==================== design 1
Design 1, clock network drawn from the DEF:
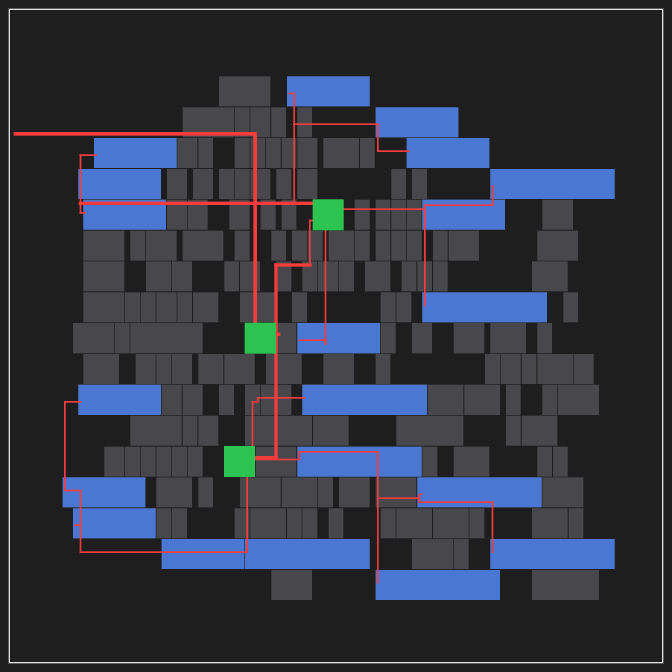
Design 1, placed cells, one colour a class:
Scale bar: 20 µm.
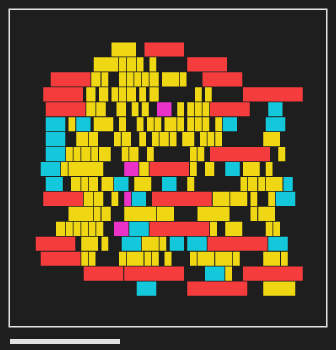
## config.mk

```make
export PLATFORM = sky130hd
export DESIGN_NAME = uart_tx_param_flat
export DESIGN_NICKNAME = d
export VERILOG_FILES = /design/src/rtl/uart_pkg.sv /design/src/rtl/uart_tx_param_if.sv /design/src/rtl/uart_baud_tick.sv /design/src/rtl/uart_tx_param.sv /design/src/flat_wrapper.sv
export SDC_FILE = /design/constraint.sdc
export NUM_CORES = 1
export LEC_CHECK = 0
export ABC_AREA = 1
export CORE_MARGIN = 4
export CORE_UTILIZATION = 48
export CTS_CLUSTER_DIAMETER = 100
export DETAILED_ROUTE_END_ITERATION = 7
export PLACE_DENSITY = 0.75
export RECOVER_POWER = 100
export SYNTH_ARGS = -nofsm -noshare
export SYNTH_HDL_FRONTEND = slang
export SYNTH_SLANG_ARGS = --single-unit
```

## constraint.sdc

```tcl
create_clock -name clk -period 1.8 [get_ports clk]
set_input_delay 0.36 -clock clk [delete_from_list [all_inputs] [get_ports clk]]
set_output_delay 0.36 -clock clk [all_outputs]
set_load 0.01 [all_outputs]
```

## src/rtl/uart_pkg.sv

```systemverilog
// Shared UART definitions: FSM state encoding and parity-mode constants,
// common to the transmitter and the future receiver.
package uart_pkg;

  localparam int STATE_W = 3;

  typedef logic [STATE_W-1:0] state_t;

  localparam logic [2:0] ST_IDLE   = 3'd0;
  localparam logic [2:0] ST_START  = 3'd1;
  localparam logic [2:0] ST_DATA   = 3'd2;
  localparam logic [2:0] ST_PARITY = 3'd3;
  localparam logic [2:0] ST_STOP   = 3'd4;

  localparam logic PAR_EVEN = 1'b0;
  localparam logic PAR_ODD  = 1'b1;

endpackage

```

## src/rtl/uart_tx_param_if.sv

```systemverilog
// Client-side handshake of the UART transmitter: word request in, status and
// serial line out.
interface uart_tx_param_if #(
  parameter int DATA_BITS = 8
);

  logic                 en;
  logic                 start;
  logic [DATA_BITS-1:0] data_in;
  logic                 busy;
  logic                 done;
  logic                 out;

  modport master (
    output en,
    output start,
    output data_in,
    input  busy,
    input  done,
    input  out
  );

  modport slave (
    input  en,
    input  start,
    input  data_in,
    output busy,
    output done,
    output out
  );

endinterface

```

## src/rtl/uart_baud_tick.sv

```systemverilog
// Bit-period timer: counts 0..CLKS_PER_BIT-1 while enabled and flags the
// final count, so the owner advances exactly once per serial bit.
module uart_baud_tick #(
  parameter int CLKS_PER_BIT = 16
) (
  input  logic clk,
  input  logic rst,
  input  logic clr,
  input  logic en,
  output logic tick
);

  localparam int CNT_W = (CLKS_PER_BIT > 1) ? $clog2(CLKS_PER_BIT) : 1;
  localparam logic [CNT_W-1:0] CNT_LAST = CNT_W'(CLKS_PER_BIT - 1);

  logic [CNT_W-1:0] cnt;

  assign tick = en && (cnt == CNT_LAST);

  always_ff @(posedge clk) begin
    if (rst || clr) begin
      cnt <= '0;
    end else if (en) begin
      cnt <= tick ? '0 : cnt + 1'b1;
    end
  end

endmodule

```

## src/rtl/uart_tx_param.sv

```systemverilog
// Parametrised UART transmitter: start bit, DATA_BITS LSB-first, optional
// parity, 1 or 2 stop bits; back-to-back frames and abort on enable drop.
module uart_tx_param
  import uart_pkg::*;
#(
  parameter int DATA_BITS    = 8,
  parameter int CLKS_PER_BIT = 16,
  parameter int PARITY_EN    = 0,
  parameter int PARITY_ODD   = 0,
  parameter int STOP_BITS    = 1
) (
  input  logic            clk,
  input  logic            rst,
  uart_tx_param_if.slave  tx
);

  localparam int IDX_W = $clog2(DATA_BITS + 1);
  localparam logic [IDX_W-1:0] LAST_DATA = IDX_W'(DATA_BITS - 1);
  localparam logic [IDX_W-1:0] LAST_STOP = IDX_W'(STOP_BITS - 1);
  localparam logic PAR_MODE = (PARITY_ODD != 0) ? PAR_ODD : PAR_EVEN;

  state_t               state;
  logic [IDX_W-1:0]     bit_idx;
  logic [DATA_BITS-1:0] shreg;
  logic                 done_q;
  logic                 tick;
  logic                 tick_clr;
  logic                 tick_en;
  logic                 last_stop;
  logic                 accept;
  logic                 line;

  // Rotation keeps the XOR of the register equal to the latched word.
  function automatic logic parity_of(input logic [DATA_BITS-1:0] w);
    return (^w) ^ PAR_MODE;
  endfunction

  assign last_stop = (state == ST_STOP) && tick && (bit_idx == LAST_STOP);
  assign accept    = tx.en && tx.start && ((state == ST_IDLE) || last_stop);
  assign tick_clr  = accept || !tx.en;
  assign tick_en   = (state != ST_IDLE);

  uart_baud_tick #(
    .CLKS_PER_BIT (CLKS_PER_BIT)
  ) u_baud_tick (
    .clk  (clk),
    .rst  (rst),
    .clr  (tick_clr),
    .en   (tick_en),
    .tick (tick)
  );

  always_ff @(posedge clk) begin
    if (rst) begin
      state   <= ST_IDLE;
      bit_idx <= '0;
      done_q  <= 1'b0;
    end else begin
      done_q <= 1'b0;
      if (!tx.en) begin
        state   <= ST_IDLE;
        bit_idx <= '0;
      end else begin
        case (state)
          ST_IDLE: begin
            if (accept) state <= ST_START;
          end
          ST_START: begin
            if (tick) begin
              state   <= ST_DATA;
              bit_idx <= '0;
            end
          end
          ST_DATA: begin
            if (tick) begin
              if (bit_idx == LAST_DATA) begin
                bit_idx <= '0;
                state   <= (PARITY_EN != 0) ? ST_PARITY : ST_STOP;
              end else begin
                bit_idx <= bit_idx + 1'b1;
              end
            end
          end
          ST_PARITY: begin
            if (tick) begin
              state   <= ST_STOP;
              bit_idx <= '0;
            end
          end
          ST_STOP: begin
            if (tick) begin
              if (bit_idx == LAST_STOP) begin
                bit_idx <= '0;
                done_q  <= 1'b1;
                state   <= accept ? ST_START : ST_IDLE;
              end else begin
                bit_idx <= bit_idx + 1'b1;
              end
            end
          end
          default: begin
            state   <= ST_IDLE;
            bit_idx <= '0;
          end
        endcase
      end
    end
  end

  // Data register carries no reset; the FSM alone decides when it is shown.
  always_ff @(posedge clk) begin
    if (accept) begin
      shreg <= tx.data_in;
    end else if ((state == ST_DATA) && tick) begin
      shreg <= {shreg[0], shreg[DATA_BITS-1:1]};
    end
  end

  always_comb begin
    line = 1'b1;
    case (state)
      ST_START:  line = 1'b0;
      ST_DATA:   line = shreg[0];
      ST_PARITY: line = parity_of(shreg);
      default:   line = 1'b1;
    endcase
  end

  assign tx.out  = line;
  assign tx.busy = (state != ST_IDLE);
  assign tx.done = done_q;

endmodule

```

## src/flat_wrapper.sv

```systemverilog
// flat-port wrapper written by rule: the top's interface ports become plain ports
module uart_tx_param_flat import uart_pkg::*;
#(
  parameter int DATA_BITS    = 8,
  parameter int CLKS_PER_BIT = 16,
  parameter int PARITY_EN    = 0,
  parameter int PARITY_ODD   = 0,
  parameter int STOP_BITS    = 1
)
  (clk, rst, tx_en, tx_start, tx_data_in, tx_busy, tx_done, tx_out);
  uart_tx_param_if #(.DATA_BITS(DATA_BITS)) tx_i ();
  input  logic clk;
  input  logic rst;
  input wire logic [$bits(tx_i.en)-1:0] tx_en;
  input wire logic [$bits(tx_i.start)-1:0] tx_start;
  input wire logic [$bits(tx_i.data_in)-1:0] tx_data_in;
  output wire logic [$bits(tx_i.busy)-1:0] tx_busy;
  output wire logic [$bits(tx_i.done)-1:0] tx_done;
  output wire logic [$bits(tx_i.out)-1:0] tx_out;
  assign tx_i.en = tx_en;
  assign tx_i.start = tx_start;
  assign tx_i.data_in = tx_data_in;
  assign tx_busy = tx_i.busy;
  assign tx_done = tx_i.done;
  assign tx_out = tx_i.out;
  uart_tx_param #(.DATA_BITS(DATA_BITS), .CLKS_PER_BIT(CLKS_PER_BIT), .PARITY_EN(PARITY_EN), .PARITY_ODD(PARITY_ODD), .STOP_BITS(STOP_BITS)) u_core (.clk(clk), .rst(rst), .tx(tx_i));
endmodule
```

==> run notes <==
Results of the run.

Detailed routing placed a total of 1135 µm of wire on met2. met1 track demand over resource after global routing is 0.1823. The filler cells instantiated in the layout total 209. The final timing report gives a worst setup slack of -0.04116 ns. The remaining design rule violation count is 0. The number of DRC violations after detailed-routing iteration 0 is 31. By area, the class that comes first in the final layout consists of multi-input combinational cells. The longest individual stage delay on the worst path is 0.42 ns.

Among cell families on the critical path, the largest total delay comes from flip-flops. The length of routed wiring on met1 is 968 µm. The script computed a power per unit cell area of 652.1 nW/µm². The detailed-routed wire length on met3 is 122 µm. The area share of the largest cell type after synthesis is 0.2043.

The startpoint identified for the worst hold timing path is u_core.u_baud_tick.cnt[1]. The combinational logic power is 0.205 mW. The flip-flop count of the largest register, all copies and words added is 8. The clock network contribution to total cell area is 0.01837. The final-report setup violation count is 1.

Looking at the critical path, the single cell with the biggest stage delay is sky130_fd_sc_hd__edfxtp_1. The core region is 2276 µm². The destination of the worst register-to-register timing path is u_core.shreg[1]. The run finished, with violations left. The width of the die is 57.50 µm. In the synthesized netlist, the dominant kind of combinational cell is simple AND/OR/NAND/NOR gates. The chip area is 3306 µm².

The clock net sink count is 20. For met3 alone, demand over resource in global routing was 0.03394. Per the synth stats, the proportion of register bits with asynchronous set or reset is 0.

The maximum resistive drop on vdd is 0.4098 mV. The power share of the clock group is 0.235. Per report_power, the Sequential row totals 0.508 mW. STA classifies the critical path endpoint as an output port. The largest registers in the layout are u_core.shreg: 8 flops, u_core.bit_idx: 4 flops, u_core.u_baud_tick.cnt: 4 flops.

The final net count is 192. For this design the total switching power over the nets is 0.2595 mW. In the final run the clock tree shows a worst skew of 0.002911 ns.

Signal routing reaches up to met4. The synthesis report lists the Yosys warning total as 0. The leakage power is 0.6370 nW. The number of instances resized during post-cts repair is 7. The report puts the hold buffer count at CTS at 0. The fraction of area in registers is 0.3360. The script logs the mean routed wire length per placed instance as 11.08 µm. The number of I/O port buffers is 14. The script computed the net switching share of total power as 0.2783. Of the total synthesized cell area, the portion taken by AND, OR, NAND and NOR gates is 0.2702. Per the detail_route report, the via count comes to 1010. The highest-count logic cell in the final layout is sky130_fd_sc_hd__nand2_1. The net count after synthesis is 166.

The number of gates on the worst path with buffers counted is 7. Per the layout area report, the combinational fraction of cell area is 0.4226. The checks that failed: negative setup slack. The post-layout instance count excluding filler cells is 204. Setup repair after global routing could not meet its margin everywhere. The critical path launch point type is a flip-flop.

The sequential cell fraction of total power is 0.545.
Notes on 'clock network drawn from the DEF' of design 1 above:
legend:
  green:
    item: cells driving clock nets
    count: 3
  red:
    item: clock wires
    length: 251 µm
  blue:
    item: flip-flops
    count: 20
routed clock nets: 4

Notes on 'placed cells, one colour a class' of design 1 above:
legend:
  magenta:
    class: clock drivers and dummy loads
    cells: 4
  cyan:
    class: other buffers and delay cells
    cells: 22
  yellow:
    class: all other logic
    cells: 130
  red:
    class: flip-flops
    cells: 20


==================== design 2
==> src/rtl/regfile_writeback.sv <==
// Register file with a one-entry writeback holding register, read bypass
// from that entry, and a busy scoreboard for pending destination registers.
module regfile_writeback #(
    parameter int NREG = 16,
    parameter int DW   = 32
) (
    input  logic          clk,
    input  logic          rst_n,
    input  logic          stall_in,
    input  logic          RegWrite_in,
    input  logic          MemtoReg_in,
    input  logic [3:0]    wr_reg,
    input  logic [DW-1:0] alu_result,
    input  logic [DW-1:0] mem_data,
    input  logic          issue_en,
    input  logic [3:0]    issue_reg,
    input  logic [3:0]    rs,
    input  logic [3:0]    rt,
    output logic [DW-1:0] read_data1,
    output logic [DW-1:0] read_data2,
    output logic          hazard1,
    output logic          hazard2,
    output logic          wb_valid,
    output logic [15:0]   commit_count
);

    logic [NREG-1:0][DW-1:0] regs;
    logic [3:0]              wb_reg;
    logic [DW-1:0]           wb_data;
    logic [NREG-1:0]         busy;
    logic [NREG-1:0]         busy_nxt;
    logic                    capture;
    logic                    commit;

    assign capture = !stall_in && RegWrite_in;
    assign commit  = !stall_in && wb_valid;

    // Writeback holding register: loads on capture, empties when no write arrives.
    always_ff @(posedge clk or negedge rst_n) begin
        if (!rst_n) begin
            wb_valid <= 1'b0;
            wb_reg   <= '0;
            wb_data  <= '0;
        end else if (!stall_in) begin
            wb_valid <= RegWrite_in;
            if (RegWrite_in) begin
                wb_reg  <= wr_reg;
                wb_data <= MemtoReg_in ? mem_data : alu_result;
            end
        end
    end

    // Commit the held entry into the array; it reads the old wb_* so a
    // same-edge capture never overtakes the older value.
    always_ff @(posedge clk or negedge rst_n) begin
        if (!rst_n) begin
            regs         <= '0;
            commit_count <= '0;
        end else if (commit) begin
            regs[wb_reg] <= wb_data;
            commit_count <= commit_count + 16'd1;
        end
    end

    // Scoreboard next state: clear on capture first so an issue on the
    // same index wins; issue is honoured even while stalled.
    always_comb begin
        busy_nxt = busy;
        if (capture)
            busy_nxt[wr_reg] = 1'b0;
        if (issue_en)
            busy_nxt[issue_reg] = 1'b1;
    end

    // Scoreboard register.
    always_ff @(posedge clk or negedge rst_n) begin
        if (!rst_n)
            busy <= '0;
        else
            busy <= busy_nxt;
    end

    // Read ports with bypass from the pending writeback entry.
    always_comb begin
        read_data1 = regs[rs];
        read_data2 = regs[rt];
        if (wb_valid && wb_reg == rs)
            read_data1 = wb_data;
        if (wb_valid && wb_reg == rt)
            read_data2 = wb_data;
    end

    assign hazard1 = busy[rs];
    assign hazard2 = busy[rt];

endmodule

==> config.mk <==
export PLATFORM = sky130hd
export DESIGN_NAME = regfile_writeback
export DESIGN_NICKNAME = d
export VERILOG_FILES = /design/src/rtl/regfile_writeback.sv
export SDC_FILE = /design/constraint.sdc
export NUM_CORES = 1
export LEC_CHECK = 0
export CAP_MARGIN = 15
export CORE_AREA = 2 2 228 230
export DETAILED_ROUTE_END_ITERATION = 10
export DIE_AREA = 0 0 230 232
export PLACE_DENSITY = 0.86
export SYNTH_ARGS = -nofsm -noshare
export SYNTH_HDL_FRONTEND = slang
export SYNTH_SLANG_ARGS = --single-unit
==> constraint.sdc <==
create_clock -name clk -period 2.6 [get_ports clk]
set_clock_uncertainty 0.1 [all_clocks]
set_input_delay 0.39 -clock clk [delete_from_list [all_inputs] [get_ports clk]]
set_output_delay 0.39 -clock clk [all_outputs]
set_load 0.01 [all_outputs]
Design 2, clock nets:
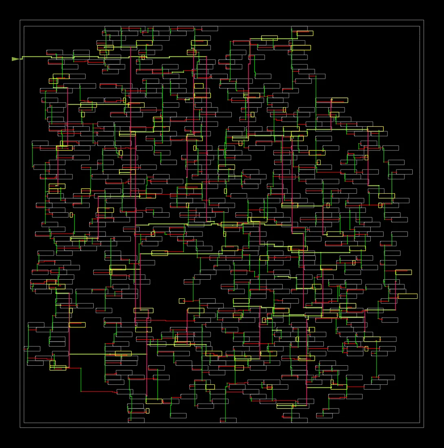
Flops: 581
reported clock group power: 8.46 mW
clock latency on the worst-skew pair: 0.65 ns

==> run notes <==
Results of the run.

The total of warnings raised by yosys is 0. Once layout is complete, the utilization of the core stands at 0.7338. The most heavily used metal layer in global routing is met2. Of all flip-flops after synthesis, the portion carrying an async set or reset was 1.000.

The first-pass iteration count of the detailed router is 5. The global-route met2 utilization is 0.5625. Summed over all combinational cells, the power is 8.26 mW.

In this run, synthesis inferred 0 flip-flops with an integrated enable. Per STA, the worst path is made up of xor2_2, nor4_4, buf_6, buf_12, mux2_4, buf_6. The count of pins over their slew limit is 0.

The maximum number of pins on one net before global-route repair is 77. For this design the ratio of total power to cell area is 809.0 nW/µm². The internal power is 21.38 mW. Setup slack on the worst reg-to-reg path comes out at 0.24 ns. Per the post-CTS timing run, clock transition at the registers of the reported paths is 0.06 ns. The power report attributes to the sequential group a share of 0.447. In the final timing run, aggregate negative setup slack is -20.12 ns. Logic depth along the worst register-to-register path is recorded as 6. The run finished, with violations left. From the final report, the count of setup violators was given as 66. The final worst slack is -0.3568 ns. The checks that failed: negative setup slack. Buffers inserted to repair hold after CTS numbered 1. The final routed wire length divided by cell count is 29.48 µm.

The switching portion of total power comes to 0.2921. The buffering stage count on the worst path with inverters included is 3. The fraction of area in registers is 0.3895. The standard cell with the maximum stage delay on the critical path is sky130_fd_sc_hd__dfrtp_2. In the synthesized netlist, the number of instances is 2096.

The worst setup path is captured at an output port. The placer congestion estimate is 0.8710. Of the synthesized area, sequential elements account for 0.4709.

The largest single stage delay on the critical path is 0.48 ns.
Design 2, cell sizes after repair:
Scale bar: 50 µm.
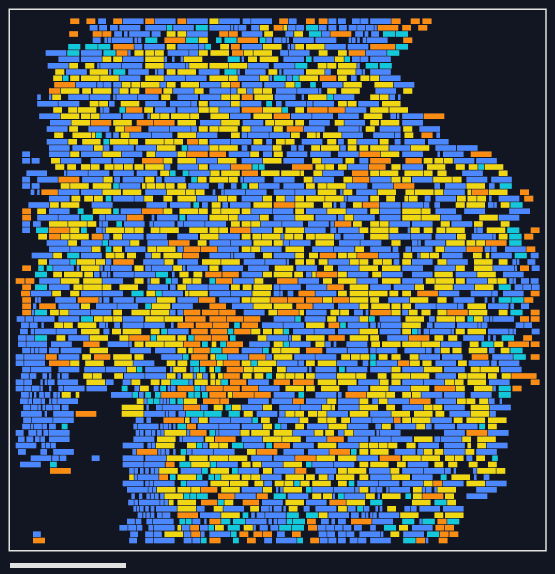
legend:
  orange:
    size: drive 6 and up
    cells: 235
    most_used: buf_12
  cyan:
    size: drive 3 to 4
    cells: 198
    most_used: buf_4
  yellow:
    size: drive 2
    cells: 815
    most_used: mux2_2
  blue:
    size: drive 1 or less
    cells: 1103
    most_used: dfrtp_1


==================== design 3
[config.mk]
export PLATFORM = sky130hd
export DESIGN_NAME = pipelined_adder_n_flat
export DESIGN_NICKNAME = d
export VERILOG_FILES = /design/src/rtl/arith_pkg.sv /design/src/rtl/pipelined_adder_n_if.sv /design/src/rtl/adder_seg_stage.sv /design/src/rtl/pipelined_adder_n.sv /design/src/flat_wrapper.sv
export SDC_FILE = /design/constraint.sdc
export NUM_CORES = 1
export LEC_CHECK = 0
export CAP_MARGIN = 40
export CORE_UTILIZATION = 56
export DETAILED_ROUTE_END_ITERATION = 6
export PLACE_DENSITY = 0.81
export SETUP_SLACK_MARGIN = 0.05
export SYNTH_ARGS = -nofsm -noshare
export SYNTH_HDL_FRONTEND = slang
export SYNTH_HIERARCHICAL = 1
export SYNTH_SLANG_ARGS = --single-unit
[constraint.sdc]
create_clock -name clk -period 5 [get_ports clk]
set_clock_uncertainty 0.05 [all_clocks]
set_input_delay 1 -clock clk [delete_from_list [all_inputs] [get_ports clk]]
set_output_delay 1 -clock clk [all_outputs]
set_load 0.005 [all_outputs]
[src/rtl/arith_pkg.sv]
// Shared arithmetic definitions for the pipelined adder family.
//   nseg()  : number of SEG-bit pipeline segments in a WIDTH-bit word
//   OP_ADD / OP_SUB : encoding of the sub mode input
package arith_pkg;

  localparam logic OP_ADD = 1'b0;
  localparam logic OP_SUB = 1'b1;

  // Stage count for a WIDTH-bit adder resolved SEG bits per stage.
  function automatic int unsigned nseg(input int unsigned width, input int unsigned seg);
    return width / seg;
  endfunction

endpackage

[src/rtl/pipelined_adder_n_if.sv]
// Operand/result handshake bundle for pipelined_adder_n.
//   in_valid/in_ready   : operand beat handshake (a, b, cin, sub)
//   out_valid/out_ready : result beat handshake (s, carry, ovf)
// master = producer/consumer side, slave = the adder.
interface pipelined_adder_n_if #(
  parameter int unsigned WIDTH = 32
);

  logic             in_valid;
  logic             in_ready;
  logic [WIDTH-1:0] a;
  logic [WIDTH-1:0] b;
  logic             cin;
  logic             sub;
  logic             out_valid;
  logic             out_ready;
  logic [WIDTH-1:0] s;
  logic             carry;
  logic             ovf;

  modport master (
    output in_valid, a, b, cin, sub, out_ready,
    input  in_ready, out_valid, s, carry, ovf
  );

  modport slave (
    input  in_valid, a, b, cin, sub, out_ready,
    output in_ready, out_valid, s, carry, ovf
  );

endinterface

[src/rtl/adder_seg_stage.sv]
// One pipeline stage of the segmented adder: resolves bits
// [IDX*SEG +: SEG] of the sum and registers the carry for the next stage.
//   ld        : stage may load this cycle (empty or its content moves on)
//   up_*      : upstream valid, operands, partial sum and carry
//   valid/a/b/sum/c : registered stage content
module adder_seg_stage #(
  parameter int unsigned WIDTH = 32,
  parameter int unsigned SEG   = 8,
  parameter int unsigned IDX   = 0
) (
  input  logic             clk,
  input  logic             rst_n,
  input  logic             ld,
  input  logic             up_valid,
  input  logic [WIDTH-1:0] up_a,
  input  logic [WIDTH-1:0] up_b,
  input  logic [WIDTH-1:0] up_sum,
  input  logic             up_c,
  output logic             valid,
  output logic [WIDTH-1:0] a,
  output logic [WIDTH-1:0] b,
  output logic [WIDTH-1:0] sum,
  output logic             c
);

  localparam int unsigned LO = IDX * SEG;
  localparam int unsigned SW = SEG + 1;

  logic [SEG:0]       seg_res;
  logic [WIDTH-1:0]   sum_c;

  // Segment add; lower resolved bits and upper operand bits pass unchanged.
  always_comb begin
    seg_res = {1'b0, up_a[LO +: SEG]} + {1'b0, up_b[LO +: SEG]} + SW'(up_c);
    sum_c   = up_sum;
    sum_c[LO +: SEG] = seg_res[SEG-1:0];
  end

  // Data only updates on a real beat so a drained stage keeps its last value.
  always_ff @(posedge clk or negedge rst_n) begin
    if (!rst_n) begin
      valid <= 1'b0;
      a     <= '0;
      b     <= '0;
      sum   <= '0;
      c     <= 1'b0;
    end else if (ld) begin
      valid <= up_valid;
      if (up_valid) begin
        a   <= up_a;
        b   <= up_b;
        sum <= sum_c;
        c   <= seg_res[SEG];
      end
    end
  end

endmodule

[src/rtl/pipelined_adder_n.sv]
// Pipelined WIDTH-bit adder/subtractor, SEG bits resolved per stage,
// NSEG = WIDTH/SEG stages, latency NSEG, one beat per cycle.
//   clk, rst_n : clock, async active-low reset
//   bus        : slave side of pipelined_adder_n_if (operands in, result out)
// Results come straight from the last stage registers.
module pipelined_adder_n
  import arith_pkg::*;
#(
  parameter int unsigned WIDTH = 32,
  parameter int unsigned SEG   = 8
) (
  input  logic                 clk,
  input  logic                 rst_n,
  pipelined_adder_n_if.slave   bus
);

  localparam int unsigned NSEG = nseg(WIDTH, SEG);
  localparam int unsigned LAST = NSEG - 1;

  logic [NSEG-1:0]  v;
  logic [NSEG-1:0]  ld;
  logic [NSEG-1:0]  c_q;
  logic [WIDTH-1:0] a_q [NSEG];
  logic [WIDTH-1:0] b_q [NSEG];
  logic [WIDTH-1:0] s_q [NSEG];
  logic [WIDTH-1:0] b_eff;
  logic             c_eff;

  // Subtraction as a + ~b + 1; cin is ignored in that mode.
  always_comb begin
    b_eff = bus.b;
    c_eff = bus.cin;
    if (bus.sub == OP_SUB) begin
      b_eff = ~bus.b;
      c_eff = 1'b1;
    end
  end

  // Ready chain from the output back: a stage loads when empty or when its
  // content moves on, so bubbles collapse under a stalled output.
  always_comb begin
    ld       = '0;
    ld[LAST] = !v[LAST] || bus.out_ready;
    for (int k = int'(NSEG) - 2; k >= 0; k--) begin
      ld[k] = !v[k] || ld[k+1];
    end
  end

  for (genvar k = 0; k < NSEG; k++) begin : g_stage
    if (k == 0) begin : g_first
      adder_seg_stage #(.WIDTH(WIDTH), .SEG(SEG), .IDX(0)) u_stage (
        .clk      (clk),
        .rst_n    (rst_n),
        .ld       (ld[0]),
        .up_valid (bus.in_valid),
        .up_a     (bus.a),
        .up_b     (b_eff),
        .up_sum   ('0),
        .up_c     (c_eff),
        .valid    (v[0]),
        .a        (a_q[0]),
        .b        (b_q[0]),
        .sum      (s_q[0]),
        .c        (c_q[0])
      );
    end else begin : g_next
      adder_seg_stage #(.WIDTH(WIDTH), .SEG(SEG), .IDX(k)) u_stage (
        .clk      (clk),
        .rst_n    (rst_n),
        .ld       (ld[k]),
        .up_valid (v[k-1]),
        .up_a     (a_q[k-1]),
        .up_b     (b_q[k-1]),
        .up_sum   (s_q[k-1]),
        .up_c     (c_q[k-1]),
        .valid    (v[k]),
        .a        (a_q[k]),
        .b        (b_q[k]),
        .sum      (s_q[k]),
        .c        (c_q[k])
      );
    end
  end

  assign bus.in_ready  = ld[0];
  assign bus.out_valid = v[LAST];
  assign bus.s         = s_q[LAST];
  assign bus.carry     = c_q[LAST];
  // Signed overflow against the effective (possibly inverted) B operand.
  assign bus.ovf       = (a_q[LAST][WIDTH-1] == b_q[LAST][WIDTH-1]) &&
                         (s_q[LAST][WIDTH-1] != a_q[LAST][WIDTH-1]);

endmodule

[src/flat_wrapper.sv]
// flat-port wrapper written by rule: the top's interface ports become plain ports
module pipelined_adder_n_flat import arith_pkg::*;
#(
  parameter int unsigned WIDTH = 32,
  parameter int unsigned SEG   = 8
)
  (clk, rst_n, bus_in_valid, bus_a, bus_b, bus_cin, bus_sub, bus_out_ready, bus_in_ready, bus_out_valid, bus_s, bus_carry, bus_ovf);
  pipelined_adder_n_if #(.WIDTH(WIDTH)) bus_i ();
  input  logic clk;
  input  logic rst_n;
  input wire logic [$bits(bus_i.in_valid)-1:0] bus_in_valid;
  input wire logic [$bits(bus_i.a)-1:0] bus_a;
  input wire logic [$bits(bus_i.b)-1:0] bus_b;
  input wire logic [$bits(bus_i.cin)-1:0] bus_cin;
  input wire logic [$bits(bus_i.sub)-1:0] bus_sub;
  input wire logic [$bits(bus_i.out_ready)-1:0] bus_out_ready;
  output wire logic [$bits(bus_i.in_ready)-1:0] bus_in_ready;
  output wire logic [$bits(bus_i.out_valid)-1:0] bus_out_valid;
  output wire logic [$bits(bus_i.s)-1:0] bus_s;
  output wire logic [$bits(bus_i.carry)-1:0] bus_carry;
  output wire logic [$bits(bus_i.ovf)-1:0] bus_ovf;
  assign bus_i.in_valid = bus_in_valid;
  assign bus_i.a = bus_a;
  assign bus_i.b = bus_b;
  assign bus_i.cin = bus_cin;
  assign bus_i.sub = bus_sub;
  assign bus_i.out_ready = bus_out_ready;
  assign bus_in_ready = bus_i.in_ready;
  assign bus_out_valid = bus_i.out_valid;
  assign bus_s = bus_i.s;
  assign bus_carry = bus_i.carry;
  assign bus_ovf = bus_i.ovf;
  pipelined_adder_n #(.WIDTH(WIDTH), .SEG(SEG)) u_core (.clk(clk), .rst_n(rst_n), .bus(bus_i));
endmodule
Design 3, M4 wires:
Scale bar: 50 µm.
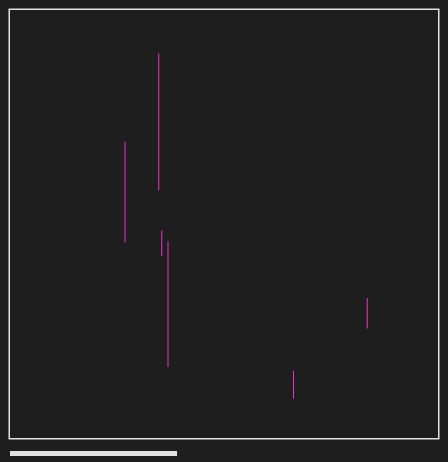
wire length on this layer: 133 µm
main direction: vertical
longest straight run: 40.8 µm

Design 3, cell sizes after repair:
Scale bar: 50 µm.
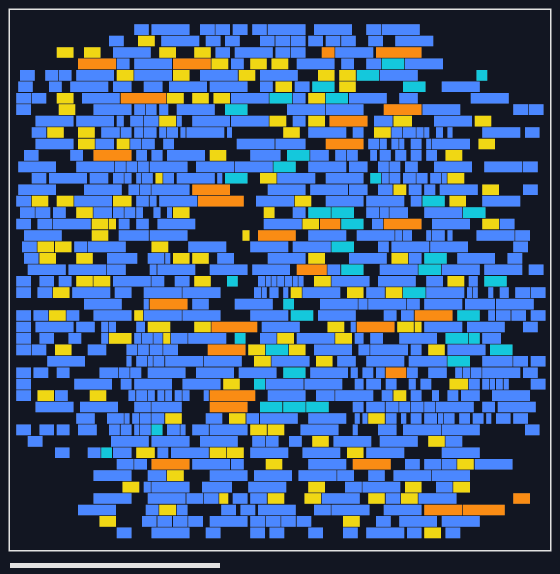
legend:
  cyan:
    size: drive 3 to 4
    cells: 40
    most_used: mux2_4
  blue:
    size: drive 1 or less
    cells: 564
    most_used: dfrtp_1
  yellow:
    size: drive 2
    cells: 121
    most_used: mux2_2
  orange:
    size: drive 6 and up
    cells: 28
    most_used: clkbuf_16
total of plain and repair buffers excluding clock buffers: 114
crit path setup slack, layout: 1.305 ns
final design instance area without fill: 10670 µm²

Design 3, I/O pins on the die edge:
Pins as bars across the die edge, other pins in grey.
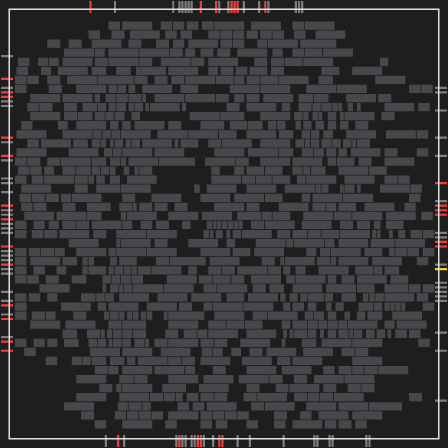
legend:
  red:
    port: `bus_b`
    pins: 32
    direction: input
    edge: 13 left, 7 top, 6 bottom, 6 right
  yellow:
    port: `bus_ovf`
    pins: 1
    direction: output
    edge: right
all pins by edge: 36 left, 24 bottom, 24 right, 22 top
number of port buffers: 105
Die Width: 128.4 µm

==> run notes <==
Results of the run.

The flow ran to the end, and the final reports show no timing, DRC or antenna violations. The initial antenna violation count was 0. Leaving out filler cells and counting taps, the final layout contains 964.

Registers represent a cell area share of 0.4361. The placer congestion estimate is 0.8750. The sequential cell fraction of total power is 0.409. The critical path in this run is classified as input pin to output port. The power density over the cells is 532.6 nW/µm².

The number of hold buffers added after CTS is 0. The fraction of cell area in non-clock buffers is 0.1075. The reported sequential group power is 2.33 mW. The combinational cell fraction of total power is 0.331. The overflow left after global routing is 0.

The cell sequence reported for the critical path is clkdlybuf4s50_1, nor2b_1, nand4_1, clkdlybuf4s50_1. The starting density of the core is 0.5801. The multi-input gate share of total cell area is 0.3689. The CTS buffer count is 17.

Of all nets on the critical path, the largest fanout is 5. The area occupied by registers is 4654 µm². For this run, the script counts the antenna cells in the layout as 0. The first-pass iteration count of the detailed router is 4.

The layout report lists the clock-cell share of area as 0.06096. 106 I/O pins were placed. Measured against its own limit, the worst slew margin works out to 0.5184. The global-route met2 utilization is 0.3924.

Entering global routing, the biggest net connects 97 pins. The most common cell type on the critical path is sky130_fd_sc_hd__clkdlybuf4s50_1. The final-layout fill cell count is 1071. Setup repair after global routing left no endpoint under its margin.

The maximum clock insertion buffer count is 2. The arrival time of data at the critical path endpoint is 2.64 ns. In the final layout, the share of cells above drive strength 1 is 0.2510. The residual antenna-violating net count after detailed routing is 0. The leakage power is 4.560 nW. The flip-flop count of the largest register, all copies and words added is 72. The total of warnings raised by yosys is 6. The clock net sink count is 186. The count of inserted tapcells is 211. Detailed routing placed a total of 8869 µm of wire on met2. The final net count is 846.

The number of buffers added for setup after CTS is 0. The first-pass GRT wire length is 29410 µm. Setup violations remaining at the end of the flow were counted as 0. The largest registers in the layout are u_core/g_stage.g_next.u_stage/sum: 72 flops, u_core/g_stage.g_next.u_stage/a: 25 flops, u_core/g_stage.g_next.u_stage/b: 25 flops. In the power breakdown, the biggest contributor is sequential cells. The longest individual stage delay on the worst path is 0.55 ns. Clock-pin slew was measured on the worst setup and hold paths at 0.07 ns.

416 cells are multi-input combinational gates. The path category of the worst min-delay check is input pin to async pin. The number of DRC violations after detailed-routing iteration 0 is 338. Counting the clock-network buffers in the layout gives 20.

The number of instances resized during post-cts repair is 0. In the power breakdown, the internal column shows 4.020 mW. Power attributed to the clock group is 1.47 mW. TritonCTS built the clock tree. The critical path's slowest stage uses the library cell sky130_fd_sc_hd__clkdlybuf4s50_1.

The final routed wire length divided by cell count is 18.22 µm. The overall die size recorded for this design is 16490 µm². The number of hold violations in the final report is 0.

The switching power is 1.665 mW. The H-tree level count is 4. The report lists the number of standard-cell rows as 45.

==================== design 4
Design 4, cell sizes after repair:
Scale bar: 20 µm.
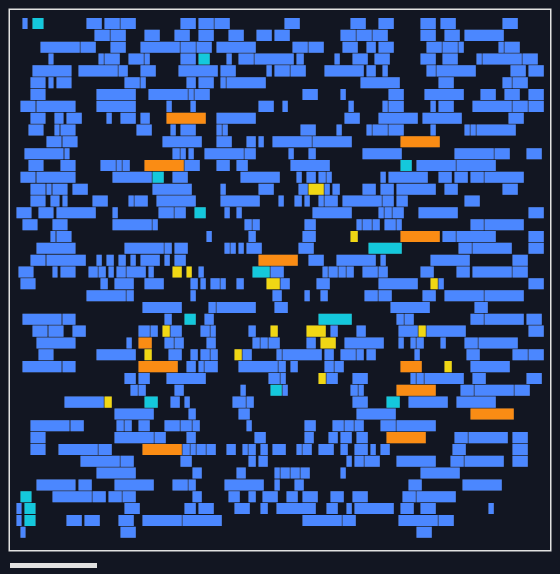
Design 4, I/O pins on the die edge:
Pins as bars across the die edge, other pins in grey.
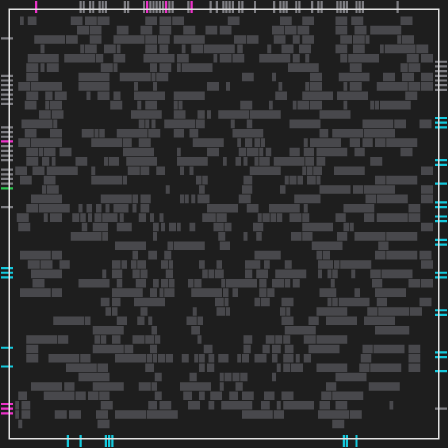
--- config.mk ---
export PLATFORM = sky130hd
export DESIGN_NAME = csr_test_monitor
export DESIGN_NICKNAME = d
export VERILOG_FILES = /design/src/rtl/csr_test_monitor.sv
export SDC_FILE = /design/constraint.sdc
export NUM_CORES = 1
export LEC_CHECK = 0
export CELL_PAD_IN_SITES_DETAIL_PLACEMENT = 0
export CELL_PAD_IN_SITES_GLOBAL_PLACEMENT = 2
export CORE_UTILIZATION = 34
export DETAILED_ROUTE_END_ITERATION = 7
export GPL_TIMING_DRIVEN = 0
export PLACE_DENSITY_LB_ADDON = 0.1
export RECOVER_POWER = 100
export SYNTH_ARGS = -nofsm -noshare
export SYNTH_HDL_FRONTEND = slang
export SYNTH_SLANG_ARGS = --single-unit
--- constraint.sdc ---
create_clock -name clk -period 4.8 [get_ports clk]
set_clock_uncertainty 0.05 [all_clocks]
set_input_delay 0.96 -clock clk [delete_from_list [all_inputs] [get_ports clk]]
set_output_delay 0.96 -clock clk [all_outputs]
set_load 0.01 [all_outputs]
--- src/rtl/csr_test_monitor.sv ---
// On-chip pass/fail/timeout monitor for the CPU tohost CSR, with a one-byte result handshake.
// Optional build macro CSR_DOUBLE_SAMPLE_EN adds a glitch-rejecting double sample of csr.
module csr_test_monitor #(
    parameter int unsigned TIMEOUT_CYCLES = 10000,
    parameter int          CNT_W          = 32
) (
    input  logic             clk,
    input  logic             rst_n,
    input  logic             start,
    input  logic [31:0]      csr,
    output logic             busy,
    output logic             done,
    output logic             pass,
    output logic             fail,
    output logic             timeout,
    output logic [30:0]      fail_id,
    output logic [CNT_W-1:0] cycle_count,
    output logic             result_valid,
    input  logic             result_ready,
    output logic [7:0]       result_code
);

    localparam logic [1:0] S_IDLE   = 2'd0;
    localparam logic [1:0] S_RUN    = 2'd1;
    localparam logic [1:0] S_REPORT = 2'd2;
    localparam logic [1:0] S_HALT   = 2'd3;

    localparam logic [CNT_W-1:0] LAST_COUNT = CNT_W'(TIMEOUT_CYCLES - 1);
    localparam logic [CNT_W-1:0] ONE        = CNT_W'(1);

    localparam logic [7:0] CODE_PASS    = 8'h50;
    localparam logic [7:0] CODE_FAIL    = 8'h46;
    localparam logic [7:0] CODE_TIMEOUT = 8'h54;

    logic [1:0]       state;
    logic [CNT_W-1:0] counter;
    logic             csr_hit;
    logic [30:0]      csr_id;

    assign csr_id = csr[31:1];

`ifdef CSR_DOUBLE_SAMPLE_EN
    logic [31:0] csr_q;

    always_ff @(posedge clk or negedge rst_n) begin
        if (!rst_n) begin
            csr_q <= '0;
        end else begin
            csr_q <= csr;
        end
    end

    // A done indication must look identical on two consecutive edges to count.
    assign csr_hit = csr[0] && (csr_q == csr);
`else
    assign csr_hit = csr[0];
`endif

    assign busy         = (state == S_RUN);
    assign result_valid = (state == S_REPORT);

    always_ff @(posedge clk or negedge rst_n) begin
        if (!rst_n) begin
            state       <= S_IDLE;
            counter     <= '0;
            done        <= 1'b0;
            pass        <= 1'b0;
            fail        <= 1'b0;
            timeout     <= 1'b0;
            fail_id     <= '0;
            cycle_count <= '0;
            result_code <= 8'h00;
        end else begin
            case (state)
                S_IDLE: begin
                    counter     <= '0;
                    done        <= 1'b0;
                    pass        <= 1'b0;
                    fail        <= 1'b0;
                    timeout     <= 1'b0;
                    fail_id     <= '0;
                    cycle_count <= '0;
                    result_code <= 8'h00;
                    if (start) begin
                        state <= S_RUN;
                    end
                end

                // A csr verdict outranks a timeout landing on the same edge.
                S_RUN: begin
                    if (csr_hit) begin
                        done        <= 1'b1;
                        cycle_count <= counter;
                        state       <= S_REPORT;
                        if (csr_id == 31'd0) begin
                            pass        <= 1'b1;
                            result_code <= CODE_PASS;
                        end else begin
                            fail        <= 1'b1;
                            fail_id     <= csr_id;
                            result_code <= CODE_FAIL;
                        end
                    end else if (counter == LAST_COUNT) begin
                        done        <= 1'b1;
                        timeout     <= 1'b1;
                        cycle_count <= counter;
                        result_code <= CODE_TIMEOUT;
                        state       <= S_REPORT;
                    end else begin
                        counter <= counter + ONE;
                    end
                end

                S_REPORT: begin
                    if (result_ready) begin
                        state <= S_HALT;
                    end
                end

                S_HALT: begin
                    if (start) begin
                        state       <= S_RUN;
                        counter     <= '0;
                        done        <= 1'b0;
                        pass        <= 1'b0;
                        fail        <= 1'b0;
                        timeout     <= 1'b0;
                        fail_id     <= '0;
                        cycle_count <= '0;
                        result_code <= 8'h00;
                    end
                end

                default: begin
                    state <= S_IDLE;
                end
            endcase
        end
    end

endmodule
==> run notes <==
Results of the run.

The run finished, with violations left. The clock latency on the worst-skew pair is 0.35 ns. Yosys instantiated no cell more often than sky130_fd_sc_hd__dfrtp_1. The maximum clock insertion buffer count is 2.

The checks that failed: max-capacitance violations, max-slew violations. The synthesized area per cell is 10.70 µm². Per the synthesis report, the adder-cell share of the synthesized area is 0.01233. The number of inverters outside the clock class in the layout is 11. The floorplan core area is 14530 µm². The xor/xnor share of the synthesized area is 0.

According to the floorplan log, the row count is 44. Per the final report, max-transition violations number 36. The area of the multi-input gates is 2210 µm². The total wire length is 14710 µm.

The number of logic gates is 323. The chip area in the Yosys report is 5074 µm². The run reported a max-capacitance violation count of 1. Looking at hold timing, the worst path starts from pass.
## Picture notes: 'cell sizes after repair' of design 4
legend:
  orange:
    size: drive 6 and up
    cells: 12
    most_used: clkbuf_16
  yellow:
    size: drive 2
    cells: 16
    most_used: buf_2
  cyan:
    size: drive 3 to 4
    cells: 15
    most_used: buf_4
  blue:
    size: drive 1 or less
    cells: 559
    most_used: dfrtp_1
area overhead of the layout relative to synthesis: 31.25%
crit path setup slack, layout: 1.019 ns

## Picture notes: 'I/O pins on the die edge' of design 4
legend:
  cyan:
    port: `cycle_count`
    pins: 32
    direction: output
    edge: 19 right, 8 bottom, 5 left
  magenta:
    port: `result_code`
    pins: 8
    direction: output
    edge: 4 left, 4 top
  green:
    port: `start`
    pins: 1
    direction: input
    edge: left
number of port buffers: 108
Die Width: 124.2 µm
vertical die dimension: 124.2 µm


==================== design 5
Design 5, gate families picked out:
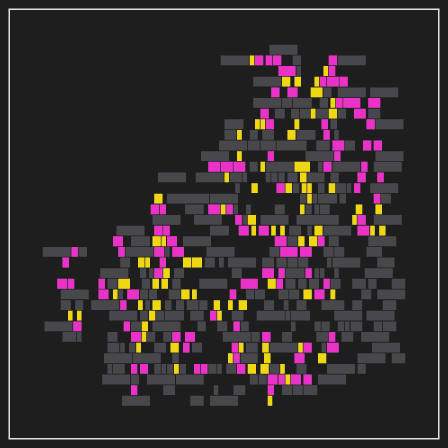
Design 5, cell sizes after repair:
Scale bar: 20 µm.
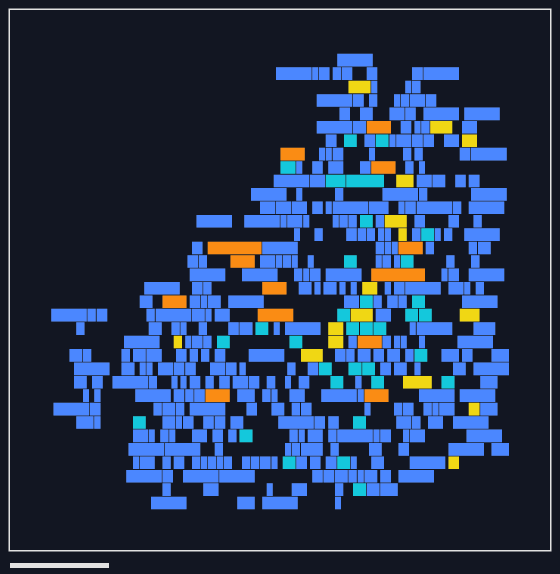
--- src/rtl/button_conditioner.sv ---
// Push-button front end: two-flop synchroniser, counter-based debounce FSM,
// registered clean level plus one-cycle press, release and long-hold strobes.
module button_conditioner #(
    parameter int DEBOUNCE_CYCLES = 120000,
    parameter int HOLD_CYCLES     = 12000000,
    parameter bit ACTIVE_LOW      = 1'b1,
    parameter int CNT_W           = 24
) (
    input  logic clk,
    input  logic rst,
    input  logic btn_in,
    output logic btn_level,
    output logic press_pulse,
    output logic release_pulse,
    output logic hold_pulse
);

    typedef enum logic [1:0] {
        RELEASED     = 2'd0,
        PRESS_WAIT   = 2'd1,
        PRESSED      = 2'd2,
        RELEASE_WAIT = 2'd3
    } state_t;

    localparam logic             IDLE_LVL  = ACTIVE_LOW ? 1'b1 : 1'b0;
    localparam logic [CNT_W-1:0] DB_LAST   = CNT_W'(DEBOUNCE_CYCLES - 1);
    localparam logic [CNT_W-1:0] HOLD_LAST = CNT_W'(HOLD_CYCLES - 1);
    localparam logic [CNT_W-1:0] CNT_ONE   = CNT_W'(1);

    logic             r_sync1;
    logic             r_sync2;
    state_t           r_state;
    logic [CNT_W-1:0] r_dbCnt;
    logic [CNT_W-1:0] r_holdCnt;
    logic             r_holdDone;
    logic             r_level;
    logic             r_press;
    logic             r_release;
    logic             r_hold;

    logic             w_pressed;
    state_t           w_nextState;
    logic [CNT_W-1:0] w_nextDbCnt;
    logic [CNT_W-1:0] w_nextHoldCnt;
    logic             w_nextHoldDone;
    logic             w_nextLevel;
    logic             w_nextPress;
    logic             w_nextRelease;
    logic             w_nextHold;

    assign w_pressed = ACTIVE_LOW ? ~r_sync2 : r_sync2;

    // Synchroniser flops reset to the released pin level so no false press follows reset.
    always_ff @(posedge clk) begin
        if (rst) begin
            r_sync1    <= IDLE_LVL;
            r_sync2    <= IDLE_LVL;
            r_state    <= RELEASED;
            r_dbCnt    <= '0;
            r_holdCnt  <= '0;
            r_holdDone <= 1'b0;
            r_level    <= 1'b0;
            r_press    <= 1'b0;
            r_release  <= 1'b0;
            r_hold     <= 1'b0;
        end else begin
            r_sync1    <= btn_in;
            r_sync2    <= r_sync1;
            r_state    <= w_nextState;
            r_dbCnt    <= w_nextDbCnt;
            r_holdCnt  <= w_nextHoldCnt;
            r_holdDone <= w_nextHoldDone;
            r_level    <= w_nextLevel;
            r_press    <= w_nextPress;
            r_release  <= w_nextRelease;
            r_hold     <= w_nextHold;
        end
    end

    always_comb begin
        w_nextState    = r_state;
        w_nextDbCnt    = r_dbCnt;
        w_nextHoldCnt  = r_holdCnt;
        w_nextHoldDone = r_holdDone;
        w_nextLevel    = r_level;
        w_nextPress    = 1'b0;
        w_nextRelease  = 1'b0;
        w_nextHold     = 1'b0;
        case (r_state)
            RELEASED: begin
                if (w_pressed) begin
                    w_nextState = PRESS_WAIT;
                    w_nextDbCnt = '0;
                end
            end
            PRESS_WAIT: begin
                if (!w_pressed) begin
                    w_nextState = RELEASED;
                end else if (r_dbCnt == DB_LAST) begin
                    w_nextState    = PRESSED;
                    w_nextLevel    = 1'b1;
                    w_nextPress    = 1'b1;
                    w_nextHoldCnt  = '0;
                    w_nextHoldDone = 1'b0;
                end else begin
                    w_nextDbCnt = r_dbCnt + CNT_ONE;
                end
            end
            // A falling input wins over hold counting; the hold count stays frozen until we return.
            PRESSED: begin
                if (!w_pressed) begin
                    w_nextState = RELEASE_WAIT;
                    w_nextDbCnt = '0;
                end else if (!r_holdDone) begin
                    if (r_holdCnt == HOLD_LAST) begin
                        w_nextHold     = 1'b1;
                        w_nextHoldDone = 1'b1;
                    end else begin
                        w_nextHoldCnt = r_holdCnt + CNT_ONE;
                    end
                end
            end
            RELEASE_WAIT: begin
                if (w_pressed) begin
                    w_nextState = PRESSED;
                end else if (r_dbCnt == DB_LAST) begin
                    w_nextState   = RELEASED;
                    w_nextLevel   = 1'b0;
                    w_nextRelease = 1'b1;
                end else begin
                    w_nextDbCnt = r_dbCnt + CNT_ONE;
                end
            end
            default: begin
                w_nextState = RELEASED;
                w_nextDbCnt = '0;
                w_nextLevel = 1'b0;
            end
        endcase
    end

    assign btn_level     = r_level;
    assign press_pulse   = r_press;
    assign release_pulse = r_release;
    assign hold_pulse    = r_hold;

endmodule

--- config.mk ---
export PLATFORM = sky130hd
export DESIGN_NAME = button_conditioner
export DESIGN_NICKNAME = d
export VERILOG_FILES = /design/src/rtl/button_conditioner.sv
export SDC_FILE = /design/constraint.sdc
export NUM_CORES = 1
export LEC_CHECK = 0
export CAP_MARGIN = 20
export CORE_MARGIN = 8
export CORE_UTILIZATION = 35
export DETAILED_ROUTE_END_ITERATION = 6
export SLEW_MARGIN = 20
export SYNTH_ARGS = -nofsm -noshare
export SYNTH_HDL_FRONTEND = slang
export SYNTH_SLANG_ARGS = --single-unit
export TNS_END_PERCENT = 50
--- constraint.sdc ---
create_clock -name clk -period 2.4 [get_ports clk]
set_clock_uncertainty 0.15 [all_clocks]
set_input_delay 0.24 -clock clk [delete_from_list [all_inputs] [get_ports clk]]
set_output_delay 0.24 -clock clk [all_outputs]
set_load 0.005 [all_outputs]
==> run notes <==
Results of the run.

The number of global-route vias before repair came to 2768. The share of total power dissipated in the clock network is 0.498. The number of antenna cells inserted is 0. The report counts max-capacitance violations totalling 0. The final timing report lists a hold violation count of 0. The ratio of routed vias to standard cells is 5.814. The count of inserted tapcells is 108. The CTS tree is built. Summing all multiplexer cells gives an area fraction of 0.003684. The path category of the worst min-delay check is flip-flop to flip-flop. Per the log, the first TritonRoute iteration ended with a DRC count of 170. The critical path endpoint is r_holdCnt[12]. The number of warnings in the stage logs is 27. The placement stage leaves a total instance area of 3420 µm².

The power density over the cells is 561.3 nW/µm². Yosys stat counts 379 cells in the synthesized netlist. In the synthesized netlist, the cells that appear most often are 57 x sky130_fd_sc_hd__dfxtp_1, 41 x sky130_fd_sc_hd__nand2_1, 28 x sky130_fd_sc_hd__a21oi_1. Of the synthesized area, sequential elements account for 0.3733. The registers reported with the highest flop counts are r_dbCnt: 24 flops, r_holdCnt: 24 flops. No sink is reached through more buffers than the 2 on the longest clock path. For this run, global-route usage on met3 was measured as 0.03576. The maximum number of pins on one net before global-route repair is 19. The die covers 11980 µm². The post-synthesis async set-or-reset flop share is 0. Grouping stages by cell kind, the critical path spends the most delay in simple AND/OR/NAND/NOR gates. The number of gates on the worst path with buffers counted is 6.

After synthesis, the cell types taking the most area are sky130_fd_sc_hd__dfxtp_1 37%, sky130_fd_sc_hd__nand2_1 5.0%, sky130_fd_sc_hd__a31oi_1 4.9%. Per the skew report, the later register of the worst-skew pair sees a clock latency of 0.34 ns. The count of pins over their slew limit is 0.

By instance count after routing, the leading logic cell types are 57 x sky130_fd_sc_hd__dfxtp_1, 41 x sky130_fd_sc_hd__nand2_1, 30 x sky130_fd_sc_hd__buf_4. Of all cell types, the one taking the most synthesized area is sky130_fd_sc_hd__dfxtp_1. STA shows the worst reg2reg path with a cell count of 6. The total wire length is 7968 µm.

The count of distinct cell types in the synthesized netlist is 60. The category of the critical setup timing path is flip-flop to flip-flop. Counting the warning lines in the Yosys log gives 0. The synthesis report names the predominant flop master as sky130_fd_sc_hd__dfxtp_1.

The last timing report of the flow puts the setup violation total at 0. The number of top-level pins is 7. The switching power is 0.4543 mW. Per the detail_route report, the via count comes to 3029.

The flow ran to the end, and the final reports show no timing, DRC or antenna violations. The worst path needs 2.269 ns of the cycle, external delays included. Per the placement report, the placed cell count is 505.

The layout cell share with drive strength beyond 1 is 0.1501. There are 57 flip-flops and latches. Per the synthesis report, the XOR/XNOR share of the synthesized area is 0.01965. The fraction of cell area in sequential cells is reported as 0.3131. The residual antenna-violating net count after detailed routing is 0. The worst hold slack is 0.2744 ns.

The global routing report lists met2 layer usage as 0.2076. The buffering stage count on the worst path with inverters included is 1. The critical path launch point type is a flip-flop.

Buffers inserted to repair hold after CTS numbered 0. The final-layout fill cell count is 872. Setup slack on the worst reg-to-reg path comes out at 0.13 ns. The synthesized area per cell is 8.065 µm².

STA classifies the critical path endpoint as a flip-flop. The layout report lists the multi-input gate area as 1817 µm². The chip area in the Yosys report is 3057 µm². After the last flow step, the layout net total stands at 413.
About 'gate families picked out' of design 5:
legend:
  magenta:
    family: inverting AOI/OAI gates
    cells: 99
  yellow:
    family: NAND gates
    cells: 81
combinational fraction of the cell area: 0.4985
post-layout instance count excluding filler cells: 521
top logic cell by instance count in the layout: sky130_fd_sc_hd__dfxtp_1

About 'cell sizes after repair' of design 5:
legend:
  yellow:
    size: drive 2
    cells: 16
  cyan:
    size: drive 3 to 4
    cells: 33
    most_used: buf_4
  orange:
    size: drive 6 and up
    cells: 13
    most_used: clkbuf_8
  blue:
    size: drive 1 or less
    cells: 351
    most_used: dfxtp_1
area overhead of the layout relative to synthesis: 19.24%
crit path setup slack, layout: 0.1314 ns


==================== design 6
Design 6, clock network drawn from the DEF:
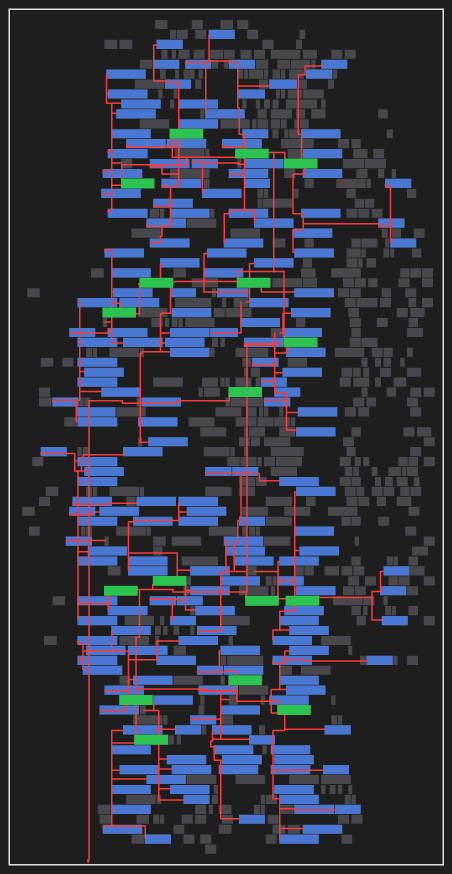
**src/rtl/rf_writeback_queue_if.sv**
```systemverilog
// Bundle between the writeback queue and its neighbours: the producer-side
// push handshake and the register-file side (write port out, read addresses
// in, hazard flags back to decode).
//   in_valid/in_ready/in_rd/in_data : push handshake from execute/memory
//   PW/RW/LE                        : register-file write port
//   RA/RB                           : register-file read addresses
//   hazard_a/hazard_b               : pending-write match on RA/RB
// slave is the queue side; master is the environment side.
interface rf_writeback_queue_if #(
    parameter int DW = 32,
    parameter int AW = 5
);
    logic          in_valid;
    logic          in_ready;
    logic [AW-1:0] in_rd;
    logic [DW-1:0] in_data;
    logic [DW-1:0] PW;
    logic [AW-1:0] RW;
    logic          LE;
    logic [AW-1:0] RA;
    logic [AW-1:0] RB;
    logic          hazard_a;
    logic          hazard_b;

    modport slave (
        input  in_valid, in_rd, in_data, RA, RB,
        output in_ready, PW, RW, LE, hazard_a, hazard_b
    );

    modport master (
        output in_valid, in_rd, in_data, RA, RB,
        input  in_ready, PW, RW, LE, hazard_a, hazard_b
    );
endinterface

```
**src/rtl/rf_writeback_queue.sv**
```systemverilog
// Writeback queue feeding the single write port of the 32x32 register file.
// Buffers up to DEPTH results, retires at most one per clock onto PW/RW/LE
// (registered, LE high for exactly one cycle per retired entry), drops
// writes to R0, and flags read-after-write hazards on RA/RB.
//   Clk, Rst : clock, synchronous active-high reset
//   Flush    : discard all queued writes (beats push and pop)
//   Hold     : suppress retirement this cycle (beats pop)
//   bus      : push handshake, write port, read addresses, hazards
//   count    : number of queued entries
module rf_writeback_queue #(
    parameter int DEPTH = 4,
    parameter int DW    = 32,
    parameter int AW    = 5
) (
    input  logic                     Clk,
    input  logic                     Rst,
    input  logic                     Flush,
    input  logic                     Hold,
    rf_writeback_queue_if.slave      bus,
    output logic [$clog2(DEPTH):0]   count
);
    localparam int              PTRW = $clog2(DEPTH);
    localparam logic [PTRW:0]   FULL = (PTRW + 1)'(DEPTH);

    logic [AW-1:0]    ent_rd   [DEPTH];
    logic [DW-1:0]    ent_data [DEPTH];
    logic [DEPTH-1:0] ent_vld;
    logic [PTRW-1:0]  wr_ptr;
    logic [PTRW-1:0]  rd_ptr;
    logic [PTRW:0]    cnt;

    logic             le_q;
    logic [AW-1:0]    rw_q;
    logic [DW-1:0]    pw_q;

    logic             accept;
    logic             push;
    logic             pop;
    logic             haz_a;
    logic             haz_b;

    // Readiness looks only at the current occupancy; a pop in the same cycle
    // does not open a slot until the next cycle.
    assign bus.in_ready = !Rst && (cnt < FULL);
    assign accept       = bus.in_valid && bus.in_ready;
    // R0 writes complete the handshake but are never stored.
    assign push         = accept && (bus.in_rd != '0) && !Flush;
    assign pop          = (cnt != '0) && !Hold && !Flush;

    always_ff @(posedge Clk) begin
        if (Rst) begin
            wr_ptr  <= '0;
            rd_ptr  <= '0;
            cnt     <= '0;
            ent_vld <= '0;
            le_q    <= 1'b0;
            rw_q    <= '0;
            pw_q    <= '0;
        end else if (Flush) begin
            // The write currently on LE has already been presented and
            // completes this edge; only queued entries are dropped.
            wr_ptr  <= '0;
            rd_ptr  <= '0;
            cnt     <= '0;
            ent_vld <= '0;
            le_q    <= 1'b0;
        end else begin
            le_q <= pop;
            if (pop) begin
                pw_q            <= ent_data[rd_ptr];
                rw_q            <= ent_rd[rd_ptr];
                ent_vld[rd_ptr] <= 1'b0;
                rd_ptr          <= rd_ptr + PTRW'(1);
            end
            // When both happen the queue is neither empty nor full, so the
            // two pointers address different slots.
            if (push) begin
                ent_vld[wr_ptr] <= 1'b1;
                wr_ptr          <= wr_ptr + PTRW'(1);
            end
            case ({push, pop})
                2'b10:   cnt <= cnt + 1'b1;
                2'b01:   cnt <= cnt - 1'b1;
                default: cnt <= cnt;
            endcase
        end
    end

    // Payload storage carries no reset; validity is tracked by ent_vld.
    always_ff @(posedge Clk) begin
        if (push) begin
            ent_rd[wr_ptr]   <= bus.in_rd;
            ent_data[wr_ptr] <= bus.in_data;
        end
    end

    // A hazard covers both queued entries and the write on the port right
    // now, since the file only captures it at the end of the LE cycle.
    always_comb begin
        haz_a = 1'b0;
        haz_b = 1'b0;
        for (int i = 0; i < DEPTH; i++) begin
            if (ent_vld[i] && (ent_rd[i] == bus.RA)) haz_a = 1'b1;
            if (ent_vld[i] && (ent_rd[i] == bus.RB)) haz_b = 1'b1;
        end
        if (le_q && (rw_q == bus.RA)) haz_a = 1'b1;
        if (le_q && (rw_q == bus.RB)) haz_b = 1'b1;
        if (bus.RA == '0) haz_a = 1'b0;
        if (bus.RB == '0) haz_b = 1'b0;
    end

    assign bus.hazard_a = haz_a;
    assign bus.hazard_b = haz_b;
    assign bus.LE       = le_q;
    assign bus.RW       = rw_q;
    assign bus.PW       = pw_q;
    assign count        = cnt;
endmodule

```
**src/flat_wrapper.sv**
```systemverilog
// flat-port wrapper written by rule: the top's interface ports become plain ports
module rf_writeback_queue_flat 
#(
    parameter int DEPTH = 4,
    parameter int DW    = 32,
    parameter int AW    = 5
)
  (Clk, Rst, Flush, Hold, count, bus_in_valid, bus_in_rd, bus_in_data, bus_RA, bus_RB, bus_in_ready, bus_PW, bus_RW, bus_LE, bus_hazard_a, bus_hazard_b);
  rf_writeback_queue_if #(.DW(DW), .AW(AW)) bus_i ();
  input  logic Clk;
  input  logic Rst;
  input  logic Flush;
  input  logic Hold;
  output logic [$clog2(DEPTH):0] count;
  input wire logic [$bits(bus_i.in_valid)-1:0] bus_in_valid;
  input wire logic [$bits(bus_i.in_rd)-1:0] bus_in_rd;
  input wire logic [$bits(bus_i.in_data)-1:0] bus_in_data;
  input wire logic [$bits(bus_i.RA)-1:0] bus_RA;
  input wire logic [$bits(bus_i.RB)-1:0] bus_RB;
  output wire logic [$bits(bus_i.in_ready)-1:0] bus_in_ready;
  output wire logic [$bits(bus_i.PW)-1:0] bus_PW;
  output wire logic [$bits(bus_i.RW)-1:0] bus_RW;
  output wire logic [$bits(bus_i.LE)-1:0] bus_LE;
  output wire logic [$bits(bus_i.hazard_a)-1:0] bus_hazard_a;
  output wire logic [$bits(bus_i.hazard_b)-1:0] bus_hazard_b;
  assign bus_i.in_valid = bus_in_valid;
  assign bus_i.in_rd = bus_in_rd;
  assign bus_i.in_data = bus_in_data;
  assign bus_i.RA = bus_RA;
  assign bus_i.RB = bus_RB;
  assign bus_in_ready = bus_i.in_ready;
  assign bus_PW = bus_i.PW;
  assign bus_RW = bus_i.RW;
  assign bus_LE = bus_i.LE;
  assign bus_hazard_a = bus_i.hazard_a;
  assign bus_hazard_b = bus_i.hazard_b;
  rf_writeback_queue #(.DEPTH(DEPTH), .DW(DW), .AW(AW)) u_core (.Clk(Clk), .Rst(Rst), .Flush(Flush), .Hold(Hold), .bus(bus_i), .count(count));
endmodule
```
**config.mk**
```make
export PLATFORM = sky130hd
export DESIGN_NAME = rf_writeback_queue_flat
export DESIGN_NICKNAME = d
export VERILOG_FILES = /design/src/rtl/rf_writeback_queue_if.sv /design/src/rtl/rf_writeback_queue.sv /design/src/flat_wrapper.sv
export SDC_FILE = /design/constraint.sdc
export NUM_CORES = 1
export LEC_CHECK = 0
export ABC_CLOCK_PERIOD_IN_PS = 2340
export CORE_ASPECT_RATIO = 2
export CORE_MARGIN = 1.5
export CORE_UTILIZATION = 30
export CTS_BUF_LIST = sky130_fd_sc_hd__clkbuf_16
export DETAILED_ROUTE_END_ITERATION = 8
export PLACE_DENSITY = 0.51
export SETUP_SLACK_MARGIN = 0.5
export SLEW_MARGIN = 30
export SYNTH_ARGS = -nofsm -noshare
export SYNTH_HDL_FRONTEND = slang
export SYNTH_SLANG_ARGS = --single-unit
```
**constraint.sdc**
```tcl
create_clock -name Clk -period 2.34 [get_ports Clk]
set_input_delay 0.468 -clock Clk [delete_from_list [all_inputs] [get_ports Clk]]
set_output_delay 0.468 -clock Clk [all_outputs]
set_load 0.02 [all_outputs]
```
==> run notes <==
Results of the run.

The area share of the largest cell type after synthesis is 0.5562. Tracing the worst setup path back leads to its startpoint at u_core.ent_rd[1][2]. The switching portion of total power is 0.2148. The run finished, with violations left.

After the flow finishes, the layout carries non-filler instances totaling 1035. The switching power is 1.486 mW. By instance count after routing, the leading logic cell types are 148 x sky130_fd_sc_hd__edfxtp_1, 82 x sky130_fd_sc_hd__nand2_1, 53 x sky130_fd_sc_hd__dlygate4sd2_1. The layout cell share with drive strength beyond 1 is 0.2671. In this run the layout overhead on the synthesized area is reported as 33.46%. Walking the worst path, the cells encountered are buf_6, xor2_1, nor4_2, nand3_1, nand3_1, o22a_2, buf_6. The worst-case IR drop observed on VDD is 0.5094 mV.

The CTS tree is built. Per the synthesis report, the XOR/XNOR share of the synthesized area is 0.05919. Per the synthesis report, the AND-OR/OR-AND share of the synthesized area is 0.03414. Pin placement for this block handled 96 I/O pins. Per the OpenROAD floorplan log, the width of the die is 118.4 µm. A synthesized cell averages 15.45 µm². The register with the most flip-flops in the layout has 128 of them. The final timing report gives a worst setup slack of -0.08433 ns. Summed over all combinational cells, the power is 0.366 mW. In this run the cell area measured after placement is 9734 µm². The critical path endpoint category is an output port. The category of the critical setup timing path is flip-flop to output port.

The checks that failed: negative setup slack. The ratio of routed vias to standard cells is 4.657. Per the gpl log, the routability congestion estimate is 0.8400. The die span in y is 233.8 µm. The design has 197 sequential cells. The detailed-routed wire length on met3 is 650 µm.

The main area contributors are sky130_fd_sc_hd__edfxtp_1 56%, sky130_fd_sc_hd__dfxtp_1 12%, sky130_fd_sc_hd__mux4_2 10%. The overflow left after global routing is 0. The flop and latch count out of synthesis is 197. The final-layout fill cell count is 2478. The internal power of the cells totals 5.434 mW. Buffers added to address setup during post-CTS repair amount to 9. Entering global routing, the biggest net connects 44 pins.

The final routed wire length divided by cell count is 20.42 µm. In this run, power in flip-flops and latches comes to 3.79 mW. The highest attainable clock frequency is 412.5 MHz. The gate-level netlist out of Yosys references 32 unique cell types. The top cell type in the final layout, fill and taps aside, is sky130_fd_sc_hd__edfxtp_1. The residual antenna-violating net count after detailed routing is 0.

After layout, the buffer instance count without clock buffers stands at 173. The clock-pin slew reported for the worst setup and hold paths after clock tree synthesis is 0.07 ns. The H-tree level count is 4.

In the synthesized netlist, the cells that appear most often are 148 x sky130_fd_sc_hd__edfxtp_1, 82 x sky130_fd_sc_hd__nand2_1, 49 x sky130_fd_sc_hd__dfxtp_1. Across all stage logs, warnings added up to 35. The final-report setup violation count is 1.

STA classifies the critical path startpoint as a flip-flop. Yosys printed 0 warnings.
Notes on 'clock network drawn from the DEF' of design 6 above:
legend:
  red:
    item: clock wires
    length: 2230 µm
  green:
    item: cells driving clock nets
    count: 17
  blue:
    item: flip-flops
    count: 197
routed clock nets: 18
reported clock group power: 2.77 mW
Setup Skew: 0.01198 ns
clock latency on the worst-skew pair: 0.44 ns
clock network power share: 0.400


==================== design 7
Design 7, I/O pins on the die edge:
Pins as bars across the die edge, other pins in grey.
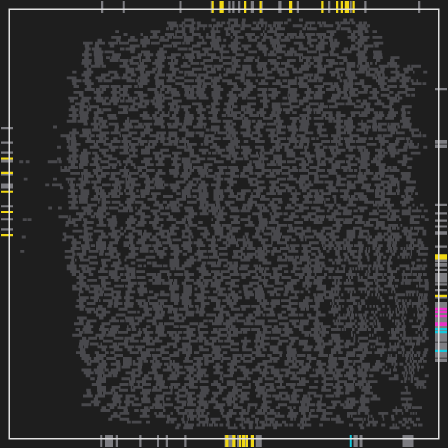
Design 7, cell sizes after repair:
Scale bar: 100 µm.
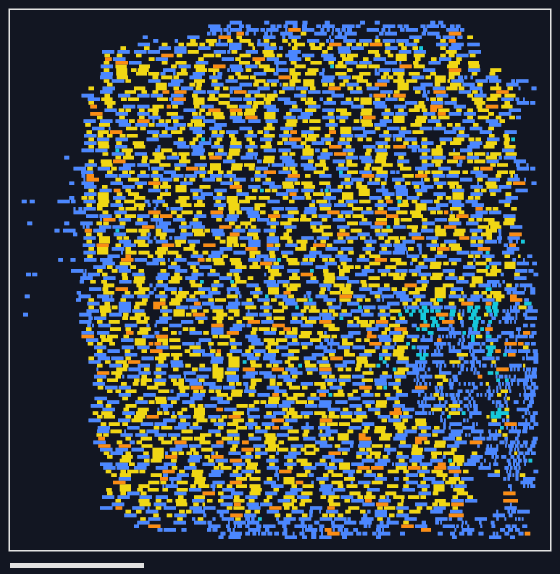
==> src/rtl/alu_issue_stage.sv <==
// Decode/issue stage ahead of the ALU: owns the register file and a busy scoreboard that stalls RAW hazards.
// Optional define ALU_ISSUE_BYPASS_EN forwards a same-cycle writeback straight into the operands being issued.
module alu_issue_stage #(
    parameter int PENDING_MAX = 4
) (
    input  logic        clk,
    input  logic        rst,
    input  logic        in_valid,
    output logic        in_ready,
    input  logic [31:0] in_instr,
    output logic        out_valid,
    input  logic        out_ready,
    output logic [3:0]  out_op,
    output logic [31:0] out_a,
    output logic [31:0] out_b,
    output logic [15:0] out_imm,
    output logic [4:0]  out_rd,
    output logic        out_illegal,
    input  logic        wb_en,
    input  logic [4:0]  wb_addr,
    input  logic [31:0] wb_data
);

    localparam int PW = $clog2(PENDING_MAX + 1);

    typedef enum logic [3:0] {
        OP_ADD     = 4'd0,
        OP_ADDU    = 4'd1,
        OP_SUB     = 4'd2,
        OP_SUBU    = 4'd3,
        OP_AND     = 4'd4,
        OP_OR      = 4'd5,
        OP_SLL     = 4'd6,
        OP_SRL     = 4'd7,
        OP_SLT     = 4'd8,
        OP_ADDI    = 4'd9,
        OP_ADDIU   = 4'd10,
        OP_ANDI    = 4'd11,
        OP_ORI     = 4'd12,
        OP_SLTI    = 4'd13,
        OP_ILLEGAL = 4'd15
    } alu_op_e;

    logic [31:0]   regs [32];
    logic [31:0]   busy;
    logic [31:0]   busy_next;
    logic [PW-1:0] pending;
    logic [PW-1:0] pending_next;

    logic [5:0]  opcode;
    logic [5:0]  funct;
    logic [4:0]  rs;
    logic [4:0]  rt;
    logic [4:0]  rd;
    logic [4:0]  shamt;
    alu_op_e     dec_op;
    logic        dec_illegal;
    logic        dec_shift;
    logic        dec_itype;
    logic        use_rs;
    logic        use_rt;
    logic [4:0]  dec_dest;
    logic        rs_fwd;
    logic        rt_fwd;
    logic [31:0] rs_val;
    logic [31:0] rt_val;
    logic        rs_busy;
    logic        rt_busy;
    logic        pend_full;
    logic        hazard;
    logic        accept;
    logic        issue;
    logic        wb_hit;

    assign opcode = in_instr[31:26];
    assign rs     = in_instr[25:21];
    assign rt     = in_instr[20:16];
    assign rd     = in_instr[15:11];
    assign shamt  = in_instr[10:6];
    assign funct  = in_instr[5:0];

    always_comb begin
        dec_op = OP_ILLEGAL;
        case (opcode)
            6'h00: begin
                case (funct)
                    6'h20:   dec_op = OP_ADD;
                    6'h21:   dec_op = OP_ADDU;
                    6'h22:   dec_op = OP_SUB;
                    6'h23:   dec_op = OP_SUBU;
                    6'h24:   dec_op = OP_AND;
                    6'h25:   dec_op = OP_OR;
                    6'h00:   dec_op = OP_SLL;
                    6'h02:   dec_op = OP_SRL;
                    6'h2A:   dec_op = OP_SLT;
                    default: dec_op = OP_ILLEGAL;
                endcase
            end
            6'h08:   dec_op = OP_ADDI;
            6'h09:   dec_op = OP_ADDIU;
            6'h0C:   dec_op = OP_ANDI;
            6'h0D:   dec_op = OP_ORI;
            6'h0A:   dec_op = OP_SLTI;
            default: dec_op = OP_ILLEGAL;
        endcase
    end

    // Shifts read only rt, I-type only rs; an illegal word reads and writes nothing.
    assign dec_illegal = (dec_op == OP_ILLEGAL);
    assign dec_shift   = (dec_op == OP_SLL) || (dec_op == OP_SRL);
    assign dec_itype   = (dec_op >= OP_ADDI) && !dec_illegal;
    assign use_rs      = !dec_illegal && !dec_shift;
    assign use_rt      = !dec_illegal && !dec_itype;
    assign dec_dest    = dec_illegal ? 5'd0 : (dec_itype ? rt : rd);

`ifdef ALU_ISSUE_BYPASS_EN
    assign rs_fwd = wb_en && (wb_addr == rs) && (rs != 5'd0);
    assign rt_fwd = wb_en && (wb_addr == rt) && (rt != 5'd0);
`else
    assign rs_fwd = 1'b0;
    assign rt_fwd = 1'b0;
`endif

    assign rs_val = (rs == 5'd0) ? 32'd0 : (rs_fwd ? wb_data : regs[rs]);
    assign rt_val = (rt == 5'd0) ? 32'd0 : (rt_fwd ? wb_data : regs[rt]);

    assign rs_busy   = use_rs && (rs != 5'd0) && busy[rs] && !rs_fwd;
    assign rt_busy   = use_rt && (rt != 5'd0) && busy[rt] && !rt_fwd;
    assign pend_full = (dec_dest != 5'd0) && (pending == PW'(PENDING_MAX));
    assign hazard    = rs_busy || rt_busy || pend_full;

    assign in_ready = (!out_valid || out_ready) && !hazard;
    assign accept   = in_valid && in_ready;
    assign issue    = accept && (dec_dest != 5'd0);
    assign wb_hit   = wb_en && (wb_addr != 5'd0);

    always_ff @(posedge clk or posedge rst) begin
        if (rst) begin
            for (int i = 0; i < 32; i++) begin
                regs[i] <= 32'd0;
            end
        end else if (wb_hit) begin
            regs[wb_addr] <= wb_data;
        end
    end

    // Clear first so that an issue to the register being written back on the same edge keeps it busy.
    always_comb begin
        busy_next = busy;
        if (wb_hit) begin
            busy_next[wb_addr] = 1'b0;
        end
        if (issue) begin
            busy_next[dec_dest] = 1'b1;
        end
    end

    always_comb begin
        pending_next = pending;
        if (issue && !(wb_hit && (pending != '0))) begin
            pending_next = pending + PW'(1);
        end else if (!issue && wb_hit && (pending != '0)) begin
            pending_next = pending - PW'(1);
        end
    end

    always_ff @(posedge clk or posedge rst) begin
        if (rst) begin
            busy    <= 32'd0;
            pending <= '0;
        end else begin
            busy    <= busy_next;
            pending <= pending_next;
        end
    end

    always_ff @(posedge clk or posedge rst) begin
        if (rst) begin
            out_valid   <= 1'b0;
            out_op      <= 4'd0;
            out_a       <= 32'd0;
            out_b       <= 32'd0;
            out_imm     <= 16'd0;
            out_rd      <= 5'd0;
            out_illegal <= 1'b0;
        end else if (accept) begin
            out_valid   <= 1'b1;
            out_op      <= dec_op;
            out_a       <= dec_illegal ? 32'd0 : (dec_shift ? rt_val : rs_val);
            out_b       <= (use_rs && use_rt) ? rt_val : 32'd0;
            out_imm     <= dec_itype ? in_instr[15:0] : (dec_shift ? {11'd0, shamt} : 16'd0);
            out_rd      <= dec_dest;
            out_illegal <= dec_illegal;
        end else if (out_ready) begin
            out_valid <= 1'b0;
        end
    end

endmodule

==> config.mk <==
export PLATFORM = sky130hd
export DESIGN_NAME = alu_issue_stage
export DESIGN_NICKNAME = d
export VERILOG_FILES = /design/src/rtl/alu_issue_stage.sv
export SDC_FILE = /design/constraint.sdc
export NUM_CORES = 2
export LEC_CHECK = 0
export CAP_MARGIN = 20
export CELL_PAD_IN_SITES_DETAIL_PLACEMENT = 1
export CELL_PAD_IN_SITES_GLOBAL_PLACEMENT = 1
export CORE_MARGIN = 8
export CORE_UTILIZATION = 40
export DETAILED_ROUTE_END_ITERATION = 16
export PLACE_DENSITY = 0.63
export SLEW_MARGIN = 15
export SYNTH_ARGS = -nofsm -noshare
export SYNTH_HDL_FRONTEND = slang
export SYNTH_SLANG_ARGS = --single-unit
==> constraint.sdc <==
create_clock -name clk -period 106.5 [get_ports clk]
set_clock_uncertainty 0.15 [all_clocks]
set_input_delay 21.3 -clock clk [delete_from_list [all_inputs] [get_ports clk]]
set_output_delay 21.3 -clock clk [all_outputs]
set_load 0.05 [all_outputs]
==> run notes <==
Results of the run.

Hold is met by 0.2434 ns. The placer congestion estimate is 0.7947. According to the floorplan report, the die width is 402.5 µm. The post-place instance area is 63010 µm². For reference, the final report shows the hold violation count at 0. Per the synthesis report, the XOR/XNOR share of the synthesized area is 0.0005655. The critical path launch point type is an input pin.

In the final layout, flip-flops and latches occupy 28780 µm². The longest individual stage delay on the worst path is 0.82 ns. The area share of the largest cell type after synthesis is 0.4817. The switching portion of total power is 0.2681.

Setup total negative slack on the finished layout was measured at 0 ns. The H-tree level count is 4. The highest attainable clock frequency is 21.47 MHz. In the power breakdown, the internal column shows 0.9353 mW. The synthesized design contains 0 enable-type register cells. The initial antenna violation count is 4. The post-layout instance count excluding filler cells is 5797.

The power density over the cells is 18.93 nW/µm². The net count after synthesis is 3861. The starting density of the core is 0.4008. The final worst slack is 59.92 ns. The run finished with clean final reports. In the hold timing report, the worst path depth is 0.

The switching power is 0.3426 mW. Entering global routing, the biggest net connects 147 pins. Measured on the finished design, the core utilization comes to 0.4530. The simple logic cell fraction of the synthesized area is 0.02065. The number of placement rows is 142. The most frequent cell after synthesis is sky130_fd_sc_hd__dfrtp_1. The via count is 36350. In the placement report, post-DP HPWL is listed as 102100 µm. The dominant power group is sequential cells. Of the total standard cell area in the layout, the sequential portion is 0.4262. After filler insertion, the fill cell instance count of the layout stands at 14160. The sequential cell fraction of total power is 0.445. The final-report setup violation count is 0. The worst slack at placement is 59.85 ns. Per the layout area report, the combinational fraction of cell area is 0.4378.

The largest family of logic cells by area is multiplexers. The post-route fraction of the period consumed by the critical path is 0.4374. The repair_antennas step left the layout with diodes totalling 2. The layout cell share with drive strength beyond 1 is 0.5170. Sequential cells placed in the final layout were counted as 1150. The cell sitting at the root of the clock tree is a sky130_fd_sc_hd__clkbuf_16. The first global-routing pass estimated 285100 µm of wire.

Per the placement report, the placed cell count is 5538.
Notes on 'I/O pins on the die edge' of design 7 above:
legend:
  cyan:
    port: `out_op`
    pins: 4
    direction: output
    edge: 3 right, 1 bottom
  yellow:
    port: `out_a`
    pins: 32
    direction: output
    edge: 13 top, 10 bottom, 5 left, 4 right
  magenta:
    port: `out_rd`
    pins: 5
    direction: output
    edge: right
all pins by edge: 69 right, 49 bottom, 31 top, 17 left
vertical die dimension: 402.5 µm
number of port buffers: 165

Notes on 'cell sizes after repair' of design 7 above:
legend:
  cyan:
    size: drive 3 to 4
    cells: 101
    most_used: buf_4
  orange:
    size: drive 6 and up
    cells: 205
    most_used: clkbuf_16
  yellow:
    size: drive 2
    cells: 1685
    most_used: mux2_2
  blue:
    size: drive 1 or less
    cells: 1860
    most_used: dfrtp_1


==================== design 8
Design 8, I/O pins on the die edge:
Pins as bars across the die edge, other pins in grey.
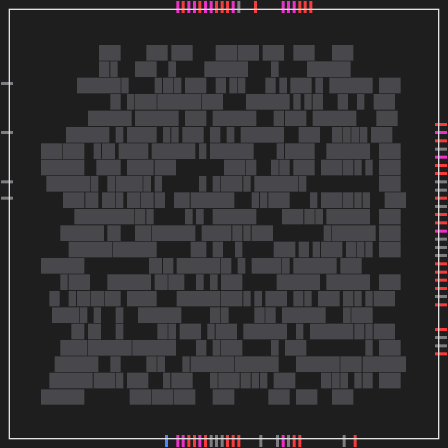
Design 8, clock nets:
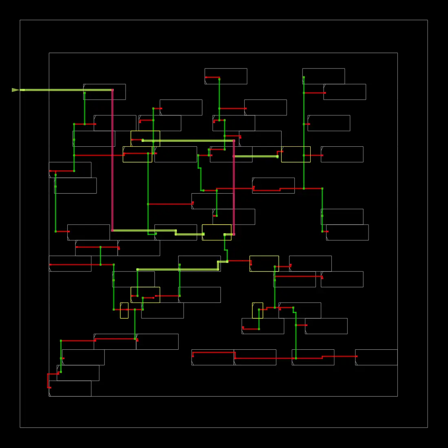
Design 8, placed cells, one colour a class:
Scale bar: 20 µm.
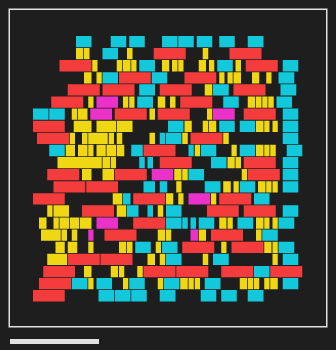
**config.mk**
```make
export PLATFORM = sky130hd
export DESIGN_NAME = ddr_rd_capture
export DESIGN_NICKNAME = d
export VERILOG_FILES = /design/src/rtl/ddr_pkg.sv /design/src/rtl/ddr_lat_pipe.sv /design/src/rtl/ddr_rd_capture.sv
export SDC_FILE = /design/constraint.sdc
export NUM_CORES = 1
export LEC_CHECK = 0
export CORE_MARGIN = 5
export CORE_UTILIZATION = 44
export CTS_CLUSTER_DIAMETER = 120
export DETAILED_ROUTE_END_ITERATION = 16
export GPL_TIMING_DRIVEN = 0
export PLACE_DENSITY_LB_ADDON = 0.08
export SETUP_SLACK_MARGIN = 0.15
export SLEW_MARGIN = 15
export SYNTH_ARGS = -nofsm -noshare
export SYNTH_HDL_FRONTEND = slang
export SYNTH_SLANG_ARGS = --single-unit
```
**constraint.sdc**
```tcl
create_clock -name clock -period 2.5 [get_ports clock]
set_input_delay 0.5 -clock clock [delete_from_list [all_inputs] [get_ports clock]]
set_output_delay 0.5 -clock clock [all_outputs]
set_load 0.01 [all_outputs]
```
**src/rtl/ddr_pkg.sv**
```systemverilog
// Shared definitions for the DDR read/write capture paths: legal configuration
// ranges, beat ordering inside an SDR word, and the read capture FSM states.
package ddr_pkg;

  localparam int BURST_MIN = 2;
  localparam int BURST_MAX = 8;
  localparam int CL_MIN    = 1;
  localparam int CL_MAX    = 15;

  // Even (rising-edge) beat occupies the low half of a packed word.
  localparam bit EVEN_BEAT_LOW = 1'b1;

  typedef enum logic [0:0] {
    ST_IDLE    = 1'b0,
    ST_CAPTURE = 1'b1
  } cap_state_e;

  function automatic int half_burst(input int burst);
    int b;
    b = burst;
    if (b < BURST_MIN) begin
      b = BURST_MIN;
    end else if (b > BURST_MAX) begin
      b = BURST_MAX;
    end else begin
      b = burst;
    end
    return b / 2;
  endfunction

  function automatic int clamp_cl(input int cl);
    int c;
    if (cl < CL_MIN) begin
      c = CL_MIN;
    end else if (cl > CL_MAX) begin
      c = CL_MAX;
    end else begin
      c = cl;
    end
    return c;
  endfunction

endpackage

```
**src/rtl/ddr_lat_pipe.sv**
```systemverilog
// Fixed-latency 1-bit shift register with synchronous reset; 'any' flags
// that at least one token is still travelling through the pipe.
module ddr_lat_pipe #(
  parameter int DEPTH = 3
) (
  input  logic clock,
  input  logic reset,
  input  logic din,
  output logic q,
  output logic any
);

  logic [DEPTH-1:0] sr_r;

  generate
    if (DEPTH == 1) begin : g_one
      // Single-stage delay.
      always_ff @(posedge clock) begin
        if (reset) begin
          sr_r <= 1'b0;
        end else begin
          sr_r <= din;
        end
      end
    end else begin : g_multi
      // Shift tokens toward the MSB, one stage per clock.
      always_ff @(posedge clock) begin
        if (reset) begin
          sr_r <= '0;
        end else begin
          sr_r <= {sr_r[DEPTH-2:0], din};
        end
      end
    end
  endgenerate

  assign q   = sr_r[DEPTH-1];
  assign any = |sr_r;

endmodule

```
**src/rtl/ddr_rd_capture.sv**
```systemverilog
// Rebuilds SDRAM read bursts from IDDR rise/fall samples into SDR words.
// Optional half-cycle realignment is enabled by DDR_RD_CAPTURE_REALIGN_EN.
module ddr_rd_capture
  import ddr_pkg::*;
#(
  parameter int WIDTH     = 16,
  parameter int CL_CYCLES = 3,
  parameter int BURST     = 4
) (
  input  logic               clock,
  input  logic               reset,
`ifdef DDR_RD_CAPTURE_REALIGN_EN
  input  logic               phase,
`endif
  input  logic               rd_cmd,
  input  logic [WIDTH-1:0]   d_rise,
  input  logic [WIDTH-1:0]   d_fall,
  output logic [2*WIDTH-1:0] data_out,
  output logic               data_valid,
  output logic               data_last,
  output logic               busy,
  output logic               overrun
);

  localparam int         HALF      = half_burst(BURST);
  localparam int         PIPE_D    = clamp_cl(CL_CYCLES);
  localparam logic [2:0] LAST_BEAT = 3'(HALF - 1);

  cap_state_e         state_r;
  logic [2:0]         cnt_r;
  logic [2:0]         space_r;
  logic [2*WIDTH-1:0] data_r;
  logic               valid_r;
  logic               last_r;
  logic               busy_r;
  logic               overrun_r;

  logic               accept_s;
  logic               exit_s;
  logic               pipe_any_s;
  logic               start_s;
  logic               pending_s;
  logic               sample_s;
  logic               last_s;
  logic [2:0]         cur_cnt_s;
  logic [2*WIDTH-1:0] word_s;

  // Command acceptance: enforce minimum spacing of one burst window.
  always_comb begin
    accept_s = 1'b0;
    if (!reset && rd_cmd && (space_r == 3'd0)) begin
      accept_s = 1'b1;
    end else begin
      accept_s = 1'b0;
    end
  end

  ddr_lat_pipe #(
    .DEPTH (PIPE_D)
  ) u_lat_pipe (
    .clock (clock),
    .reset (reset),
    .din   (accept_s),
    .q     (exit_s),
    .any   (pipe_any_s)
  );

`ifdef DDR_RD_CAPTURE_REALIGN_EN
  logic               exit_d_r;
  logic [WIDTH-1:0]   fall_prev_r;

  // Delayed window start and previous falling beat for the shifted phase.
  always_ff @(posedge clock) begin
    if (reset) begin
      exit_d_r    <= 1'b0;
      fall_prev_r <= '0;
    end else begin
      exit_d_r    <= exit_s;
      fall_prev_r <= d_fall;
    end
  end

  // Select window start and word packing by DQ phase.
  always_comb begin
    start_s   = exit_s;
    word_s    = {d_fall, d_rise};
    pending_s = pipe_any_s | exit_d_r;
    if (phase) begin
      start_s = exit_d_r;
      word_s  = {d_rise, fall_prev_r};
    end else begin
      start_s = exit_s;
      word_s  = EVEN_BEAT_LOW ? {d_fall, d_rise} : {d_rise, d_fall};
    end
  end
`else
  // Window opens as the command leaves the latency pipe.
  always_comb begin
    start_s   = exit_s;
    pending_s = pipe_any_s;
    word_s    = EVEN_BEAT_LOW ? {d_fall, d_rise} : {d_rise, d_fall};
  end
`endif

  // Decide whether this edge samples a beat pair and which beat index it is.
  always_comb begin
    sample_s  = 1'b0;
    cur_cnt_s = 3'd0;
    last_s    = 1'b0;
    case (state_r)
      ST_CAPTURE: begin
        sample_s  = 1'b1;
        cur_cnt_s = cnt_r;
      end
      ST_IDLE: begin
        sample_s  = start_s;
        cur_cnt_s = 3'd0;
      end
      default: begin
        sample_s  = 1'b0;
        cur_cnt_s = 3'd0;
      end
    endcase
    if (sample_s && (cur_cnt_s == LAST_BEAT)) begin
      last_s = 1'b1;
    end else begin
      last_s = 1'b0;
    end
  end

  // Capture FSM and registered data strobes; state reflects beats still owed.
  always_ff @(posedge clock) begin
    if (reset) begin
      state_r <= ST_IDLE;
      cnt_r   <= 3'd0;
      data_r  <= '0;
      valid_r <= 1'b0;
      last_r  <= 1'b0;
    end else begin
      case (state_r)
        ST_IDLE: begin
          if (start_s && (LAST_BEAT != 3'd0)) begin
            state_r <= ST_CAPTURE;
            cnt_r   <= 3'd1;
          end else begin
            state_r <= ST_IDLE;
            cnt_r   <= 3'd0;
          end
        end
        ST_CAPTURE: begin
          if (cnt_r == LAST_BEAT) begin
            state_r <= ST_IDLE;
            cnt_r   <= 3'd0;
          end else begin
            state_r <= ST_CAPTURE;
            cnt_r   <= cnt_r + 3'd1;
          end
        end
        default: begin
          state_r <= ST_IDLE;
          cnt_r   <= 3'd0;
        end
      endcase
      if (sample_s) begin
        data_r <= word_s;
      end else begin
        data_r <= data_r;
      end
      valid_r <= sample_s;
      last_r  <= last_s;
    end
  end

  // Spacing counter, overrun pulse and busy flag.
  always_ff @(posedge clock) begin
    if (reset) begin
      space_r   <= 3'd0;
      overrun_r <= 1'b0;
      busy_r    <= 1'b0;
    end else begin
      if (accept_s) begin
        space_r <= LAST_BEAT;
      end else if (space_r != 3'd0) begin
        space_r <= space_r - 3'd1;
      end else begin
        space_r <= space_r;
      end
      overrun_r <= rd_cmd & ~accept_s;
      busy_r    <= accept_s | pending_s | sample_s;
    end
  end

  assign data_out   = data_r;
  assign data_valid = valid_r;
  assign data_last  = last_r;
  assign busy       = busy_r;
  assign overrun    = overrun_r;

endmodule

```
==> run notes <==
Results of the run.

The first-pass iteration count of the detailed router is 2. For this run, the share of the core covered by cells in the final layout is 0.6825. The number of hold buffers added after CTS is 0. The post-synthesis async set-or-reset flop share is 0. The count of distinct cell types in the synthesized netlist is 20. The net count after synthesis is 230.

The number of clock buffers in the layout is 7. Per report_power, the Combinational row totals 0.398 mW. The chip area in the Yosys report is 1638 µm².

Among cell families on the critical path, the largest total delay comes from buffers and inverters. The critical path endpoint category is an output port. The dominant power group is sequential cells. The via count is 1440. Of the synthesized area, sequential elements account for 0.5623. According to the timing report, the critical path is captured at data_out[16].

The final-report setup violation count is 0. Per the layout area report, the sequential fraction of cell area is 0.3713. The flow ran to the end, and the final reports show no timing, DRC or antenna violations. The overall global routing resource usage is 0.1577. The clock-pin slew reported for the worst setup and hold paths after clock tree synthesis is 0.08 ns.
Notes on 'I/O pins on the die edge' of design 8 above:
legend:
  red:
    port: `data_out`
    pins: 32
    direction: output
    edge: 14 right, 9 bottom, 9 top
  blue:
    port: `data_last`
    pins: 1
    direction: output
    edge: bottom
  magenta:
    port: `d_fall`
    pins: 16
    direction: input
    edge: 9 top, 4 bottom, 3 right
all pins by edge: 27 right, 21 bottom, 19 top, 4 left
vertical die dimension: 71.01 µm
number of port buffers: 69

Notes on 'clock nets' of design 8 above:
clock latency on the worst-skew pair: 0.29 ns
number of buffers inserted during clock tree synthesis: 5
Flops: 46
clock sink count: 46

Notes on 'placed cells, one colour a class' of design 8 above:
legend:
  cyan:
    class: other buffers and delay cells
    cells: 81
  magenta:
    class: clock drivers and dummy loads
    cells: 8
  yellow:
    class: all other logic
    cells: 133
  red:
    class: flip-flops
    cells: 46


==================== design 9
Design 9, clock network drawn from the DEF:
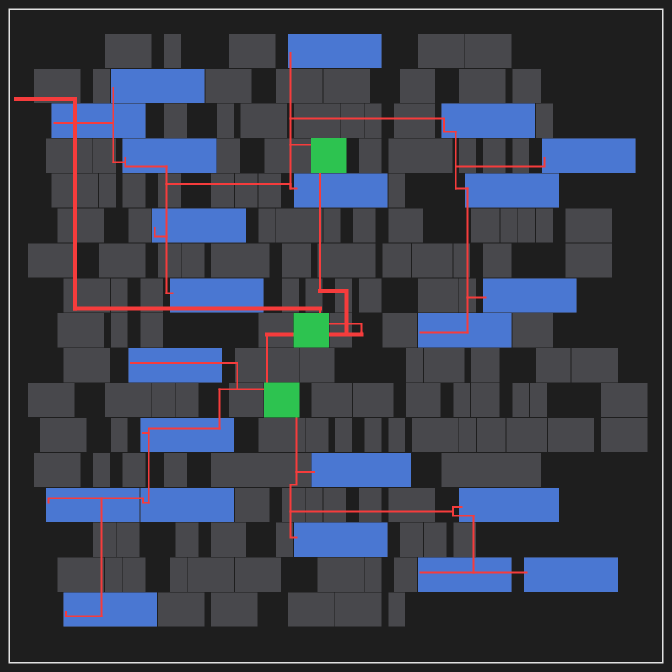
Design 9, I/O pins on the die edge:
Pins as bars across the die edge, other pins in grey.
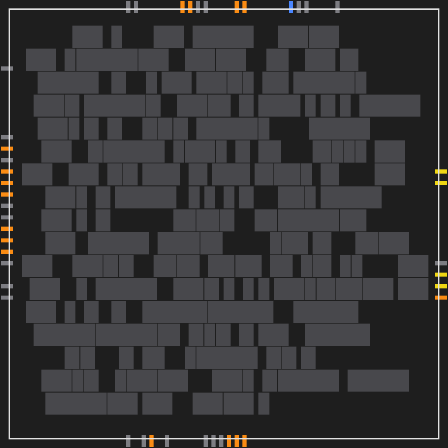
==> config.mk <==
export PLATFORM = sky130hd
export DESIGN_NAME = req_encoder16_flat
export DESIGN_NICKNAME = d
export VERILOG_FILES = /design/src/rtl/req_encoder16_if.sv /design/src/rtl/req_encoder16.sv /design/src/flat_wrapper.sv
export SDC_FILE = /design/constraint.sdc
export NUM_CORES = 1
export LEC_CHECK = 0
export ABC_AREA = 0
export CAP_MARGIN = 10
export CORE_UTILIZATION = 41
export CTS_CLUSTER_DIAMETER = 120
export CTS_CLUSTER_SIZE = 25
export DETAILED_ROUTE_END_ITERATION = 16
export PLACE_DENSITY = 0.77
export SYNTH_ARGS = -nofsm -noshare
export SYNTH_HDL_FRONTEND = slang
export SYNTH_SLANG_ARGS = --single-unit
export TNS_END_PERCENT = 20
==> constraint.sdc <==
create_clock -name clk -period 1.8 [get_ports clk]
set_input_delay 0.27 -clock clk [delete_from_list [all_inputs] [get_ports clk]]
set_output_delay 0.27 -clock clk [all_outputs]
set_load 0.005 [all_outputs]
==> src/rtl/req_encoder16_if.sv <==
// Bundle of the request-encoder signals: request capture, index handshake and status.
// master = encoder side, slave = request source / consumer side.
interface req_encoder16_if;
    logic        en;
    logic [15:0] req;
    logic [3:0]  code;
    logic        valid;
    logic        ready;
    logic [15:0] pending;
    logic        any;
    logic        fsm_state;

    // code/valid/ready: a transfer happens on any rising edge where valid and
    // ready are both 1; while valid=1 and ready=0, code stays frozen.
    modport master (
        input  en,
        input  req,
        input  ready,
        output code,
        output valid,
        output pending,
        output any,
        output fsm_state
    );

    modport slave (
        output en,
        output req,
        output ready,
        input  code,
        input  valid,
        input  pending,
        input  any,
        input  fsm_state
    );
endinterface

==> src/rtl/req_encoder16.sv <==
// Sequential 16-to-4 request encoder: sticky pending register served one index at a time.
// Define REQ_ENC_ROUND_ROBIN_EN for rotating priority; otherwise highest index wins.
module req_encoder16 #(
    parameter int N_REQ = 16,
    parameter int IDX_W = 4
) (
    input  logic             clk,
    input  logic             rst,
    req_encoder16_if.master  bus
);

    typedef enum logic {
        IDLE    = 1'b0,
        PRESENT = 1'b1
    } state_t;

    state_t             state_q, state_d;
    logic [N_REQ-1:0]   pending_q, pending_d;
    logic [IDX_W-1:0]   code_q, code_d;
    logic               valid_q, valid_d;
    logic [IDX_W-1:0]   sel;
    logic               acc;
    logic [N_REQ-1:0]   clr_mask;

    assign acc      = valid_q & bus.ready;
    assign clr_mask = acc ? (16'h0001 << code_q) : '0;

    // A bit cleared by the accept and re-requested in the same cycle stays set.
    always_comb begin
        pending_d = (pending_q & ~clr_mask) | (bus.en ? bus.req : '0);
    end

`ifdef REQ_ENC_ROUND_ROBIN_EN
    logic [IDX_W-1:0] ptr_q;
    logic [IDX_W-1:0] idx;

    // Walk from the lowest priority up to ptr so the last hit is the winner.
    always_comb begin
        sel = '0;
        idx = '0;
        for (int k = N_REQ - 1; k >= 0; k--) begin
            idx = ptr_q - k[IDX_W-1:0];
            if (pending_q[idx]) begin
                sel = idx;
            end
        end
    end

    always_ff @(posedge clk) begin
        if (rst) begin
            ptr_q <= 4'd15;
        end else if (acc) begin
            ptr_q <= code_q - 4'd1;
        end
    end
`else
    always_comb begin
        sel = '0;
        for (int i = 0; i < N_REQ; i++) begin
            if (pending_q[i]) begin
                sel = i[IDX_W-1:0];
            end
        end
    end
`endif

    always_comb begin
        state_d = state_q;
        code_d  = code_q;
        valid_d = valid_q;
        case (state_q)
            IDLE: begin
                valid_d = 1'b0;
                if (|pending_q) begin
                    code_d  = sel;
                    valid_d = 1'b1;
                    state_d = PRESENT;
                end
            end
            PRESENT: begin
                if (acc) begin
                    valid_d = 1'b0;
                    state_d = IDLE;
                end
            end
            default: begin
                state_d = IDLE;
                valid_d = 1'b0;
            end
        endcase
    end

    always_ff @(posedge clk) begin
        if (rst) begin
            state_q   <= IDLE;
            pending_q <= '0;
            code_q    <= '0;
            valid_q   <= 1'b0;
        end else begin
            state_q   <= state_d;
            pending_q <= pending_d;
            code_q    <= code_d;
            valid_q   <= valid_d;
        end
    end

    assign bus.code      = code_q;
    assign bus.valid     = valid_q;
    assign bus.pending   = pending_q;
    assign bus.any       = |pending_q;
    assign bus.fsm_state = state_q;

endmodule
==> src/flat_wrapper.sv <==
// flat-port wrapper written by rule: the top's interface ports become plain ports
module req_encoder16_flat 
#(
    parameter int N_REQ = 16,
    parameter int IDX_W = 4
)
  (clk, rst, bus_en, bus_req, bus_ready, bus_code, bus_valid, bus_pending, bus_any, bus_fsm_state);
  req_encoder16_if bus_i ();
  input  logic clk;
  input  logic rst;
  input wire logic [$bits(bus_i.en)-1:0] bus_en;
  input wire logic [$bits(bus_i.req)-1:0] bus_req;
  input wire logic [$bits(bus_i.ready)-1:0] bus_ready;
  output wire logic [$bits(bus_i.code)-1:0] bus_code;
  output wire logic [$bits(bus_i.valid)-1:0] bus_valid;
  output wire logic [$bits(bus_i.pending)-1:0] bus_pending;
  output wire logic [$bits(bus_i.any)-1:0] bus_any;
  output wire logic [$bits(bus_i.fsm_state)-1:0] bus_fsm_state;
  assign bus_i.en = bus_en;
  assign bus_i.req = bus_req;
  assign bus_i.ready = bus_ready;
  assign bus_code = bus_i.code;
  assign bus_valid = bus_i.valid;
  assign bus_pending = bus_i.pending;
  assign bus_any = bus_i.any;
  assign bus_fsm_state = bus_i.fsm_state;
  req_encoder16 #(.N_REQ(N_REQ), .IDX_W(IDX_W)) u_core (.clk(clk), .rst(rst), .bus(bus_i));
endmodule
==> run notes <==
Results of the run.

The run finished with clean final reports. In this run the critical register-to-register path is captured at u_core.bus.code[0]. The count of mapped cells out of synthesis is 123.

The final-report setup violation count is 0. The highest attainable clock frequency is 577.2 MHz. The xor/xnor share of the synthesized area is 0. The detailed-routed wire length on met3 is 179 µm. Clock skew on the completed layout was measured at 0.002703 ns. The length of routed wiring on met1 is 1204 µm. The synthesized design spends more area on one cell type than any other, namely sky130_fd_sc_hd__dfxtp_1. The clock network power consumption is 0.275 mW. For this run the detailed placement stage logged an HPWL of 2030 µm.

The count of inserted tapcells is 28. The most frequently used flop master after synthesis is sky130_fd_sc_hd__dfxtp_1. After routing the design area is 1525 µm². The post-layout utilization of the core is 0.6829. The category of the critical setup timing path is flip-flop to output port.

The worst flop-to-flop path startpoint is u_core.bus.pending[14]. The first global-routing pass estimated 4498 µm of wire. The leading cell category by total area is multi-input combinational cells. In this run, the synthesized area fraction spent on and/or/nand/nor cells is recorded as 0.2372. Per the run report, area growth between synthesis and finish was 56.28%. Final hold analysis gives a worst-case slack of 0.5027 ns.

The area occupied by registers is 442.9 µm². Cell internal power was estimated by the tool at 0.8367 mW. The number of buffers added for setup after CTS is 2. The number of global-route vias before repair is 1003. The synthesized design contains 0 enable-type register cells.

The final hold violation count recorded for this run is 0. The maximum resistive drop on vdd is 0.5174 mV. The CTS tree is built. The post-synthesis mux area share is 0. The post-place instance area is 1443 µm². The maximum clock insertion buffer count is 2. The cell area after synthesis is 975.9 µm². The final worst slack is 0.06738 ns.

The total design power is 1.168 mW. The start point of the worst hold path is bus_req[11]. The placer congestion estimate is 0.8340. The global routing report lists met1 layer usage as 0.3081. Row generation in the floorplan step produced 17 rows. Clock tree synthesis found a total of 22 sinks. The H-tree level count is 1. The standard cell with the maximum stage delay on the critical path is sky130_fd_sc_hd__dfxtp_2.

In the post-route report, total wirelength is listed as 2793 µm. On the critical path the largest part of the delay comes from simple AND/OR/NAND/NOR gates. The combinational cell fraction of total power is 0.261. The final-layout fill cell count is 197.

The setup slack of the most critical reg-to-reg path is 0.27 ns. The sequential cell fraction of total power is 0.503. The ratio of routed vias to standard cells is 5.487.

The area share of the largest cell type after synthesis is 0.4513. The initial antenna violation count is 0. The met3 track demand over resource is 0.03939. For the pin with the worst max-slew slack, the measured transition is 0.5439 ns. On met2, the global router reports a usage of 0.3867. The count of pins over their slew limit is 0. OpenSTA lists the critical path startpoint as u_core.bus.pending[14]. For this run, the total global-route usage over all layers was measured as 0.2367.

The final layout report lists a non-clock buffer count of 49. The fraction of cell area in non-clock buffers is 0.3093. The number of cells on the worst reg-to-reg path is 5. After layout, the inverter instance count without clock inverters stands at 5.
## Picture notes: 'clock network drawn from the DEF' of design 9
legend:
  red:
    item: clock wires
    length: 264 µm
  green:
    item: cells driving clock nets
    count: 3
  blue:
    item: flip-flops
    count: 22
flops lie: widely spread

## Picture notes: 'I/O pins on the die edge' of design 9
legend:
  yellow:
    port: `bus_code`
    pins: 4
    direction: output
    edge: right
  blue:
    port: `bus_any`
    pins: 1
    direction: output
    edge: top
  orange:
    port: `bus_pending`
    pins: 16
    direction: output
    edge: 7 left, 4 bottom, 4 top, 1 right
all pins by edge: 15 left, 12 top, 10 bottom, 6 right
vertical die dimension: 50.79 µm
number of port buffers: 42
Die Width: 50.79 µm


==================== design 10
Design 10, I/O pins on the die edge:
Pins as bars across the die edge, other pins in grey.
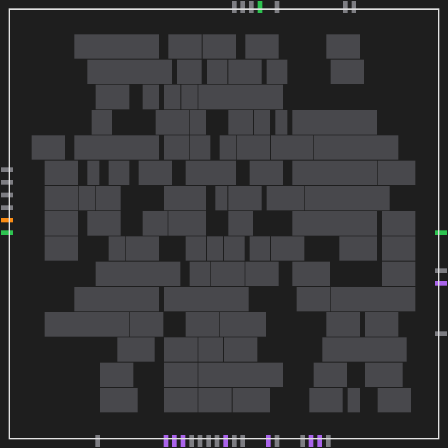
Design 10, cell sizes after repair:
Scale bar: 10 µm.
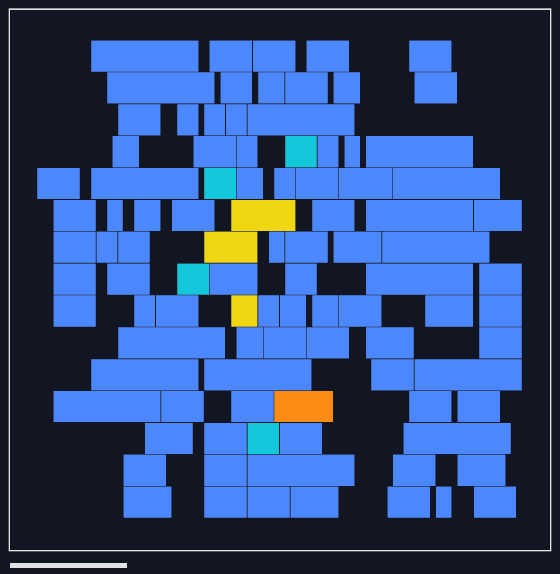
File: src/rtl/ram_loader.sv
// Byte-serial program loader: receives PROG_LEN bytes, writes them to a 16x8 RAM
// through the MAR manual path while holding the CPU. Optional trailing checksum: RAM_LOADER_CHECKSUM_EN.
module ram_loader #(
    parameter int PROG_LEN   = 16,
    parameter int ADDR_WIDTH = 4
) (
    input  logic                  clk,
    input  logic                  rst,
    input  logic                  start,
    input  logic                  abort,
    input  logic                  byte_valid,
    input  logic [7:0]            byte_data,
    output logic                  byte_ready,
    output logic                  cpu_hold,
    output logic [ADDR_WIDTH-1:0] ram_addr,
    output logic [7:0]            ram_wdata,
    output logic                  ram_we,
    output logic                  busy,
    output logic                  done,
    output logic                  error,
    output logic [2:0]            dbg_state
);

    localparam logic [2:0] S_IDLE  = 3'd0;
    localparam logic [2:0] S_RECV  = 3'd1;
    localparam logic [2:0] S_SETUP = 3'd2;
    localparam logic [2:0] S_WRITE = 3'd3;
    localparam logic [2:0] S_DONE  = 3'd4;
`ifdef RAM_LOADER_CHECKSUM_EN
    localparam logic [2:0] S_CHECK = 3'd5;
`endif

    localparam logic [ADDR_WIDTH-1:0] LAST_ADDR = ADDR_WIDTH'(PROG_LEN - 1);

    logic [2:0]            state_q, state_d;
    logic [ADDR_WIDTH-1:0] addr_q, addr_d;
    logic [7:0]            wdata_q, wdata_d;
    logic                  error_q, error_d;
    logic                  xfer;
`ifdef RAM_LOADER_CHECKSUM_EN
    logic [7:0]            csum_q, csum_d;
`endif

    // A byte moves only when byte_valid and byte_ready are both high at the rising edge;
    // abort withdraws ready so an aborted cycle can never look like a transfer.
`ifdef RAM_LOADER_CHECKSUM_EN
    assign byte_ready = ~abort & ((state_q == S_RECV) | (state_q == S_CHECK));
`else
    assign byte_ready = ~abort & (state_q == S_RECV);
`endif
    assign xfer      = byte_valid & byte_ready;
    assign ram_we    = ~abort & (state_q == S_WRITE);
    assign busy      = (state_q != S_IDLE);
    assign cpu_hold  = busy;
    assign done      = (state_q == S_DONE);
    assign error     = error_q;
    assign ram_addr  = addr_q;
    assign ram_wdata = wdata_q;
    assign dbg_state = state_q;

    always_comb begin
        state_d = state_q;
        addr_d  = addr_q;
        wdata_d = wdata_q;
        error_d = error_q;
`ifdef RAM_LOADER_CHECKSUM_EN
        csum_d  = csum_q;
`endif
        if (abort && (state_q != S_IDLE)) begin
            state_d = S_IDLE;
            error_d = 1'b1;
        end else begin
            case (state_q)
                S_IDLE: begin
                    if (start) begin
                        state_d = S_RECV;
                        addr_d  = '0;
                        error_d = 1'b0;
`ifdef RAM_LOADER_CHECKSUM_EN
                        csum_d  = '0;
`endif
                    end
                end
                S_RECV: begin
                    if (xfer) begin
                        wdata_d = byte_data;
`ifdef RAM_LOADER_CHECKSUM_EN
                        csum_d  = csum_q + byte_data;
`endif
                        state_d = S_SETUP;
                    end
                end
                S_SETUP: state_d = S_WRITE;
                S_WRITE: begin
                    if (addr_q == LAST_ADDR) begin
`ifdef RAM_LOADER_CHECKSUM_EN
                        state_d = S_CHECK;
`else
                        state_d = S_DONE;
`endif
                    end else begin
                        addr_d  = addr_q + 1'b1;
                        state_d = S_RECV;
                    end
                end
`ifdef RAM_LOADER_CHECKSUM_EN
                S_CHECK: begin
                    if (xfer) begin
                        if (byte_data == csum_q) begin
                            state_d = S_DONE;
                        end else begin
                            error_d = 1'b1;
                            state_d = S_IDLE;
                        end
                    end
                end
`endif
                S_DONE:  state_d = S_IDLE;
                default: state_d = S_IDLE;
            endcase
        end
    end

    always_ff @(posedge clk or posedge rst) begin
        if (rst) begin
            state_q <= S_IDLE;
            addr_q  <= '0;
            wdata_q <= '0;
            error_q <= 1'b0;
`ifdef RAM_LOADER_CHECKSUM_EN
            csum_q  <= '0;
`endif
        end else begin
            state_q <= state_d;
            addr_q  <= addr_d;
            wdata_q <= wdata_d;
            error_q <= error_d;
`ifdef RAM_LOADER_CHECKSUM_EN
            csum_q  <= csum_d;
`endif
        end
    end

endmodule

File: config.mk
export PLATFORM = sky130hd
export DESIGN_NAME = ram_loader
export DESIGN_NICKNAME = d
export VERILOG_FILES = /design/src/rtl/ram_loader.sv
export SDC_FILE = /design/constraint.sdc
export NUM_CORES = 1
export LEC_CHECK = 0
export CORE_MARGIN = 2
export CORE_UTILIZATION = 43
export DETAILED_ROUTE_END_ITERATION = 8
export PLACE_DENSITY = 0.82
export SLEW_MARGIN = 20
export SYNTH_ARGS = -nofsm -noshare
export SYNTH_HDL_FRONTEND = slang
export SYNTH_SLANG_ARGS = --single-unit
File: constraint.sdc
create_clock -name clk -period 3.23 [get_ports clk]
set_input_delay 0.4845 -clock clk [delete_from_list [all_inputs] [get_ports clk]]
set_output_delay 0.4845 -clock clk [all_outputs]
set_load 0.02 [all_outputs]
==> run notes <==
Results of the run.

The leading cell category by total area is sequential cells. The starting density of the core is 0.4511. After routing the design area is 1136 µm².

For reference, the most critical setup path is categorized as input pin to output port. The chip area is 2125 µm². The leakage power is 0.5012 nW. The critical path launch point type is an input pin. The flow ran to the end, and the final reports show no timing, DRC or antenna violations.

The post-route fraction of the period consumed by the critical path is 0.7848. The signal on the critical path passes through clkdlybuf4s50_1, nor4bb_1, buf_4, clkdlybuf4s50_1. The buffer count excluding the clock tree in the final layout is 34. The most common cell type on the critical path is sky130_fd_sc_hd__clkdlybuf4s50_1.

The maximum resistive drop on vdd is 0.5006 mV. Dividing the synthesized area by the synthesized cell count gives 12.09 µm². The power density over the cells is 644.9 nW/µm². Adding up every negative setup slack in the final design gives 0 ns.

The number of gates on the worst path with buffers counted is 4. Per the final layout report, the fraction of cells sized above drive strength 1 comes to 0.08247. The critical path endpoint is ram_we. Per the OpenROAD floorplan log, the height of the die is 46.10 µm.

Of the total power, registers draw 0.402. The initial antenna violation count is 0. According to the hold report, the worst path is of the flip-flop to flip-flop type. The adder-cell area share of the yosys netlist is 0.01642. The CTS tree is built. The largest part of the power goes to combinational logic.
About 'I/O pins on the die edge' of design 10:
legend:
  orange:
    port: `abort`
    pins: 1
    direction: input
    edge: left
  purple:
    port: `byte_data`
    pins: 8
    direction: input
    edge: 7 bottom, 1 right
  green:
    port: `dbg_state`
    pins: 3
    direction: output
    edge: 1 right, 1 left, 1 top
all pins by edge: 17 bottom, 7 top, 6 left, 4 right

About 'cell sizes after repair' of design 10:
legend:
  yellow:
    size: drive 2
    cells: 3
  blue:
    size: drive 1 or less
    cells: 89
    most_used: clkdlybuf4s50_1
  cyan:
    size: drive 3 to 4
    cells: 4
    most_used: clkbuf_4
  orange:
    size: drive 6 and up
    cells: 1
    most_used: clkbuf_8


==================== design 11
Design 11, cell sizes after repair:
Scale bar: 20 µm.
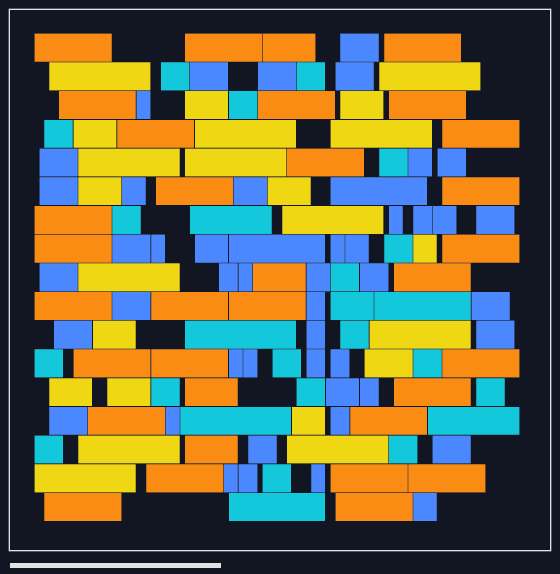
Design 11, placed cells, one colour a class:
Scale bar: 20 µm.
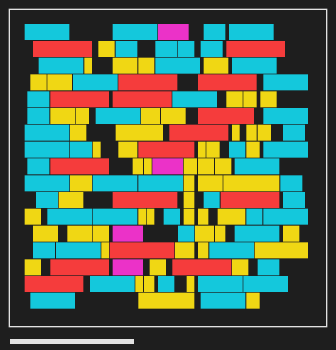
$ cat config.mk
export PLATFORM = sky130hd
export DESIGN_NAME = norz_xotr_phase_sequencer
export DESIGN_NICKNAME = d
export VERILOG_FILES = /design/src/rtl/norz_seq_pkg.sv /design/src/rtl/norz_xpt_counter.sv /design/src/rtl/norz_xotr_phase_sequencer.sv
export SDC_FILE = /design/constraint.sdc
export NUM_CORES = 1
export LEC_CHECK = 0
export CAP_MARGIN = 0
export CORE_MARGIN = 2
export CORE_UTILIZATION = 37
export CTS_BUF_LIST = sky130_fd_sc_hd__clkbuf_8
export CTS_CLUSTER_DIAMETER = 50
export CTS_CLUSTER_SIZE = 25
export DETAILED_ROUTE_END_ITERATION = 10
export PLACE_DENSITY_LB_ADDON = 0.12
export SYNTH_ARGS = -nofsm -noshare
export SYNTH_HDL_FRONTEND = slang
export SYNTH_SLANG_ARGS = --single-unit
$ cat constraint.sdc
create_clock -name Clock -period 1.8 [get_ports Clock]
set_input_delay 0.27 -clock Clock [delete_from_list [all_inputs] [get_ports Clock]]
set_output_delay 0.27 -clock Clock [all_outputs]
set_load 0.1 [all_outputs]
$ cat src/rtl/norz_seq_pkg.sv
// ---------------------------------------------------------------------------
// norz_seq_pkg
//   Shared definitions for the opcode fetch / phase sequencer:
//     - seq_state_t   : sequencer state (FETCH, EXEC)
//     - PREFIX_ED     : opcode byte that opens the ED (XOTR) page
//     - XPT_W_DEFAULT : default width of the XPT phase counter
//     - invert8       : helper producing the complement of a byte
// ---------------------------------------------------------------------------
package norz_seq_pkg;

  typedef enum logic {
    FETCH = 1'b0,
    EXEC  = 1'b1
  } seq_state_t;

  localparam logic [7:0] PREFIX_ED     = 8'hED;
  localparam int         XPT_W_DEFAULT = 5;

  function automatic logic [7:0] invert8(input logic [7:0] value);
    return ~value;
  endfunction

endpackage : norz_seq_pkg

$ cat src/rtl/norz_xpt_counter.sv
// ---------------------------------------------------------------------------
// norz_xpt_counter
//   Execution-phase (XPT) counter. Clear has priority over increment; with
//   neither asserted the count holds.
//
//   Ports
//     clk     in   1      rising-edge clock
//     rst_n   in   1      asynchronous active-low reset (count -> 0)
//     clr     in   1      load zero on the next edge
//     inc     in   1      add one on the next edge (ignored while clr=1)
//     count   out  XPT_W  current phase
//     at_max  out  1      count is all-ones (terminal count)
// ---------------------------------------------------------------------------
module norz_xpt_counter
  import norz_seq_pkg::*;
#(
  parameter int XPT_W = XPT_W_DEFAULT
) (
  input  logic             clk,
  input  logic             rst_n,
  input  logic             clr,
  input  logic             inc,
  output logic [XPT_W-1:0] count,
  output logic             at_max
);

  localparam logic [XPT_W-1:0] ONE = {{(XPT_W-1){1'b0}}, 1'b1};

  logic [XPT_W-1:0] count_q;

  always_ff @(posedge clk or negedge rst_n) begin
    if (!rst_n) begin
      count_q <= '0;
    end else if (clr) begin
      count_q <= '0;
    end else if (inc) begin
      count_q <= count_q + ONE;
    end
  end

  assign count  = count_q;
  assign at_max = &count_q;

endmodule : norz_xpt_counter

$ cat src/rtl/norz_xotr_phase_sequencer.sv
// ---------------------------------------------------------------------------
// norz_xotr_phase_sequencer
//   Closes the fetch/execute loop for the opcode decoders. In FETCH it
//   requests opcode bytes and latches them into Source, entering XOTR mode
//   on an ED prefix. In EXEC it runs the XPT phase counter, drives the
//   decoder page enables and samples the decoders' sequencing pulses.
//
//   Optional feature macro: NORZ_XPT_WATCHDOG_EN
//     defined   : XPT reaching all-ones in EXEC without PR_Reset_XPT or
//                 P2_Set_CM1 raises a sticky Fault and aborts to FETCH with
//                 XOTR and XPT cleared.
//     undefined : XPT wraps modulo 2^XPT_W and Fault is tied to 0.
//
//   Ports
//     Clock          in   1      rising-edge clock
//     notReset       in   1      asynchronous active-low reset
//     Fetch_Req      out  1      opcode fetch request (M1), registered
//     Fetch_Ready    in   1      fetch data valid, only honoured in FETCH
//     Fetch_Data     in   8      opcode byte
//     Wait           in   1      stall: XPT frozen, pulses ignored,
//                                decoder enables forced low
//     PR_Reset_XPT   in   1      decoder pulse: clear XPT
//     P2_Set_CM1     in   1      decoder pulse: end instruction, fetch next
//     P2_Reset_XOTR  in   1      decoder pulse: leave XOTR mode
//     XPT / notXPT   out  XPT_W  phase counter and its complement
//     Source / notSource out 8   latched opcode and its complement
//     XOTR_Enable    out  1      enable for the ED-page decoder
//     BASE_Enable    out  1      enable for the unprefixed decoder
//     Fault          out  1      sticky XPT watchdog fault
// ---------------------------------------------------------------------------
module norz_xotr_phase_sequencer
  import norz_seq_pkg::*;
#(
  parameter int         XPT_W     = XPT_W_DEFAULT,
  parameter logic [7:0] PREFIX_OP = PREFIX_ED
) (
  input  logic             Clock,
  input  logic             notReset,
  output logic             Fetch_Req,
  input  logic             Fetch_Ready,
  input  logic [7:0]       Fetch_Data,
  input  logic             Wait,
  input  logic             PR_Reset_XPT,
  input  logic             P2_Set_CM1,
  input  logic             P2_Reset_XOTR,
  output logic [XPT_W-1:0] XPT,
  output logic [XPT_W-1:0] notXPT,
  output logic [7:0]       Source,
  output logic [7:0]       notSource,
  output logic             XOTR_Enable,
  output logic             BASE_Enable,
  output logic             Fault
);

  seq_state_t       state_q;
  logic             fetch_req_q;
  logic [7:0]       source_q;
  logic             xotr_q;

  logic [XPT_W-1:0] xpt;
  logic             xpt_at_max;
  logic             xpt_clr;
  logic             xpt_inc;

  logic             in_fetch;
  logic             in_exec;
  logic             is_prefix;
  logic             prefix_entry;
  logic             opcode_load;
  logic             exec_adv;

  // An ED byte only opens the prefix page when not already in it; a second
  // ED while XOTR=1 is an ordinary opcode of the ED page.
  assign in_fetch     = (state_q == FETCH);
  assign in_exec      = (state_q == EXEC);
  assign is_prefix    = (Fetch_Data == PREFIX_OP);
  assign prefix_entry = in_fetch & Fetch_Ready & is_prefix & ~xotr_q;
  assign opcode_load  = in_fetch & Fetch_Ready & ~prefix_entry;

  // Wait freezes the whole execute side: no count, no pulse sampling.
  assign exec_adv = in_exec & ~Wait;

  // Terminal count is folded into the clear so the wrap to zero is explicit;
  // with the watchdog enabled the abort also lands on XPT=0, so the same
  // clear term serves both builds.
  assign xpt_clr = opcode_load | (exec_adv & (PR_Reset_XPT | xpt_at_max));
  assign xpt_inc = exec_adv;

  norz_xpt_counter #(
    .XPT_W (XPT_W)
  ) u_xpt_counter (
    .clk    (Clock),
    .rst_n  (notReset),
    .clr    (xpt_clr),
    .inc    (xpt_inc),
    .count  (xpt),
    .at_max (xpt_at_max)
  );

`ifdef NORZ_XPT_WATCHDOG_EN
  logic fault_q;
  logic wd_trip;

  // A runaway instruction: the phase counter is about to wrap and the
  // decoder has neither restarted the phase nor ended the instruction.
  assign wd_trip = exec_adv & xpt_at_max & ~PR_Reset_XPT & ~P2_Set_CM1;

  always_ff @(posedge Clock or negedge notReset) begin
    if (!notReset) begin
      fault_q <= 1'b0;
    end else if (wd_trip) begin
      fault_q <= 1'b1;
    end
  end

  assign Fault = fault_q;
`else
  logic wd_trip;

  assign wd_trip = 1'b0;
  assign Fault   = 1'b0;
`endif

  // Sequencer FSM: state, registered fetch request, opcode latch, XOTR mode.
  always_ff @(posedge Clock or negedge notReset) begin
    if (!notReset) begin
      state_q     <= FETCH;
      fetch_req_q <= 1'b1;
      source_q    <= 8'h00;
      xotr_q      <= 1'b0;
    end else begin
      unique case (state_q)
        FETCH: begin
          if (Fetch_Ready) begin
            source_q <= Fetch_Data;
            if (prefix_entry) begin
              // Stay in FETCH with the request held for the second byte.
              xotr_q <= 1'b1;
            end else begin
              state_q     <= EXEC;
              fetch_req_q <= 1'b0;
            end
          end
        end
        EXEC: begin
          if (exec_adv) begin
            if (P2_Reset_XOTR) begin
              xotr_q <= 1'b0;
            end
            if (P2_Set_CM1 || wd_trip) begin
              state_q     <= FETCH;
              fetch_req_q <= 1'b1;
            end
            if (wd_trip) begin
              xotr_q <= 1'b0;
            end
          end
        end
        default: begin
          state_q     <= FETCH;
          fetch_req_q <= 1'b1;
        end
      endcase
    end
  end

  // Decoder enables react to Wait in the same cycle so a stalled phase
  // never fires decoder outputs.
  assign XOTR_Enable = in_exec & xotr_q & ~Wait;
  assign BASE_Enable = in_exec & ~xotr_q & ~Wait;

  assign Fetch_Req = fetch_req_q;
  assign XPT       = xpt;
  assign notXPT    = ~xpt;
  assign Source    = source_q;
  assign notSource = invert8(source_q);

endmodule : norz_xotr_phase_sequencer

==> run notes <==
Results of the run.

The run finished, with violations left. The checks that failed: negative setup slack. The multi-input gate share of total cell area is 0.2210.

Once detailed placement completed, the half-perimeter wirelength came to 1823 µm. The flip-flop count of the largest register, all copies and words added is 8. Once the clock tree was built, the setup fixing pass inserted 0 buffers. The total of warnings raised by yosys is 0. The master cell of the clock root buffer is sky130_fd_sc_hd__clkbuf_8. Before CTS, the worst setup slack after placement is -0.006818 ns.

The cell type with the largest total area after synthesis is sky130_fd_sc_hd__dfrtp_1. From the final report, the count of setup violators was given as 1. For reference, the final report shows the max-slew violation count at 0. The maximum number of pins on one net before global-route repair is 11. On the final layout, the worst clock skew is 0.001648 ns. The highest attainable clock frequency is 546.7 MHz. For the worst setup path, the data required time is 1.98 ns. The number of clock buffers in the layout is 4. The H-tree level count is 1. The most frequently used flop master after synthesis is sky130_fd_sc_hd__dfrtp_1. Dividing the final minimum period by the clock period gives 1.016. The largest family of logic cells by area is simple AND/OR/NAND/NOR gates.

The total area inside the core boundary comes to 2148 µm². The standard cell with the maximum stage delay on the critical path is sky130_fd_sc_hd__dfrtp_4. Summed over all failing endpoints, the final setup total negative slack is -0.02921 ns.

The post-layout utilization of the core is 0.8247. Before any placement, the netlist area is recorded as 823.3 µm². The power report attributes to the clock group a share of 0.100. The flop and latch count out of synthesis is 16. Sorting the synthesis cell report by count puts at the top sky130_fd_sc_hd__dfrtp_1. Following the worst setup path forward leads to its endpoint at u_xpt_counter.count[4].

The number of hold buffers added after CTS is 0. The global route stage reports its total congestion overflow as 0. The script computed a power per unit cell area of 1829 nW/µm². The simple logic cell fraction of the synthesized area is 0.1748. The number of maximum-capacitance violations recorded for the run is 0. The final worst slack is -0.02921 ns. Per the OpenROAD floorplan log, the width of the die is 51.17 µm. The arrival time of data at the worst endpoint is listed as 2.01 ns. The reported sequential group power is 0.628 mW. The worst setup path startpoint is u_xpt_counter.count[0].

The via count is 764. The main area contributors are sky130_fd_sc_hd__dfrtp_1 46%, sky130_fd_sc_hd__mux2_2 11%, sky130_fd_sc_hd__inv_1 6.4%. STA classifies the critical path startpoint as a flip-flop.

The highest metal layer carrying signal wires in the routed design is met4. The cell-mix breakdown from Yosys lists the XOR/XNOR area share as 0. The most heavily used metal layer in global routing is met2. For this design the static power due to leakage is 0.7252 nW. Per the placement log, port buffering inserted 43 buffers.

The cell total after placement is 150.
Notes on 'cell sizes after repair' of design 11 above:
legend:
  orange:
    size: drive 6 and up
    cells: 33
    most_used: buf_12
  blue:
    size: drive 1 or less
    cells: 48
    most_used: clkdlybuf4s50_1
  yellow:
    size: drive 2
    cells: 23
    most_used: dfrtp_2
  cyan:
    size: drive 3 to 4
    cells: 25
    most_used: clkinvlp_4

Notes on 'placed cells, one colour a class' of design 11 above:
legend:
  red:
    class: flip-flops
    cells: 16
  magenta:
    class: clock drivers and dummy loads
    cells: 4
  cyan:
    class: other buffers and delay cells
    cells: 50
  yellow:
    class: all other logic
    cells: 59
number of standard-cell rows in the floorplan: 17
flop share of the area: 0.2387
final design instance area without fill: 1772 µm²


==================== design 12
Design 12, I/O pins on the die edge:
Pins as bars across the die edge, other pins in grey.
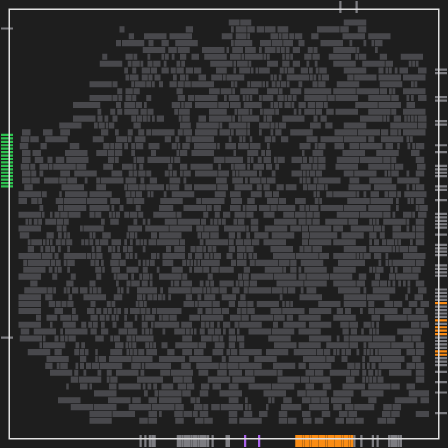
--- src/rtl/vga_scanner.sv ---
// Raster scanner for the Game-of-Life display: VGA timing, pan/zoom cell mapping,
// synchronous cell-memory fetch and colour generation, with every output aligned 4 cycles late.
module vga_scanner #(
  parameter int unsigned WIDTH      = 12,
  parameter int unsigned HSIZE      = 800,
  parameter int unsigned HFP        = 856,
  parameter int unsigned HSP        = 976,
  parameter int unsigned HMAX       = 1040,
  parameter int unsigned VSIZE      = 600,
  parameter int unsigned VFP        = 637,
  parameter int unsigned VSP        = 643,
  parameter int unsigned VMAX       = 666,
  parameter bit          HSPP       = 1'b1,
  parameter bit          VSPP       = 1'b1,
  parameter int unsigned P_PARAM_N  = 200,
  parameter int unsigned P_PARAM_M  = 150,
  parameter int unsigned BLOCK_LEN  = 32,
  parameter int unsigned ADDR_W     = 10,
  parameter int unsigned MAX_SCROLL = 4
) (
  input  logic                 clk,
  input  logic                 rst_n,
  input  logic [15:0]          shift_x,
  input  logic [15:0]          shift_y,
  input  logic [3:0]           scroll,
  input  logic [1:0]           color_mode,
  input  logic                 setting_status,
  input  logic [2*WIDTH-1:0]   setting_pos,
  output logic [ADDR_W-1:0]    rd_addr,
  input  logic [BLOCK_LEN-1:0] rd_data,
  output logic                 hsync,
  output logic                 vsync,
  output logic                 data_enable,
  output logic [7:0]           video_red,
  output logic [7:0]           video_green,
  output logic [7:0]           video_blue,
  output logic                 frame_start
);
  localparam int unsigned CW = (WIDTH > 16 ? WIDTH : 16) + 1;
  localparam int unsigned IW = 2 * WIDTH;
  localparam int unsigned BW = $clog2(BLOCK_LEN);

  logic [WIDTH-1:0] h_q, v_q;
  logic [15:0]      sx_q, sy_q;
  logic [3:0]       sc_q;
  logic [1:0]       mode_q;
  logic             cur_en_q;
  logic [IW-1:0]    cur_pos_q;
  logic             h_last, v_last;

  assign h_last = (h_q == WIDTH'(HMAX - 1));
  assign v_last = (v_q == WIDTH'(VMAX - 1));

  // Shadows only load on the last pixel of a frame, so a frame never mixes settings.
  always_ff @(posedge clk or negedge rst_n) begin
    if (!rst_n) begin
      h_q       <= '0;
      v_q       <= '0;
      sx_q      <= '0;
      sy_q      <= '0;
      sc_q      <= '0;
      mode_q    <= '0;
      cur_en_q  <= 1'b0;
      cur_pos_q <= '0;
    end else begin
      h_q <= h_last ? '0 : h_q + 1'b1;
      if (h_last) v_q <= v_last ? '0 : v_q + 1'b1;
      if (h_last && v_last) begin
        if (32'(shift_x) < P_PARAM_N) sx_q <= shift_x;
        if (32'(shift_y) < P_PARAM_M) sy_q <= shift_y;
        sc_q      <= (32'(scroll) > MAX_SCROLL) ? 4'(MAX_SCROLL) : scroll;
        mode_q    <= color_mode;
        cur_en_q  <= setting_status;
        cur_pos_q <= setting_pos;
      end
    end
  end

  logic [WIDTH-1:0] hs, vs, cell_mask;
  logic [CW-1:0]    cx_sum, cy_sum, cx_d, cy_d;
  logic             oog_d, edge_d, de_d, hsync_d, vsync_d, fs_d;

  always_comb begin
    hs        = h_q >> sc_q;
    vs        = v_q >> sc_q;
    oog_d     = (CW'(hs) >= CW'(P_PARAM_N)) || (CW'(vs) >= CW'(P_PARAM_M));
    cx_sum    = CW'(hs) + CW'(sx_q);
    cy_sum    = CW'(vs) + CW'(sy_q);
    cx_d      = (cx_sum >= CW'(P_PARAM_N)) ? cx_sum - CW'(P_PARAM_N) : cx_sum;
    cy_d      = (cy_sum >= CW'(P_PARAM_M)) ? cy_sum - CW'(P_PARAM_M) : cy_sum;
    cell_mask = ~({WIDTH{1'b1}} << sc_q);
    edge_d    = (mode_q == 2'd2) && (sc_q >= 4'd2) &&
                (((h_q & cell_mask) == '0) || ((v_q & cell_mask) == '0));
    de_d      = (h_q < WIDTH'(HSIZE)) && (v_q < WIDTH'(VSIZE));
    hsync_d   = ((h_q >= WIDTH'(HFP)) && (h_q < WIDTH'(HSP))) ? HSPP : !HSPP;
    vsync_d   = ((v_q >= WIDTH'(VFP)) && (v_q < WIDTH'(VSP))) ? VSPP : !VSPP;
    fs_d      = (h_q == '0) && (v_q == '0);
  end

  logic [CW-1:0]    cx1_q, cy1_q;
  logic             oog1_q, edge1_q, oog2_q, edge2_q, oog3_q, edge3_q;
  logic [IW-1:0]    idx_d, idx2_q, idx3_q;
  logic [BW-1:0]    bit2_q, bit3_q;
  logic [3:0]       de_sr_q, hs_sr_q, vs_sr_q, fs_sr_q;
  logic [7:0]       red_d, green_d, blue_d;
  logic             live, cur_hit;

  assign idx_d = IW'(cy1_q) * IW'(P_PARAM_N) + IW'(cx1_q);

  always_ff @(posedge clk or negedge rst_n) begin
    if (!rst_n) begin
      cx1_q       <= '0;
      cy1_q       <= '0;
      oog1_q      <= 1'b0;
      edge1_q     <= 1'b0;
      idx2_q      <= '0;
      bit2_q      <= '0;
      oog2_q      <= 1'b0;
      edge2_q     <= 1'b0;
      rd_addr     <= '0;
      idx3_q      <= '0;
      bit3_q      <= '0;
      oog3_q      <= 1'b0;
      edge3_q     <= 1'b0;
      de_sr_q     <= '0;
      hs_sr_q     <= {4{!HSPP}};
      vs_sr_q     <= {4{!VSPP}};
      fs_sr_q     <= '0;
      video_red   <= '0;
      video_green <= '0;
      video_blue  <= '0;
    end else begin
      cx1_q   <= cx_d;
      cy1_q   <= cy_d;
      oog1_q  <= oog_d;
      edge1_q <= edge_d;
      idx2_q  <= idx_d;
      bit2_q  <= idx_d[BW-1:0];
      oog2_q  <= oog1_q;
      edge2_q <= edge1_q;
      if (de_sr_q[0] && !oog1_q) rd_addr <= ADDR_W'(idx_d >> BW);
      // Extra stage keeps idx/bit aligned with the RAM's one-cycle read latency.
      idx3_q      <= idx2_q;
      bit3_q      <= bit2_q;
      oog3_q      <= oog2_q;
      edge3_q     <= edge2_q;
      de_sr_q     <= {de_sr_q[2:0], de_d};
      hs_sr_q     <= {hs_sr_q[2:0], hsync_d};
      vs_sr_q     <= {vs_sr_q[2:0], vsync_d};
      fs_sr_q     <= {fs_sr_q[2:0], fs_d};
      video_red   <= red_d;
      video_green <= green_d;
      video_blue  <= blue_d;
    end
  end

  always_comb begin
    red_d   = '0;
    green_d = '0;
    blue_d  = '0;
    live    = rd_data[bit3_q];
    cur_hit = cur_en_q && (idx3_q == cur_pos_q);
    if (de_sr_q[2]) begin
      if (oog3_q) begin
        {red_d, green_d, blue_d} = 24'h202020;
      end else if (cur_hit) begin
        {red_d, green_d, blue_d} = live ? 24'hFF0000 : 24'h0000FF;
      end else if (live) begin
        if (mode_q == 2'd1) begin
          red_d   = {idx3_q[4:0], idx3_q[7:5]};
          green_d = {idx3_q[2:0], idx3_q[7:3]};
          blue_d  = 8'hFF;
        end else begin
          {red_d, green_d, blue_d} = 24'hFFFFFF;
        end
      end else if (edge3_q) begin
        {red_d, green_d, blue_d} = 24'h404040;
      end
    end
  end

  assign data_enable = de_sr_q[3];
  assign hsync       = hs_sr_q[3];
  assign vsync       = vs_sr_q[3];
  assign frame_start = fs_sr_q[3];

endmodule

--- config.mk ---
export PLATFORM = sky130hd
export DESIGN_NAME = vga_scanner
export DESIGN_NICKNAME = d
export VERILOG_FILES = /design/src/rtl/vga_scanner.sv
export SDC_FILE = /design/constraint.sdc
export NUM_CORES = 1
export LEC_CHECK = 0
export CAP_MARGIN = 5
export CORE_MARGIN = 3
export CORE_UTILIZATION = 50
export DETAILED_ROUTE_END_ITERATION = 6
export GPL_TIMING_DRIVEN = 0
export PLACE_DENSITY_LB_ADDON = 0.15
export REMOVE_ABC_BUFFERS = 1
export SYNTH_ARGS = -nofsm -noshare
export SYNTH_HDL_FRONTEND = slang
export SYNTH_SLANG_ARGS = --single-unit
--- constraint.sdc ---
create_clock -name clk -period 4.65 [get_ports clk]
set_input_delay 1.395 -clock clk [delete_from_list [all_inputs] [get_ports clk]]
set_output_delay 1.395 -clock clk [all_outputs]
set_load 0.05 [all_outputs]
==> run notes <==
Results of the run.

The power share of the clock group is 0.499. Wire segments on met3 add up to 1104 µm in the final route. Counting every instance in the synthesized netlist gives 1362.

In this run, placement finished with an instance count of 1774. The number of clock buffers in the layout is 32. Looking at the clock tree report, the H-tree level count equals 1. The run reported a max-capacitance violation count of 0. Of the available clock period, the critical path in the final layout requires 0.9458. The core region is 26130 µm².

The final routed wire length divided by cell count is 15.72 µm. The number of hold buffers added after CTS is 0. The power report attributes to the sequential group a share of 0.436.

The worst setup path is captured at a flip-flop. In the per-layer breakdown of the detailed-route log, met1 shows 13020 µm. The largest registers in the layout are cur_pos_q: 24 flops, idx2_q: 20 flops, idx3_q: 20 flops.

VDD sags by at most 0.2343 mV. After synthesis, the netlist uses 78 different library cells. At the worst endpoint, the arrival time is 4.80 ns. The top cell types in the final layout, fill and taps aside, are 216 x sky130_fd_sc_hd__dfrtp_1, 146 x sky130_fd_sc_hd__nand2_1, 133 x sky130_fd_sc_hd__clkdlybuf4s50_1. Per the cell usage report, the commonest logic cell in the layout is sky130_fd_sc_hd__dfrtp_1. The run finished with clean final reports.

The worst flop-to-flop path startpoint is sc_q[0]. Looking at the worst setup and hold paths, the clock pins of their registers show a slew of 0.07 ns. Buffers inserted during clock tree synthesis total 26.

After global routing, the most crowded layer is met2. The number of warnings in the stage logs is 32. Summed over all nets, the half-perimeter wirelength after detailed placement is 20590 µm.

The CTS tree is built. The actual slew at the worst max-slew pin is 0.9917 ns. In this run, the number of DRC markers left after iteration 0 of detailed routing was 610.

The cell depth of the worst flop-to-flop path is 17. The worst setup path startpoint is sc_q[0]. After synthesis, the mean cell area works out to 9.815 µm². The layout report lists the clock-cell share of area as 0.05992. Summed over all layers, the routed wires come to 28890 µm. In the final design database the tool counted 1695 nets. The cell sitting at the root of the clock tree is a sky130_fd_sc_hd__clkbuf_16. Once the clock tree was built, the setup fixing pass inserted 8 buffers.

The cell type with the largest total area after synthesis is sky130_fd_sc_hd__dfrtp_1. The residual antenna-violating net count after detailed routing is 0. The layout report lists the non-clock buffer share of cell area as 0.09401.

The critical path endpoint is cx1_q[14]. In this run the most critical hold path is launched from hs_sr_q[1]. In this run, the synthesized area fraction spent on and/or/nand/nor cells is recorded as 0.1611.

The cell area after layout is 16220 µm². The post-synthesis mux area share is 0.06486. The total of warnings raised by yosys is 0. Of the total power, the share spent switching nets is 0.2157. The count of pins over their slew limit is 0.
## Picture notes: 'I/O pins on the die edge' of design 12
legend:
  purple:
    port: `color_mode`
    pins: 2
    direction: input
    edge: bottom
  green:
    port: `shift_y`
    pins: 16
    direction: input
    edge: left
  orange:
    port: `rd_data`
    pins: 32
    direction: input
    edge: 25 bottom, 7 right
all pins by edge: 59 bottom, 56 right, 18 left, 2 top
vertical die dimension: 169.5 µm
number of port buffers: 134
Die Width: 169.5 µm


==================== design 13
Design 13, I/O pins on the die edge:
Pins as bars across the die edge, other pins in grey.
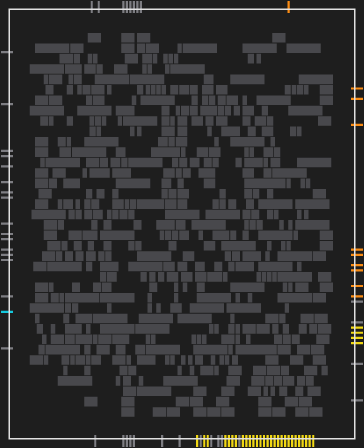
Design 13, cell sizes after repair:
Scale bar: 20 µm.
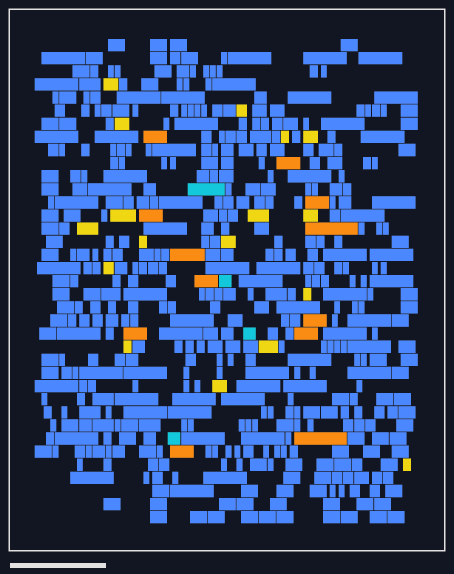
Design 13, clock nets:
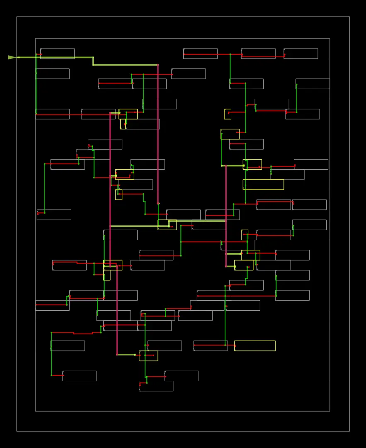
==> config.mk <==
export PLATFORM = sky130hd
export DESIGN_NAME = poly_small_mkgauss_multi
export DESIGN_NICKNAME = d
export VERILOG_FILES = /design/src/rtl/poly_small_mkgauss_multi.sv
export SDC_FILE = /design/constraint.sdc
export NUM_CORES = 1
export LEC_CHECK = 0
export CAP_MARGIN = 5
export CORE_AREA = 5 5 85 107
export CTS_CLUSTER_DIAMETER = 50
export DETAILED_ROUTE_END_ITERATION = 10
export DIE_AREA = 0 0 90 112
export PLACE_DENSITY_LB_ADDON = 0.08
export SYNTH_ARGS = -nofsm -noshare
export SYNTH_HDL_FRONTEND = slang
export SYNTH_SLANG_ARGS = --single-unit
==> constraint.sdc <==
create_clock -name clk -period 4.7 [get_ports clk]
set_clock_uncertainty 0.2 [all_clocks]
set_input_delay 0.705 -clock clk [delete_from_list [all_inputs] [get_ports clk]]
set_output_delay 0.705 -clock clk [all_outputs]
set_load 0.03 [all_outputs]
==> src/rtl/poly_small_mkgauss_multi.sv <==
// Small Gaussian polynomial front end: filters sampler output into 1 or 2 odd-sum polynomials
// of degree 2^logn and streams them out through a single valid/ready output register.
module poly_small_mkgauss_multi #(
  parameter int unsigned LOGN_MAX = 10,
  parameter int unsigned COEF_W   = 8,
  parameter int unsigned BOUND    = 127,
  parameter int unsigned RCNT_W   = 16
) (
  input  logic                clk,
  input  logic                rst_n,
  input  logic                start,
  input  logic [3:0]          logn_i,
  input  logic                two_poly_i,
  output logic                busy,
  output logic                done,
  output logic                err,
  output logic                smp_req,
  input  logic                smp_valid,
  input  logic [31:0]         smp_data,
  output logic                coef_valid,
  input  logic                coef_ready,
  output logic [COEF_W-1:0]   coef_data,
  output logic [LOGN_MAX-1:0] coef_idx,
  output logic                coef_poly,
  output logic                coef_last,
  output logic [RCNT_W-1:0]   rej_cnt
);

  typedef enum logic [1:0] {StIdle, StRun, StDrain, StDone} state_e;

  localparam int unsigned NW = LOGN_MAX + 1;
  localparam logic signed [31:0] BoundS = 32'(BOUND);

  state_e              state_q;
  logic [3:0]          logn_q;
  logic                two_q;
  logic [LOGN_MAX-1:0] idx_q;
  logic                par_q;
  logic                poly_q;
  logic                busy_q, done_q, err_q;
  logic                cv_q;
  logic [COEF_W-1:0]   data_q;
  logic [LOGN_MAX-1:0] oidx_q;
  logic                opoly_q, olast_q;
  logic [RCNT_W-1:0]   rej_q;

  logic [NW-1:0] n_full, n_m1;
  logic          at_last, in_bound, par_ok, smp_acc, take, reject, final_coef, logn_legal;

  assign n_full     = NW'(1) << logn_q;
  assign n_m1       = n_full - NW'(1);
  assign at_last    = (idx_q == n_m1[LOGN_MAX-1:0]);
  assign in_bound   = ($signed(smp_data) <= BoundS) && ($signed(smp_data) >= -BoundS);
  assign smp_req    = (state_q == StRun) && (!cv_q || coef_ready);
  assign smp_acc    = smp_req && smp_valid;
  // Last coefficient must make the running sum odd.
  assign par_ok     = !at_last || (par_q ^ smp_data[0]);
  assign take       = smp_acc && in_bound && par_ok;
  assign reject     = smp_acc && !take;
  assign final_coef = at_last && (poly_q == two_q);
  assign logn_legal = (logn_i != 4'd0) && (32'(logn_i) <= LOGN_MAX);

  always_ff @(posedge clk or negedge rst_n) begin
    if (!rst_n) begin
      state_q <= StIdle;
      logn_q  <= '0;
      two_q   <= 1'b0;
      idx_q   <= '0;
      par_q   <= 1'b0;
      poly_q  <= 1'b0;
      busy_q  <= 1'b0;
      done_q  <= 1'b0;
      err_q   <= 1'b0;
      cv_q    <= 1'b0;
      data_q  <= '0;
      oidx_q  <= '0;
      opoly_q <= 1'b0;
      olast_q <= 1'b0;
      rej_q   <= '0;
    end else begin
      if (take) begin
        cv_q    <= 1'b1;
        data_q  <= smp_data[COEF_W-1:0];
        oidx_q  <= idx_q;
        opoly_q <= poly_q;
        olast_q <= final_coef;
        if (at_last) begin
          idx_q  <= '0;
          par_q  <= 1'b0;
          poly_q <= poly_q ^ two_q;
        end else begin
          idx_q <= idx_q + 1'b1;
          par_q <= par_q ^ smp_data[0];
        end
      end else if (cv_q && coef_ready) begin
        cv_q <= 1'b0;
      end

      if (reject && (rej_q != '1)) begin
        rej_q <= rej_q + 1'b1;
      end

      unique case (state_q)
        StIdle: begin
          if (start) begin
            rej_q  <= '0;
            logn_q <= logn_i;
            two_q  <= two_poly_i;
            idx_q  <= '0;
            par_q  <= 1'b0;
            poly_q <= 1'b0;
            busy_q <= 1'b1;
            if (logn_legal) begin
              state_q <= StRun;
            end else begin
              state_q <= StDone;
              done_q  <= 1'b1;
              err_q   <= 1'b1;
            end
          end
        end
        StRun: begin
          if (take && final_coef) state_q <= StDrain;
        end
        StDrain: begin
          if (cv_q && coef_ready) begin
            state_q <= StDone;
            done_q  <= 1'b1;
          end
        end
        StDone: begin
          state_q <= StIdle;
          done_q  <= 1'b0;
          err_q   <= 1'b0;
          busy_q  <= 1'b0;
        end
        default: state_q <= StIdle;
      endcase
    end
  end

  assign busy       = busy_q;
  assign done       = done_q;
  assign err        = err_q;
  assign coef_valid = cv_q;
  assign coef_data  = data_q;
  assign coef_idx   = oidx_q;
  assign coef_poly  = opoly_q;
  assign coef_last  = olast_q;
  assign rej_cnt    = rej_q;

endmodule

==> run notes <==
Results of the run.

The most critical setup path has its endpoint at rej_cnt[13]. Across all register-to-register paths, the minimum setup slack is 0.57 ns. In the finished design, the share of the clock period the worst path needs comes to 0.8792. For reference, the clock transition at the flip-flops on the worst setup and hold paths is 0.07 ns.

The dominant power group is sequential cells. The number of buffers added for setup after CTS is 0. Summing every instance area after synthesis gives 3501 µm².

For reference, the top cells by count after synthesis are 95 x sky130_fd_sc_hd__nand2_1, 59 x sky130_fd_sc_hd__dfrtp_1, 27 x sky130_fd_sc_hd__a21oi_1. The cell depth of the worst flop-to-flop path is 10. The slowest stage of the critical path belongs to the cell sky130_fd_sc_hd__o31a_1. In this run the cell area measured after placement is 4355 µm². The area share of the largest cell type after synthesis is 0.4217.

The buffer_ports step reported a buffer count of 82. The post-layout utilization of the core is 0.5698. The layout-stage area growth over the synthesis result is 30.34%. The worst hold slack is 0.2248 ns. The floorplan core area is 8009 µm². For this run, the number of standard cells in the final layout without fillers is 587. The number of warnings in the stage logs is 29. Ranked by total cell area, the synthesized netlist is headed by sky130_fd_sc_hd__dfrtp_1 42%, sky130_fd_sc_hd__nand2_1 10%, sky130_fd_sc_hd__a21oi_1 3.9%. In the post-route report, total wirelength is listed as 9300 µm.

The die span in y is 112 µm. Summing over every cut layer, the via total after detailed routing is 3299. For this run, the script counts the antenna cells in the layout as 0. Of the total power, combinational logic draws 0.161. The detailed placer's ending HPWL is 6736 µm. The actual slew at the worst max-slew pin is 1.217 ns. The number of gates on the worst path with buffers counted is 10. The total design power is 1.260 mW. The detailed-routed wire length on met3 is 348 µm. The residual antenna-violating net count after detailed routing is 0. The run finished with clean final reports.

The maximum number of pins on one net before global-route repair is 39. The number of cells in the yosys synthesis report is 411. Post-synth the commonest register cell is sky130_fd_sc_hd__dfrtp_1. The length of routed wiring on met1 is 3911 µm.

The cell type with the largest total area after synthesis is sky130_fd_sc_hd__dfrtp_1. Internal power comes to 0.9230 mW. The clock network contribution to total cell area is 0.04552. The maximum resistive drop on vdd is 0.2249 mV. The violation tally recorded at the end of detailed-routing iteration 0 is 188. The initial antenna violation count is 0. The synthesized design contains 0 enable-type register cells. The chip area in the Yosys report is 3501 µm². The met1 usage is 0.2161. The required time of the critical path is 4.76 ns. The buffer count excluding the clock tree in the final layout is 86. Measured along the x axis, the die boundary spans 90 µm. The adder-cell area share of the yosys netlist is 0.02502. The first detailed-routing pass took 4 iterations. The worst slack at placement is 0.5926 ns. The number of top-level pins is 83. Data on the critical path arrives at its endpoint at 4.19 ns. The number of nets handed over by synthesis was 460. Leaving out fill and tap cells, the most frequent cells in the layout are 95 x sky130_fd_sc_hd__nand2_1, 81 x sky130_fd_sc_hd__clkdlybuf4s50_1, 59 x sky130_fd_sc_hd__dfrtp_1. The flop and latch count out of synthesis is 59.

The number of instances resized during post-cts repair is 0. The fraction of area in registers is 0.3236. The post-synthesis compound-gate area fraction is 0.1612. In the global route stage, met3 resource usage came out at 0.03581. The flip-flop count of the largest register, all copies and words added is 16. In the final report, the number of hold violations comes to 0.

After synthesis, the mean cell area works out to 8.518 µm². The count of pins over their slew limit is 0. The number of clock buffers in the layout is 10.
## Picture notes: 'I/O pins on the die edge' of design 13
legend:
  orange:
    port: `coef_idx`
    pins: 10
    direction: output
    edge: 9 right, 1 top
  yellow:
    port: `smp_data`
    pins: 32
    direction: input
    edge: 28 bottom, 4 right
  cyan:
    port: `err`
    pins: 1
    direction: output
    edge: left
all pins by edge: 40 bottom, 17 left, 17 right, 9 top

## Picture notes: 'cell sizes after repair' of design 13
legend:
  orange:
    size: drive 6 and up
    cells: 12
    most_used: clkbuf_8
  blue:
    size: drive 1 or less
    cells: 457
    most_used: nand2_1
  cyan:
    size: drive 3 to 4
    cells: 4
    most_used: buf_4
  yellow:
    size: drive 2
    cells: 17

## Picture notes: 'clock nets' of design 13
clock sink count: 59
number of buffers inserted during clock tree synthesis: 9


==================== design 14
--- config.mk ---
export PLATFORM = sky130hd
export DESIGN_NAME = fifo_rd_streamer_flat
export DESIGN_NICKNAME = d
export VERILOG_FILES = /design/src/rtl/fifo_rd_streamer_if.sv /design/src/rtl/fifo_rd_streamer.sv /design/src/flat_wrapper.sv
export SDC_FILE = /design/constraint.sdc
export NUM_CORES = 1
export LEC_CHECK = 0
export CAP_MARGIN = 30
export CORE_ASPECT_RATIO = 1.4
export CORE_MARGIN = 4
export CORE_UTILIZATION = 49
export CTS_BUF_LIST = sky130_fd_sc_hd__clkbuf_4 sky130_fd_sc_hd__clkbuf_8 sky130_fd_sc_hd__clkbuf_16
export DETAILED_ROUTE_END_ITERATION = 10
export PLACE_DENSITY_LB_ADDON = 0.3
export SLEW_MARGIN = 20
export SYNTH_ARGS = -nofsm -noshare
export SYNTH_HDL_FRONTEND = slang
export SYNTH_SLANG_ARGS = --single-unit
--- constraint.sdc ---
create_clock -name clk -period 3.1 [get_ports clk]
set_input_delay 0.465 -clock clk [delete_from_list [all_inputs] [get_ports clk]]
set_output_delay 0.465 -clock clk [all_outputs]
set_load 0.05 [all_outputs]
--- src/rtl/fifo_rd_streamer_if.sv ---
// FIFO read port plus output valid/ready stream, grouped for fifo_rd_streamer.
// master = streamer side, slave = environment (FIFO + consumer) side.
interface fifo_rd_streamer_if #(
    parameter int DATA_W = 32,
    parameter int CNT_W  = 16
);
    logic              o_rden;
    logic [DATA_W-1:0] i_rddata;
    logic              i_empty;
    logic              o_valid;
    logic              i_ready;
    logic [DATA_W-1:0] o_data;
    logic [CNT_W-1:0]  o_xfer_cnt;

    modport master (
        output o_rden,
        input  i_rddata,
        input  i_empty,
        output o_valid,
        input  i_ready,
        output o_data,
        output o_xfer_cnt
    );

    modport slave (
        input  o_rden,
        output i_rddata,
        output i_empty,
        input  o_valid,
        output i_ready,
        input  o_data,
        input  o_xfer_cnt
    );
endinterface

--- src/rtl/fifo_rd_streamer.sv ---
// Drains a 1-cycle-latency sync FIFO into a valid/ready stream via a 2-entry buffer; first word visible 2 cycles after !empty.
// Reads are throttled so buffered + in-flight words never exceed 2; output holds steady under backpressure. rstn is active-high.
module fifo_rd_streamer #(
    parameter int DATA_W = 32,
    parameter int CNT_W  = 16
) (
    input  logic                clk,
    input  logic                rstn,
    fifo_rd_streamer_if.master  bus
);

    typedef enum logic [1:0] {
        BUF_EMPTY = 2'd0,
        BUF_ONE   = 2'd1,
        BUF_TWO   = 2'd2
    } state_t;

    state_t              r_state;
    state_t              w_next;
    logic                r_inflight;
    logic [DATA_W-1:0]   r_buf0;
    logic [DATA_W-1:0]   r_buf1;
    logic [CNT_W-1:0]    r_cnt;

    logic                w_valid;
    logic                w_xfer;
    logic                w_cap;
    logic                w_rden;
    logic [1:0]          w_words;
    logic [1:0]          w_occ;

    assign w_valid = (r_state != BUF_EMPTY);
    assign w_xfer  = w_valid && bus.i_ready;
    assign w_cap   = r_inflight;

    always_comb begin
        w_words = 2'd0;
        case (r_state)
            BUF_EMPTY: w_words = 2'd0;
            BUF_ONE:   w_words = 2'd1;
            default:   w_words = 2'd2;
        endcase
    end

    // Occupancy as it will stand after this edge's capture/accept; a new read must keep it <= 2.
    assign w_occ  = w_words + {1'b0, r_inflight} - {1'b0, w_xfer};
    assign w_rden = !rstn && !bus.i_empty && (w_occ < 2'd2);

    // State register
    always_ff @(posedge clk or posedge rstn) begin
        if (rstn) begin
            r_state <= BUF_EMPTY;
        end else begin
            r_state <= w_next;
        end
    end

    // Next-state logic
    always_comb begin
        w_next = r_state;
        case (r_state)
            BUF_EMPTY: if (w_cap) w_next = BUF_ONE;
            BUF_ONE: begin
                if (w_cap && !w_xfer)      w_next = BUF_TWO;
                else if (!w_cap && w_xfer) w_next = BUF_EMPTY;
            end
            default:   if (!w_cap && w_xfer) w_next = BUF_ONE;
        endcase
    end

    // Outputs
    always_comb begin
        bus.o_valid    = w_valid;
        bus.o_rden     = w_rden;
        bus.o_data     = r_buf0;
        bus.o_xfer_cnt = r_cnt;
    end

    // r_buf0 always holds the oldest word so o_data comes straight from a register.
    always_ff @(posedge clk or posedge rstn) begin
        if (rstn) begin
            r_inflight <= 1'b0;
            r_buf0     <= '0;
            r_buf1     <= '0;
            r_cnt      <= '0;
        end else begin
            r_inflight <= w_rden;
            if (w_xfer) r_cnt <= r_cnt + CNT_W'(1);
            case (r_state)
                BUF_EMPTY: begin
                    if (w_cap) r_buf0 <= bus.i_rddata;
                end
                BUF_ONE: begin
                    if (w_cap) begin
                        if (w_xfer) r_buf0 <= bus.i_rddata;
                        else        r_buf1 <= bus.i_rddata;
                    end
                end
                default: begin
                    if (w_xfer) begin
                        r_buf0 <= r_buf1;
                        if (w_cap) r_buf1 <= bus.i_rddata;
                    end
                end
            endcase
        end
    end

endmodule

--- src/flat_wrapper.sv ---
// flat-port wrapper written by rule: the top's interface ports become plain ports
module fifo_rd_streamer_flat 
#(
    parameter int DATA_W = 32,
    parameter int CNT_W  = 16
)
  (clk, rstn, bus_o_rden, bus_i_rddata, bus_i_empty, bus_o_valid, bus_i_ready, bus_o_data, bus_o_xfer_cnt);
  fifo_rd_streamer_if #(.DATA_W(DATA_W), .CNT_W(CNT_W)) bus_i ();
  input  logic clk;
  input  logic rstn;
  output wire logic [$bits(bus_i.o_rden)-1:0] bus_o_rden;
  input wire logic [$bits(bus_i.i_rddata)-1:0] bus_i_rddata;
  input wire logic [$bits(bus_i.i_empty)-1:0] bus_i_empty;
  output wire logic [$bits(bus_i.o_valid)-1:0] bus_o_valid;
  input wire logic [$bits(bus_i.i_ready)-1:0] bus_i_ready;
  output wire logic [$bits(bus_i.o_data)-1:0] bus_o_data;
  output wire logic [$bits(bus_i.o_xfer_cnt)-1:0] bus_o_xfer_cnt;
  assign bus_o_rden = bus_i.o_rden;
  assign bus_i.i_rddata = bus_i_rddata;
  assign bus_i.i_empty = bus_i_empty;
  assign bus_o_valid = bus_i.o_valid;
  assign bus_i.i_ready = bus_i_ready;
  assign bus_o_data = bus_i.o_data;
  assign bus_o_xfer_cnt = bus_i.o_xfer_cnt;
  fifo_rd_streamer #(.DATA_W(DATA_W), .CNT_W(CNT_W)) u_core (.clk(clk), .rstn(rstn), .bus(bus_i));
endmodule
Design 14, clock network drawn from the DEF:
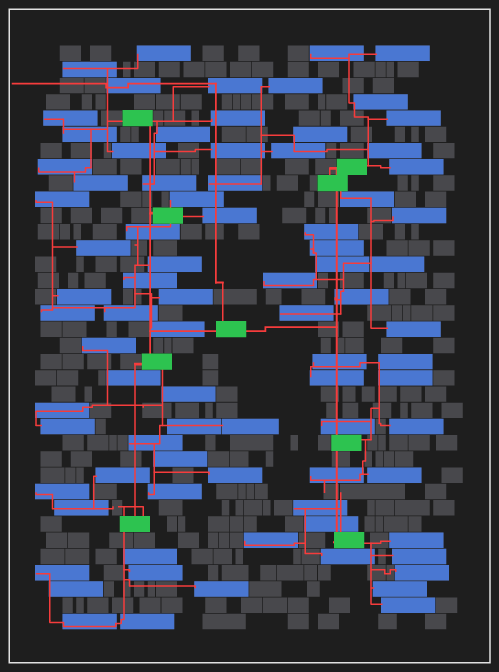
legend:
  green:
    item: cells driving clock nets
    count: 9
  blue:
    item: flip-flops
    count: 83
  red:
    item: clock wires
    length: 956 µm
routed clock nets: 10
Setup Skew: 0.005862 ns
clock network power share: 0.175
reported clock group power: 0.767 mW

Design 14, cell sizes after repair:
Scale bar: 20 µm.
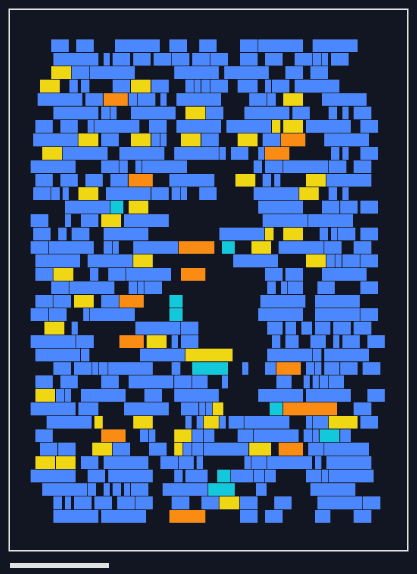
legend:
  orange:
    size: drive 6 and up
    cells: 13
    most_used: clkbuf_8
  yellow:
    size: drive 2
    cells: 41
    most_used: mux2_2
  blue:
    size: drive 1 or less
    cells: 318
    most_used: clkdlybuf4s50_1
  cyan:
    size: drive 3 to 4
    cells: 9
    most_used: buf_4
total of plain and repair buffers excluding clock buffers: 90
area overhead of the layout relative to synthesis: 31.78%

==> run notes <==
Results of the run.

The required time of the critical path is 2.63 ns. The most frequent cell after synthesis is sky130_fd_sc_hd__dfrtp_1. According to the CTS report, the clock sink count is 83. Per Yosys stat, the portion of area used by sequential elements is 0.5790. The detailed route wirelength on metal2 is 3643 µm. The fraction of area in registers is 0.4397. The count of pins over their slew limit is 0. Setup total negative slack on the finished layout was measured at 0 ns.

The post-route fraction of the period consumed by the critical path is 0.9022. The path category of the worst min-delay check is flip-flop to flip-flop. Leaving out fill and tap cells, the most frequent cell in the layout is sky130_fd_sc_hd__clkdlybuf4s50_1. The die span in y is 109.2 µm. The number of global-route vias before repair is 2466. In this run the worst path has a maximum fanout of 22. The worst setup path is captured at an output port. Summed over all sequential cells, the power is 1.77 mW. The share of the core area taken by cells at floorplan is 0.5105.

The run finished with clean final reports. Per the final layout report, the fraction of cells sized above drive strength 1 comes to 0.1654.
Design 14, clock nets:
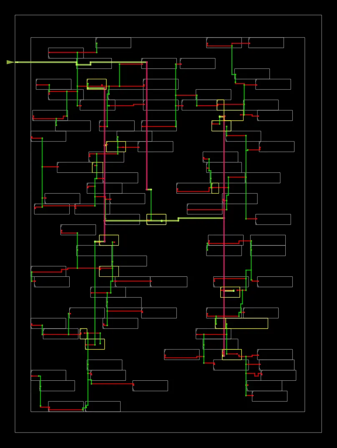
Flops: 83
# clk buffers: 11
clock latency on the worst-skew pair: 0.35 ns


==================== design 15
Design 15, I/O pins on the die edge:
Pins as bars across the die edge, other pins in grey.
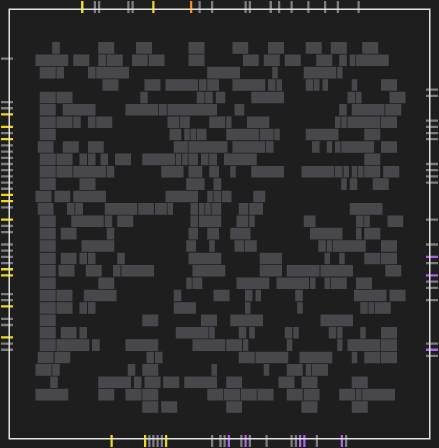
Design 15, placed cells, one colour a class:
Scale bar: 20 µm.
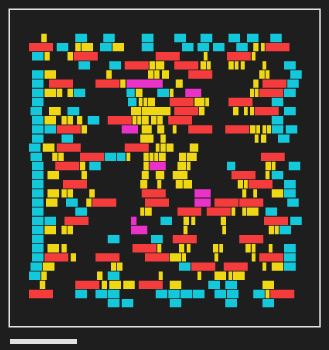
==> config.mk <==
export PLATFORM = sky130hd
export DESIGN_NAME = fb_sram_arbiter
export DESIGN_NICKNAME = d
export VERILOG_FILES = /design/src/rtl/fb_sram_arbiter.sv
export SDC_FILE = /design/constraint.sdc
export NUM_CORES = 1
export LEC_CHECK = 0
export CELL_PAD_IN_SITES_DETAIL_PLACEMENT = 0
export CELL_PAD_IN_SITES_GLOBAL_PLACEMENT = 1
export CORE_AREA = 5 5 87 89
export DETAILED_ROUTE_END_ITERATION = 16
export DIE_AREA = 0 0 92 94
export PLACE_DENSITY_LB_ADDON = 0.1
export SLEW_MARGIN = 20
export SYNTH_ARGS = -nofsm -noshare
export SYNTH_HDL_FRONTEND = slang
export SYNTH_SLANG_ARGS = --single-unit
export TNS_END_PERCENT = 10
==> constraint.sdc <==
create_clock -name clk -period 2.9 [get_ports clk]
set_clock_uncertainty 0.15 [all_clocks]
set_input_delay 0.29 -clock clk [delete_from_list [all_inputs] [get_ports clk]]
set_output_delay 0.29 -clock clk [all_outputs]
set_load 0.05 [all_outputs]
==> src/rtl/fb_sram_arbiter.sv <==
// Framebuffer SRAM arbiter: shares one async SRAM between video scanout (read-only)
// and the CPU bus (read/write), with round-robin tie-break and fully registered SRAM strobes.
module fb_sram_arbiter #(
  parameter int ADDR_W   = 15,
  parameter int DATA_W   = 8,
  parameter int WR_PULSE = 1
) (
  input  logic              clk,
  input  logic              rst_n,
  input  logic              vid_req,
  input  logic [ADDR_W-1:0] vid_addr,
  output logic [DATA_W-1:0] vid_data,
  output logic              vid_valid,
  input  logic              cpu_req,
  input  logic              cpu_we,
  input  logic [ADDR_W-1:0] cpu_addr,
  input  logic [DATA_W-1:0] cpu_wdata,
  output logic [DATA_W-1:0] cpu_rdata,
  output logic              cpu_ack,
  output logic [ADDR_W-1:0] sram_addr,
  output logic [DATA_W-1:0] sram_dq_out,
  output logic              sram_dq_oe,
  input  logic [DATA_W-1:0] sram_dq_in,
  output logic              sram_cs_n,
  output logic              sram_oe_n,
  output logic              sram_we_n
);

  localparam int CNT_W = (WR_PULSE > 1) ? $clog2(WR_PULSE) : 1;

  localparam logic [2:0] S_IDLE     = 3'd0;
  localparam logic [2:0] S_RD1      = 3'd1;
  localparam logic [2:0] S_RD2      = 3'd2;
  localparam logic [2:0] S_WR_SETUP = 3'd3;
  localparam logic [2:0] S_WR_PULSE = 3'd4;
  localparam logic [2:0] S_WR_HOLD  = 3'd5;
  localparam logic [2:0] S_DONE     = 3'd6;

  logic [2:0]        state_r, state_s;
  logic [CNT_W-1:0]  cnt_r, cnt_s;
  logic              turn_r, turn_s;
  logic              gnt_cpu_r, gnt_cpu_s;
  logic              last_cpu_r, last_cpu_s;
  logic              vid_win_s;
  logic              done_s;
  logic [ADDR_W-1:0] addr_s;
  logic [DATA_W-1:0] dq_out_s, vid_data_s, cpu_rdata_s;
  logic              cs_n_s, oe_n_s, we_n_s, dq_oe_s;

  // Next-state, grant and capture logic
  always_comb begin
    state_s     = state_r;
    cnt_s       = cnt_r;
    turn_s      = turn_r;
    gnt_cpu_s   = gnt_cpu_r;
    last_cpu_s  = last_cpu_r;
    addr_s      = sram_addr;
    dq_out_s    = sram_dq_out;
    vid_data_s  = vid_data;
    cpu_rdata_s = cpu_rdata;
    // Video wins unless the CPU also asks and video was served last.
    vid_win_s   = vid_req & (~cpu_req | last_cpu_r);

    case (state_r)
      S_IDLE: begin
        if (vid_req | cpu_req) begin
          gnt_cpu_s  = ~vid_win_s;
          last_cpu_s = ~vid_win_s;
          if (vid_win_s) begin
            addr_s  = vid_addr;
            state_s = S_RD1;
          end else begin
            addr_s = cpu_addr;
            if (cpu_we) begin
              dq_out_s = cpu_wdata;
              state_s  = S_WR_SETUP;
            end else begin
              state_s = S_RD1;
            end
          end
        end else begin
          state_s = S_IDLE;
        end
      end
      S_RD1: state_s = S_RD2;
      S_RD2: begin
        if (gnt_cpu_r) begin
          cpu_rdata_s = sram_dq_in;
        end else begin
          vid_data_s = sram_dq_in;
        end
        state_s = S_DONE;
      end
      S_WR_SETUP: begin
        cnt_s   = CNT_W'(WR_PULSE - 1);
        state_s = S_WR_PULSE;
      end
      S_WR_PULSE: begin
        if (cnt_r == '0) begin
          state_s = S_WR_HOLD;
        end else begin
          cnt_s = cnt_r - CNT_W'(1);
        end
      end
      S_WR_HOLD: begin
        // One bus-turnaround cycle after releasing DQ before the CPU is acked.
        turn_s  = 1'b1;
        state_s = S_DONE;
      end
      S_DONE: begin
        if (turn_r) begin
          turn_s = 1'b0;
        end else begin
          state_s = S_IDLE;
        end
      end
      default: state_s = S_IDLE;
    endcase
  end

  // Strobe and completion decode from the state being entered
  always_comb begin
    cs_n_s  = 1'b1;
    oe_n_s  = 1'b1;
    we_n_s  = 1'b1;
    dq_oe_s = 1'b0;
    case (state_s)
      S_RD1, S_RD2: begin
        cs_n_s = 1'b0;
        oe_n_s = 1'b0;
      end
      S_WR_SETUP, S_WR_HOLD: begin
        cs_n_s  = 1'b0;
        dq_oe_s = 1'b1;
      end
      S_WR_PULSE: begin
        cs_n_s  = 1'b0;
        we_n_s  = 1'b0;
        dq_oe_s = 1'b1;
      end
      default: begin
        cs_n_s  = 1'b1;
        dq_oe_s = 1'b0;
      end
    endcase
    done_s = (state_s == S_DONE) & ~turn_s;
  end

  // State and registered outputs
  always_ff @(posedge clk) begin
    if (!rst_n) begin
      state_r     <= S_IDLE;
      cnt_r       <= '0;
      turn_r      <= 1'b0;
      gnt_cpu_r   <= 1'b0;
      last_cpu_r  <= 1'b1;
      sram_addr   <= '0;
      sram_dq_out <= '0;
      sram_dq_oe  <= 1'b0;
      sram_cs_n   <= 1'b1;
      sram_oe_n   <= 1'b1;
      sram_we_n   <= 1'b1;
      vid_data    <= '0;
      cpu_rdata   <= '0;
      vid_valid   <= 1'b0;
      cpu_ack     <= 1'b0;
    end else begin
      state_r     <= state_s;
      cnt_r       <= cnt_s;
      turn_r      <= turn_s;
      gnt_cpu_r   <= gnt_cpu_s;
      last_cpu_r  <= last_cpu_s;
      sram_addr   <= addr_s;
      sram_dq_out <= dq_out_s;
      sram_dq_oe  <= dq_oe_s;
      sram_cs_n   <= cs_n_s;
      sram_oe_n   <= oe_n_s;
      sram_we_n   <= we_n_s;
      vid_data    <= vid_data_s;
      cpu_rdata   <= cpu_rdata_s;
      vid_valid   <= done_s & ~gnt_cpu_s;
      cpu_ack     <= done_s & gnt_cpu_s;
    end
  end

endmodule
==> run notes <==
Results of the run.

The launch point of the worst min-delay path is recorded as vid_data[5]. The critical path goes through nor4b_4, nand3_1, a31o_2. The post-place instance area is 3017 µm². The register bank with the most flops is sram_addr.

For met3 alone, demand over resource in global routing was 0.05208. Counting buffers and inverters, the worst setup path is 3 cells deep. The post-synthesis compound-gate area fraction is 0.1539. The number of cells in the yosys synthesis report is 223.

The reported sequential group power is 0.835 mW. The adder-cell area share of the yosys netlist is 0. The total of warnings raised by yosys is 0. The script logs the mean routed wire length per placed instance as 12.98 µm.

The routed layout reports a DRC error count of 0. The buffering stage count on the worst path with inverters included is 0. The detailed-routed wire length on met3 is 567 µm. The critical path in this run is classified as flip-flop to flip-flop. The critical path endpoint is sram_dq_oe. In the hold report, the worst path ends at vid_data[5]. In the final layout, flip-flops and latches occupy 1021 µm². The clock network consumes a total of 0.512 mW. The actual slew at the worst max-slew pin is 0.5469 ns.

The first global-routing pass estimated 8017 µm of wire. The CTS tree is built. The number of clock buffers in the layout is 6. The cell area after synthesis is 2008 µm².

STA puts the critical path data required time at 2.95 ns. The number of antenna diodes in the final layout is 0. The worst hold path passes through 2 cells. The overall global routing resource usage is 0.1160. The synthesized area per cell is 9.005 µm². The CTS buffer count is 5. The area share of the largest cell type after synthesis is 0.5084. The multi-input gate share of total cell area is 0.2882. The H-tree level count is 2. The simple logic cell fraction of the synthesized area is 0.1813. The sequential fraction of the synthesis area is 0.5084. The run finished with clean final reports. Per the post-CTS timing run, clock transition at the registers of the reported paths is 0.09 ns.

For this block, the routed nets add up to 5140 µm of wire. The stage logs contain a warning count of 26. STA classifies the critical path endpoint as a flip-flop. The initial utilization of the core area, before any placement, comes to 0.3006.

Between the synthesized netlist and the finished layout, the area growth was recorded as 56.07%. The final-report setup violation count is 0. The worst setup path startpoint is state_r[1].

The length of routed wiring on met1 is 2121 µm. After layout, the design draws a total of 2.030 mW. The residual antenna-violating net count after detailed routing is 0.

The overflow left after global routing is 0. The via count is 1869. The first-pass iteration count of the detailed router is 4. The net count after synthesis is 274. In the finished design the tool counted flip-flops and latches totalling 51. The post-synthesis async set-or-reset flop share is 0.
Notes on 'I/O pins on the die edge' of design 15 above:
legend:
  orange:
    port: `cpu_we`
    pins: 1
    direction: input
    edge: top
  purple:
    port: `sram_dq_in`
    pins: 8
    direction: input
    edge: 5 bottom, 3 right
  yellow:
    port: `sram_addr`
    pins: 15
    direction: output
    edge: 10 left, 3 bottom, 2 top
all pins by edge: 35 left, 22 bottom, 21 right, 18 top
Die Width: 92 µm
number of port buffers: 95
vertical die dimension: 94 µm

Notes on 'placed cells, one colour a class' of design 15 above:
legend:
  yellow:
    class: all other logic
    cells: 158
  magenta:
    class: clock drivers and dummy loads
    cells: 8
  red:
    class: flip-flops
    cells: 51
  cyan:
    class: other buffers and delay cells
    cells: 99
final design instance area without fill: 3134 µm²
utilization after layout: 0.4691
number of standard-cell rows in the floorplan: 30


==================== design 16
Design 16, placed cells, one colour a class:
Scale bar: 20 µm.
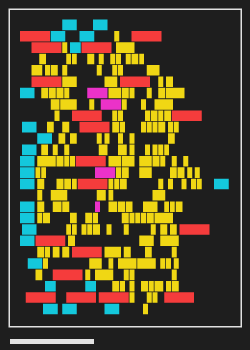
Design 16, I/O pins on the die edge:
Pins as bars across the die edge, other pins in grey.
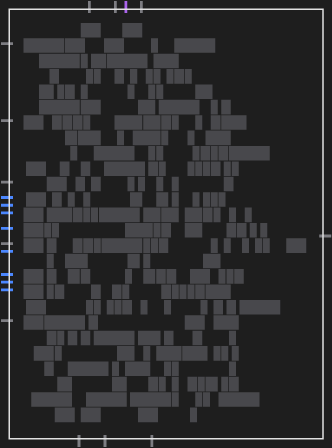
### src/rtl/freq_div_n.sv
// Runtime-programmable clock divider: square wave of period De clk cycles plus a period tick.
// Optional build FREQ_DIV_N_ODD_DUTY50_EN adds a falling-edge stage for 50% duty on odd divisors.
module freq_div_n #(
    parameter int WIDTH     = 8,
    parameter int RESET_DIV = 2
) (
    input  logic             clk,
    input  logic             reset,
    input  logic             enable,
    input  logic [WIDTH-1:0] divisor,
    output logic             frequency,
    output logic             tick,
    output logic [WIDTH-1:0] div_active
);

    typedef enum logic {IDLE, RUN} state_t;

    state_t           state;
    logic [WIDTH-1:0] cnt;
    logic [WIDTH-1:0] div_q;
    logic             pos_ph;

    logic [WIDTH-1:0] div_map;
    logic [WIDTH-1:0] cnt_inc;
    logic [WIDTH-1:0] half;
    logic [WIDTH-1:0] last;

    // A divisor of 1 cannot make a square wave, so it runs as divide-by-2.
    assign div_map = (divisor == WIDTH'(1)) ? WIDTH'(2) : divisor;
    assign cnt_inc = cnt + WIDTH'(1);
    assign half    = div_q >> 1;
    assign last    = div_q - WIDTH'(1);

    assign div_active = div_q;

    // NOTE: all state updates use <= so every branch sees the pre-edge values of cnt/div_q.
    always_ff @(posedge clk) begin
        if (reset) begin
            state  <= IDLE;
            cnt    <= '0;
            div_q  <= WIDTH'(RESET_DIV);
            pos_ph <= 1'b0;
            tick   <= 1'b0;
        end else begin
            case (state)
                IDLE: begin
                    cnt    <= '0;
                    div_q  <= div_map;
                    pos_ph <= 1'b0;
                    tick   <= 1'b0;
                    if (enable && divisor != '0) begin
                        state  <= RUN;
                        pos_ph <= 1'b1;
                        tick   <= 1'b1;
                    end
                end
                RUN: begin
                    if (!enable) begin
                        tick <= 1'b0;
                    end else if (cnt == last) begin
                        // Period boundary: the only place a new divisor is accepted.
                        cnt <= '0;
                        if (divisor == '0) begin
                            state  <= IDLE;
                            pos_ph <= 1'b0;
                            tick   <= 1'b0;
                        end else begin
                            div_q  <= div_map;
                            pos_ph <= 1'b1;
                            tick   <= 1'b1;
                        end
                    end else begin
                        cnt    <= cnt_inc;
                        tick   <= 1'b0;
                        pos_ph <= (cnt_inc < half);
                    end
                end
                default: state <= IDLE;
            endcase
        end
    end

`ifdef FREQ_DIV_N_ODD_DUTY50_EN
    logic neg_ph;

    // Half-cycle delayed copy stretches the high phase by 0.5 clk for odd divisors.
    always_ff @(negedge clk) begin
        if (reset) neg_ph <= 1'b0;
        else       neg_ph <= pos_ph;
    end

    assign frequency = pos_ph | (neg_ph & div_q[0]);
`else
    assign frequency = pos_ph;
`endif

endmodule

### config.mk
export PLATFORM = sky130hd
export DESIGN_NAME = freq_div_n
export DESIGN_NICKNAME = d
export VERILOG_FILES = /design/src/rtl/freq_div_n.sv
export SDC_FILE = /design/constraint.sdc
export NUM_CORES = 1
export LEC_CHECK = 0
export ABC_AREA = 1
export ABC_CLOCK_PERIOD_IN_PS = 2300
export CAP_MARGIN = 25
export CORE_ASPECT_RATIO = 1.4
export CORE_MARGIN = 2
export CORE_UTILIZATION = 36
export DETAILED_ROUTE_END_ITERATION = 8
export GPL_ROUTABILITY_DRIVEN = 0
export HOLD_SLACK_MARGIN = 0.1
export SYNTH_ARGS = -nofsm -noshare
export SYNTH_HDL_FRONTEND = slang
export SYNTH_SLANG_ARGS = --single-unit
export TNS_END_PERCENT = 1
### constraint.sdc
create_clock -name clk -period 2.3 [get_ports clk]
set_input_delay 0.46 -clock clk [delete_from_list [all_inputs] [get_ports clk]]
set_output_delay 0.46 -clock clk [all_outputs]
set_load 0.01 [all_outputs]
==> run notes <==
Results of the run.

The flow ran to the end, and the final reports show no timing, DRC or antenna violations. The number of global-route vias before repair is 1326. The clock network power consumption is 0.240 mW. For the worst reg-to-reg path, the startpoint reported by OpenROAD is cnt[2]. The area occupied by registers is 380.4 µm². The overall global routing resource usage is 0.1848.

The most common cell type on the critical path is sky130_fd_sc_hd__nand2_1. The die span in y is 75.65 µm. In this run the count of I/O pins placed on the die edge is 21.

The first TritonRoute pass finished after 4 iterations. The cell count after synthesis came out at 202. Multi-input logic gates represent a cell area share of 0.5142. The ratio of routed vias to standard cells is 4.828.

The worst hold path cell count is 2. Per the synthesis report, the number of distinct cell types is 24. The layout-stage area growth over the synthesis result is 23.32%. The startpoint identified for the worst hold timing path is cnt[4]. In this run, post-CTS hold repair placed 0 buffers.

The dominant power group in this design is sequential cells. The CTS buffer count is 3. The total wire length is 3155 µm. The synthesis run shows the most used standard cells to be 56 x sky130_fd_sc_hd__nand2_1, 23 x sky130_fd_sc_hd__a21oi_1, 19 x sky130_fd_sc_hd__dfxtp_1.

Dividing the detail-routed wire length by the instance count gives 11.77 µm. The layout cell share with drive strength beyond 1 is 0.1195. The worst clock skew on the final layout is 0.003582 ns. The maximum resistive drop on vdd is 0.3728 mV.

The fraction of area in registers is 0.2337. The simple logic cell fraction of the synthesized area is 0.3735. The leading cell category by total area is multi-input combinational cells.

In the layout the commonest cells are 56 x sky130_fd_sc_hd__nand2_1, 23 x sky130_fd_sc_hd__a21oi_1, 20 x sky130_fd_sc_hd__clkdlybuf4s50_1. The worst hold slack is 0.5084 ns. The worst hold endpoint is cnt[4].

Walking the worst path, the cells encountered are nand3_1, xor2_1, ha_1, nand2_1, o21ai_0, nand3_1, nand2_1, nand2_1, nand2_1, nand2_1, nand2_1, a21oi_1. The clock net in this run drives a total of 19 sinks. For this block, the initial DRC count from the detailed router was 12. The number of buffers added for setup after CTS is 0.

For the worst setup path, the data arrival time is 2.14 ns. The maximum number of pins on one net before global-route repair is 16. After layout, the buffer instance count without clock buffers stands at 23.
Notes on 'placed cells, one colour a class' of design 16 above:
legend:
  cyan:
    class: other buffers and delay cells
    cells: 23
  yellow:
    class: all other logic
    cells: 180
  red:
    class: flip-flops
    cells: 19
  magenta:
    class: clock drivers and dummy loads
    cells: 4
number of standard-cell rows in the floorplan: 26
final design instance area without fill: 1628 µm²
core area: 3578 µm²

Notes on 'I/O pins on the die edge' of design 16 above:
legend:
  blue:
    port: `divisor`
    pins: 8
    direction: input
    edge: left
  purple:
    port: `frequency`
    pins: 1
    direction: output
    edge: top
all pins by edge: 13 left, 4 top, 3 bottom, 1 right


==================== design 17
==> config.mk <==
export PLATFORM = sky130hd
export DESIGN_NAME = program_sequencer
export DESIGN_NICKNAME = d
export VERILOG_FILES = /design/src/rtl/program_sequencer.sv
export SDC_FILE = /design/constraint.sdc
export NUM_CORES = 1
export LEC_CHECK = 0
export CORE_MARGIN = 2
export CORE_UTILIZATION = 47
export DETAILED_ROUTE_END_ITERATION = 7
export GPL_TIMING_DRIVEN = 0
export PLACE_DENSITY = 0.89
export SLEW_MARGIN = 20
export SYNTH_ARGS = -nofsm -noshare
export SYNTH_HDL_FRONTEND = slang
export SYNTH_SLANG_ARGS = --single-unit
==> constraint.sdc <==
create_clock -name clk -period 5.9 [get_ports clk]
set_clock_uncertainty 0.2 [all_clocks]
set_input_delay 1.18 -clock clk [delete_from_list [all_inputs] [get_ports clk]]
set_output_delay 1.18 -clock clk [all_outputs]
set_load 0.05 [all_outputs]
==> src/rtl/program_sequencer.sv <==
// Program counter / next-address generator with hold and one-level interrupt.
// Ports: clk, reset_n, jmp, jmp_nz, jmp_addr, dont_jmp, hold, irq, reti ->
//        pm_addr (comb), pc, int_active, from_PS; optional instr_count
//        when PSEQ_INSTR_COUNT_EN is defined.
module program_sequencer #(
    parameter int                   PM_ADDR_W    = 8,
    parameter logic [PM_ADDR_W-1:0] RESET_VECTOR = 8'h00,
    parameter logic [PM_ADDR_W-1:0] INT_VECTOR   = 8'hF0
) (
    input  logic                 clk,
    input  logic                 reset_n,
    input  logic                 jmp,
    input  logic                 jmp_nz,
    input  logic [3:0]           jmp_addr,
    input  logic                 dont_jmp,
    input  logic                 hold,
    input  logic                 irq,
    input  logic                 reti,
    output logic [PM_ADDR_W-1:0] pm_addr,
    output logic [PM_ADDR_W-1:0] pc,
    output logic                 int_active,
    output logic [7:0]           from_PS
`ifdef PSEQ_INSTR_COUNT_EN
    ,
    output logic [15:0]          instr_count
`endif
);

    typedef enum logic [1:0] {
        IDLE    = 2'b00,
        SERVICE = 2'b01
    } state_t;

    state_t               state;
    state_t               state_nxt;
    logic [PM_ADDR_W-1:0] saved_pc;
    logic [PM_ADDR_W-1:0] saved_nxt;
    logic [PM_ADDR_W-1:0] pc_inc;
    logic [PM_ADDR_W-1:0] jump_tgt;
    logic [4:0]           dbg_low;

    assign pc_inc   = pc + PM_ADDR_W'(1);
    assign jump_tgt = PM_ADDR_W'({jmp_addr, 4'h0});

    // Next address in priority order; pm_addr tracks the reset vector
    // while reset is held so memory already fetches the first word.
    always_comb begin
        pm_addr   = pc_inc;
        state_nxt = state;
        saved_nxt = saved_pc;
        if (!reset_n) begin
            pm_addr = RESET_VECTOR;
        end else if (hold) begin
            pm_addr = pc;
        end else if (reti && state == SERVICE) begin
            pm_addr   = saved_pc;
            state_nxt = IDLE;
        end else if (jmp) begin
            pm_addr = jump_tgt;
        end else if (jmp_nz && !dont_jmp) begin
            pm_addr = jump_tgt;
        end else if (irq && state == IDLE) begin
            pm_addr   = INT_VECTOR;
            saved_nxt = pc_inc;
            state_nxt = SERVICE;
        end
    end

    always_ff @(posedge clk or negedge reset_n) begin
        if (!reset_n) begin
            pc       <= RESET_VECTOR;
            state    <= IDLE;
            saved_pc <= '0;
        end else begin
            pc       <= pm_addr;
            state    <= state_nxt;
            saved_pc <= saved_nxt;
        end
    end

    assign int_active = (state == SERVICE);

`ifdef PSEQ_INSTR_COUNT_EN
    always_ff @(posedge clk or negedge reset_n) begin
        if (!reset_n) begin
            instr_count <= '0;
        end else if (!hold) begin
            instr_count <= instr_count + 16'd1;
        end
    end

    assign dbg_low = instr_count[4:0];
`else
    assign dbg_low = 5'h0;
`endif

    assign from_PS = {int_active, state, dbg_low};

endmodule
Design 17, clock nets:
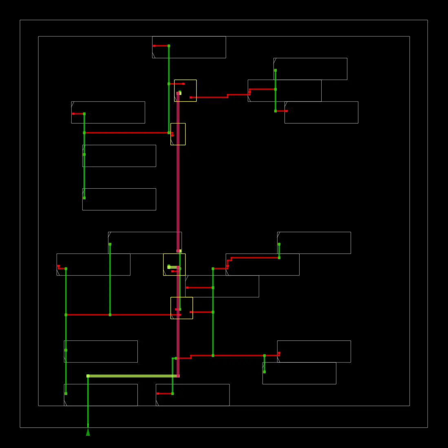
clock sink count: 17
clock latency on the worst-skew pair: 0.30 ns
# clk buffers: 3
reported clock group power: 0.0632 mW
Flops: 17

Design 17, clock network drawn from the DEF:
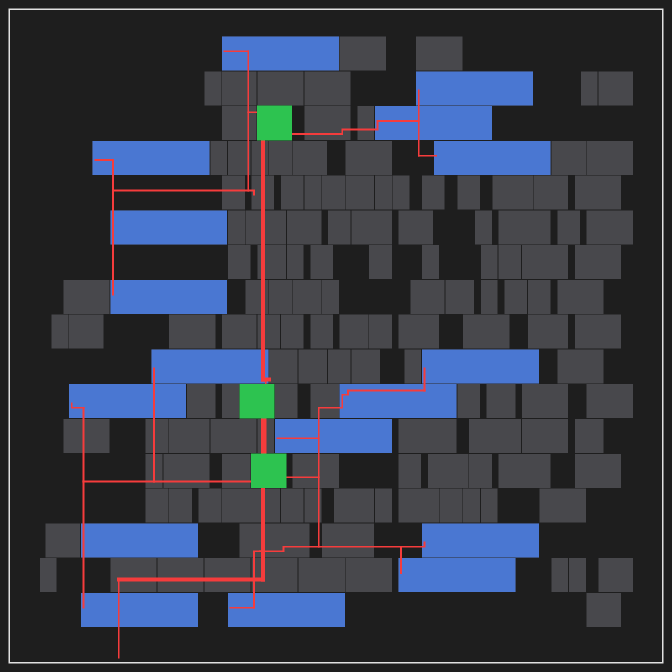
legend:
  red:
    item: clock wires
    length: 208 µm
  green:
    item: cells driving clock nets
    count: 3
  blue:
    item: flip-flops
    count: 17
routed clock nets: 4
clock network power share: 0.122

Design 17, cell sizes after repair:
Scale bar: 20 µm.
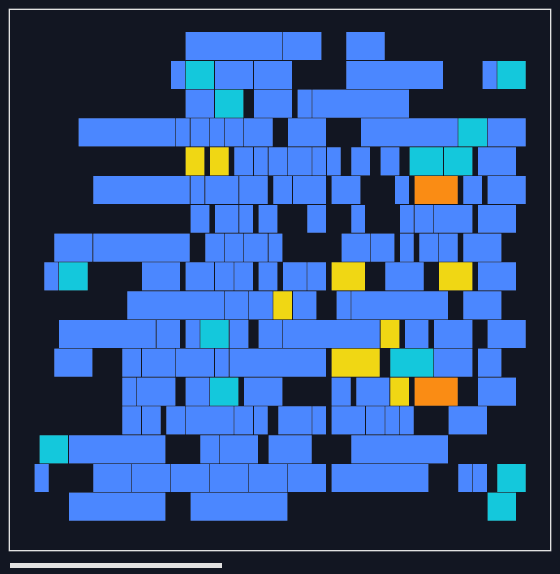
legend:
  orange:
    size: drive 6 and up
    cells: 2
    most_used: buf_6
  cyan:
    size: drive 3 to 4
    cells: 13
    most_used: buf_4
  blue:
    size: drive 1 or less
    cells: 133
    most_used: clkdlybuf4s50_1
  yellow:
    size: drive 2
    cells: 8
    most_used: buf_2

==> run notes <==
Results of the run.

The worst hold path cell count is 1. In this run, the synthesized area fraction spent on and/or/nand/nor cells is recorded as 0.2325. The largest registers in the layout are pc: 8 flops, saved_pc: 8 flops, state: 1 flops. The number of global-route vias before repair came to 946. The final layout report lists a filler cell count of 173. The standard cell with the maximum stage delay on the critical path is sky130_fd_sc_hd__clkdlybuf4s50_1. The final timing report lists a max-slew violation count of 0. The synthesized design spends more area on one cell type than any other, namely sky130_fd_sc_hd__dfrtp_1. The floorplan step defined a die boundary enclosing 2602 µm².

Summed over all routing layers, the global router reports a total usage of 0.2090. The final routed wire length divided by cell count is 13.36 µm. Leaving out filler cells and counting taps, the final layout contains 184. The run finished with clean final reports.

The detailed router placed 1008 vias in this run. Of all flip-flops after synthesis, the portion carrying an async set or reset was 1.000. The count of mapped cells out of synthesis is 117. The layout-stage area growth over the synthesis result is 36.75%. Entering global routing, the biggest net connects 19 pins. Per the repair_timing log after CTS, setup buffers inserted total 0. The gate-level netlist out of Yosys references 40 unique cell types. The detailed placer's ending HPWL is 1861 µm. The max-slew headroom at the worst pin is 0.4808. The critical path launch point type is an input pin. The arrival time of data at the critical path endpoint is 4.08 ns. The number of logic gates is 89. The layout report lists the multi-input gate area as 521.8 µm². Measured on the final layout, buffering overhead outside the clock network stands at 0.2837.

==================== design 18
$ cat src/rtl/uart_bus_bridge.sv
`default_nettype none
// ============================================================================
//  Module      : uart_bus_bridge
//  Description : Arbitrates NCH bus requesters onto a byte-serial link; sends a
//                request packet, then collects read data or a write ack.
//  Revision    : 1.0
// ============================================================================
module uart_bus_bridge #(
  parameter int NCH     = 2,
  parameter int TIMEOUT = 65535
) (
  input  logic              clk,
  input  logic              rst,
  input  logic [NCH-1:0]    req_ce,
  input  logic [NCH-1:0]    req_we,
  input  logic [NCH*32-1:0] req_addr,
  input  logic [NCH*32-1:0] req_wdata,
  input  logic [NCH*4-1:0]  req_byte,
  output logic [NCH-1:0]    req_stall,
  output logic [NCH-1:0]    req_done,
  output logic [31:0]       req_rdata,
  output logic              req_err,
  output logic              send_ce,
  output logic [7:0]        send_data,
  input  logic              send_busy,
  input  logic              recv_valid,
  input  logic [7:0]        recv_data,
  input  logic              recv_fault
);

  localparam int c_ch_w  = (NCH > 1) ? $clog2(NCH) : 1;
  localparam int c_gap_w = $clog2(TIMEOUT + 1);

  typedef enum logic [2:0] {
    IDLE   = 3'd0,
    GRANT  = 3'd1,
    TX     = 3'd2,
    TXWAIT = 3'd3,
    RX     = 3'd4,
    DONE   = 3'd5
  } state_t;

  state_t              r_state;
  logic [c_ch_w-1:0]   r_last;
  logic [c_ch_w-1:0]   r_grant;
  logic                r_we;
  logic [31:0]         r_addr;
  logic [31:0]         r_wdata;
  logic [3:0]          r_mask;
  logic [3:0]          r_idx;
  logic                r_hold;
  logic [1:0]          r_rx_cnt;
  logic [23:0]         r_rx_data;
  logic [c_gap_w-1:0]  r_gap;

  logic [c_ch_w-1:0]   w_sel;
  logic [c_ch_w-1:0]   w_cand;
  logic                w_any;
  logic                w_g_we;
  logic [31:0]         w_g_addr;
  logic [31:0]         w_g_wdata;
  logic [3:0]          w_g_mask;
  logic [7:0]          w_tx_byte;
  logic [3:0]          w_last_idx;
  logic [NCH-1:0]      w_grant_oh;

  assign req_stall  = req_ce & ~req_done;
  assign w_last_idx = r_we ? 4'd8 : 4'd4;
  assign w_grant_oh = NCH'(1) << r_grant;

  // Round-robin: scan from the channel after r_last; the nearest requester wins.
  always_comb begin
    w_sel  = '0;
    w_cand = '0;
    w_any  = 1'b0;
    for (int k = NCH; k >= 1; k--) begin
      w_cand = c_ch_w'((int'(r_last) + k) % NCH);
      if (req_ce[w_cand]) begin
        w_sel = w_cand;
        w_any = 1'b1;
      end
    end
  end

  always_comb begin
    w_g_we    = 1'b0;
    w_g_addr  = '0;
    w_g_wdata = '0;
    w_g_mask  = '0;
    for (int i = 0; i < NCH; i++) begin
      if (r_grant == c_ch_w'(i)) begin
        w_g_we    = req_we[i];
        w_g_addr  = req_addr[32*i +: 32];
        w_g_wdata = req_wdata[32*i +: 32];
        w_g_mask  = req_byte[4*i +: 4];
      end
    end
  end

  always_comb begin
    case (r_idx)
      4'd0:    w_tx_byte = {r_we, 3'b000, r_mask};
      4'd1:    w_tx_byte = r_addr[7:0];
      4'd2:    w_tx_byte = r_addr[15:8];
      4'd3:    w_tx_byte = r_addr[23:16];
      4'd4:    w_tx_byte = r_addr[31:24];
      4'd5:    w_tx_byte = r_wdata[7:0];
      4'd6:    w_tx_byte = r_wdata[15:8];
      4'd7:    w_tx_byte = r_wdata[23:16];
      4'd8:    w_tx_byte = r_wdata[31:24];
      default: w_tx_byte = 8'h00;
    endcase
  end

  always_ff @(posedge clk or negedge rst) begin
    if (!rst) begin
      r_state   <= IDLE;
      r_last    <= c_ch_w'(NCH - 1);
      r_grant   <= '0;
      r_we      <= 1'b0;
      r_addr    <= '0;
      r_wdata   <= '0;
      r_mask    <= '0;
      r_idx     <= '0;
      r_hold    <= 1'b0;
      r_rx_cnt  <= '0;
      r_rx_data <= '0;
      r_gap     <= '0;
      send_ce   <= 1'b0;
      send_data <= 8'h00;
      req_done  <= '0;
      req_rdata <= '0;
      req_err   <= 1'b0;
    end else begin
      send_ce  <= 1'b0;
      req_done <= '0;
      case (r_state)
        IDLE: begin
          if (w_any) begin
            r_grant <= w_sel;
            r_state <= GRANT;
          end
        end
        GRANT: begin
          r_we    <= w_g_we;
          r_addr  <= w_g_addr;
          r_wdata <= w_g_wdata;
          r_mask  <= w_g_mask;
          r_idx   <= '0;
          r_state <= TX;
        end
        TX: begin
          if (!send_busy) begin
            send_ce   <= 1'b1;
            send_data <= w_tx_byte;
            r_hold    <= 1'b1;
            r_state   <= TXWAIT;
          end
        end
        TXWAIT: begin
          // The transmitter sees send_ce only at the end of the first cycle here,
          // so its busy flag is not meaningful until the cycle after.
          if (r_hold) begin
            r_hold <= 1'b0;
          end else if (!send_busy) begin
            if (r_idx == w_last_idx) begin
              r_rx_cnt <= '0;
              r_gap    <= '0;
              r_state  <= RX;
            end else begin
              r_idx   <= r_idx + 4'd1;
              r_state <= TX;
            end
          end
        end
        RX: begin
          if (recv_fault) begin
            req_err   <= 1'b1;
            req_rdata <= '0;
            req_done  <= w_grant_oh;
            r_state   <= DONE;
          end else if (recv_valid) begin
            r_gap     <= '0;
            r_rx_cnt  <= r_rx_cnt + 2'd1;
            r_rx_data <= {recv_data, r_rx_data[23:8]};
            if (r_we) begin
              req_err   <= (recv_data != 8'h00);
              req_rdata <= '0;
              req_done  <= w_grant_oh;
              r_state   <= DONE;
            end else if (r_rx_cnt == 2'd3) begin
              req_err   <= 1'b0;
              req_rdata <= {recv_data, r_rx_data};
              req_done  <= w_grant_oh;
              r_state   <= DONE;
            end
          end else if (r_gap == c_gap_w'(TIMEOUT - 1)) begin
            req_err   <= 1'b1;
            req_rdata <= '0;
            req_done  <= w_grant_oh;
            r_state   <= DONE;
          end else begin
            r_gap <= r_gap + 1'b1;
          end
        end
        DONE: begin
          r_last  <= r_grant;
          r_state <= IDLE;
        end
        default: r_state <= IDLE;
      endcase
    end
  end

endmodule
`default_nettype wire
$ cat config.mk
export PLATFORM = sky130hd
export DESIGN_NAME = uart_bus_bridge
export DESIGN_NICKNAME = d
export VERILOG_FILES = /design/src/rtl/uart_bus_bridge.sv
export SDC_FILE = /design/constraint.sdc
export NUM_CORES = 1
export LEC_CHECK = 0
export CELL_PAD_IN_SITES_DETAIL_PLACEMENT = 2
export CELL_PAD_IN_SITES_GLOBAL_PLACEMENT = 2
export CORE_MARGIN = 5
export CORE_UTILIZATION = 28
export DETAILED_ROUTE_END_ITERATION = 10
export PLACE_DENSITY = 0.75
export SETUP_SLACK_MARGIN = 0.4
export SLEW_MARGIN = 20
export SYNTH_ARGS = -nofsm -noshare
export SYNTH_HDL_FRONTEND = slang
export SYNTH_SLANG_ARGS = --single-unit
$ cat constraint.sdc
create_clock -name clk -period 2 [get_ports clk]
set_input_delay 0.4 -clock clk [delete_from_list [all_inputs] [get_ports clk]]
set_output_delay 0.4 -clock clk [all_outputs]
set_load 0.03 [all_outputs]
Design 18, cell sizes after repair:
Scale bar: 50 µm.
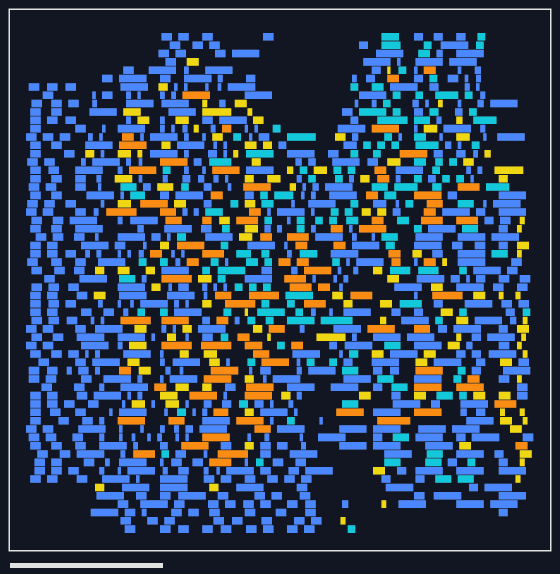
legend:
  orange:
    size: drive 6 and up
    cells: 95
    most_used: clkbuf_16
  cyan:
    size: drive 3 to 4
    cells: 145
    most_used: buf_4
  yellow:
    size: drive 2
    cells: 125
  blue:
    size: drive 1 or less
    cells: 681
    most_used: dfrtp_1
crit path setup slack, layout: -0.07590 ns
final design instance area without fill: 12960 µm²
area overhead of the layout relative to synthesis: 67.97%
total of plain and repair buffers excluding clock buffers: 349

Design 18, clock network drawn from the DEF:
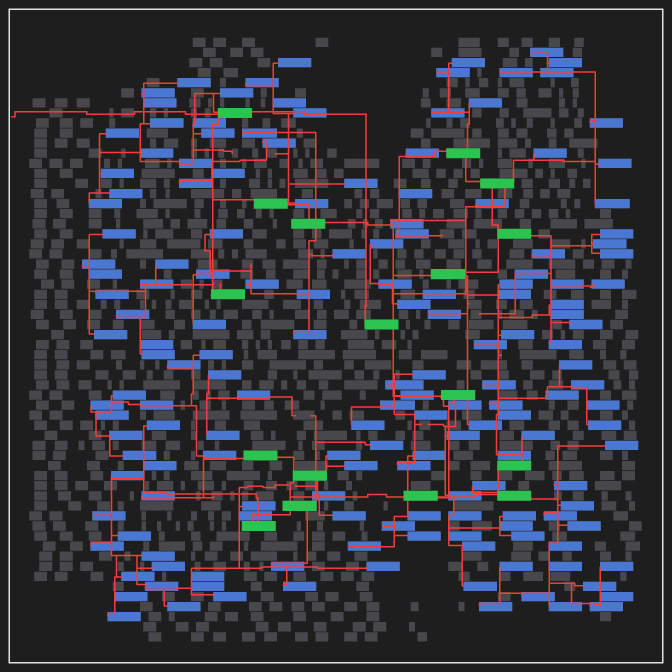
legend:
  green:
    item: cells driving clock nets
    count: 17
  blue:
    item: flip-flops
    count: 165
  red:
    item: clock wires
    length: 2610 µm
routed clock nets: 18
Setup Skew: 0.01563 ns
reported clock group power: 3.41 mW

Design 18, I/O pins on the die edge:
Pins as bars across the die edge, other pins in grey.
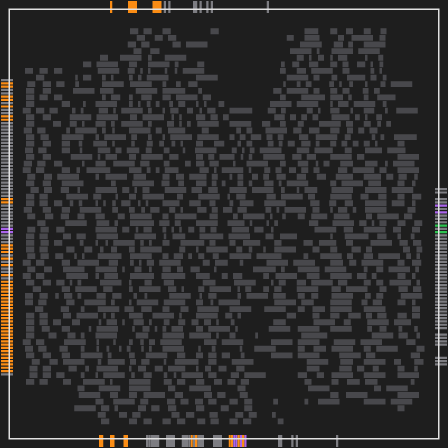
legend:
  purple:
    port: `req_byte`
    pins: 8
    direction: input
    edge: 4 bottom, 2 left, 2 right
  green:
    port: `req_we`
    pins: 2
    direction: input
    edge: right
  orange:
    port: `req_wdata`
    pins: 64
    direction: input
    edge: 43 left, 12 bottom, 9 top
all pins by edge: 90 left, 49 right, 43 bottom, 17 top

==> run notes <==
Results of the run.

The timing report gives the worst reg2reg path a setup slack of -0.08 ns. The fraction of area in registers is 0.3191. Per the post-run analysis, buffers plus inverters along the critical path come to 3. Per the synth stats, the flop cell with the highest instance count is sky130_fd_sc_hd__dfrtp_1. The total design power is 16.52 mW. The sequential cell fraction of total power is 0.316. The share of total power dissipated in the clock network is 0.206. Detailed placement reports a standard cell area of 10560 µm². The xor/xnor share of the synthesized area is 0.004539. The starting density of the core is 0.2856.

The overall global routing resource usage is 0.2031. The cell type with the largest total area after synthesis is sky130_fd_sc_hd__dfrtp_1. Of the available clock period, the critical path in the final layout requires 1.038. The area of the multi-input gates is 4000 µm². Per the TritonCTS log, the buffer count is 17. Measured along the y axis, the die boundary spans 176.0 µm. The multi-input gate share of total cell area is 0.3085. The clock network contribution to total cell area is 0.04526. The max-slew headroom at the worst pin is 0.6405.

STA classifies the critical path startpoint as a flip-flop. In the per-layer summary, the met1 wirelength comes to 14760 µm. The script computed the net switching share of total power as 0.4017. The worst setup path is captured at a flip-flop.

The largest family of logic cells by area is AND-OR/OR-AND gates. The cell sequence reported for the critical path is inv_2, ha_4, nand3_4, nor4_4, buf_4, or4_4, buf_8, nor3_1, a211o_1. The cell-mix breakdown from Yosys lists the simple-gate area share as 0.1062.

The number of top-level pins is 199. The count of inserted tapcells is 341. The power report lists cell-internal power as 9.882 mW. The post-synthesis mux area share is 0.1373. The clock-pin slew reported for the worst setup and hold paths after clock tree synthesis is 0.08 ns. The arrival time of data at the critical path endpoint is 2.45 ns.

In this run the tools logged warnings totalling 33. For reference, the critical path is launched at r_gap[0]. The clock reaches the later pin of the worst-skew pair after 0.45 ns. The total wire length is 36320 µm. The global router reports that the layer with the highest usage is met2. The residual antenna-violating net count after detailed routing is 0.

The flop and latch count out of synthesis is 165. The worst hold slack is 0.4702 ns. The chip area is 30990 µm². The final layout report lists a clock buffer count of 19. The required time of the critical path is 2.38 ns. The maximum resistive drop on vdd is 0.7843 mV. The chip area in the Yosys report is 7719 µm². The routed design uses 1739 µm of met3 wire. The remaining design rule violation count is 0. The tree built by TritonCTS fans out to 165 sinks. Entering global routing, the biggest net connects 50 pins.

The flow ran to the end, but the final reports show violations. The launch point of the worst register-to-register path is recorded as r_gap[0]. The total of warnings raised by yosys is 0. In the post-synthesis netlist, the cell with the most instances is sky130_fd_sc_hd__dfrtp_1. The final timing report gives a worst setup slack of -0.07590 ns. The synthesized area per cell is 10.81 µm².

The number of instances resized during post-cts repair is 210. The script extracted a total leakage power of 5.798 nW. The final-report setup violation count is 4. The largest registers in the layout are r_addr: 32 flops, r_wdata: 32 flops, req_rdata: 32 flops.

The number of global-route vias before repair is 8019. The cell depth of the worst flop-to-flop path is 9. The checks that failed: negative setup slack.

The global routing report lists met3 layer usage as 0.04925. The H-tree level count is 4.

==================== design 19
Design 19, clock network drawn from the DEF:
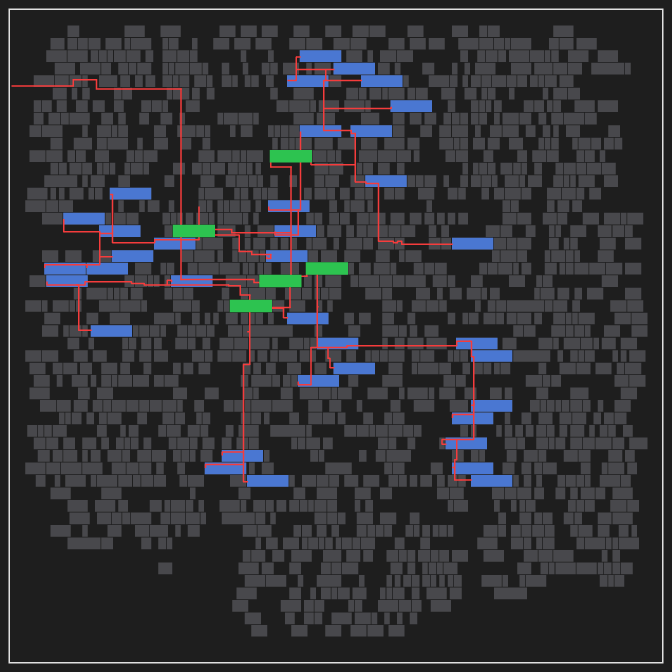
<file path="src/rtl/switch_allocator.sv">
// switch_allocator: per-cycle output arbitration for a 5x5 wormhole router.
// Each output either follows the input that holds its wormhole lock, or runs
// a round-robin pick among competing head flits. Grants are gated by the
// downstream credit of that output. Grants are combinational from the
// registered lock/owner/pointer state and the current requests.
// Port index: 4=North, 3=East, 2=West, 1=South, 0=Local.
module switch_allocator #(
  parameter bit          LOCAL_UTURN = 1'b0,
  parameter int unsigned RR_INIT     = 0
) (
  input  logic        clk,
  input  logic        rst,
  input  logic [4:0]  req_valid_i,
  input  logic [24:0] req_dir_i,
  input  logic [4:0]  req_tail_i,
  input  logic [4:0]  credit_avail_i,
  output logic [4:0]  grant_o,
  output logic [4:0]  out_valid_o,
  output logic [14:0] sel_o,
  output logic [4:0]  lock_o,
  output logic        err_o
);

  localparam int         NP       = 5;
  localparam logic [2:0] PTR_RST  = 3'(RR_INIT);
  localparam logic [2:0] IDLE_SEL = 3'b111;

  // legal_vec[5*o+i]: input i legally requests output o this cycle
  logic [24:0] legal_vec;
  logic [4:0]  illegal_in;
  logic [4:0]  owner_busy;
  logic [4:0]  lock_vec;
  logic [4:0]  gnt_vec;
  logic [4:0]  misdir_vec;
  logic [14:0] owner_vec;
  logic [14:0] win_vec;
  logic        err_reg;
  logic        err_next;

  // Classify every valid head request as legal (one-hot, no U-turn) or illegal
  always_comb begin
    logic [4:0] dir;
    logic       one_hot;
    logic       uturn;
    legal_vec  = '0;
    illegal_in = '0;
    dir        = '0;
    one_hot    = 1'b0;
    uturn      = 1'b0;
    for (int i = 0; i < NP; i++) begin
      dir     = req_dir_i[5*i +: 5];
      one_hot = (dir != 5'd0) && ((dir & (dir - 5'd1)) == 5'd0);
      // Local-to-local is the only U-turn that can be allowed
      uturn   = dir[i] && !((i == 0) && LOCAL_UTURN);
      if (req_valid_i[i]) begin
        if (one_hot && !uturn) begin
          for (int o = 0; o < NP; o++) begin
            legal_vec[5*o + i] = dir[o];
          end
        end else begin
          illegal_in[i] = 1'b1;
        end
      end
    end
  end

  // Inputs that currently own a locked output may not compete for any other
  always_comb begin
    owner_busy = '0;
    for (int o = 0; o < NP; o++) begin
      for (int i = 0; i < NP; i++) begin
        if (lock_vec[o] && (owner_vec[3*o +: 3] == 3'(i))) begin
          owner_busy[i] = 1'b1;
        end
      end
    end
  end

  for (genvar gi = 0; gi < NP; gi++) begin : g_out
    logic       lock_reg;
    logic       lock_next;
    logic [2:0] owner_reg;
    logic [2:0] owner_next;
    logic [2:0] ptr_reg;
    logic [2:0] ptr_next;
    logic [4:0] reqs;
    logic       gnt;
    logic [2:0] win;
    logic       misdir;

    assign reqs = legal_vec[5*gi +: 5];

    // Pick this output's winner (lock owner or round-robin) and its next state
    always_comb begin
      logic [4:0] elig;
      logic       found;
      logic       win_tail;
      logic       owner_valid;
      logic       owner_dir;
      int         rot;
      gnt         = 1'b0;
      win         = 3'd0;
      misdir      = 1'b0;
      found       = 1'b0;
      win_tail    = 1'b0;
      owner_valid = 1'b0;
      owner_dir   = 1'b0;
      rot         = 0;
      lock_next   = lock_reg;
      owner_next  = owner_reg;
      ptr_next    = ptr_reg;
      elig        = reqs & ~owner_busy;
      if (lock_reg) begin
        win = owner_reg;
        for (int i = 0; i < NP; i++) begin
          if (owner_reg == 3'(i)) begin
            owner_valid = req_valid_i[i];
            owner_dir   = req_dir_i[5*i + gi];
            found       = reqs[i];
          end
        end
        // Owner mid-packet pointing elsewhere: refuse and flag it
        misdir = owner_valid && !owner_dir;
      end else begin
        for (int k = 0; k < NP; k++) begin
          rot = int'(ptr_reg) + k;
          if (rot >= NP) begin
            rot = rot - NP;
          end
          for (int i = 0; i < NP; i++) begin
            if (!found && (rot == i) && elig[i]) begin
              found = 1'b1;
              win   = 3'(i);
            end
          end
        end
      end
      for (int i = 0; i < NP; i++) begin
        if (win == 3'(i)) begin
          win_tail = req_tail_i[i];
        end
      end
      gnt = found && credit_avail_i[gi];
      if (gnt) begin
        if (lock_reg) begin
          if (win_tail) begin
            lock_next = 1'b0;
          end
        end else begin
          ptr_next = (win == 3'd4) ? 3'd0 : win + 3'd1;
          if (!win_tail) begin
            lock_next  = 1'b1;
            owner_next = win;
          end
        end
      end
    end

    // Per-output lock, owner and round-robin pointer registers
    always_ff @(posedge clk or negedge rst) begin
      if (!rst) begin
        lock_reg  <= 1'b0;
        owner_reg <= 3'd0;
        ptr_reg   <= PTR_RST;
      end else begin
        lock_reg  <= lock_next;
        owner_reg <= owner_next;
        ptr_reg   <= ptr_next;
      end
    end

    assign lock_vec[gi]         = lock_reg;
    assign owner_vec[3*gi +: 3] = owner_reg;
    assign gnt_vec[gi]          = gnt;
    assign win_vec[3*gi +: 3]   = win;
    assign misdir_vec[gi]       = misdir;
  end

  assign err_next = err_reg | (|illegal_in) | (|misdir_vec);

  // Sticky protocol-error flag, cleared only by reset
  always_ff @(posedge clk or negedge rst) begin
    if (!rst) begin
      err_reg <= 1'b0;
    end else begin
      err_reg <= err_next;
    end
  end

  // Crossbar select, output valid and input pop strobes; all idle during reset
  always_comb begin
    grant_o     = '0;
    out_valid_o = '0;
    sel_o       = {NP{IDLE_SEL}};
    if (rst) begin
      for (int o = 0; o < NP; o++) begin
        if (gnt_vec[o]) begin
          out_valid_o[o]   = 1'b1;
          sel_o[3*o +: 3]  = win_vec[3*o +: 3];
          for (int i = 0; i < NP; i++) begin
            if (win_vec[3*o +: 3] == 3'(i)) begin
              grant_o[i] = 1'b1;
            end
          end
        end
      end
    end
  end

  assign lock_o = lock_vec;
  assign err_o  = err_reg;

endmodule

</file>
<file path="config.mk">
export PLATFORM = sky130hd
export DESIGN_NAME = switch_allocator
export DESIGN_NICKNAME = d
export VERILOG_FILES = /design/src/rtl/switch_allocator.sv
export SDC_FILE = /design/constraint.sdc
export NUM_CORES = 1
export LEC_CHECK = 0
export CORE_MARGIN = 3
export CORE_UTILIZATION = 50
export CTS_BUF_LIST = sky130_fd_sc_hd__clkbuf_16
export CTS_CLUSTER_SIZE = 16
export DETAILED_ROUTE_END_ITERATION = 10
export HOLD_SLACK_MARGIN = 0.1
export PLACE_DENSITY = 0.72
export SLEW_MARGIN = 20
export SYNTH_ARGS = -nofsm -noshare
export SYNTH_HDL_FRONTEND = slang
export SYNTH_SLANG_ARGS = --single-unit
</file>
<file path="constraint.sdc">
create_clock -name clk -period 6.3 [get_ports clk]
set_input_delay 0.63 -clock clk [delete_from_list [all_inputs] [get_ports clk]]
set_output_delay 0.63 -clock clk [all_outputs]
set_load 0.01 [all_outputs]
</file>
==> run notes <==
Results of the run.

The flow ran to the end, and the final reports show no timing, DRC or antenna violations. The flop and latch count out of synthesis is 36. The highest metal layer used by the detailed router is met4. The maximum clock insertion buffer count is 2. The critical path runs through a total of 16 cells. The routed layout reports a DRC error count of 0. Based on the critical path, the design can be clocked at up to 164.5 MHz. Counting I/O delays and the setup requirement, the final critical path takes 6.079 ns. The fraction of cell area in non-clock buffers is 0.09747. Per the synthesis report, the XOR/XNOR share of the synthesized area is 0.01894. Looking at the reg2reg group, the worst path starts from g_out[0].ptr_reg[0].

Per the detailed-route log, wirelength across all metal layers totals 31180 µm. The placer congestion estimate is 0.9910. In this run, synthesis inferred 0 flip-flops with an integrated enable. Yosys stat counts 1303 cells in the synthesized netlist. The count of mapped cells out of synthesis is 1303. The finished cells cover 10420 µm². The chip occupies 20160 µm². The number of I/O port buffers is 72. The length of routed wiring on met1 is 13960 µm. According to the timing report, the data required time at the worst endpoint equals 5.67 ns. Post-route period utilization is reported as 0.9649. The net count after synthesis is 1439.

CTS placed an instance of sky130_fd_sc_hd__clkbuf_16 at the clock tree root. After detailed routing, the number of vias per cell comes to 6.728. The final worst slack is 0.2211 ns. Summing over the stages, the warning tally comes to 90.

The total overflow left after global routing is 0. The maximum resistive drop on vdd is 0.3070 mV. The internal power is 1.672 mW.

In this run the count of I/O pins placed on the die edge is 73. The critical path contains buffers and inverters numbering 3 combined. Per the synthesis report, the simple-gate share of the synthesized area is 0.3452.

The critical path endpoint is grant_o[3]. The count of inserted tapcells is 229. Data arrives at the worst endpoint at 5.45 ns.

The number of clock buffers in the layout is 5. The largest single stage delay on the critical path is 0.64 ns. The number of hold violations in the final report is 0. The sequential power reported by the tool is 0.411 mW. A synthesized cell averages 7.096 µm². The switching power is 2.118 mW. In the synthesized netlist the async set-or-reset flop fraction comes to 1.000.

In this run the worst hold path is classified as input pin to async pin. The clock-pin slew reported for the worst setup and hold paths after clock tree synthesis is 0.07 ns. The worst slack at placement is 0.3339 ns.

The core region is 18090 µm². The cell type that accounts for the most area after synthesis is sky130_fd_sc_hd__ha_1. The layout has 1729 filler cells.

The number of inverters outside the clock class in the layout is 78. The most frequently used flop master after synthesis is sky130_fd_sc_hd__dfrtp_1. The post-place instance area is 10230 µm². The met1 usage is 0.4305. The maximum fanout along the worst path is 6. The count of sequential standard cells is 36. The total of warnings raised by yosys is 0. The switching portion of total power is 0.5589. Per the layout area report, the sequential fraction of cell area is 0.08642. The count of pins over their slew limit is 0. The die span in y is 142.0 µm. The maximum number of pins on one net before global-route repair is 31. In the floorplan report the effective utilization is 0.5112. The number of hold buffers added after CTS is 0.

The final net count is 1483. The main area contributors are sky130_fd_sc_hd__ha_1 12%, sky130_fd_sc_hd__dfrtp_1 9.7%, sky130_fd_sc_hd__a21oi_1 4.7%.
About 'clock network drawn from the DEF' of design 19:
legend:
  red:
    item: clock wires
    length: 686 µm
  blue:
    item: flip-flops
    count: 36
  green:
    item: cells driving clock nets
    count: 5
routed clock nets: 6
reported clock group power: 0.295 mW
clock latency on the worst-skew pair: 0.29 ns
clock network power share: 0.078
Setup Skew: 0.01027 ns


==================== design 20
Design 20, I/O pins on the die edge:
Pins as bars across the die edge, other pins in grey.
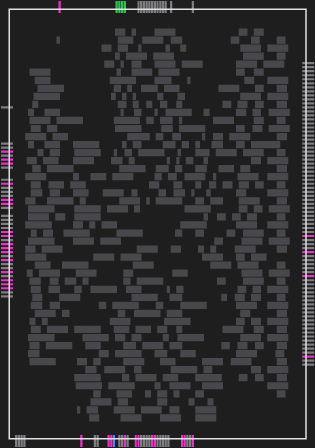
Design 20, clock network drawn from the DEF:
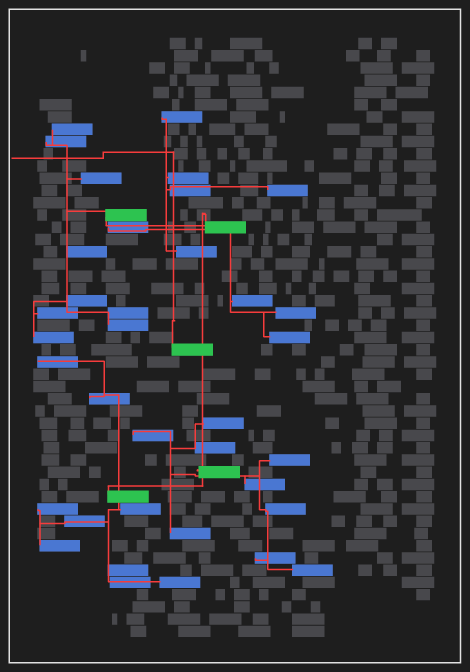
### config.mk
export PLATFORM = sky130hd
export DESIGN_NAME = icache_fill_ctrl
export DESIGN_NICKNAME = d
export VERILOG_FILES = /design/src/rtl/icache_fill_ctrl.sv
export SDC_FILE = /design/constraint.sdc
export NUM_CORES = 1
export LEC_CHECK = 0
export CAP_MARGIN = 20
export CELL_PAD_IN_SITES_DETAIL_PLACEMENT = 2
export CELL_PAD_IN_SITES_GLOBAL_PLACEMENT = 2
export CORE_ASPECT_RATIO = 1.5
export CORE_MARGIN = 5
export CORE_UTILIZATION = 19
export DETAILED_ROUTE_END_ITERATION = 7
export PLACE_DENSITY = 0.88
export SYNTH_ARGS = -nofsm -noshare
export SYNTH_HDL_FRONTEND = slang
export SYNTH_SLANG_ARGS = --single-unit
export TNS_END_PERCENT = 1
### constraint.sdc
create_clock -name clk -period 2.9 [get_ports clk]
set_clock_uncertainty 0.1 [all_clocks]
set_input_delay 0.87 -clock clk [delete_from_list [all_inputs] [get_ports clk]]
set_output_delay 0.87 -clock clk [all_outputs]
set_load 0.1 [all_outputs]
### src/rtl/icache_fill_ctrl.sv
`default_nettype none
// ============================================================================
// Module   : icache_fill_ctrl
// Purpose  : Instruction-cache line-fill controller. On a hit it refreshes
//            the replacement policy's MRU state for the accessed index. On a
//            miss it latches the line base and the victim way, reads the line
//            word by word from memory into the data array, writes the tag on
//            the final word, and then spends one cycle marking the victim MRU.
// Revision : 1.0 - initial release
// ----------------------------------------------------------------------------
// Ports
//   clk, rst                   clock, asynchronous active-high reset
//   lookup_valid/addr          cache access presented this cycle
//   hit_vector                 per-way tag match for lookup_addr
//   icache_replacement_select  victim way proposed by the replacement policy
//   icache_replacement_update  MRU write strobe (with mru_vector, index)
//   mem_read/mem_address       memory read request, held until mem_resp
//   mem_resp/mem_rdata         one-cycle read data strobe and data
//   way_write/index/offset/wdata  data-array write
//   tag_write                  tag/valid write for the filled line
//   busy, fill_done            fill in progress, completion pulse
// ============================================================================
module icache_fill_ctrl #(
    parameter int num_sets       = 4,
    parameter int lines_per_set  = 16,
    parameter int words_per_line = 4
) (
    input  logic                                clk,
    input  logic                                rst,
    input  logic                                lookup_valid,
    input  logic [31:0]                         lookup_addr,
    input  logic [num_sets-1:0]                 hit_vector,
    input  logic [num_sets-1:0]                 icache_replacement_select,
    output logic                                icache_replacement_update,
    output logic [num_sets-1:0]                 mru_vector,
    output logic [$clog2(lines_per_set)-1:0]    index,
    output logic                                mem_read,
    output logic [31:0]                         mem_address,
    input  logic                                mem_resp,
    input  logic [31:0]                         mem_rdata,
    output logic [num_sets-1:0]                 way_write,
    output logic [$clog2(lines_per_set)-1:0]    way_index,
    output logic [$clog2(words_per_line)-1:0]   way_offset,
    output logic [31:0]                         way_wdata,
    output logic                                tag_write,
    output logic                                busy,
    output logic                                fill_done
);

    localparam int IW = $clog2(lines_per_set);
    localparam int OW = $clog2(words_per_line);
    localparam int LW = 30 - OW;    // line-base width: addr[31:2+OW]

    localparam logic [OW-1:0] c_last_beat = OW'(words_per_line - 1);

    typedef enum logic [1:0] {
        S_IDLE   = 2'd0,
        S_FETCH  = 2'd1,
        S_UPDATE = 2'd2
    } state_t;

    state_t              state_q;
    logic [OW-1:0]       beat_q;
    logic [LW-1:0]       line_q;
    logic [num_sets-1:0] victim_q;

    logic [num_sets-1:0] victim_d;
    logic [IW-1:0]       w_lookup_index;
    logic [IW-1:0]       w_fill_index;
    logic                w_miss;
    logic                w_unused;

    assign w_lookup_index = lookup_addr[2+OW+IW-1 : 2+OW];
    assign w_fill_index   = line_q[IW-1:0];
    assign w_miss         = lookup_valid && (hit_vector == '0);
    assign w_unused       = ^lookup_addr[1:0];

    // Lowest set bit of the select wins; an all-zero select falls back to way 0.
    always_comb begin
        victim_d = num_sets'(1);
        for (int i = num_sets - 1; i >= 0; i--) begin
            if (icache_replacement_select[i]) begin
                victim_d    = '0;
                victim_d[i] = 1'b1;
            end
        end
    end

    always_ff @(posedge clk or posedge rst) begin
        if (rst) begin
            state_q  <= S_IDLE;
            beat_q   <= '0;
            line_q   <= '0;
            victim_q <= '0;
        end else begin
            case (state_q)
                S_IDLE: begin
                    if (w_miss) begin
                        state_q  <= S_FETCH;
                        beat_q   <= '0;
                        line_q   <= lookup_addr[31:2+OW];
                        victim_q <= victim_d;
                    end
                end
                S_FETCH: begin
                    if (mem_resp) begin
                        // Wraps to zero naturally after the last beat.
                        beat_q <= beat_q + OW'(1);
                        if (beat_q == c_last_beat) begin
                            state_q <= S_UPDATE;
                        end
                    end
                end
                S_UPDATE: state_q <= S_IDLE;
                default:  state_q <= S_IDLE;
            endcase
        end
    end

    // All outputs are decoded from the current state and inputs so that hit
    // updates and data writes land in the same cycle as their trigger. The
    // rst term keeps the outputs quiet even while a lookup is presented.
    always_comb begin
        icache_replacement_update = 1'b0;
        mru_vector                = '0;
        index                     = '0;
        mem_read                  = 1'b0;
        mem_address               = '0;
        way_write                 = '0;
        way_index                 = '0;
        way_offset                = '0;
        way_wdata                 = '0;
        tag_write                 = 1'b0;
        busy                      = 1'b0;
        fill_done                 = 1'b0;
        if (!rst) begin
            case (state_q)
                S_IDLE: begin
                    if (lookup_valid && (hit_vector != '0)) begin
                        icache_replacement_update = 1'b1;
                        mru_vector                = hit_vector;
                        index                     = w_lookup_index;
                    end
                end
                S_FETCH: begin
                    mem_read    = 1'b1;
                    busy        = 1'b1;
                    mem_address = {line_q, beat_q, 2'b00};
                    if (mem_resp) begin
                        way_write  = victim_q;
                        way_index  = w_fill_index;
                        way_offset = beat_q;
                        way_wdata  = mem_rdata;
                        tag_write  = (beat_q == c_last_beat);
                    end
                end
                S_UPDATE: begin
                    icache_replacement_update = 1'b1;
                    mru_vector                = victim_q;
                    index                     = w_fill_index;
                    fill_done                 = 1'b1;
                    busy                      = 1'b1;
                end
                default: ;
            endcase
        end
    end

endmodule
`default_nettype wire

==> run notes <==
Results of the run.

The flow ran to the end, and the final reports show no timing, DRC or antenna violations. The timing report notes that buffer and inverter cells on the critical path total 2. The number of maximum-capacitance violations recorded for the run is 0. In the routed layout, each cell is associated on average with a via count of 4.201.

The flip-flop count of the largest register, all copies and words added is 28. The critical path endpoint category is an output port. Once layout is complete, the utilization of the core stands at 0.4557. Among all stages on the critical path, the maximum delay recorded is 0.28 ns. Per the layout report, the design carries 1174 filler cells. The switching power is 1.830 mW.

Counting flops and latches in the post-synthesis netlist gives 36. The critical path endpoint is index[2]. Switching power as a fraction of the total was reported as 0.4586. The CTS buffer count is 5. The required time of the critical path is 1.93 ns. Per the post-CTS timing run, clock transition at the registers of the reported paths is 0.05 ns. The leading cell category by total area is non-clock buffers. Per the gpl log, the routability congestion estimate is 0.8172.

The count of mapped cells out of synthesis is 221.
## Picture notes: 'I/O pins on the die edge' of design 20
legend:
  magenta:
    port: `mem_address`
    pins: 32
    direction: output
    edge: 16 left, 11 bottom, 4 right, 1 top
  blue:
    port: `mem_read`
    pins: 1
    direction: output
    edge: bottom
  green:
    port: `icache_replacement_select`
    pins: 4
    direction: input
    edge: top
all pins by edge: 76 right, 37 left, 32 bottom, 18 top
vertical die dimension: 144.8 µm
Die Width: 99.88 µm
number of port buffers: 156

## Picture notes: 'clock network drawn from the DEF' of design 20
legend:
  red:
    item: clock wires
    length: 626 µm
  green:
    item: cells driving clock nets
    count: 5
  blue:
    item: flip-flops
    count: 36
routed clock nets: 6


==================== design 21
Design 21, I/O pins on the die edge:
Pins as bars across the die edge, other pins in grey.
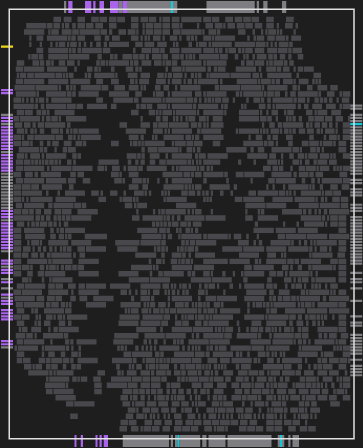
Design 21, clock network drawn from the DEF:
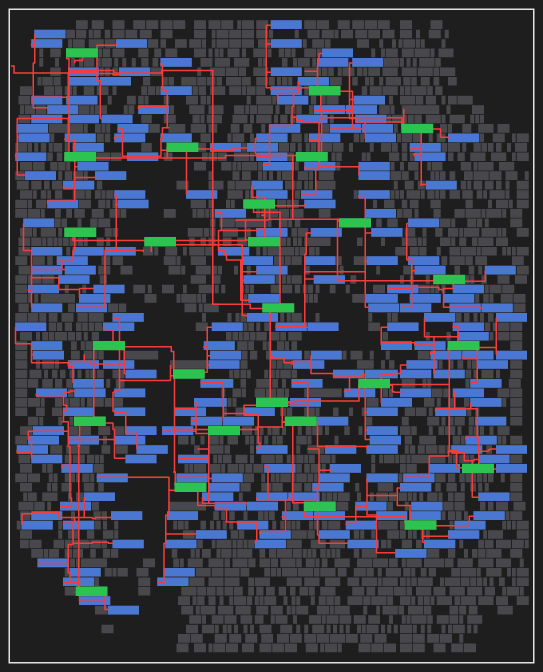
Design 21, clock nets:
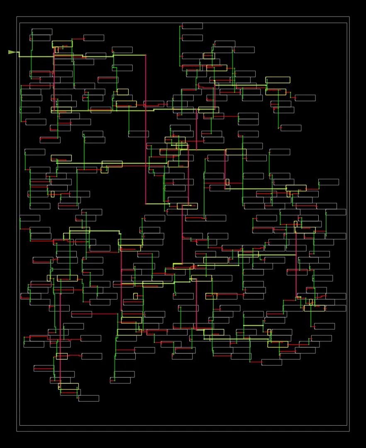
$ cat src/rtl/pl_mon_pkg.sv
// Shared types and default parameters for the PL clock/reset health monitor.
//   win_state_t : measurement-window FSM states (top level)
//   ch_state_t  : per-channel monitored-reset FSM states
package pl_mon_pkg;

    localparam int unsigned DefNumCh      = 4;
    localparam int unsigned DefWindow     = 1024;
    localparam int unsigned DefCntW       = 16;
    localparam int unsigned DefSyncStages = 2;

    typedef enum logic {
        WinIdle,
        WinMeasure
    } win_state_t;

    typedef enum logic {
        ChInReset,
        ChRunning
    } ch_state_t;

endpackage

$ cat src/rtl/pl_mon_channel.sv
// One monitored channel: synchronizes the monitored toggle and reset, counts toggle
// transitions over the window supplied by the top level, tracks reset de-assertion
// time and reset glitches, and checks qualified counts against [cfg_min, cfg_max].
//   pl_clk0, pl_reset     : reference clock, async active-high reset
//   clr_err               : clears freq_err / rst_glitch (a same-cycle set wins)
//   win_run, win_end      : window active this cycle / last cycle of the window
//   mon_tick, mon_resetn  : raw inputs from the monitored domain
//   cfg_min, cfg_max      : bounds for the window count
//   meas_cnt              : count latched at the last window end
//   freq_err, rst_glitch  : sticky error flags
//   rst_state             : synchronized reset status (1 = in reset)
//   deassert_cnt          : cycles since reset de-assertion, saturating
module pl_mon_channel
    import pl_mon_pkg::*;
#(
    parameter int unsigned CNT_W       = DefCntW,
    parameter int unsigned SYNC_STAGES = DefSyncStages
) (
    input  logic             pl_clk0,
    input  logic             pl_reset,
    input  logic             clr_err,
    input  logic             win_run,
    input  logic             win_end,
    input  logic             mon_tick,
    input  logic             mon_resetn,
    input  logic [CNT_W-1:0] cfg_min,
    input  logic [CNT_W-1:0] cfg_max,
    output logic [CNT_W-1:0] meas_cnt,
    output logic             freq_err,
    output logic             rst_state,
    output logic [CNT_W-1:0] deassert_cnt,
    output logic             rst_glitch
);

    localparam logic [CNT_W-1:0] CntMax = {CNT_W{1'b1}};
    localparam logic [CNT_W-1:0] CntOne = CNT_W'(1);

    logic [SYNC_STAGES-1:0] tick_sync_q, tick_sync_d;
    logic [SYNC_STAGES-1:0] rstn_sync_q, rstn_sync_d;
    logic                   tick_prev_q, tick_prev_d;
    logic [CNT_W-1:0]       acc_q, acc_d;
    logic [CNT_W-1:0]       meas_cnt_q, meas_cnt_d;
    logic [CNT_W-1:0]       deassert_q, deassert_d;
    logic                   qual_q, qual_d;
    logic                   freq_err_q, freq_err_d;
    logic                   glitch_q, glitch_d;
    ch_state_t              ch_state_q, ch_state_d;

    logic             tick_edge;
    logic             rst_sync;
    logic             running;
    logic             qualified;
    logic             out_of_range;
    logic             freq_set;
    logic             glitch_set;
    logic [CNT_W-1:0] acc_plus;

    always_comb begin
        tick_sync_d = {tick_sync_q[SYNC_STAGES-2:0], mon_tick};
        rstn_sync_d = {rstn_sync_q[SYNC_STAGES-2:0], mon_resetn};
        tick_prev_d = tick_sync_q[SYNC_STAGES-1];

        // Both edges of the toggle count: one transition per monitored clock edge.
        tick_edge = tick_sync_q[SYNC_STAGES-1] ^ tick_prev_q;
        rst_sync  = ~rstn_sync_q[SYNC_STAGES-1];
        running   = (ch_state_q == ChRunning);

        // Accumulator value including this cycle's edge, saturating.
        acc_plus = (tick_edge && (acc_q != CntMax)) ? acc_q + CntOne : acc_q;

        acc_d      = (!win_run || win_end) ? '0 : acc_plus;
        meas_cnt_d = win_end ? acc_plus : meas_cnt_q;

        // Qualification: channel must be RUNNING in every cycle of the window.
        qual_d    = (!win_run || win_end) ? 1'b1 : (qual_q & running);
        qualified = qual_q & running;

        out_of_range = (acc_plus < cfg_min) || (acc_plus > cfg_max);
        freq_set     = win_end && qualified && out_of_range;
        freq_err_d   = (freq_err_q & ~clr_err) | freq_set;

        ch_state_d = ch_state_q;
        glitch_set = 1'b0;
        unique case (ch_state_q)
            ChInReset: begin
                if (!rst_sync) begin
                    ch_state_d = ChRunning;
                end
            end
            ChRunning: begin
                if (rst_sync) begin
                    ch_state_d = ChInReset;
                    glitch_set = 1'b1;
                end
            end
            default: ch_state_d = ChInReset;
        endcase
        glitch_d = (glitch_q & ~clr_err) | glitch_set;

        if (rst_sync) begin
            deassert_d = '0;
        end else if (deassert_q != CntMax) begin
            deassert_d = deassert_q + CntOne;
        end else begin
            deassert_d = deassert_q;
        end
    end

    always_ff @(posedge pl_clk0 or posedge pl_reset) begin
        if (pl_reset) begin
            tick_sync_q <= '0;
            rstn_sync_q <= '0;
            tick_prev_q <= 1'b0;
            acc_q       <= '0;
            meas_cnt_q  <= '0;
            deassert_q  <= '0;
            qual_q      <= 1'b1;
            freq_err_q  <= 1'b0;
            glitch_q    <= 1'b0;
            ch_state_q  <= ChInReset;
        end else begin
            tick_sync_q <= tick_sync_d;
            rstn_sync_q <= rstn_sync_d;
            tick_prev_q <= tick_prev_d;
            acc_q       <= acc_d;
            meas_cnt_q  <= meas_cnt_d;
            deassert_q  <= deassert_d;
            qual_q      <= qual_d;
            freq_err_q  <= freq_err_d;
            glitch_q    <= glitch_d;
            ch_state_q  <= ch_state_d;
        end
    end

    assign meas_cnt     = meas_cnt_q;
    assign freq_err     = freq_err_q;
    assign rst_state    = rst_sync;
    assign deassert_cnt = deassert_q;
    assign rst_glitch   = glitch_q;

endmodule

$ cat src/rtl/pl_clk_rst_monitor.sv
// Multi-channel clock-rate and reset health monitor running on pl_clk0.
// Holds the shared measurement-window FSM and counter; each channel is a pl_mon_channel.
//   pl_clk0, pl_reset : reference clock, async active-high reset
//   enable            : 1 = measure, 0 = idle (aborts a window in progress)
//   clr_err           : clears sticky freq_err / rst_glitch
//   mon_tick          : per-channel toggle from the monitored domain
//   mon_resetn        : per-channel monitored-domain reset, active-low
//   cfg_min, cfg_max  : packed per-channel bounds, channel i at [i*CNT_W +: CNT_W]
//   meas_cnt          : packed per-channel counts of the last completed window
//   meas_valid        : one-cycle pulse when meas_cnt updates
//   freq_err          : sticky per-channel rate error
//   rst_state         : per-channel synchronized reset status (1 = in reset)
//   deassert_cnt      : packed per-channel cycles since reset de-assertion
//   rst_glitch        : sticky per-channel reset re-assertion flag
module pl_clk_rst_monitor
    import pl_mon_pkg::*;
#(
    parameter int unsigned NUM_CH      = DefNumCh,
    parameter int unsigned WINDOW      = DefWindow,
    parameter int unsigned CNT_W       = DefCntW,
    parameter int unsigned SYNC_STAGES = DefSyncStages
) (
    input  logic                    pl_clk0,
    input  logic                    pl_reset,
    input  logic                    enable,
    input  logic                    clr_err,
    input  logic [NUM_CH-1:0]       mon_tick,
    input  logic [NUM_CH-1:0]       mon_resetn,
    input  logic [NUM_CH*CNT_W-1:0] cfg_min,
    input  logic [NUM_CH*CNT_W-1:0] cfg_max,
    output logic [NUM_CH*CNT_W-1:0] meas_cnt,
    output logic                    meas_valid,
    output logic [NUM_CH-1:0]       freq_err,
    output logic [NUM_CH-1:0]       rst_state,
    output logic [NUM_CH*CNT_W-1:0] deassert_cnt,
    output logic [NUM_CH-1:0]       rst_glitch
);

    localparam int unsigned     WinW    = $clog2(WINDOW);
    localparam logic [WinW-1:0] WinLast = WinW'(WINDOW - 1);
    localparam logic [WinW-1:0] WinOne  = WinW'(1);

    win_state_t      win_state_q, win_state_d;
    logic [WinW-1:0] win_cnt_q, win_cnt_d;
    logic            meas_valid_q, meas_valid_d;
    logic            win_run;
    logic            win_end;

    always_comb begin
        win_state_d = win_state_q;
        win_cnt_d   = win_cnt_q;
        win_run     = 1'b0;
        win_end     = 1'b0;
        unique case (win_state_q)
            WinIdle: begin
                if (enable) begin
                    win_state_d = WinMeasure;
                    win_cnt_d   = '0;
                end
            end
            WinMeasure: begin
                if (!enable) begin
                    // Abort: channels clear their accumulators, meas_cnt holds.
                    win_state_d = WinIdle;
                    win_cnt_d   = '0;
                end else begin
                    win_run = 1'b1;
                    if (win_cnt_q == WinLast) begin
                        win_end   = 1'b1;
                        win_cnt_d = '0;
                    end else begin
                        win_cnt_d = win_cnt_q + WinOne;
                    end
                end
            end
            default: win_state_d = WinIdle;
        endcase
        meas_valid_d = win_end;
    end

    always_ff @(posedge pl_clk0 or posedge pl_reset) begin
        if (pl_reset) begin
            win_state_q  <= WinIdle;
            win_cnt_q    <= '0;
            meas_valid_q <= 1'b0;
        end else begin
            win_state_q  <= win_state_d;
            win_cnt_q    <= win_cnt_d;
            meas_valid_q <= meas_valid_d;
        end
    end

    assign meas_valid = meas_valid_q;

    for (genvar g = 0; g < NUM_CH; g++) begin : g_ch
        pl_mon_channel #(
            .CNT_W       (CNT_W),
            .SYNC_STAGES (SYNC_STAGES)
        ) u_ch (
            .pl_clk0      (pl_clk0),
            .pl_reset     (pl_reset),
            .clr_err      (clr_err),
            .win_run      (win_run),
            .win_end      (win_end),
            .mon_tick     (mon_tick[g]),
            .mon_resetn   (mon_resetn[g]),
            .cfg_min      (cfg_min[g*CNT_W +: CNT_W]),
            .cfg_max      (cfg_max[g*CNT_W +: CNT_W]),
            .meas_cnt     (meas_cnt[g*CNT_W +: CNT_W]),
            .freq_err     (freq_err[g]),
            .rst_state    (rst_state[g]),
            .deassert_cnt (deassert_cnt[g*CNT_W +: CNT_W]),
            .rst_glitch   (rst_glitch[g])
        );
    end

endmodule

$ cat config.mk
export PLATFORM = sky130hd
export DESIGN_NAME = pl_clk_rst_monitor
export DESIGN_NICKNAME = d
export VERILOG_FILES = /design/src/rtl/pl_mon_pkg.sv /design/src/rtl/pl_mon_channel.sv /design/src/rtl/pl_clk_rst_monitor.sv
export SDC_FILE = /design/constraint.sdc
export NUM_CORES = 1
export LEC_CHECK = 0
export CORE_ASPECT_RATIO = 1.25
export CORE_UTILIZATION = 50
export CTS_CLUSTER_SIZE = 40
export DETAILED_ROUTE_END_ITERATION = 8
export GPL_ROUTABILITY_DRIVEN = 1
export GPL_TIMING_DRIVEN = 0
export PLACE_DENSITY = 0.85
export SYNTH_ARGS = -nofsm -noshare
export SYNTH_HDL_FRONTEND = slang
export SYNTH_SLANG_ARGS = --single-unit
$ cat constraint.sdc
create_clock -name pl_clk0 -period 23.3 [get_ports pl_clk0]
set_input_delay 4.66 -clock pl_clk0 [delete_from_list [all_inputs] [get_ports pl_clk0]]
set_output_delay 4.66 -clock pl_clk0 [all_outputs]
set_load 0.01 [all_outputs]
==> run notes <==
Results of the run.

The run finished with clean final reports. The start point of the worst hold path is g_ch[1].u_ch.rstn_sync_q[0]. Counting plain and timing-repair buffers in the layout gives 323. The initial antenna violation count came to 1. The path category of the worst min-delay check is flip-flop to flip-flop. The met3 track demand over resource is 0.05280. 1033 cells are multi-input combinational gates. The number of buffers added for setup after CTS is 0. The share of total power dissipated in combinational logic is 0.087. The post-synthesis async set-or-reset flop share is 1.000. The detailed placer's ending HPWL is 27670 µm.

IR analysis of the VDD net gives a maximum drop of 0.04891 mV. The highest metal layer used by the detailed router is met5. The dominant power group is clock. Summed over all instances, the cell type with the most area after synthesis is sky130_fd_sc_hd__dfrtp_1. The synthesis report names the predominant flop master as sky130_fd_sc_hd__dfrtp_1. In the layout the commonest cells are 280 x sky130_fd_sc_hd__clkdlybuf4s50_1, 236 x sky130_fd_sc_hd__dfrtp_1, 195 x sky130_fd_sc_hd__inv_1.

Before antenna repair, the detailed router went through 6 iterations. The worst hold path passes through 0 cells. The fraction of cell area in non-clock buffers is 0.1715. The worst hold slack is 0.3469 ns. Per STA, the startpoint of the critical path is g_ch[3].u_ch.rstn_sync_q[1].

The fraction of area in registers is 0.3335. After floorplanning, the core was divided into 67 placement rows.
About 'I/O pins on the die edge' of design 21:
legend:
  cyan:
    port: `freq_err`
    pins: 4
    direction: output
    edge: 2 bottom, 1 top, 1 right
  yellow:
    port: `pl_clk0`
    pins: 1
    direction: input
    edge: left
  purple:
    port: `deassert_cnt`
    pins: 64
    direction: output
    edge: 44 left, 14 top, 6 bottom
Die Width: 150.6 µm
number of port buffers: 280
vertical die dimension: 187.8 µm

About 'clock network drawn from the DEF' of design 21:
legend:
  green:
    item: cells driving clock nets
    count: 26
  red:
    item: clock wires
    length: 3050 µm
  blue:
    item: flip-flops
    count: 240
routed clock nets: 27
flops lie: widely spread
clock latency on the worst-skew pair: 0.53 ns
clock network power share: 0.462
reported clock group power: 0.439 mW

About 'clock nets' of design 21:
Flops: 240
Setup Skew: 0.008474 ns
clock sink count: 240
number of buffers inserted during clock tree synthesis: 26


==================== design 22
--- src/rtl/uart_boot_loader.sv ---
// uart_boot_loader: receives a length-prefixed program image over UART and
// writes it into program RAM from address 0, holding the CPU in reset until
// the whole image has arrived.
// Optional feature macro: UART_BOOT_CHECKSUM_EN adds a trailing modulo-256
// checksum byte that must match the payload before the CPU is released.
module uart_boot_loader #(
  parameter int CLKS_PER_BIT = 104,
  parameter int ADDR_W       = 10,
  parameter int TIMEOUT_CLKS = 1200000
) (
  input  logic        clk,
  input  logic        rst_n,
  input  logic        rx,
  input  logic        reload,
  output logic [7:0]  mem_din,
  output logic [15:0] mem_addr,
  output logic        mem_write,
  output logic        mem_read,
  output logic        bus_own,
  output logic        cpu_hold,
  output logic        done,
  output logic        err
);

  localparam int CW = $clog2(CLKS_PER_BIT + 1);
  localparam int TW = $clog2(TIMEOUT_CLKS + 1);
  localparam logic [16:0] MAX_LEN = 17'(2 ** ADDR_W);

  typedef enum logic [1:0] {RX_IDLE, RX_START, RX_DATA, RX_STOP} rx_state_t;

  typedef enum logic [2:0] {
    LEN_HI,
    LEN_LO,
    PAYLOAD,
`ifdef UART_BOOT_CHECKSUM_EN
    CHECK,
`endif
    DONE
  } state_t;

  logic            rx_meta, rx_sync, rx_prev;
  rx_state_t       rx_state;
  logic [CW-1:0]   clk_cnt;
  logic [2:0]      bit_idx;
  logic [7:0]      shift;
  logic [7:0]      rx_byte;
  logic            byte_valid;
  logic            frame_err;

  state_t          state;
  logic [7:0]      len_hi;
  logic [15:0]     len;
  logic [ADDR_W:0] cnt;
  logic [TW-1:0]   tout_cnt;
  logic [15:0]     new_len;
  logic [16:0]     cnt_inc_ext;
`ifdef UART_BOOT_CHECKSUM_EN
  logic [7:0]      sum;
`endif

  assign new_len     = {len_hi, rx_byte};
  assign cnt_inc_ext = 17'(cnt) + 17'd1;
  assign mem_read    = 1'b0;

  // Two-flop synchroniser for the asynchronous rx line plus a delayed copy for edge detection
  always_ff @(posedge clk or negedge rst_n) begin
    if (!rst_n) begin
      rx_meta <= 1'b1;
      rx_sync <= 1'b1;
      rx_prev <= 1'b1;
    end else begin
      rx_meta <= rx;
      rx_sync <= rx_meta;
      rx_prev <= rx_sync;
    end
  end

  // UART receiver: start-bit qualification, mid-bit data sampling and stop-bit check
  always_ff @(posedge clk or negedge rst_n) begin
    if (!rst_n) begin
      rx_state   <= RX_IDLE;
      clk_cnt    <= '0;
      bit_idx    <= '0;
      shift      <= '0;
      rx_byte    <= '0;
      byte_valid <= 1'b0;
      frame_err  <= 1'b0;
    end else begin
      byte_valid <= 1'b0;
      frame_err  <= 1'b0;
      case (rx_state)
        RX_IDLE: begin
          if (rx_prev && !rx_sync) begin
            rx_state <= RX_START;
            clk_cnt  <= '0;
          end
        end
        RX_START: begin
          if (clk_cnt == CW'(CLKS_PER_BIT / 2 - 1)) begin
            clk_cnt  <= '0;
            bit_idx  <= '0;
            rx_state <= rx_sync ? RX_IDLE : RX_DATA;
          end else begin
            clk_cnt <= clk_cnt + CW'(1);
          end
        end
        RX_DATA: begin
          if (clk_cnt == CW'(CLKS_PER_BIT - 1)) begin
            clk_cnt <= '0;
            shift   <= {rx_sync, shift[7:1]};
            bit_idx <= bit_idx + 3'd1;
            if (bit_idx == 3'd7) rx_state <= RX_STOP;
          end else begin
            clk_cnt <= clk_cnt + CW'(1);
          end
        end
        RX_STOP: begin
          if (clk_cnt == CW'(CLKS_PER_BIT - 1)) begin
            clk_cnt  <= '0;
            rx_state <= RX_IDLE;
            if (rx_sync) begin
              byte_valid <= 1'b1;
              rx_byte    <= shift;
            end else begin
              frame_err <= 1'b1;
            end
          end else begin
            clk_cnt <= clk_cnt + CW'(1);
          end
        end
        default: rx_state <= RX_IDLE;
      endcase
    end
  end

  // Load sequencer: length header, payload writes, optional checksum, then hand the bus to the CPU
  always_ff @(posedge clk or negedge rst_n) begin
    if (!rst_n) begin
      state     <= LEN_HI;
      mem_din   <= '0;
      mem_addr  <= '0;
      mem_write <= 1'b0;
      bus_own   <= 1'b1;
      cpu_hold  <= 1'b1;
      done      <= 1'b0;
      err       <= 1'b0;
      len_hi    <= '0;
      len       <= '0;
      cnt       <= '0;
      tout_cnt  <= '0;
`ifdef UART_BOOT_CHECKSUM_EN
      sum       <= '0;
`endif
    end else begin
      mem_write <= 1'b0;
      case (state)
        LEN_HI: begin
          if (frame_err) begin
            err <= 1'b1;
          end else if (byte_valid) begin
            len_hi <= rx_byte;
            state  <= LEN_LO;
          end
        end
        LEN_LO: begin
          if (frame_err) begin
            err   <= 1'b1;
            state <= LEN_HI;
          end else if (byte_valid) begin
            len      <= new_len;
            cnt      <= '0;
            tout_cnt <= '0;
`ifdef UART_BOOT_CHECKSUM_EN
            sum      <= '0;
`endif
            if (new_len == 16'd0) begin
`ifdef UART_BOOT_CHECKSUM_EN
              state <= CHECK;
`else
              state    <= DONE;
              done     <= 1'b1;
              bus_own  <= 1'b0;
              mem_addr <= '0;
`endif
            end else if ({1'b0, new_len} > MAX_LEN) begin
              err   <= 1'b1;
              state <= LEN_HI;
            end else begin
              state <= PAYLOAD;
            end
          end
        end
        PAYLOAD: begin
          if (frame_err) begin
            err   <= 1'b1;
            state <= LEN_HI;
          end else if (!byte_valid && tout_cnt == TW'(TIMEOUT_CLKS - 1)) begin
            err   <= 1'b1;
            state <= LEN_HI;
          end else begin
            tout_cnt <= byte_valid ? '0 : tout_cnt + TW'(1);
            if (byte_valid) begin
              mem_write <= 1'b1;
              mem_din   <= rx_byte;
              mem_addr  <= 16'(cnt[ADDR_W-1:0]);
`ifdef UART_BOOT_CHECKSUM_EN
              sum       <= sum + rx_byte;
`endif
            end
            if (mem_write) begin
              cnt <= cnt + 1'b1;
              if (cnt_inc_ext == {1'b0, len}) begin
`ifdef UART_BOOT_CHECKSUM_EN
                state <= CHECK;
`else
                state    <= DONE;
                done     <= 1'b1;
                bus_own  <= 1'b0;
                mem_addr <= '0;
`endif
              end
            end
          end
        end
`ifdef UART_BOOT_CHECKSUM_EN
        CHECK: begin
          if (frame_err) begin
            err   <= 1'b1;
            state <= LEN_HI;
          end else if (byte_valid) begin
            if (rx_byte == sum) begin
              state    <= DONE;
              done     <= 1'b1;
              bus_own  <= 1'b0;
              mem_addr <= '0;
            end else begin
              err   <= 1'b1;
              state <= LEN_HI;
            end
          end
        end
`endif
        DONE: begin
          if (reload) begin
            cpu_hold <= 1'b1;
            bus_own  <= 1'b1;
            done     <= 1'b0;
            err      <= 1'b0;
            state    <= LEN_HI;
          end else if (done) begin
            cpu_hold <= 1'b0;
          end
        end
        default: state <= LEN_HI;
      endcase
    end
  end

endmodule

--- config.mk ---
export PLATFORM = sky130hd
export DESIGN_NAME = uart_boot_loader
export DESIGN_NICKNAME = d
export VERILOG_FILES = /design/src/rtl/uart_boot_loader.sv
export SDC_FILE = /design/constraint.sdc
export NUM_CORES = 1
export LEC_CHECK = 0
export ABC_CLOCK_PERIOD_IN_PS = 8500
export CORE_UTILIZATION = 60
export CTS_BUF_LIST = sky130_fd_sc_hd__clkbuf_4 sky130_fd_sc_hd__clkbuf_8 sky130_fd_sc_hd__clkbuf_16
export CTS_CLUSTER_SIZE = 16
export DETAILED_ROUTE_END_ITERATION = 8
export HOLD_SLACK_MARGIN = 0.02
export PLACE_DENSITY_LB_ADDON = 0.25
export SLEW_MARGIN = 20
export SYNTH_ARGS = -nofsm -noshare
export SYNTH_HDL_FRONTEND = slang
export SYNTH_SLANG_ARGS = --single-unit
--- constraint.sdc ---
create_clock -name clk -period 8.5 [get_ports clk]
set_input_delay 1.7 -clock clk [delete_from_list [all_inputs] [get_ports clk]]
set_output_delay 1.7 -clock clk [all_outputs]
set_load 0.005 [all_outputs]
==> run notes <==
Results of the run.

The floorplan core area is 9328 µm². The initial antenna violation count came to 0. The critical path endpoint category is a flip-flop. The arrival time of data at the critical path endpoint is 3.65 ns. The met3 track demand over resource is 0.07698.

The fraction of final cell area spent on clock buffers and inverters in this run is 0.09176. The tightest min-delay check is of the flip-flop to flip-flop type. The H-tree was split into 4 levels.

met2 track demand over resource after global routing is 0.4073. The overall global routing resource usage is 0.2665. After clock tree synthesis, the clock-pin slew on the worst setup and hold paths is 0.06 ns. The synthesized area per cell is 10.43 µm².

Per the layout area report, the register area comes to 3009 µm². Non-clock inverters in the final layout number 27. The number of gates on the worst path with buffers counted is 8. Per STA, the worst path is made up of ha_1, nand2_1, or3_4, a2111o_1, o311a_1, or4_4, a21boi_4, nor2b_1. The placer congestion estimate is 0.8857. Clock tree synthesis selected as its root buffer the cell sky130_fd_sc_hd__clkbuf_8. The number of clock buffers in the layout is 17. Yosys reports the multiplexer fraction of the synthesized area as 0.1030. The flow ran to the end, and the final reports show no timing, DRC or antenna violations.
Design 22, clock network drawn from the DEF:
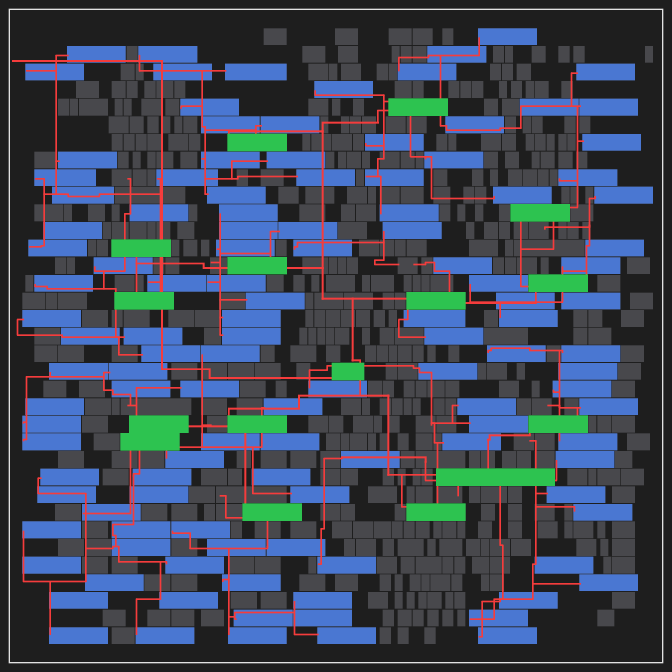
legend:
  green:
    item: cells driving clock nets
    count: 17
  red:
    item: clock wires
    length: 1470 µm
  blue:
    item: flip-flops
    count: 120
routed clock nets: 18

Design 22, cell sizes after repair:
Scale bar: 20 µm.
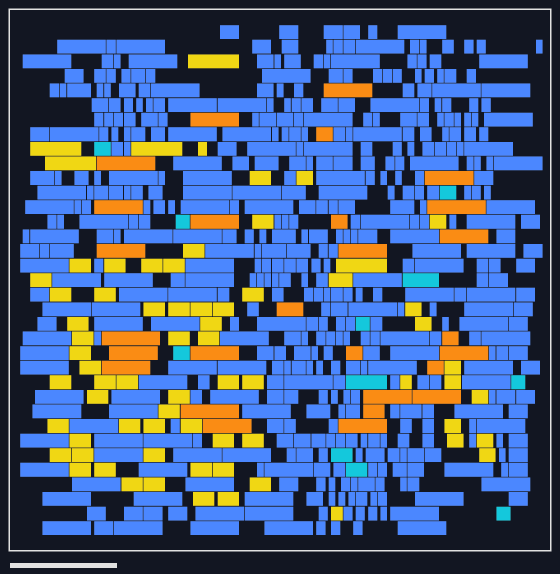
legend:
  blue:
    size: drive 1 or less
    cells: 492
    most_used: dfrtp_1
  orange:
    size: drive 6 and up
    cells: 27
    most_used: clkbuf_16
  cyan:
    size: drive 3 to 4
    cells: 11
  yellow:
    size: drive 2
    cells: 69
    most_used: mux2_2


==================== design 23
Design 23, I/O pins on the die edge:
Pins as bars across the die edge, other pins in grey.
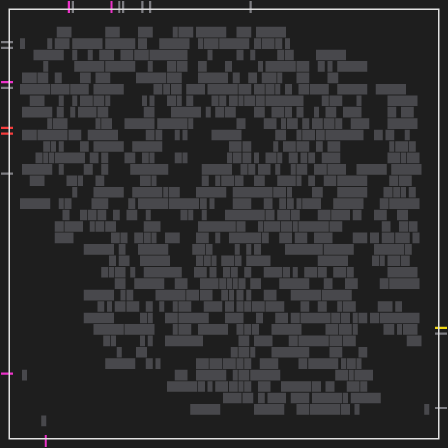
Design 23, clock network drawn from the DEF:
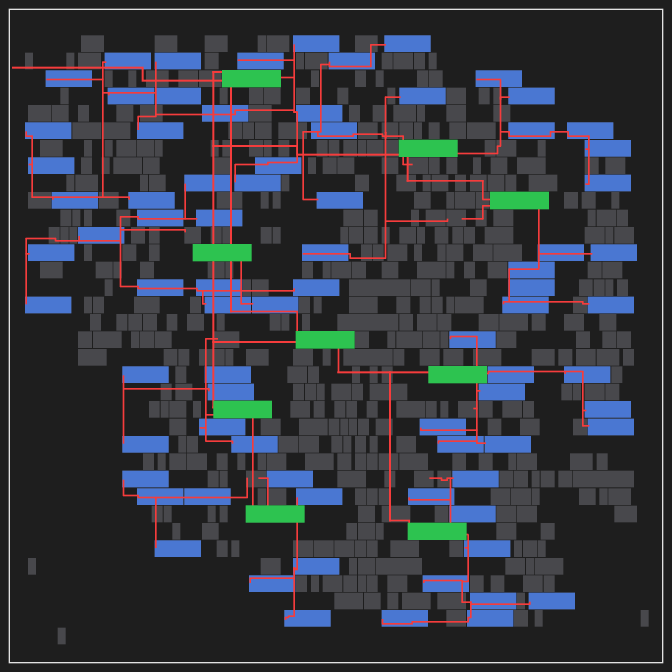
Design 23, M4 wires:
Scale bar: 20 µm.
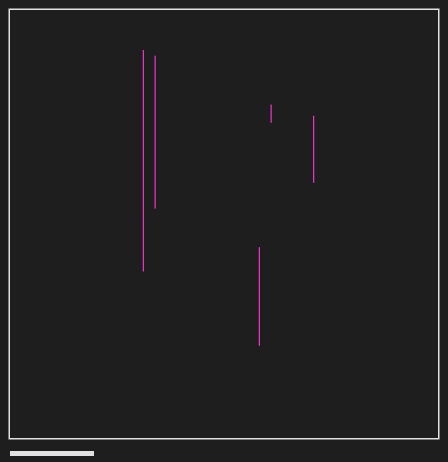
===== config.mk =====
export PLATFORM = sky130hd
export DESIGN_NAME = traffic_density_classifier
export DESIGN_NICKNAME = d
export VERILOG_FILES = /design/src/rtl/traffic_density_classifier.sv
export SDC_FILE = /design/constraint.sdc
export NUM_CORES = 1
export LEC_CHECK = 0
export CAP_MARGIN = 20
export CORE_MARGIN = 2
export CORE_UTILIZATION = 45
export CTS_BUF_LIST = sky130_fd_sc_hd__clkbuf_16
export CTS_CLUSTER_SIZE = 20
export DETAILED_ROUTE_END_ITERATION = 16
export PLACE_DENSITY = 0.64
export SLEW_MARGIN = 10
export SYNTH_ARGS = -nofsm -noshare
export SYNTH_HDL_FRONTEND = slang
export SYNTH_SLANG_ARGS = --single-unit
export TNS_END_PERCENT = 30

===== constraint.sdc =====
create_clock -name clk -period 4.4 [get_ports clk]
set_input_delay 0.88 -clock clk [delete_from_list [all_inputs] [get_ports clk]]
set_output_delay 0.88 -clock clk [all_outputs]
set_load 0.02 [all_outputs]

===== src/rtl/traffic_density_classifier.sv =====
// traffic_density_classifier
// Counts vehicle pixels inside the ROI per frame and sums them over a window
// of N_FRAMES frames. Each finished window is classified as LOW/MID/HIGH with
// downward hysteresis. The level drives traffic_sel and the matching
// red/green durations. o_sel_pending stays high until the light FSM has
// sampled a changed selection.
module traffic_density_classifier #(
  parameter int          CNT_W      = 19,
  parameter int          N_FRAMES   = 4,
  parameter int          TH_LOW     = 2000,
  parameter int          TH_HIGH    = 8000,
  parameter int          HYST       = 500,
  parameter logic [4:0]  RED_LOW    = 5'd5,
  parameter logic [4:0]  GREEN_LOW  = 5'd10,
  parameter logic [4:0]  RED_MID    = 5'd8,
  parameter logic [4:0]  GREEN_MID  = 5'd8,
  parameter logic [4:0]  RED_HIGH   = 5'd12,
  parameter logic [4:0]  GREEN_HIGH = 5'd4
) (
  input  logic       clk,
  input  logic       reset,
  input  logic       i_pix_valid,
  input  logic       i_pix_car,
  input  logic       i_frame_end,
  input  logic       tr_valid,
  output logic [1:0] traffic_sel,
  output logic [4:0] howmany_count_red,
  output logic [4:0] howmany_count_green,
  output logic       o_upd,
  output logic       o_sel_pending
);

  // The window sum holds N_FRAMES saturated frame counts plus one spare bit,
  // so it cannot wrap.
  localparam int SUM_W = CNT_W + $clog2(N_FRAMES) + 1;
  localparam int IDX_W = (N_FRAMES > 1) ? $clog2(N_FRAMES) : 1;

  localparam logic [IDX_W-1:0] LAST_IDX = IDX_W'(N_FRAMES - 1);
  localparam logic [SUM_W-1:0] TH_HIGH_UP = SUM_W'(TH_HIGH);
  localparam logic [SUM_W-1:0] TH_LOW_UP  = SUM_W'(TH_LOW);
  localparam logic [SUM_W-1:0] TH_HIGH_DN = SUM_W'(TH_HIGH - HYST);
  localparam logic [SUM_W-1:0] TH_LOW_DN  = SUM_W'(TH_LOW - HYST);

  localparam logic [1:0] LVL_LOW  = 2'b00;
  localparam logic [1:0] LVL_MID  = 2'b01;
  localparam logic [1:0] LVL_HIGH = 2'b10;

  typedef enum logic [1:0] {
    ACCUM  = 2'd0,
    EVAL   = 2'd1,
    UPDATE = 2'd2
  } state_t;

  state_t             state_reg, state_next;
  logic [CNT_W-1:0]   frame_cnt_reg;
  logic [IDX_W-1:0]   frame_idx_reg;
  logic [SUM_W-1:0]   win_sum_reg;
  logic [SUM_W-1:0]   eval_sum_reg;
  logic               eval_req_reg;
  logic [1:0]         new_level_reg;
  logic [1:0]         traffic_sel_reg;
  logic [4:0]         red_reg, green_reg;
  logic               upd_reg;
  logic               sel_changed_reg;
  logic               pending_reg;

  logic [CNT_W-1:0]   frame_total;
  logic [SUM_W-1:0]   window_total;
  logic               window_done;
  logic [1:0]         raw_level, low_level, eval_level;
  logic [4:0]         red_next, green_next;
  logic               sel_differs;

  function automatic logic [1:0] classify(input logic [SUM_W-1:0] sum,
                                          input logic [SUM_W-1:0] th_hi,
                                          input logic [SUM_W-1:0] th_lo);
    if (sum >= th_hi)      return LVL_HIGH;
    else if (sum >= th_lo) return LVL_MID;
    else                   return LVL_LOW;
  endfunction

  // Frame count including the current pixel, so a car pixel on the
  // frame_end cycle lands in the frame that is ending.
  always_comb begin
    frame_total = frame_cnt_reg;
    if (i_pix_valid && i_pix_car && (frame_cnt_reg != '1))
      frame_total = frame_cnt_reg + CNT_W'(1);
    window_total = win_sum_reg + SUM_W'(frame_total);
    window_done  = i_frame_end && (frame_idx_reg == LAST_IDX);
  end

  // Pixel counting and window accumulation run regardless of FSM state.
  always_ff @(posedge clk) begin
    if (reset) begin
      frame_cnt_reg <= '0;
      frame_idx_reg <= '0;
      win_sum_reg   <= '0;
      eval_sum_reg  <= '0;
    end else if (i_frame_end) begin
      frame_cnt_reg <= '0;
      if (window_done) begin
        eval_sum_reg  <= window_total;
        win_sum_reg   <= '0;
        frame_idx_reg <= '0;
      end else begin
        win_sum_reg   <= window_total;
        frame_idx_reg <= frame_idx_reg + IDX_W'(1);
      end
    end else begin
      frame_cnt_reg <= frame_total;
    end
  end

  // A window closing during EVAL is remembered so UPDATE re-enters EVAL.
  always_ff @(posedge clk) begin
    if (reset)
      eval_req_reg <= 1'b0;
    else if ((state_reg == EVAL) && window_done)
      eval_req_reg <= 1'b1;
    else if (state_reg == UPDATE)
      eval_req_reg <= 1'b0;
  end

  // FSM state register.
  always_ff @(posedge clk) begin
    if (reset) state_reg <= ACCUM;
    else       state_reg <= state_next;
  end

  // FSM next-state logic.
  always_comb begin
    state_next = state_reg;
    case (state_reg)
      ACCUM:   if (window_done) state_next = EVAL;
      EVAL:    state_next = UPDATE;
      UPDATE:  state_next = (window_done || eval_req_reg) ? EVAL : ACCUM;
      default: state_next = ACCUM;
    endcase
  end

  // Going up uses the plain thresholds; going down must also clear the
  // lowered thresholds, which may drop one or two levels at once.
  always_comb begin
    raw_level  = classify(eval_sum_reg, TH_HIGH_UP, TH_LOW_UP);
    low_level  = classify(eval_sum_reg, TH_HIGH_DN, TH_LOW_DN);
    eval_level = (raw_level >= traffic_sel_reg) ? raw_level : low_level;
  end

  // Level decided in EVAL, published in UPDATE.
  always_ff @(posedge clk) begin
    if (reset)                  new_level_reg <= LVL_LOW;
    else if (state_reg == EVAL) new_level_reg <= eval_level;
  end

  // Duration table lookup for the level about to be published.
  always_comb begin
    red_next   = RED_LOW;
    green_next = GREEN_LOW;
    case (new_level_reg)
      LVL_MID:  begin red_next = RED_MID;  green_next = GREEN_MID;  end
      LVL_HIGH: begin red_next = RED_HIGH; green_next = GREEN_HIGH; end
      default:  begin red_next = RED_LOW;  green_next = GREEN_LOW;  end
    endcase
    sel_differs = (new_level_reg != traffic_sel_reg);
  end

  // Selection and durations change together, only at the UPDATE edge.
  always_ff @(posedge clk) begin
    if (reset) begin
      traffic_sel_reg <= LVL_LOW;
      red_reg         <= RED_LOW;
      green_reg       <= GREEN_LOW;
      upd_reg         <= 1'b0;
      sel_changed_reg <= 1'b0;
    end else begin
      upd_reg         <= (state_reg == UPDATE);
      sel_changed_reg <= (state_reg == UPDATE) && sel_differs;
      if (state_reg == UPDATE) begin
        traffic_sel_reg <= new_level_reg;
        red_reg         <= red_next;
        green_reg       <= green_next;
      end
    end
  end

  // Pending flag: a tr_valid right after a change sampled the old
  // selection, so it does not clear the flag; a new change always sets it.
  always_ff @(posedge clk) begin
    if (reset)
      pending_reg <= 1'b0;
    else if ((state_reg == UPDATE) && sel_differs)
      pending_reg <= 1'b1;
    else if (tr_valid && !sel_changed_reg)
      pending_reg <= 1'b0;
  end

  assign traffic_sel         = traffic_sel_reg;
  assign howmany_count_red   = red_reg;
  assign howmany_count_green = green_reg;
  assign o_upd               = upd_reg;
  assign o_sel_pending       = pending_reg;

endmodule


==> run notes <==
Results of the run.

The run finished with clean final reports. The chip area is 10370 µm². Leaving out buffers and inverters, the combinational logic in the layout accounts for 2579 µm². Relative to the synthesized area, the layout overhead comes to 11.80%. Yosys attributes the largest share of cell area to sky130_fd_sc_hd__dfxtp_1 36%, sky130_fd_sc_hd__ha_1 7.6%, sky130_fd_sc_hd__nand2_1 5.2%. The area fraction of the largest cell type after synthesis is 0.3626.

met3 track demand over resource after global routing is 0.03010. The cell area that synthesis handed to floorplanning was 4307 µm². The maximum fanout along the worst path is 6.

Input and output buffers added on the ports amount to 15. The H-tree level count is 3. In this run, synthesis produced a sequential element count of 78.

The number of gates on the worst path with buffers counted is 13. After detailed placement, the design holds a cell count of 625. Together, buffers and inverters on the worst path number 1. The total of warnings raised by yosys is 0. The worst path meets setup with 0.5583 ns of slack. The register with the most flip-flops in the layout has 22 of them. The combinational logic power is 0.0528 mW. According to the cell report, the number of logic gates is 386. The iteration count recorded for the first detailed-route pass is 5.
Notes on 'I/O pins on the die edge' of design 23 above:
legend:
  magenta:
    port: `howmany_count_green`
    pins: 5
    direction: output
    edge: 2 left, 2 top, 1 bottom
  yellow:
    port: `i_pix_car`
    pins: 1
    direction: input
    edge: right
  red:
    port: `traffic_sel`
    pins: 2
    direction: output
    edge: left
all pins by edge: 8 left, 8 top, 3 right, 1 bottom

Notes on 'clock network drawn from the DEF' of design 23 above:
legend:
  blue:
    item: flip-flops
    count: 78
  red:
    item: clock wires
    length: 1030 µm
  green:
    item: cells driving clock nets
    count: 9
flops lie: widely spread

Notes on 'M4 wires' of design 23 above:
wire length on this layer: 131 µm
nets with wire on the layer: 3
longest straight run: 52.4 µm
main direction: vertical
share of all routed wire: 1.4%
WL final: 9244 µm
vias after detailed routing: 3490



==> notes/layouts.md <==
Pictures saved along the way, in no particular order.

Cell sizes after repair.
shot_01.png
Scale bar: 20 µm.
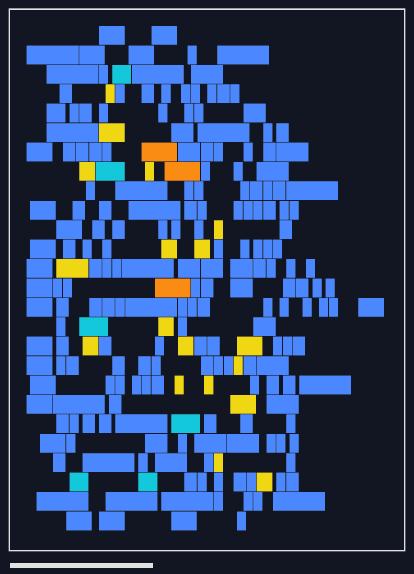
shot_02.png
Scale bar: 20 µm.
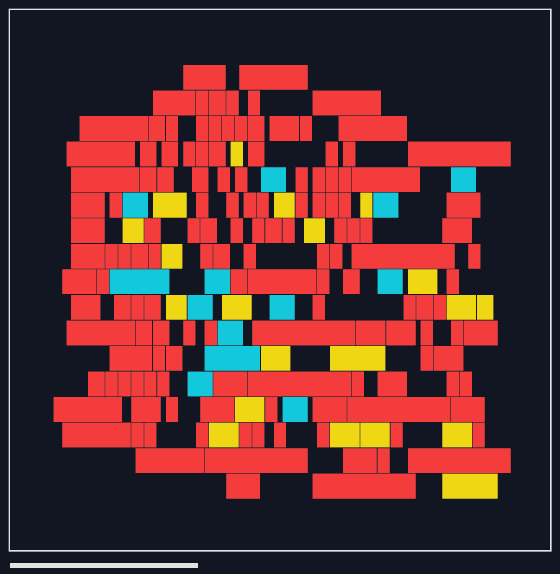
shot_03.png
Scale bar: 20 µm.
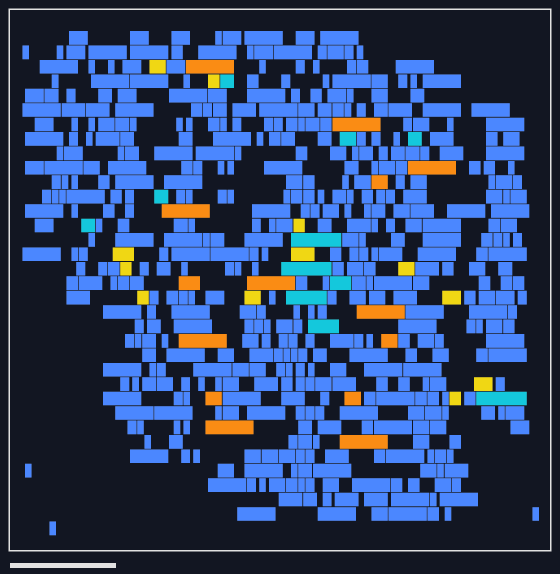
shot_04.png
Scale bar: 20 µm.
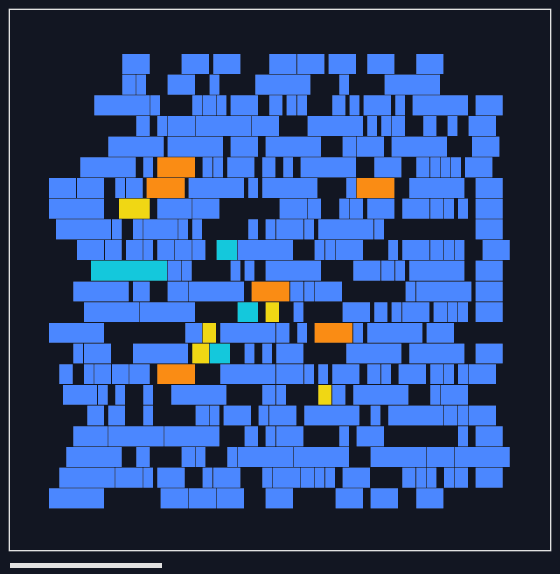
shot_05.png
Scale bar: 20 µm.
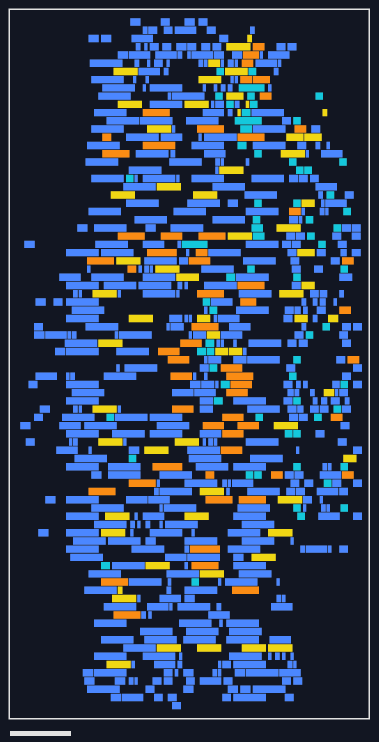
shot_06.png
Scale bar: 50 µm.
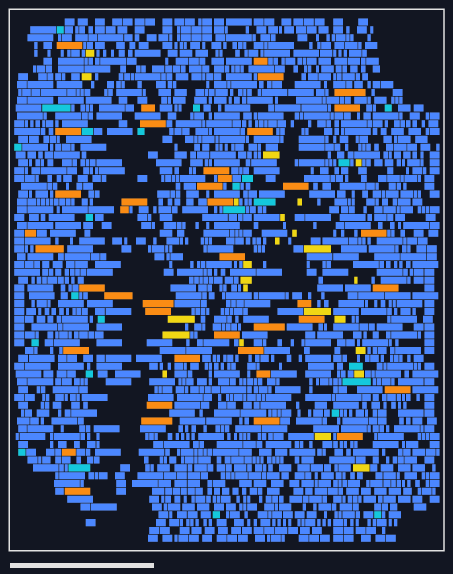
- design 6 = shot_05.png
- design 16 = shot_01.png
- design 23 = shot_03.png
- design 21 = shot_06.png
- design 1 = shot_02.png
- design 8 = shot_04.png
Of these, fewest cells: shot_02.png
Of these, smallest die: shot_02.png


==> screenshots <==
Placed cells, one colour a class.
image #1
Scale bar: 20 µm.
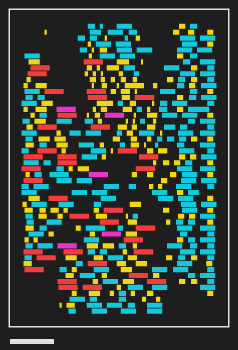
image #2
Scale bar: 10 µm.
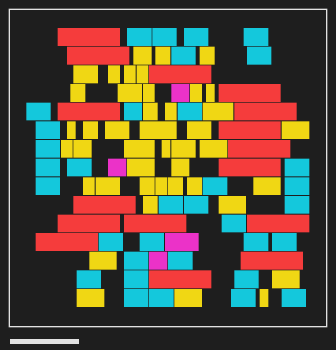
image #3
Scale bar: 20 µm.
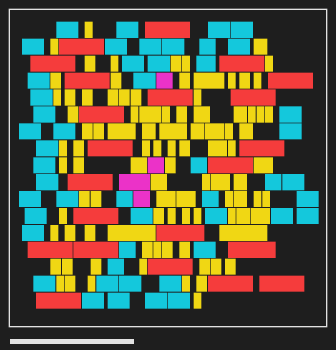
image #4
Scale bar: 20 µm.
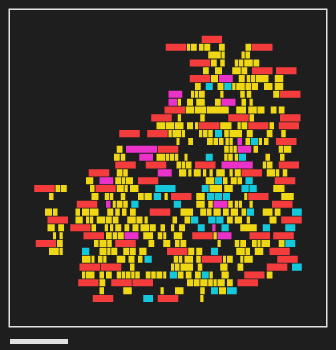
image #5
Scale bar: 20 µm.
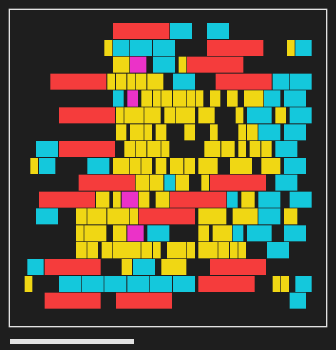
- largest die: image #1
- fewest cells: image #2
| from | picture |
|---|---|
| design 17 | image #5 |
| design 10 | image #2 |
| design 9 | image #3 |
| design 20 | image #1 |
| design 5 | image #4 |

Key to image #3:
legend:
  yellow:
    class: all other logic
    cells: 96
  red:
    class: flip-flops
    cells: 22
  cyan:
    class: other buffers and delay cells
    cells: 49
  magenta:
    class: clock drivers and dummy loads
    cells: 4

Power is estimated from default activity; no workload was simulated.
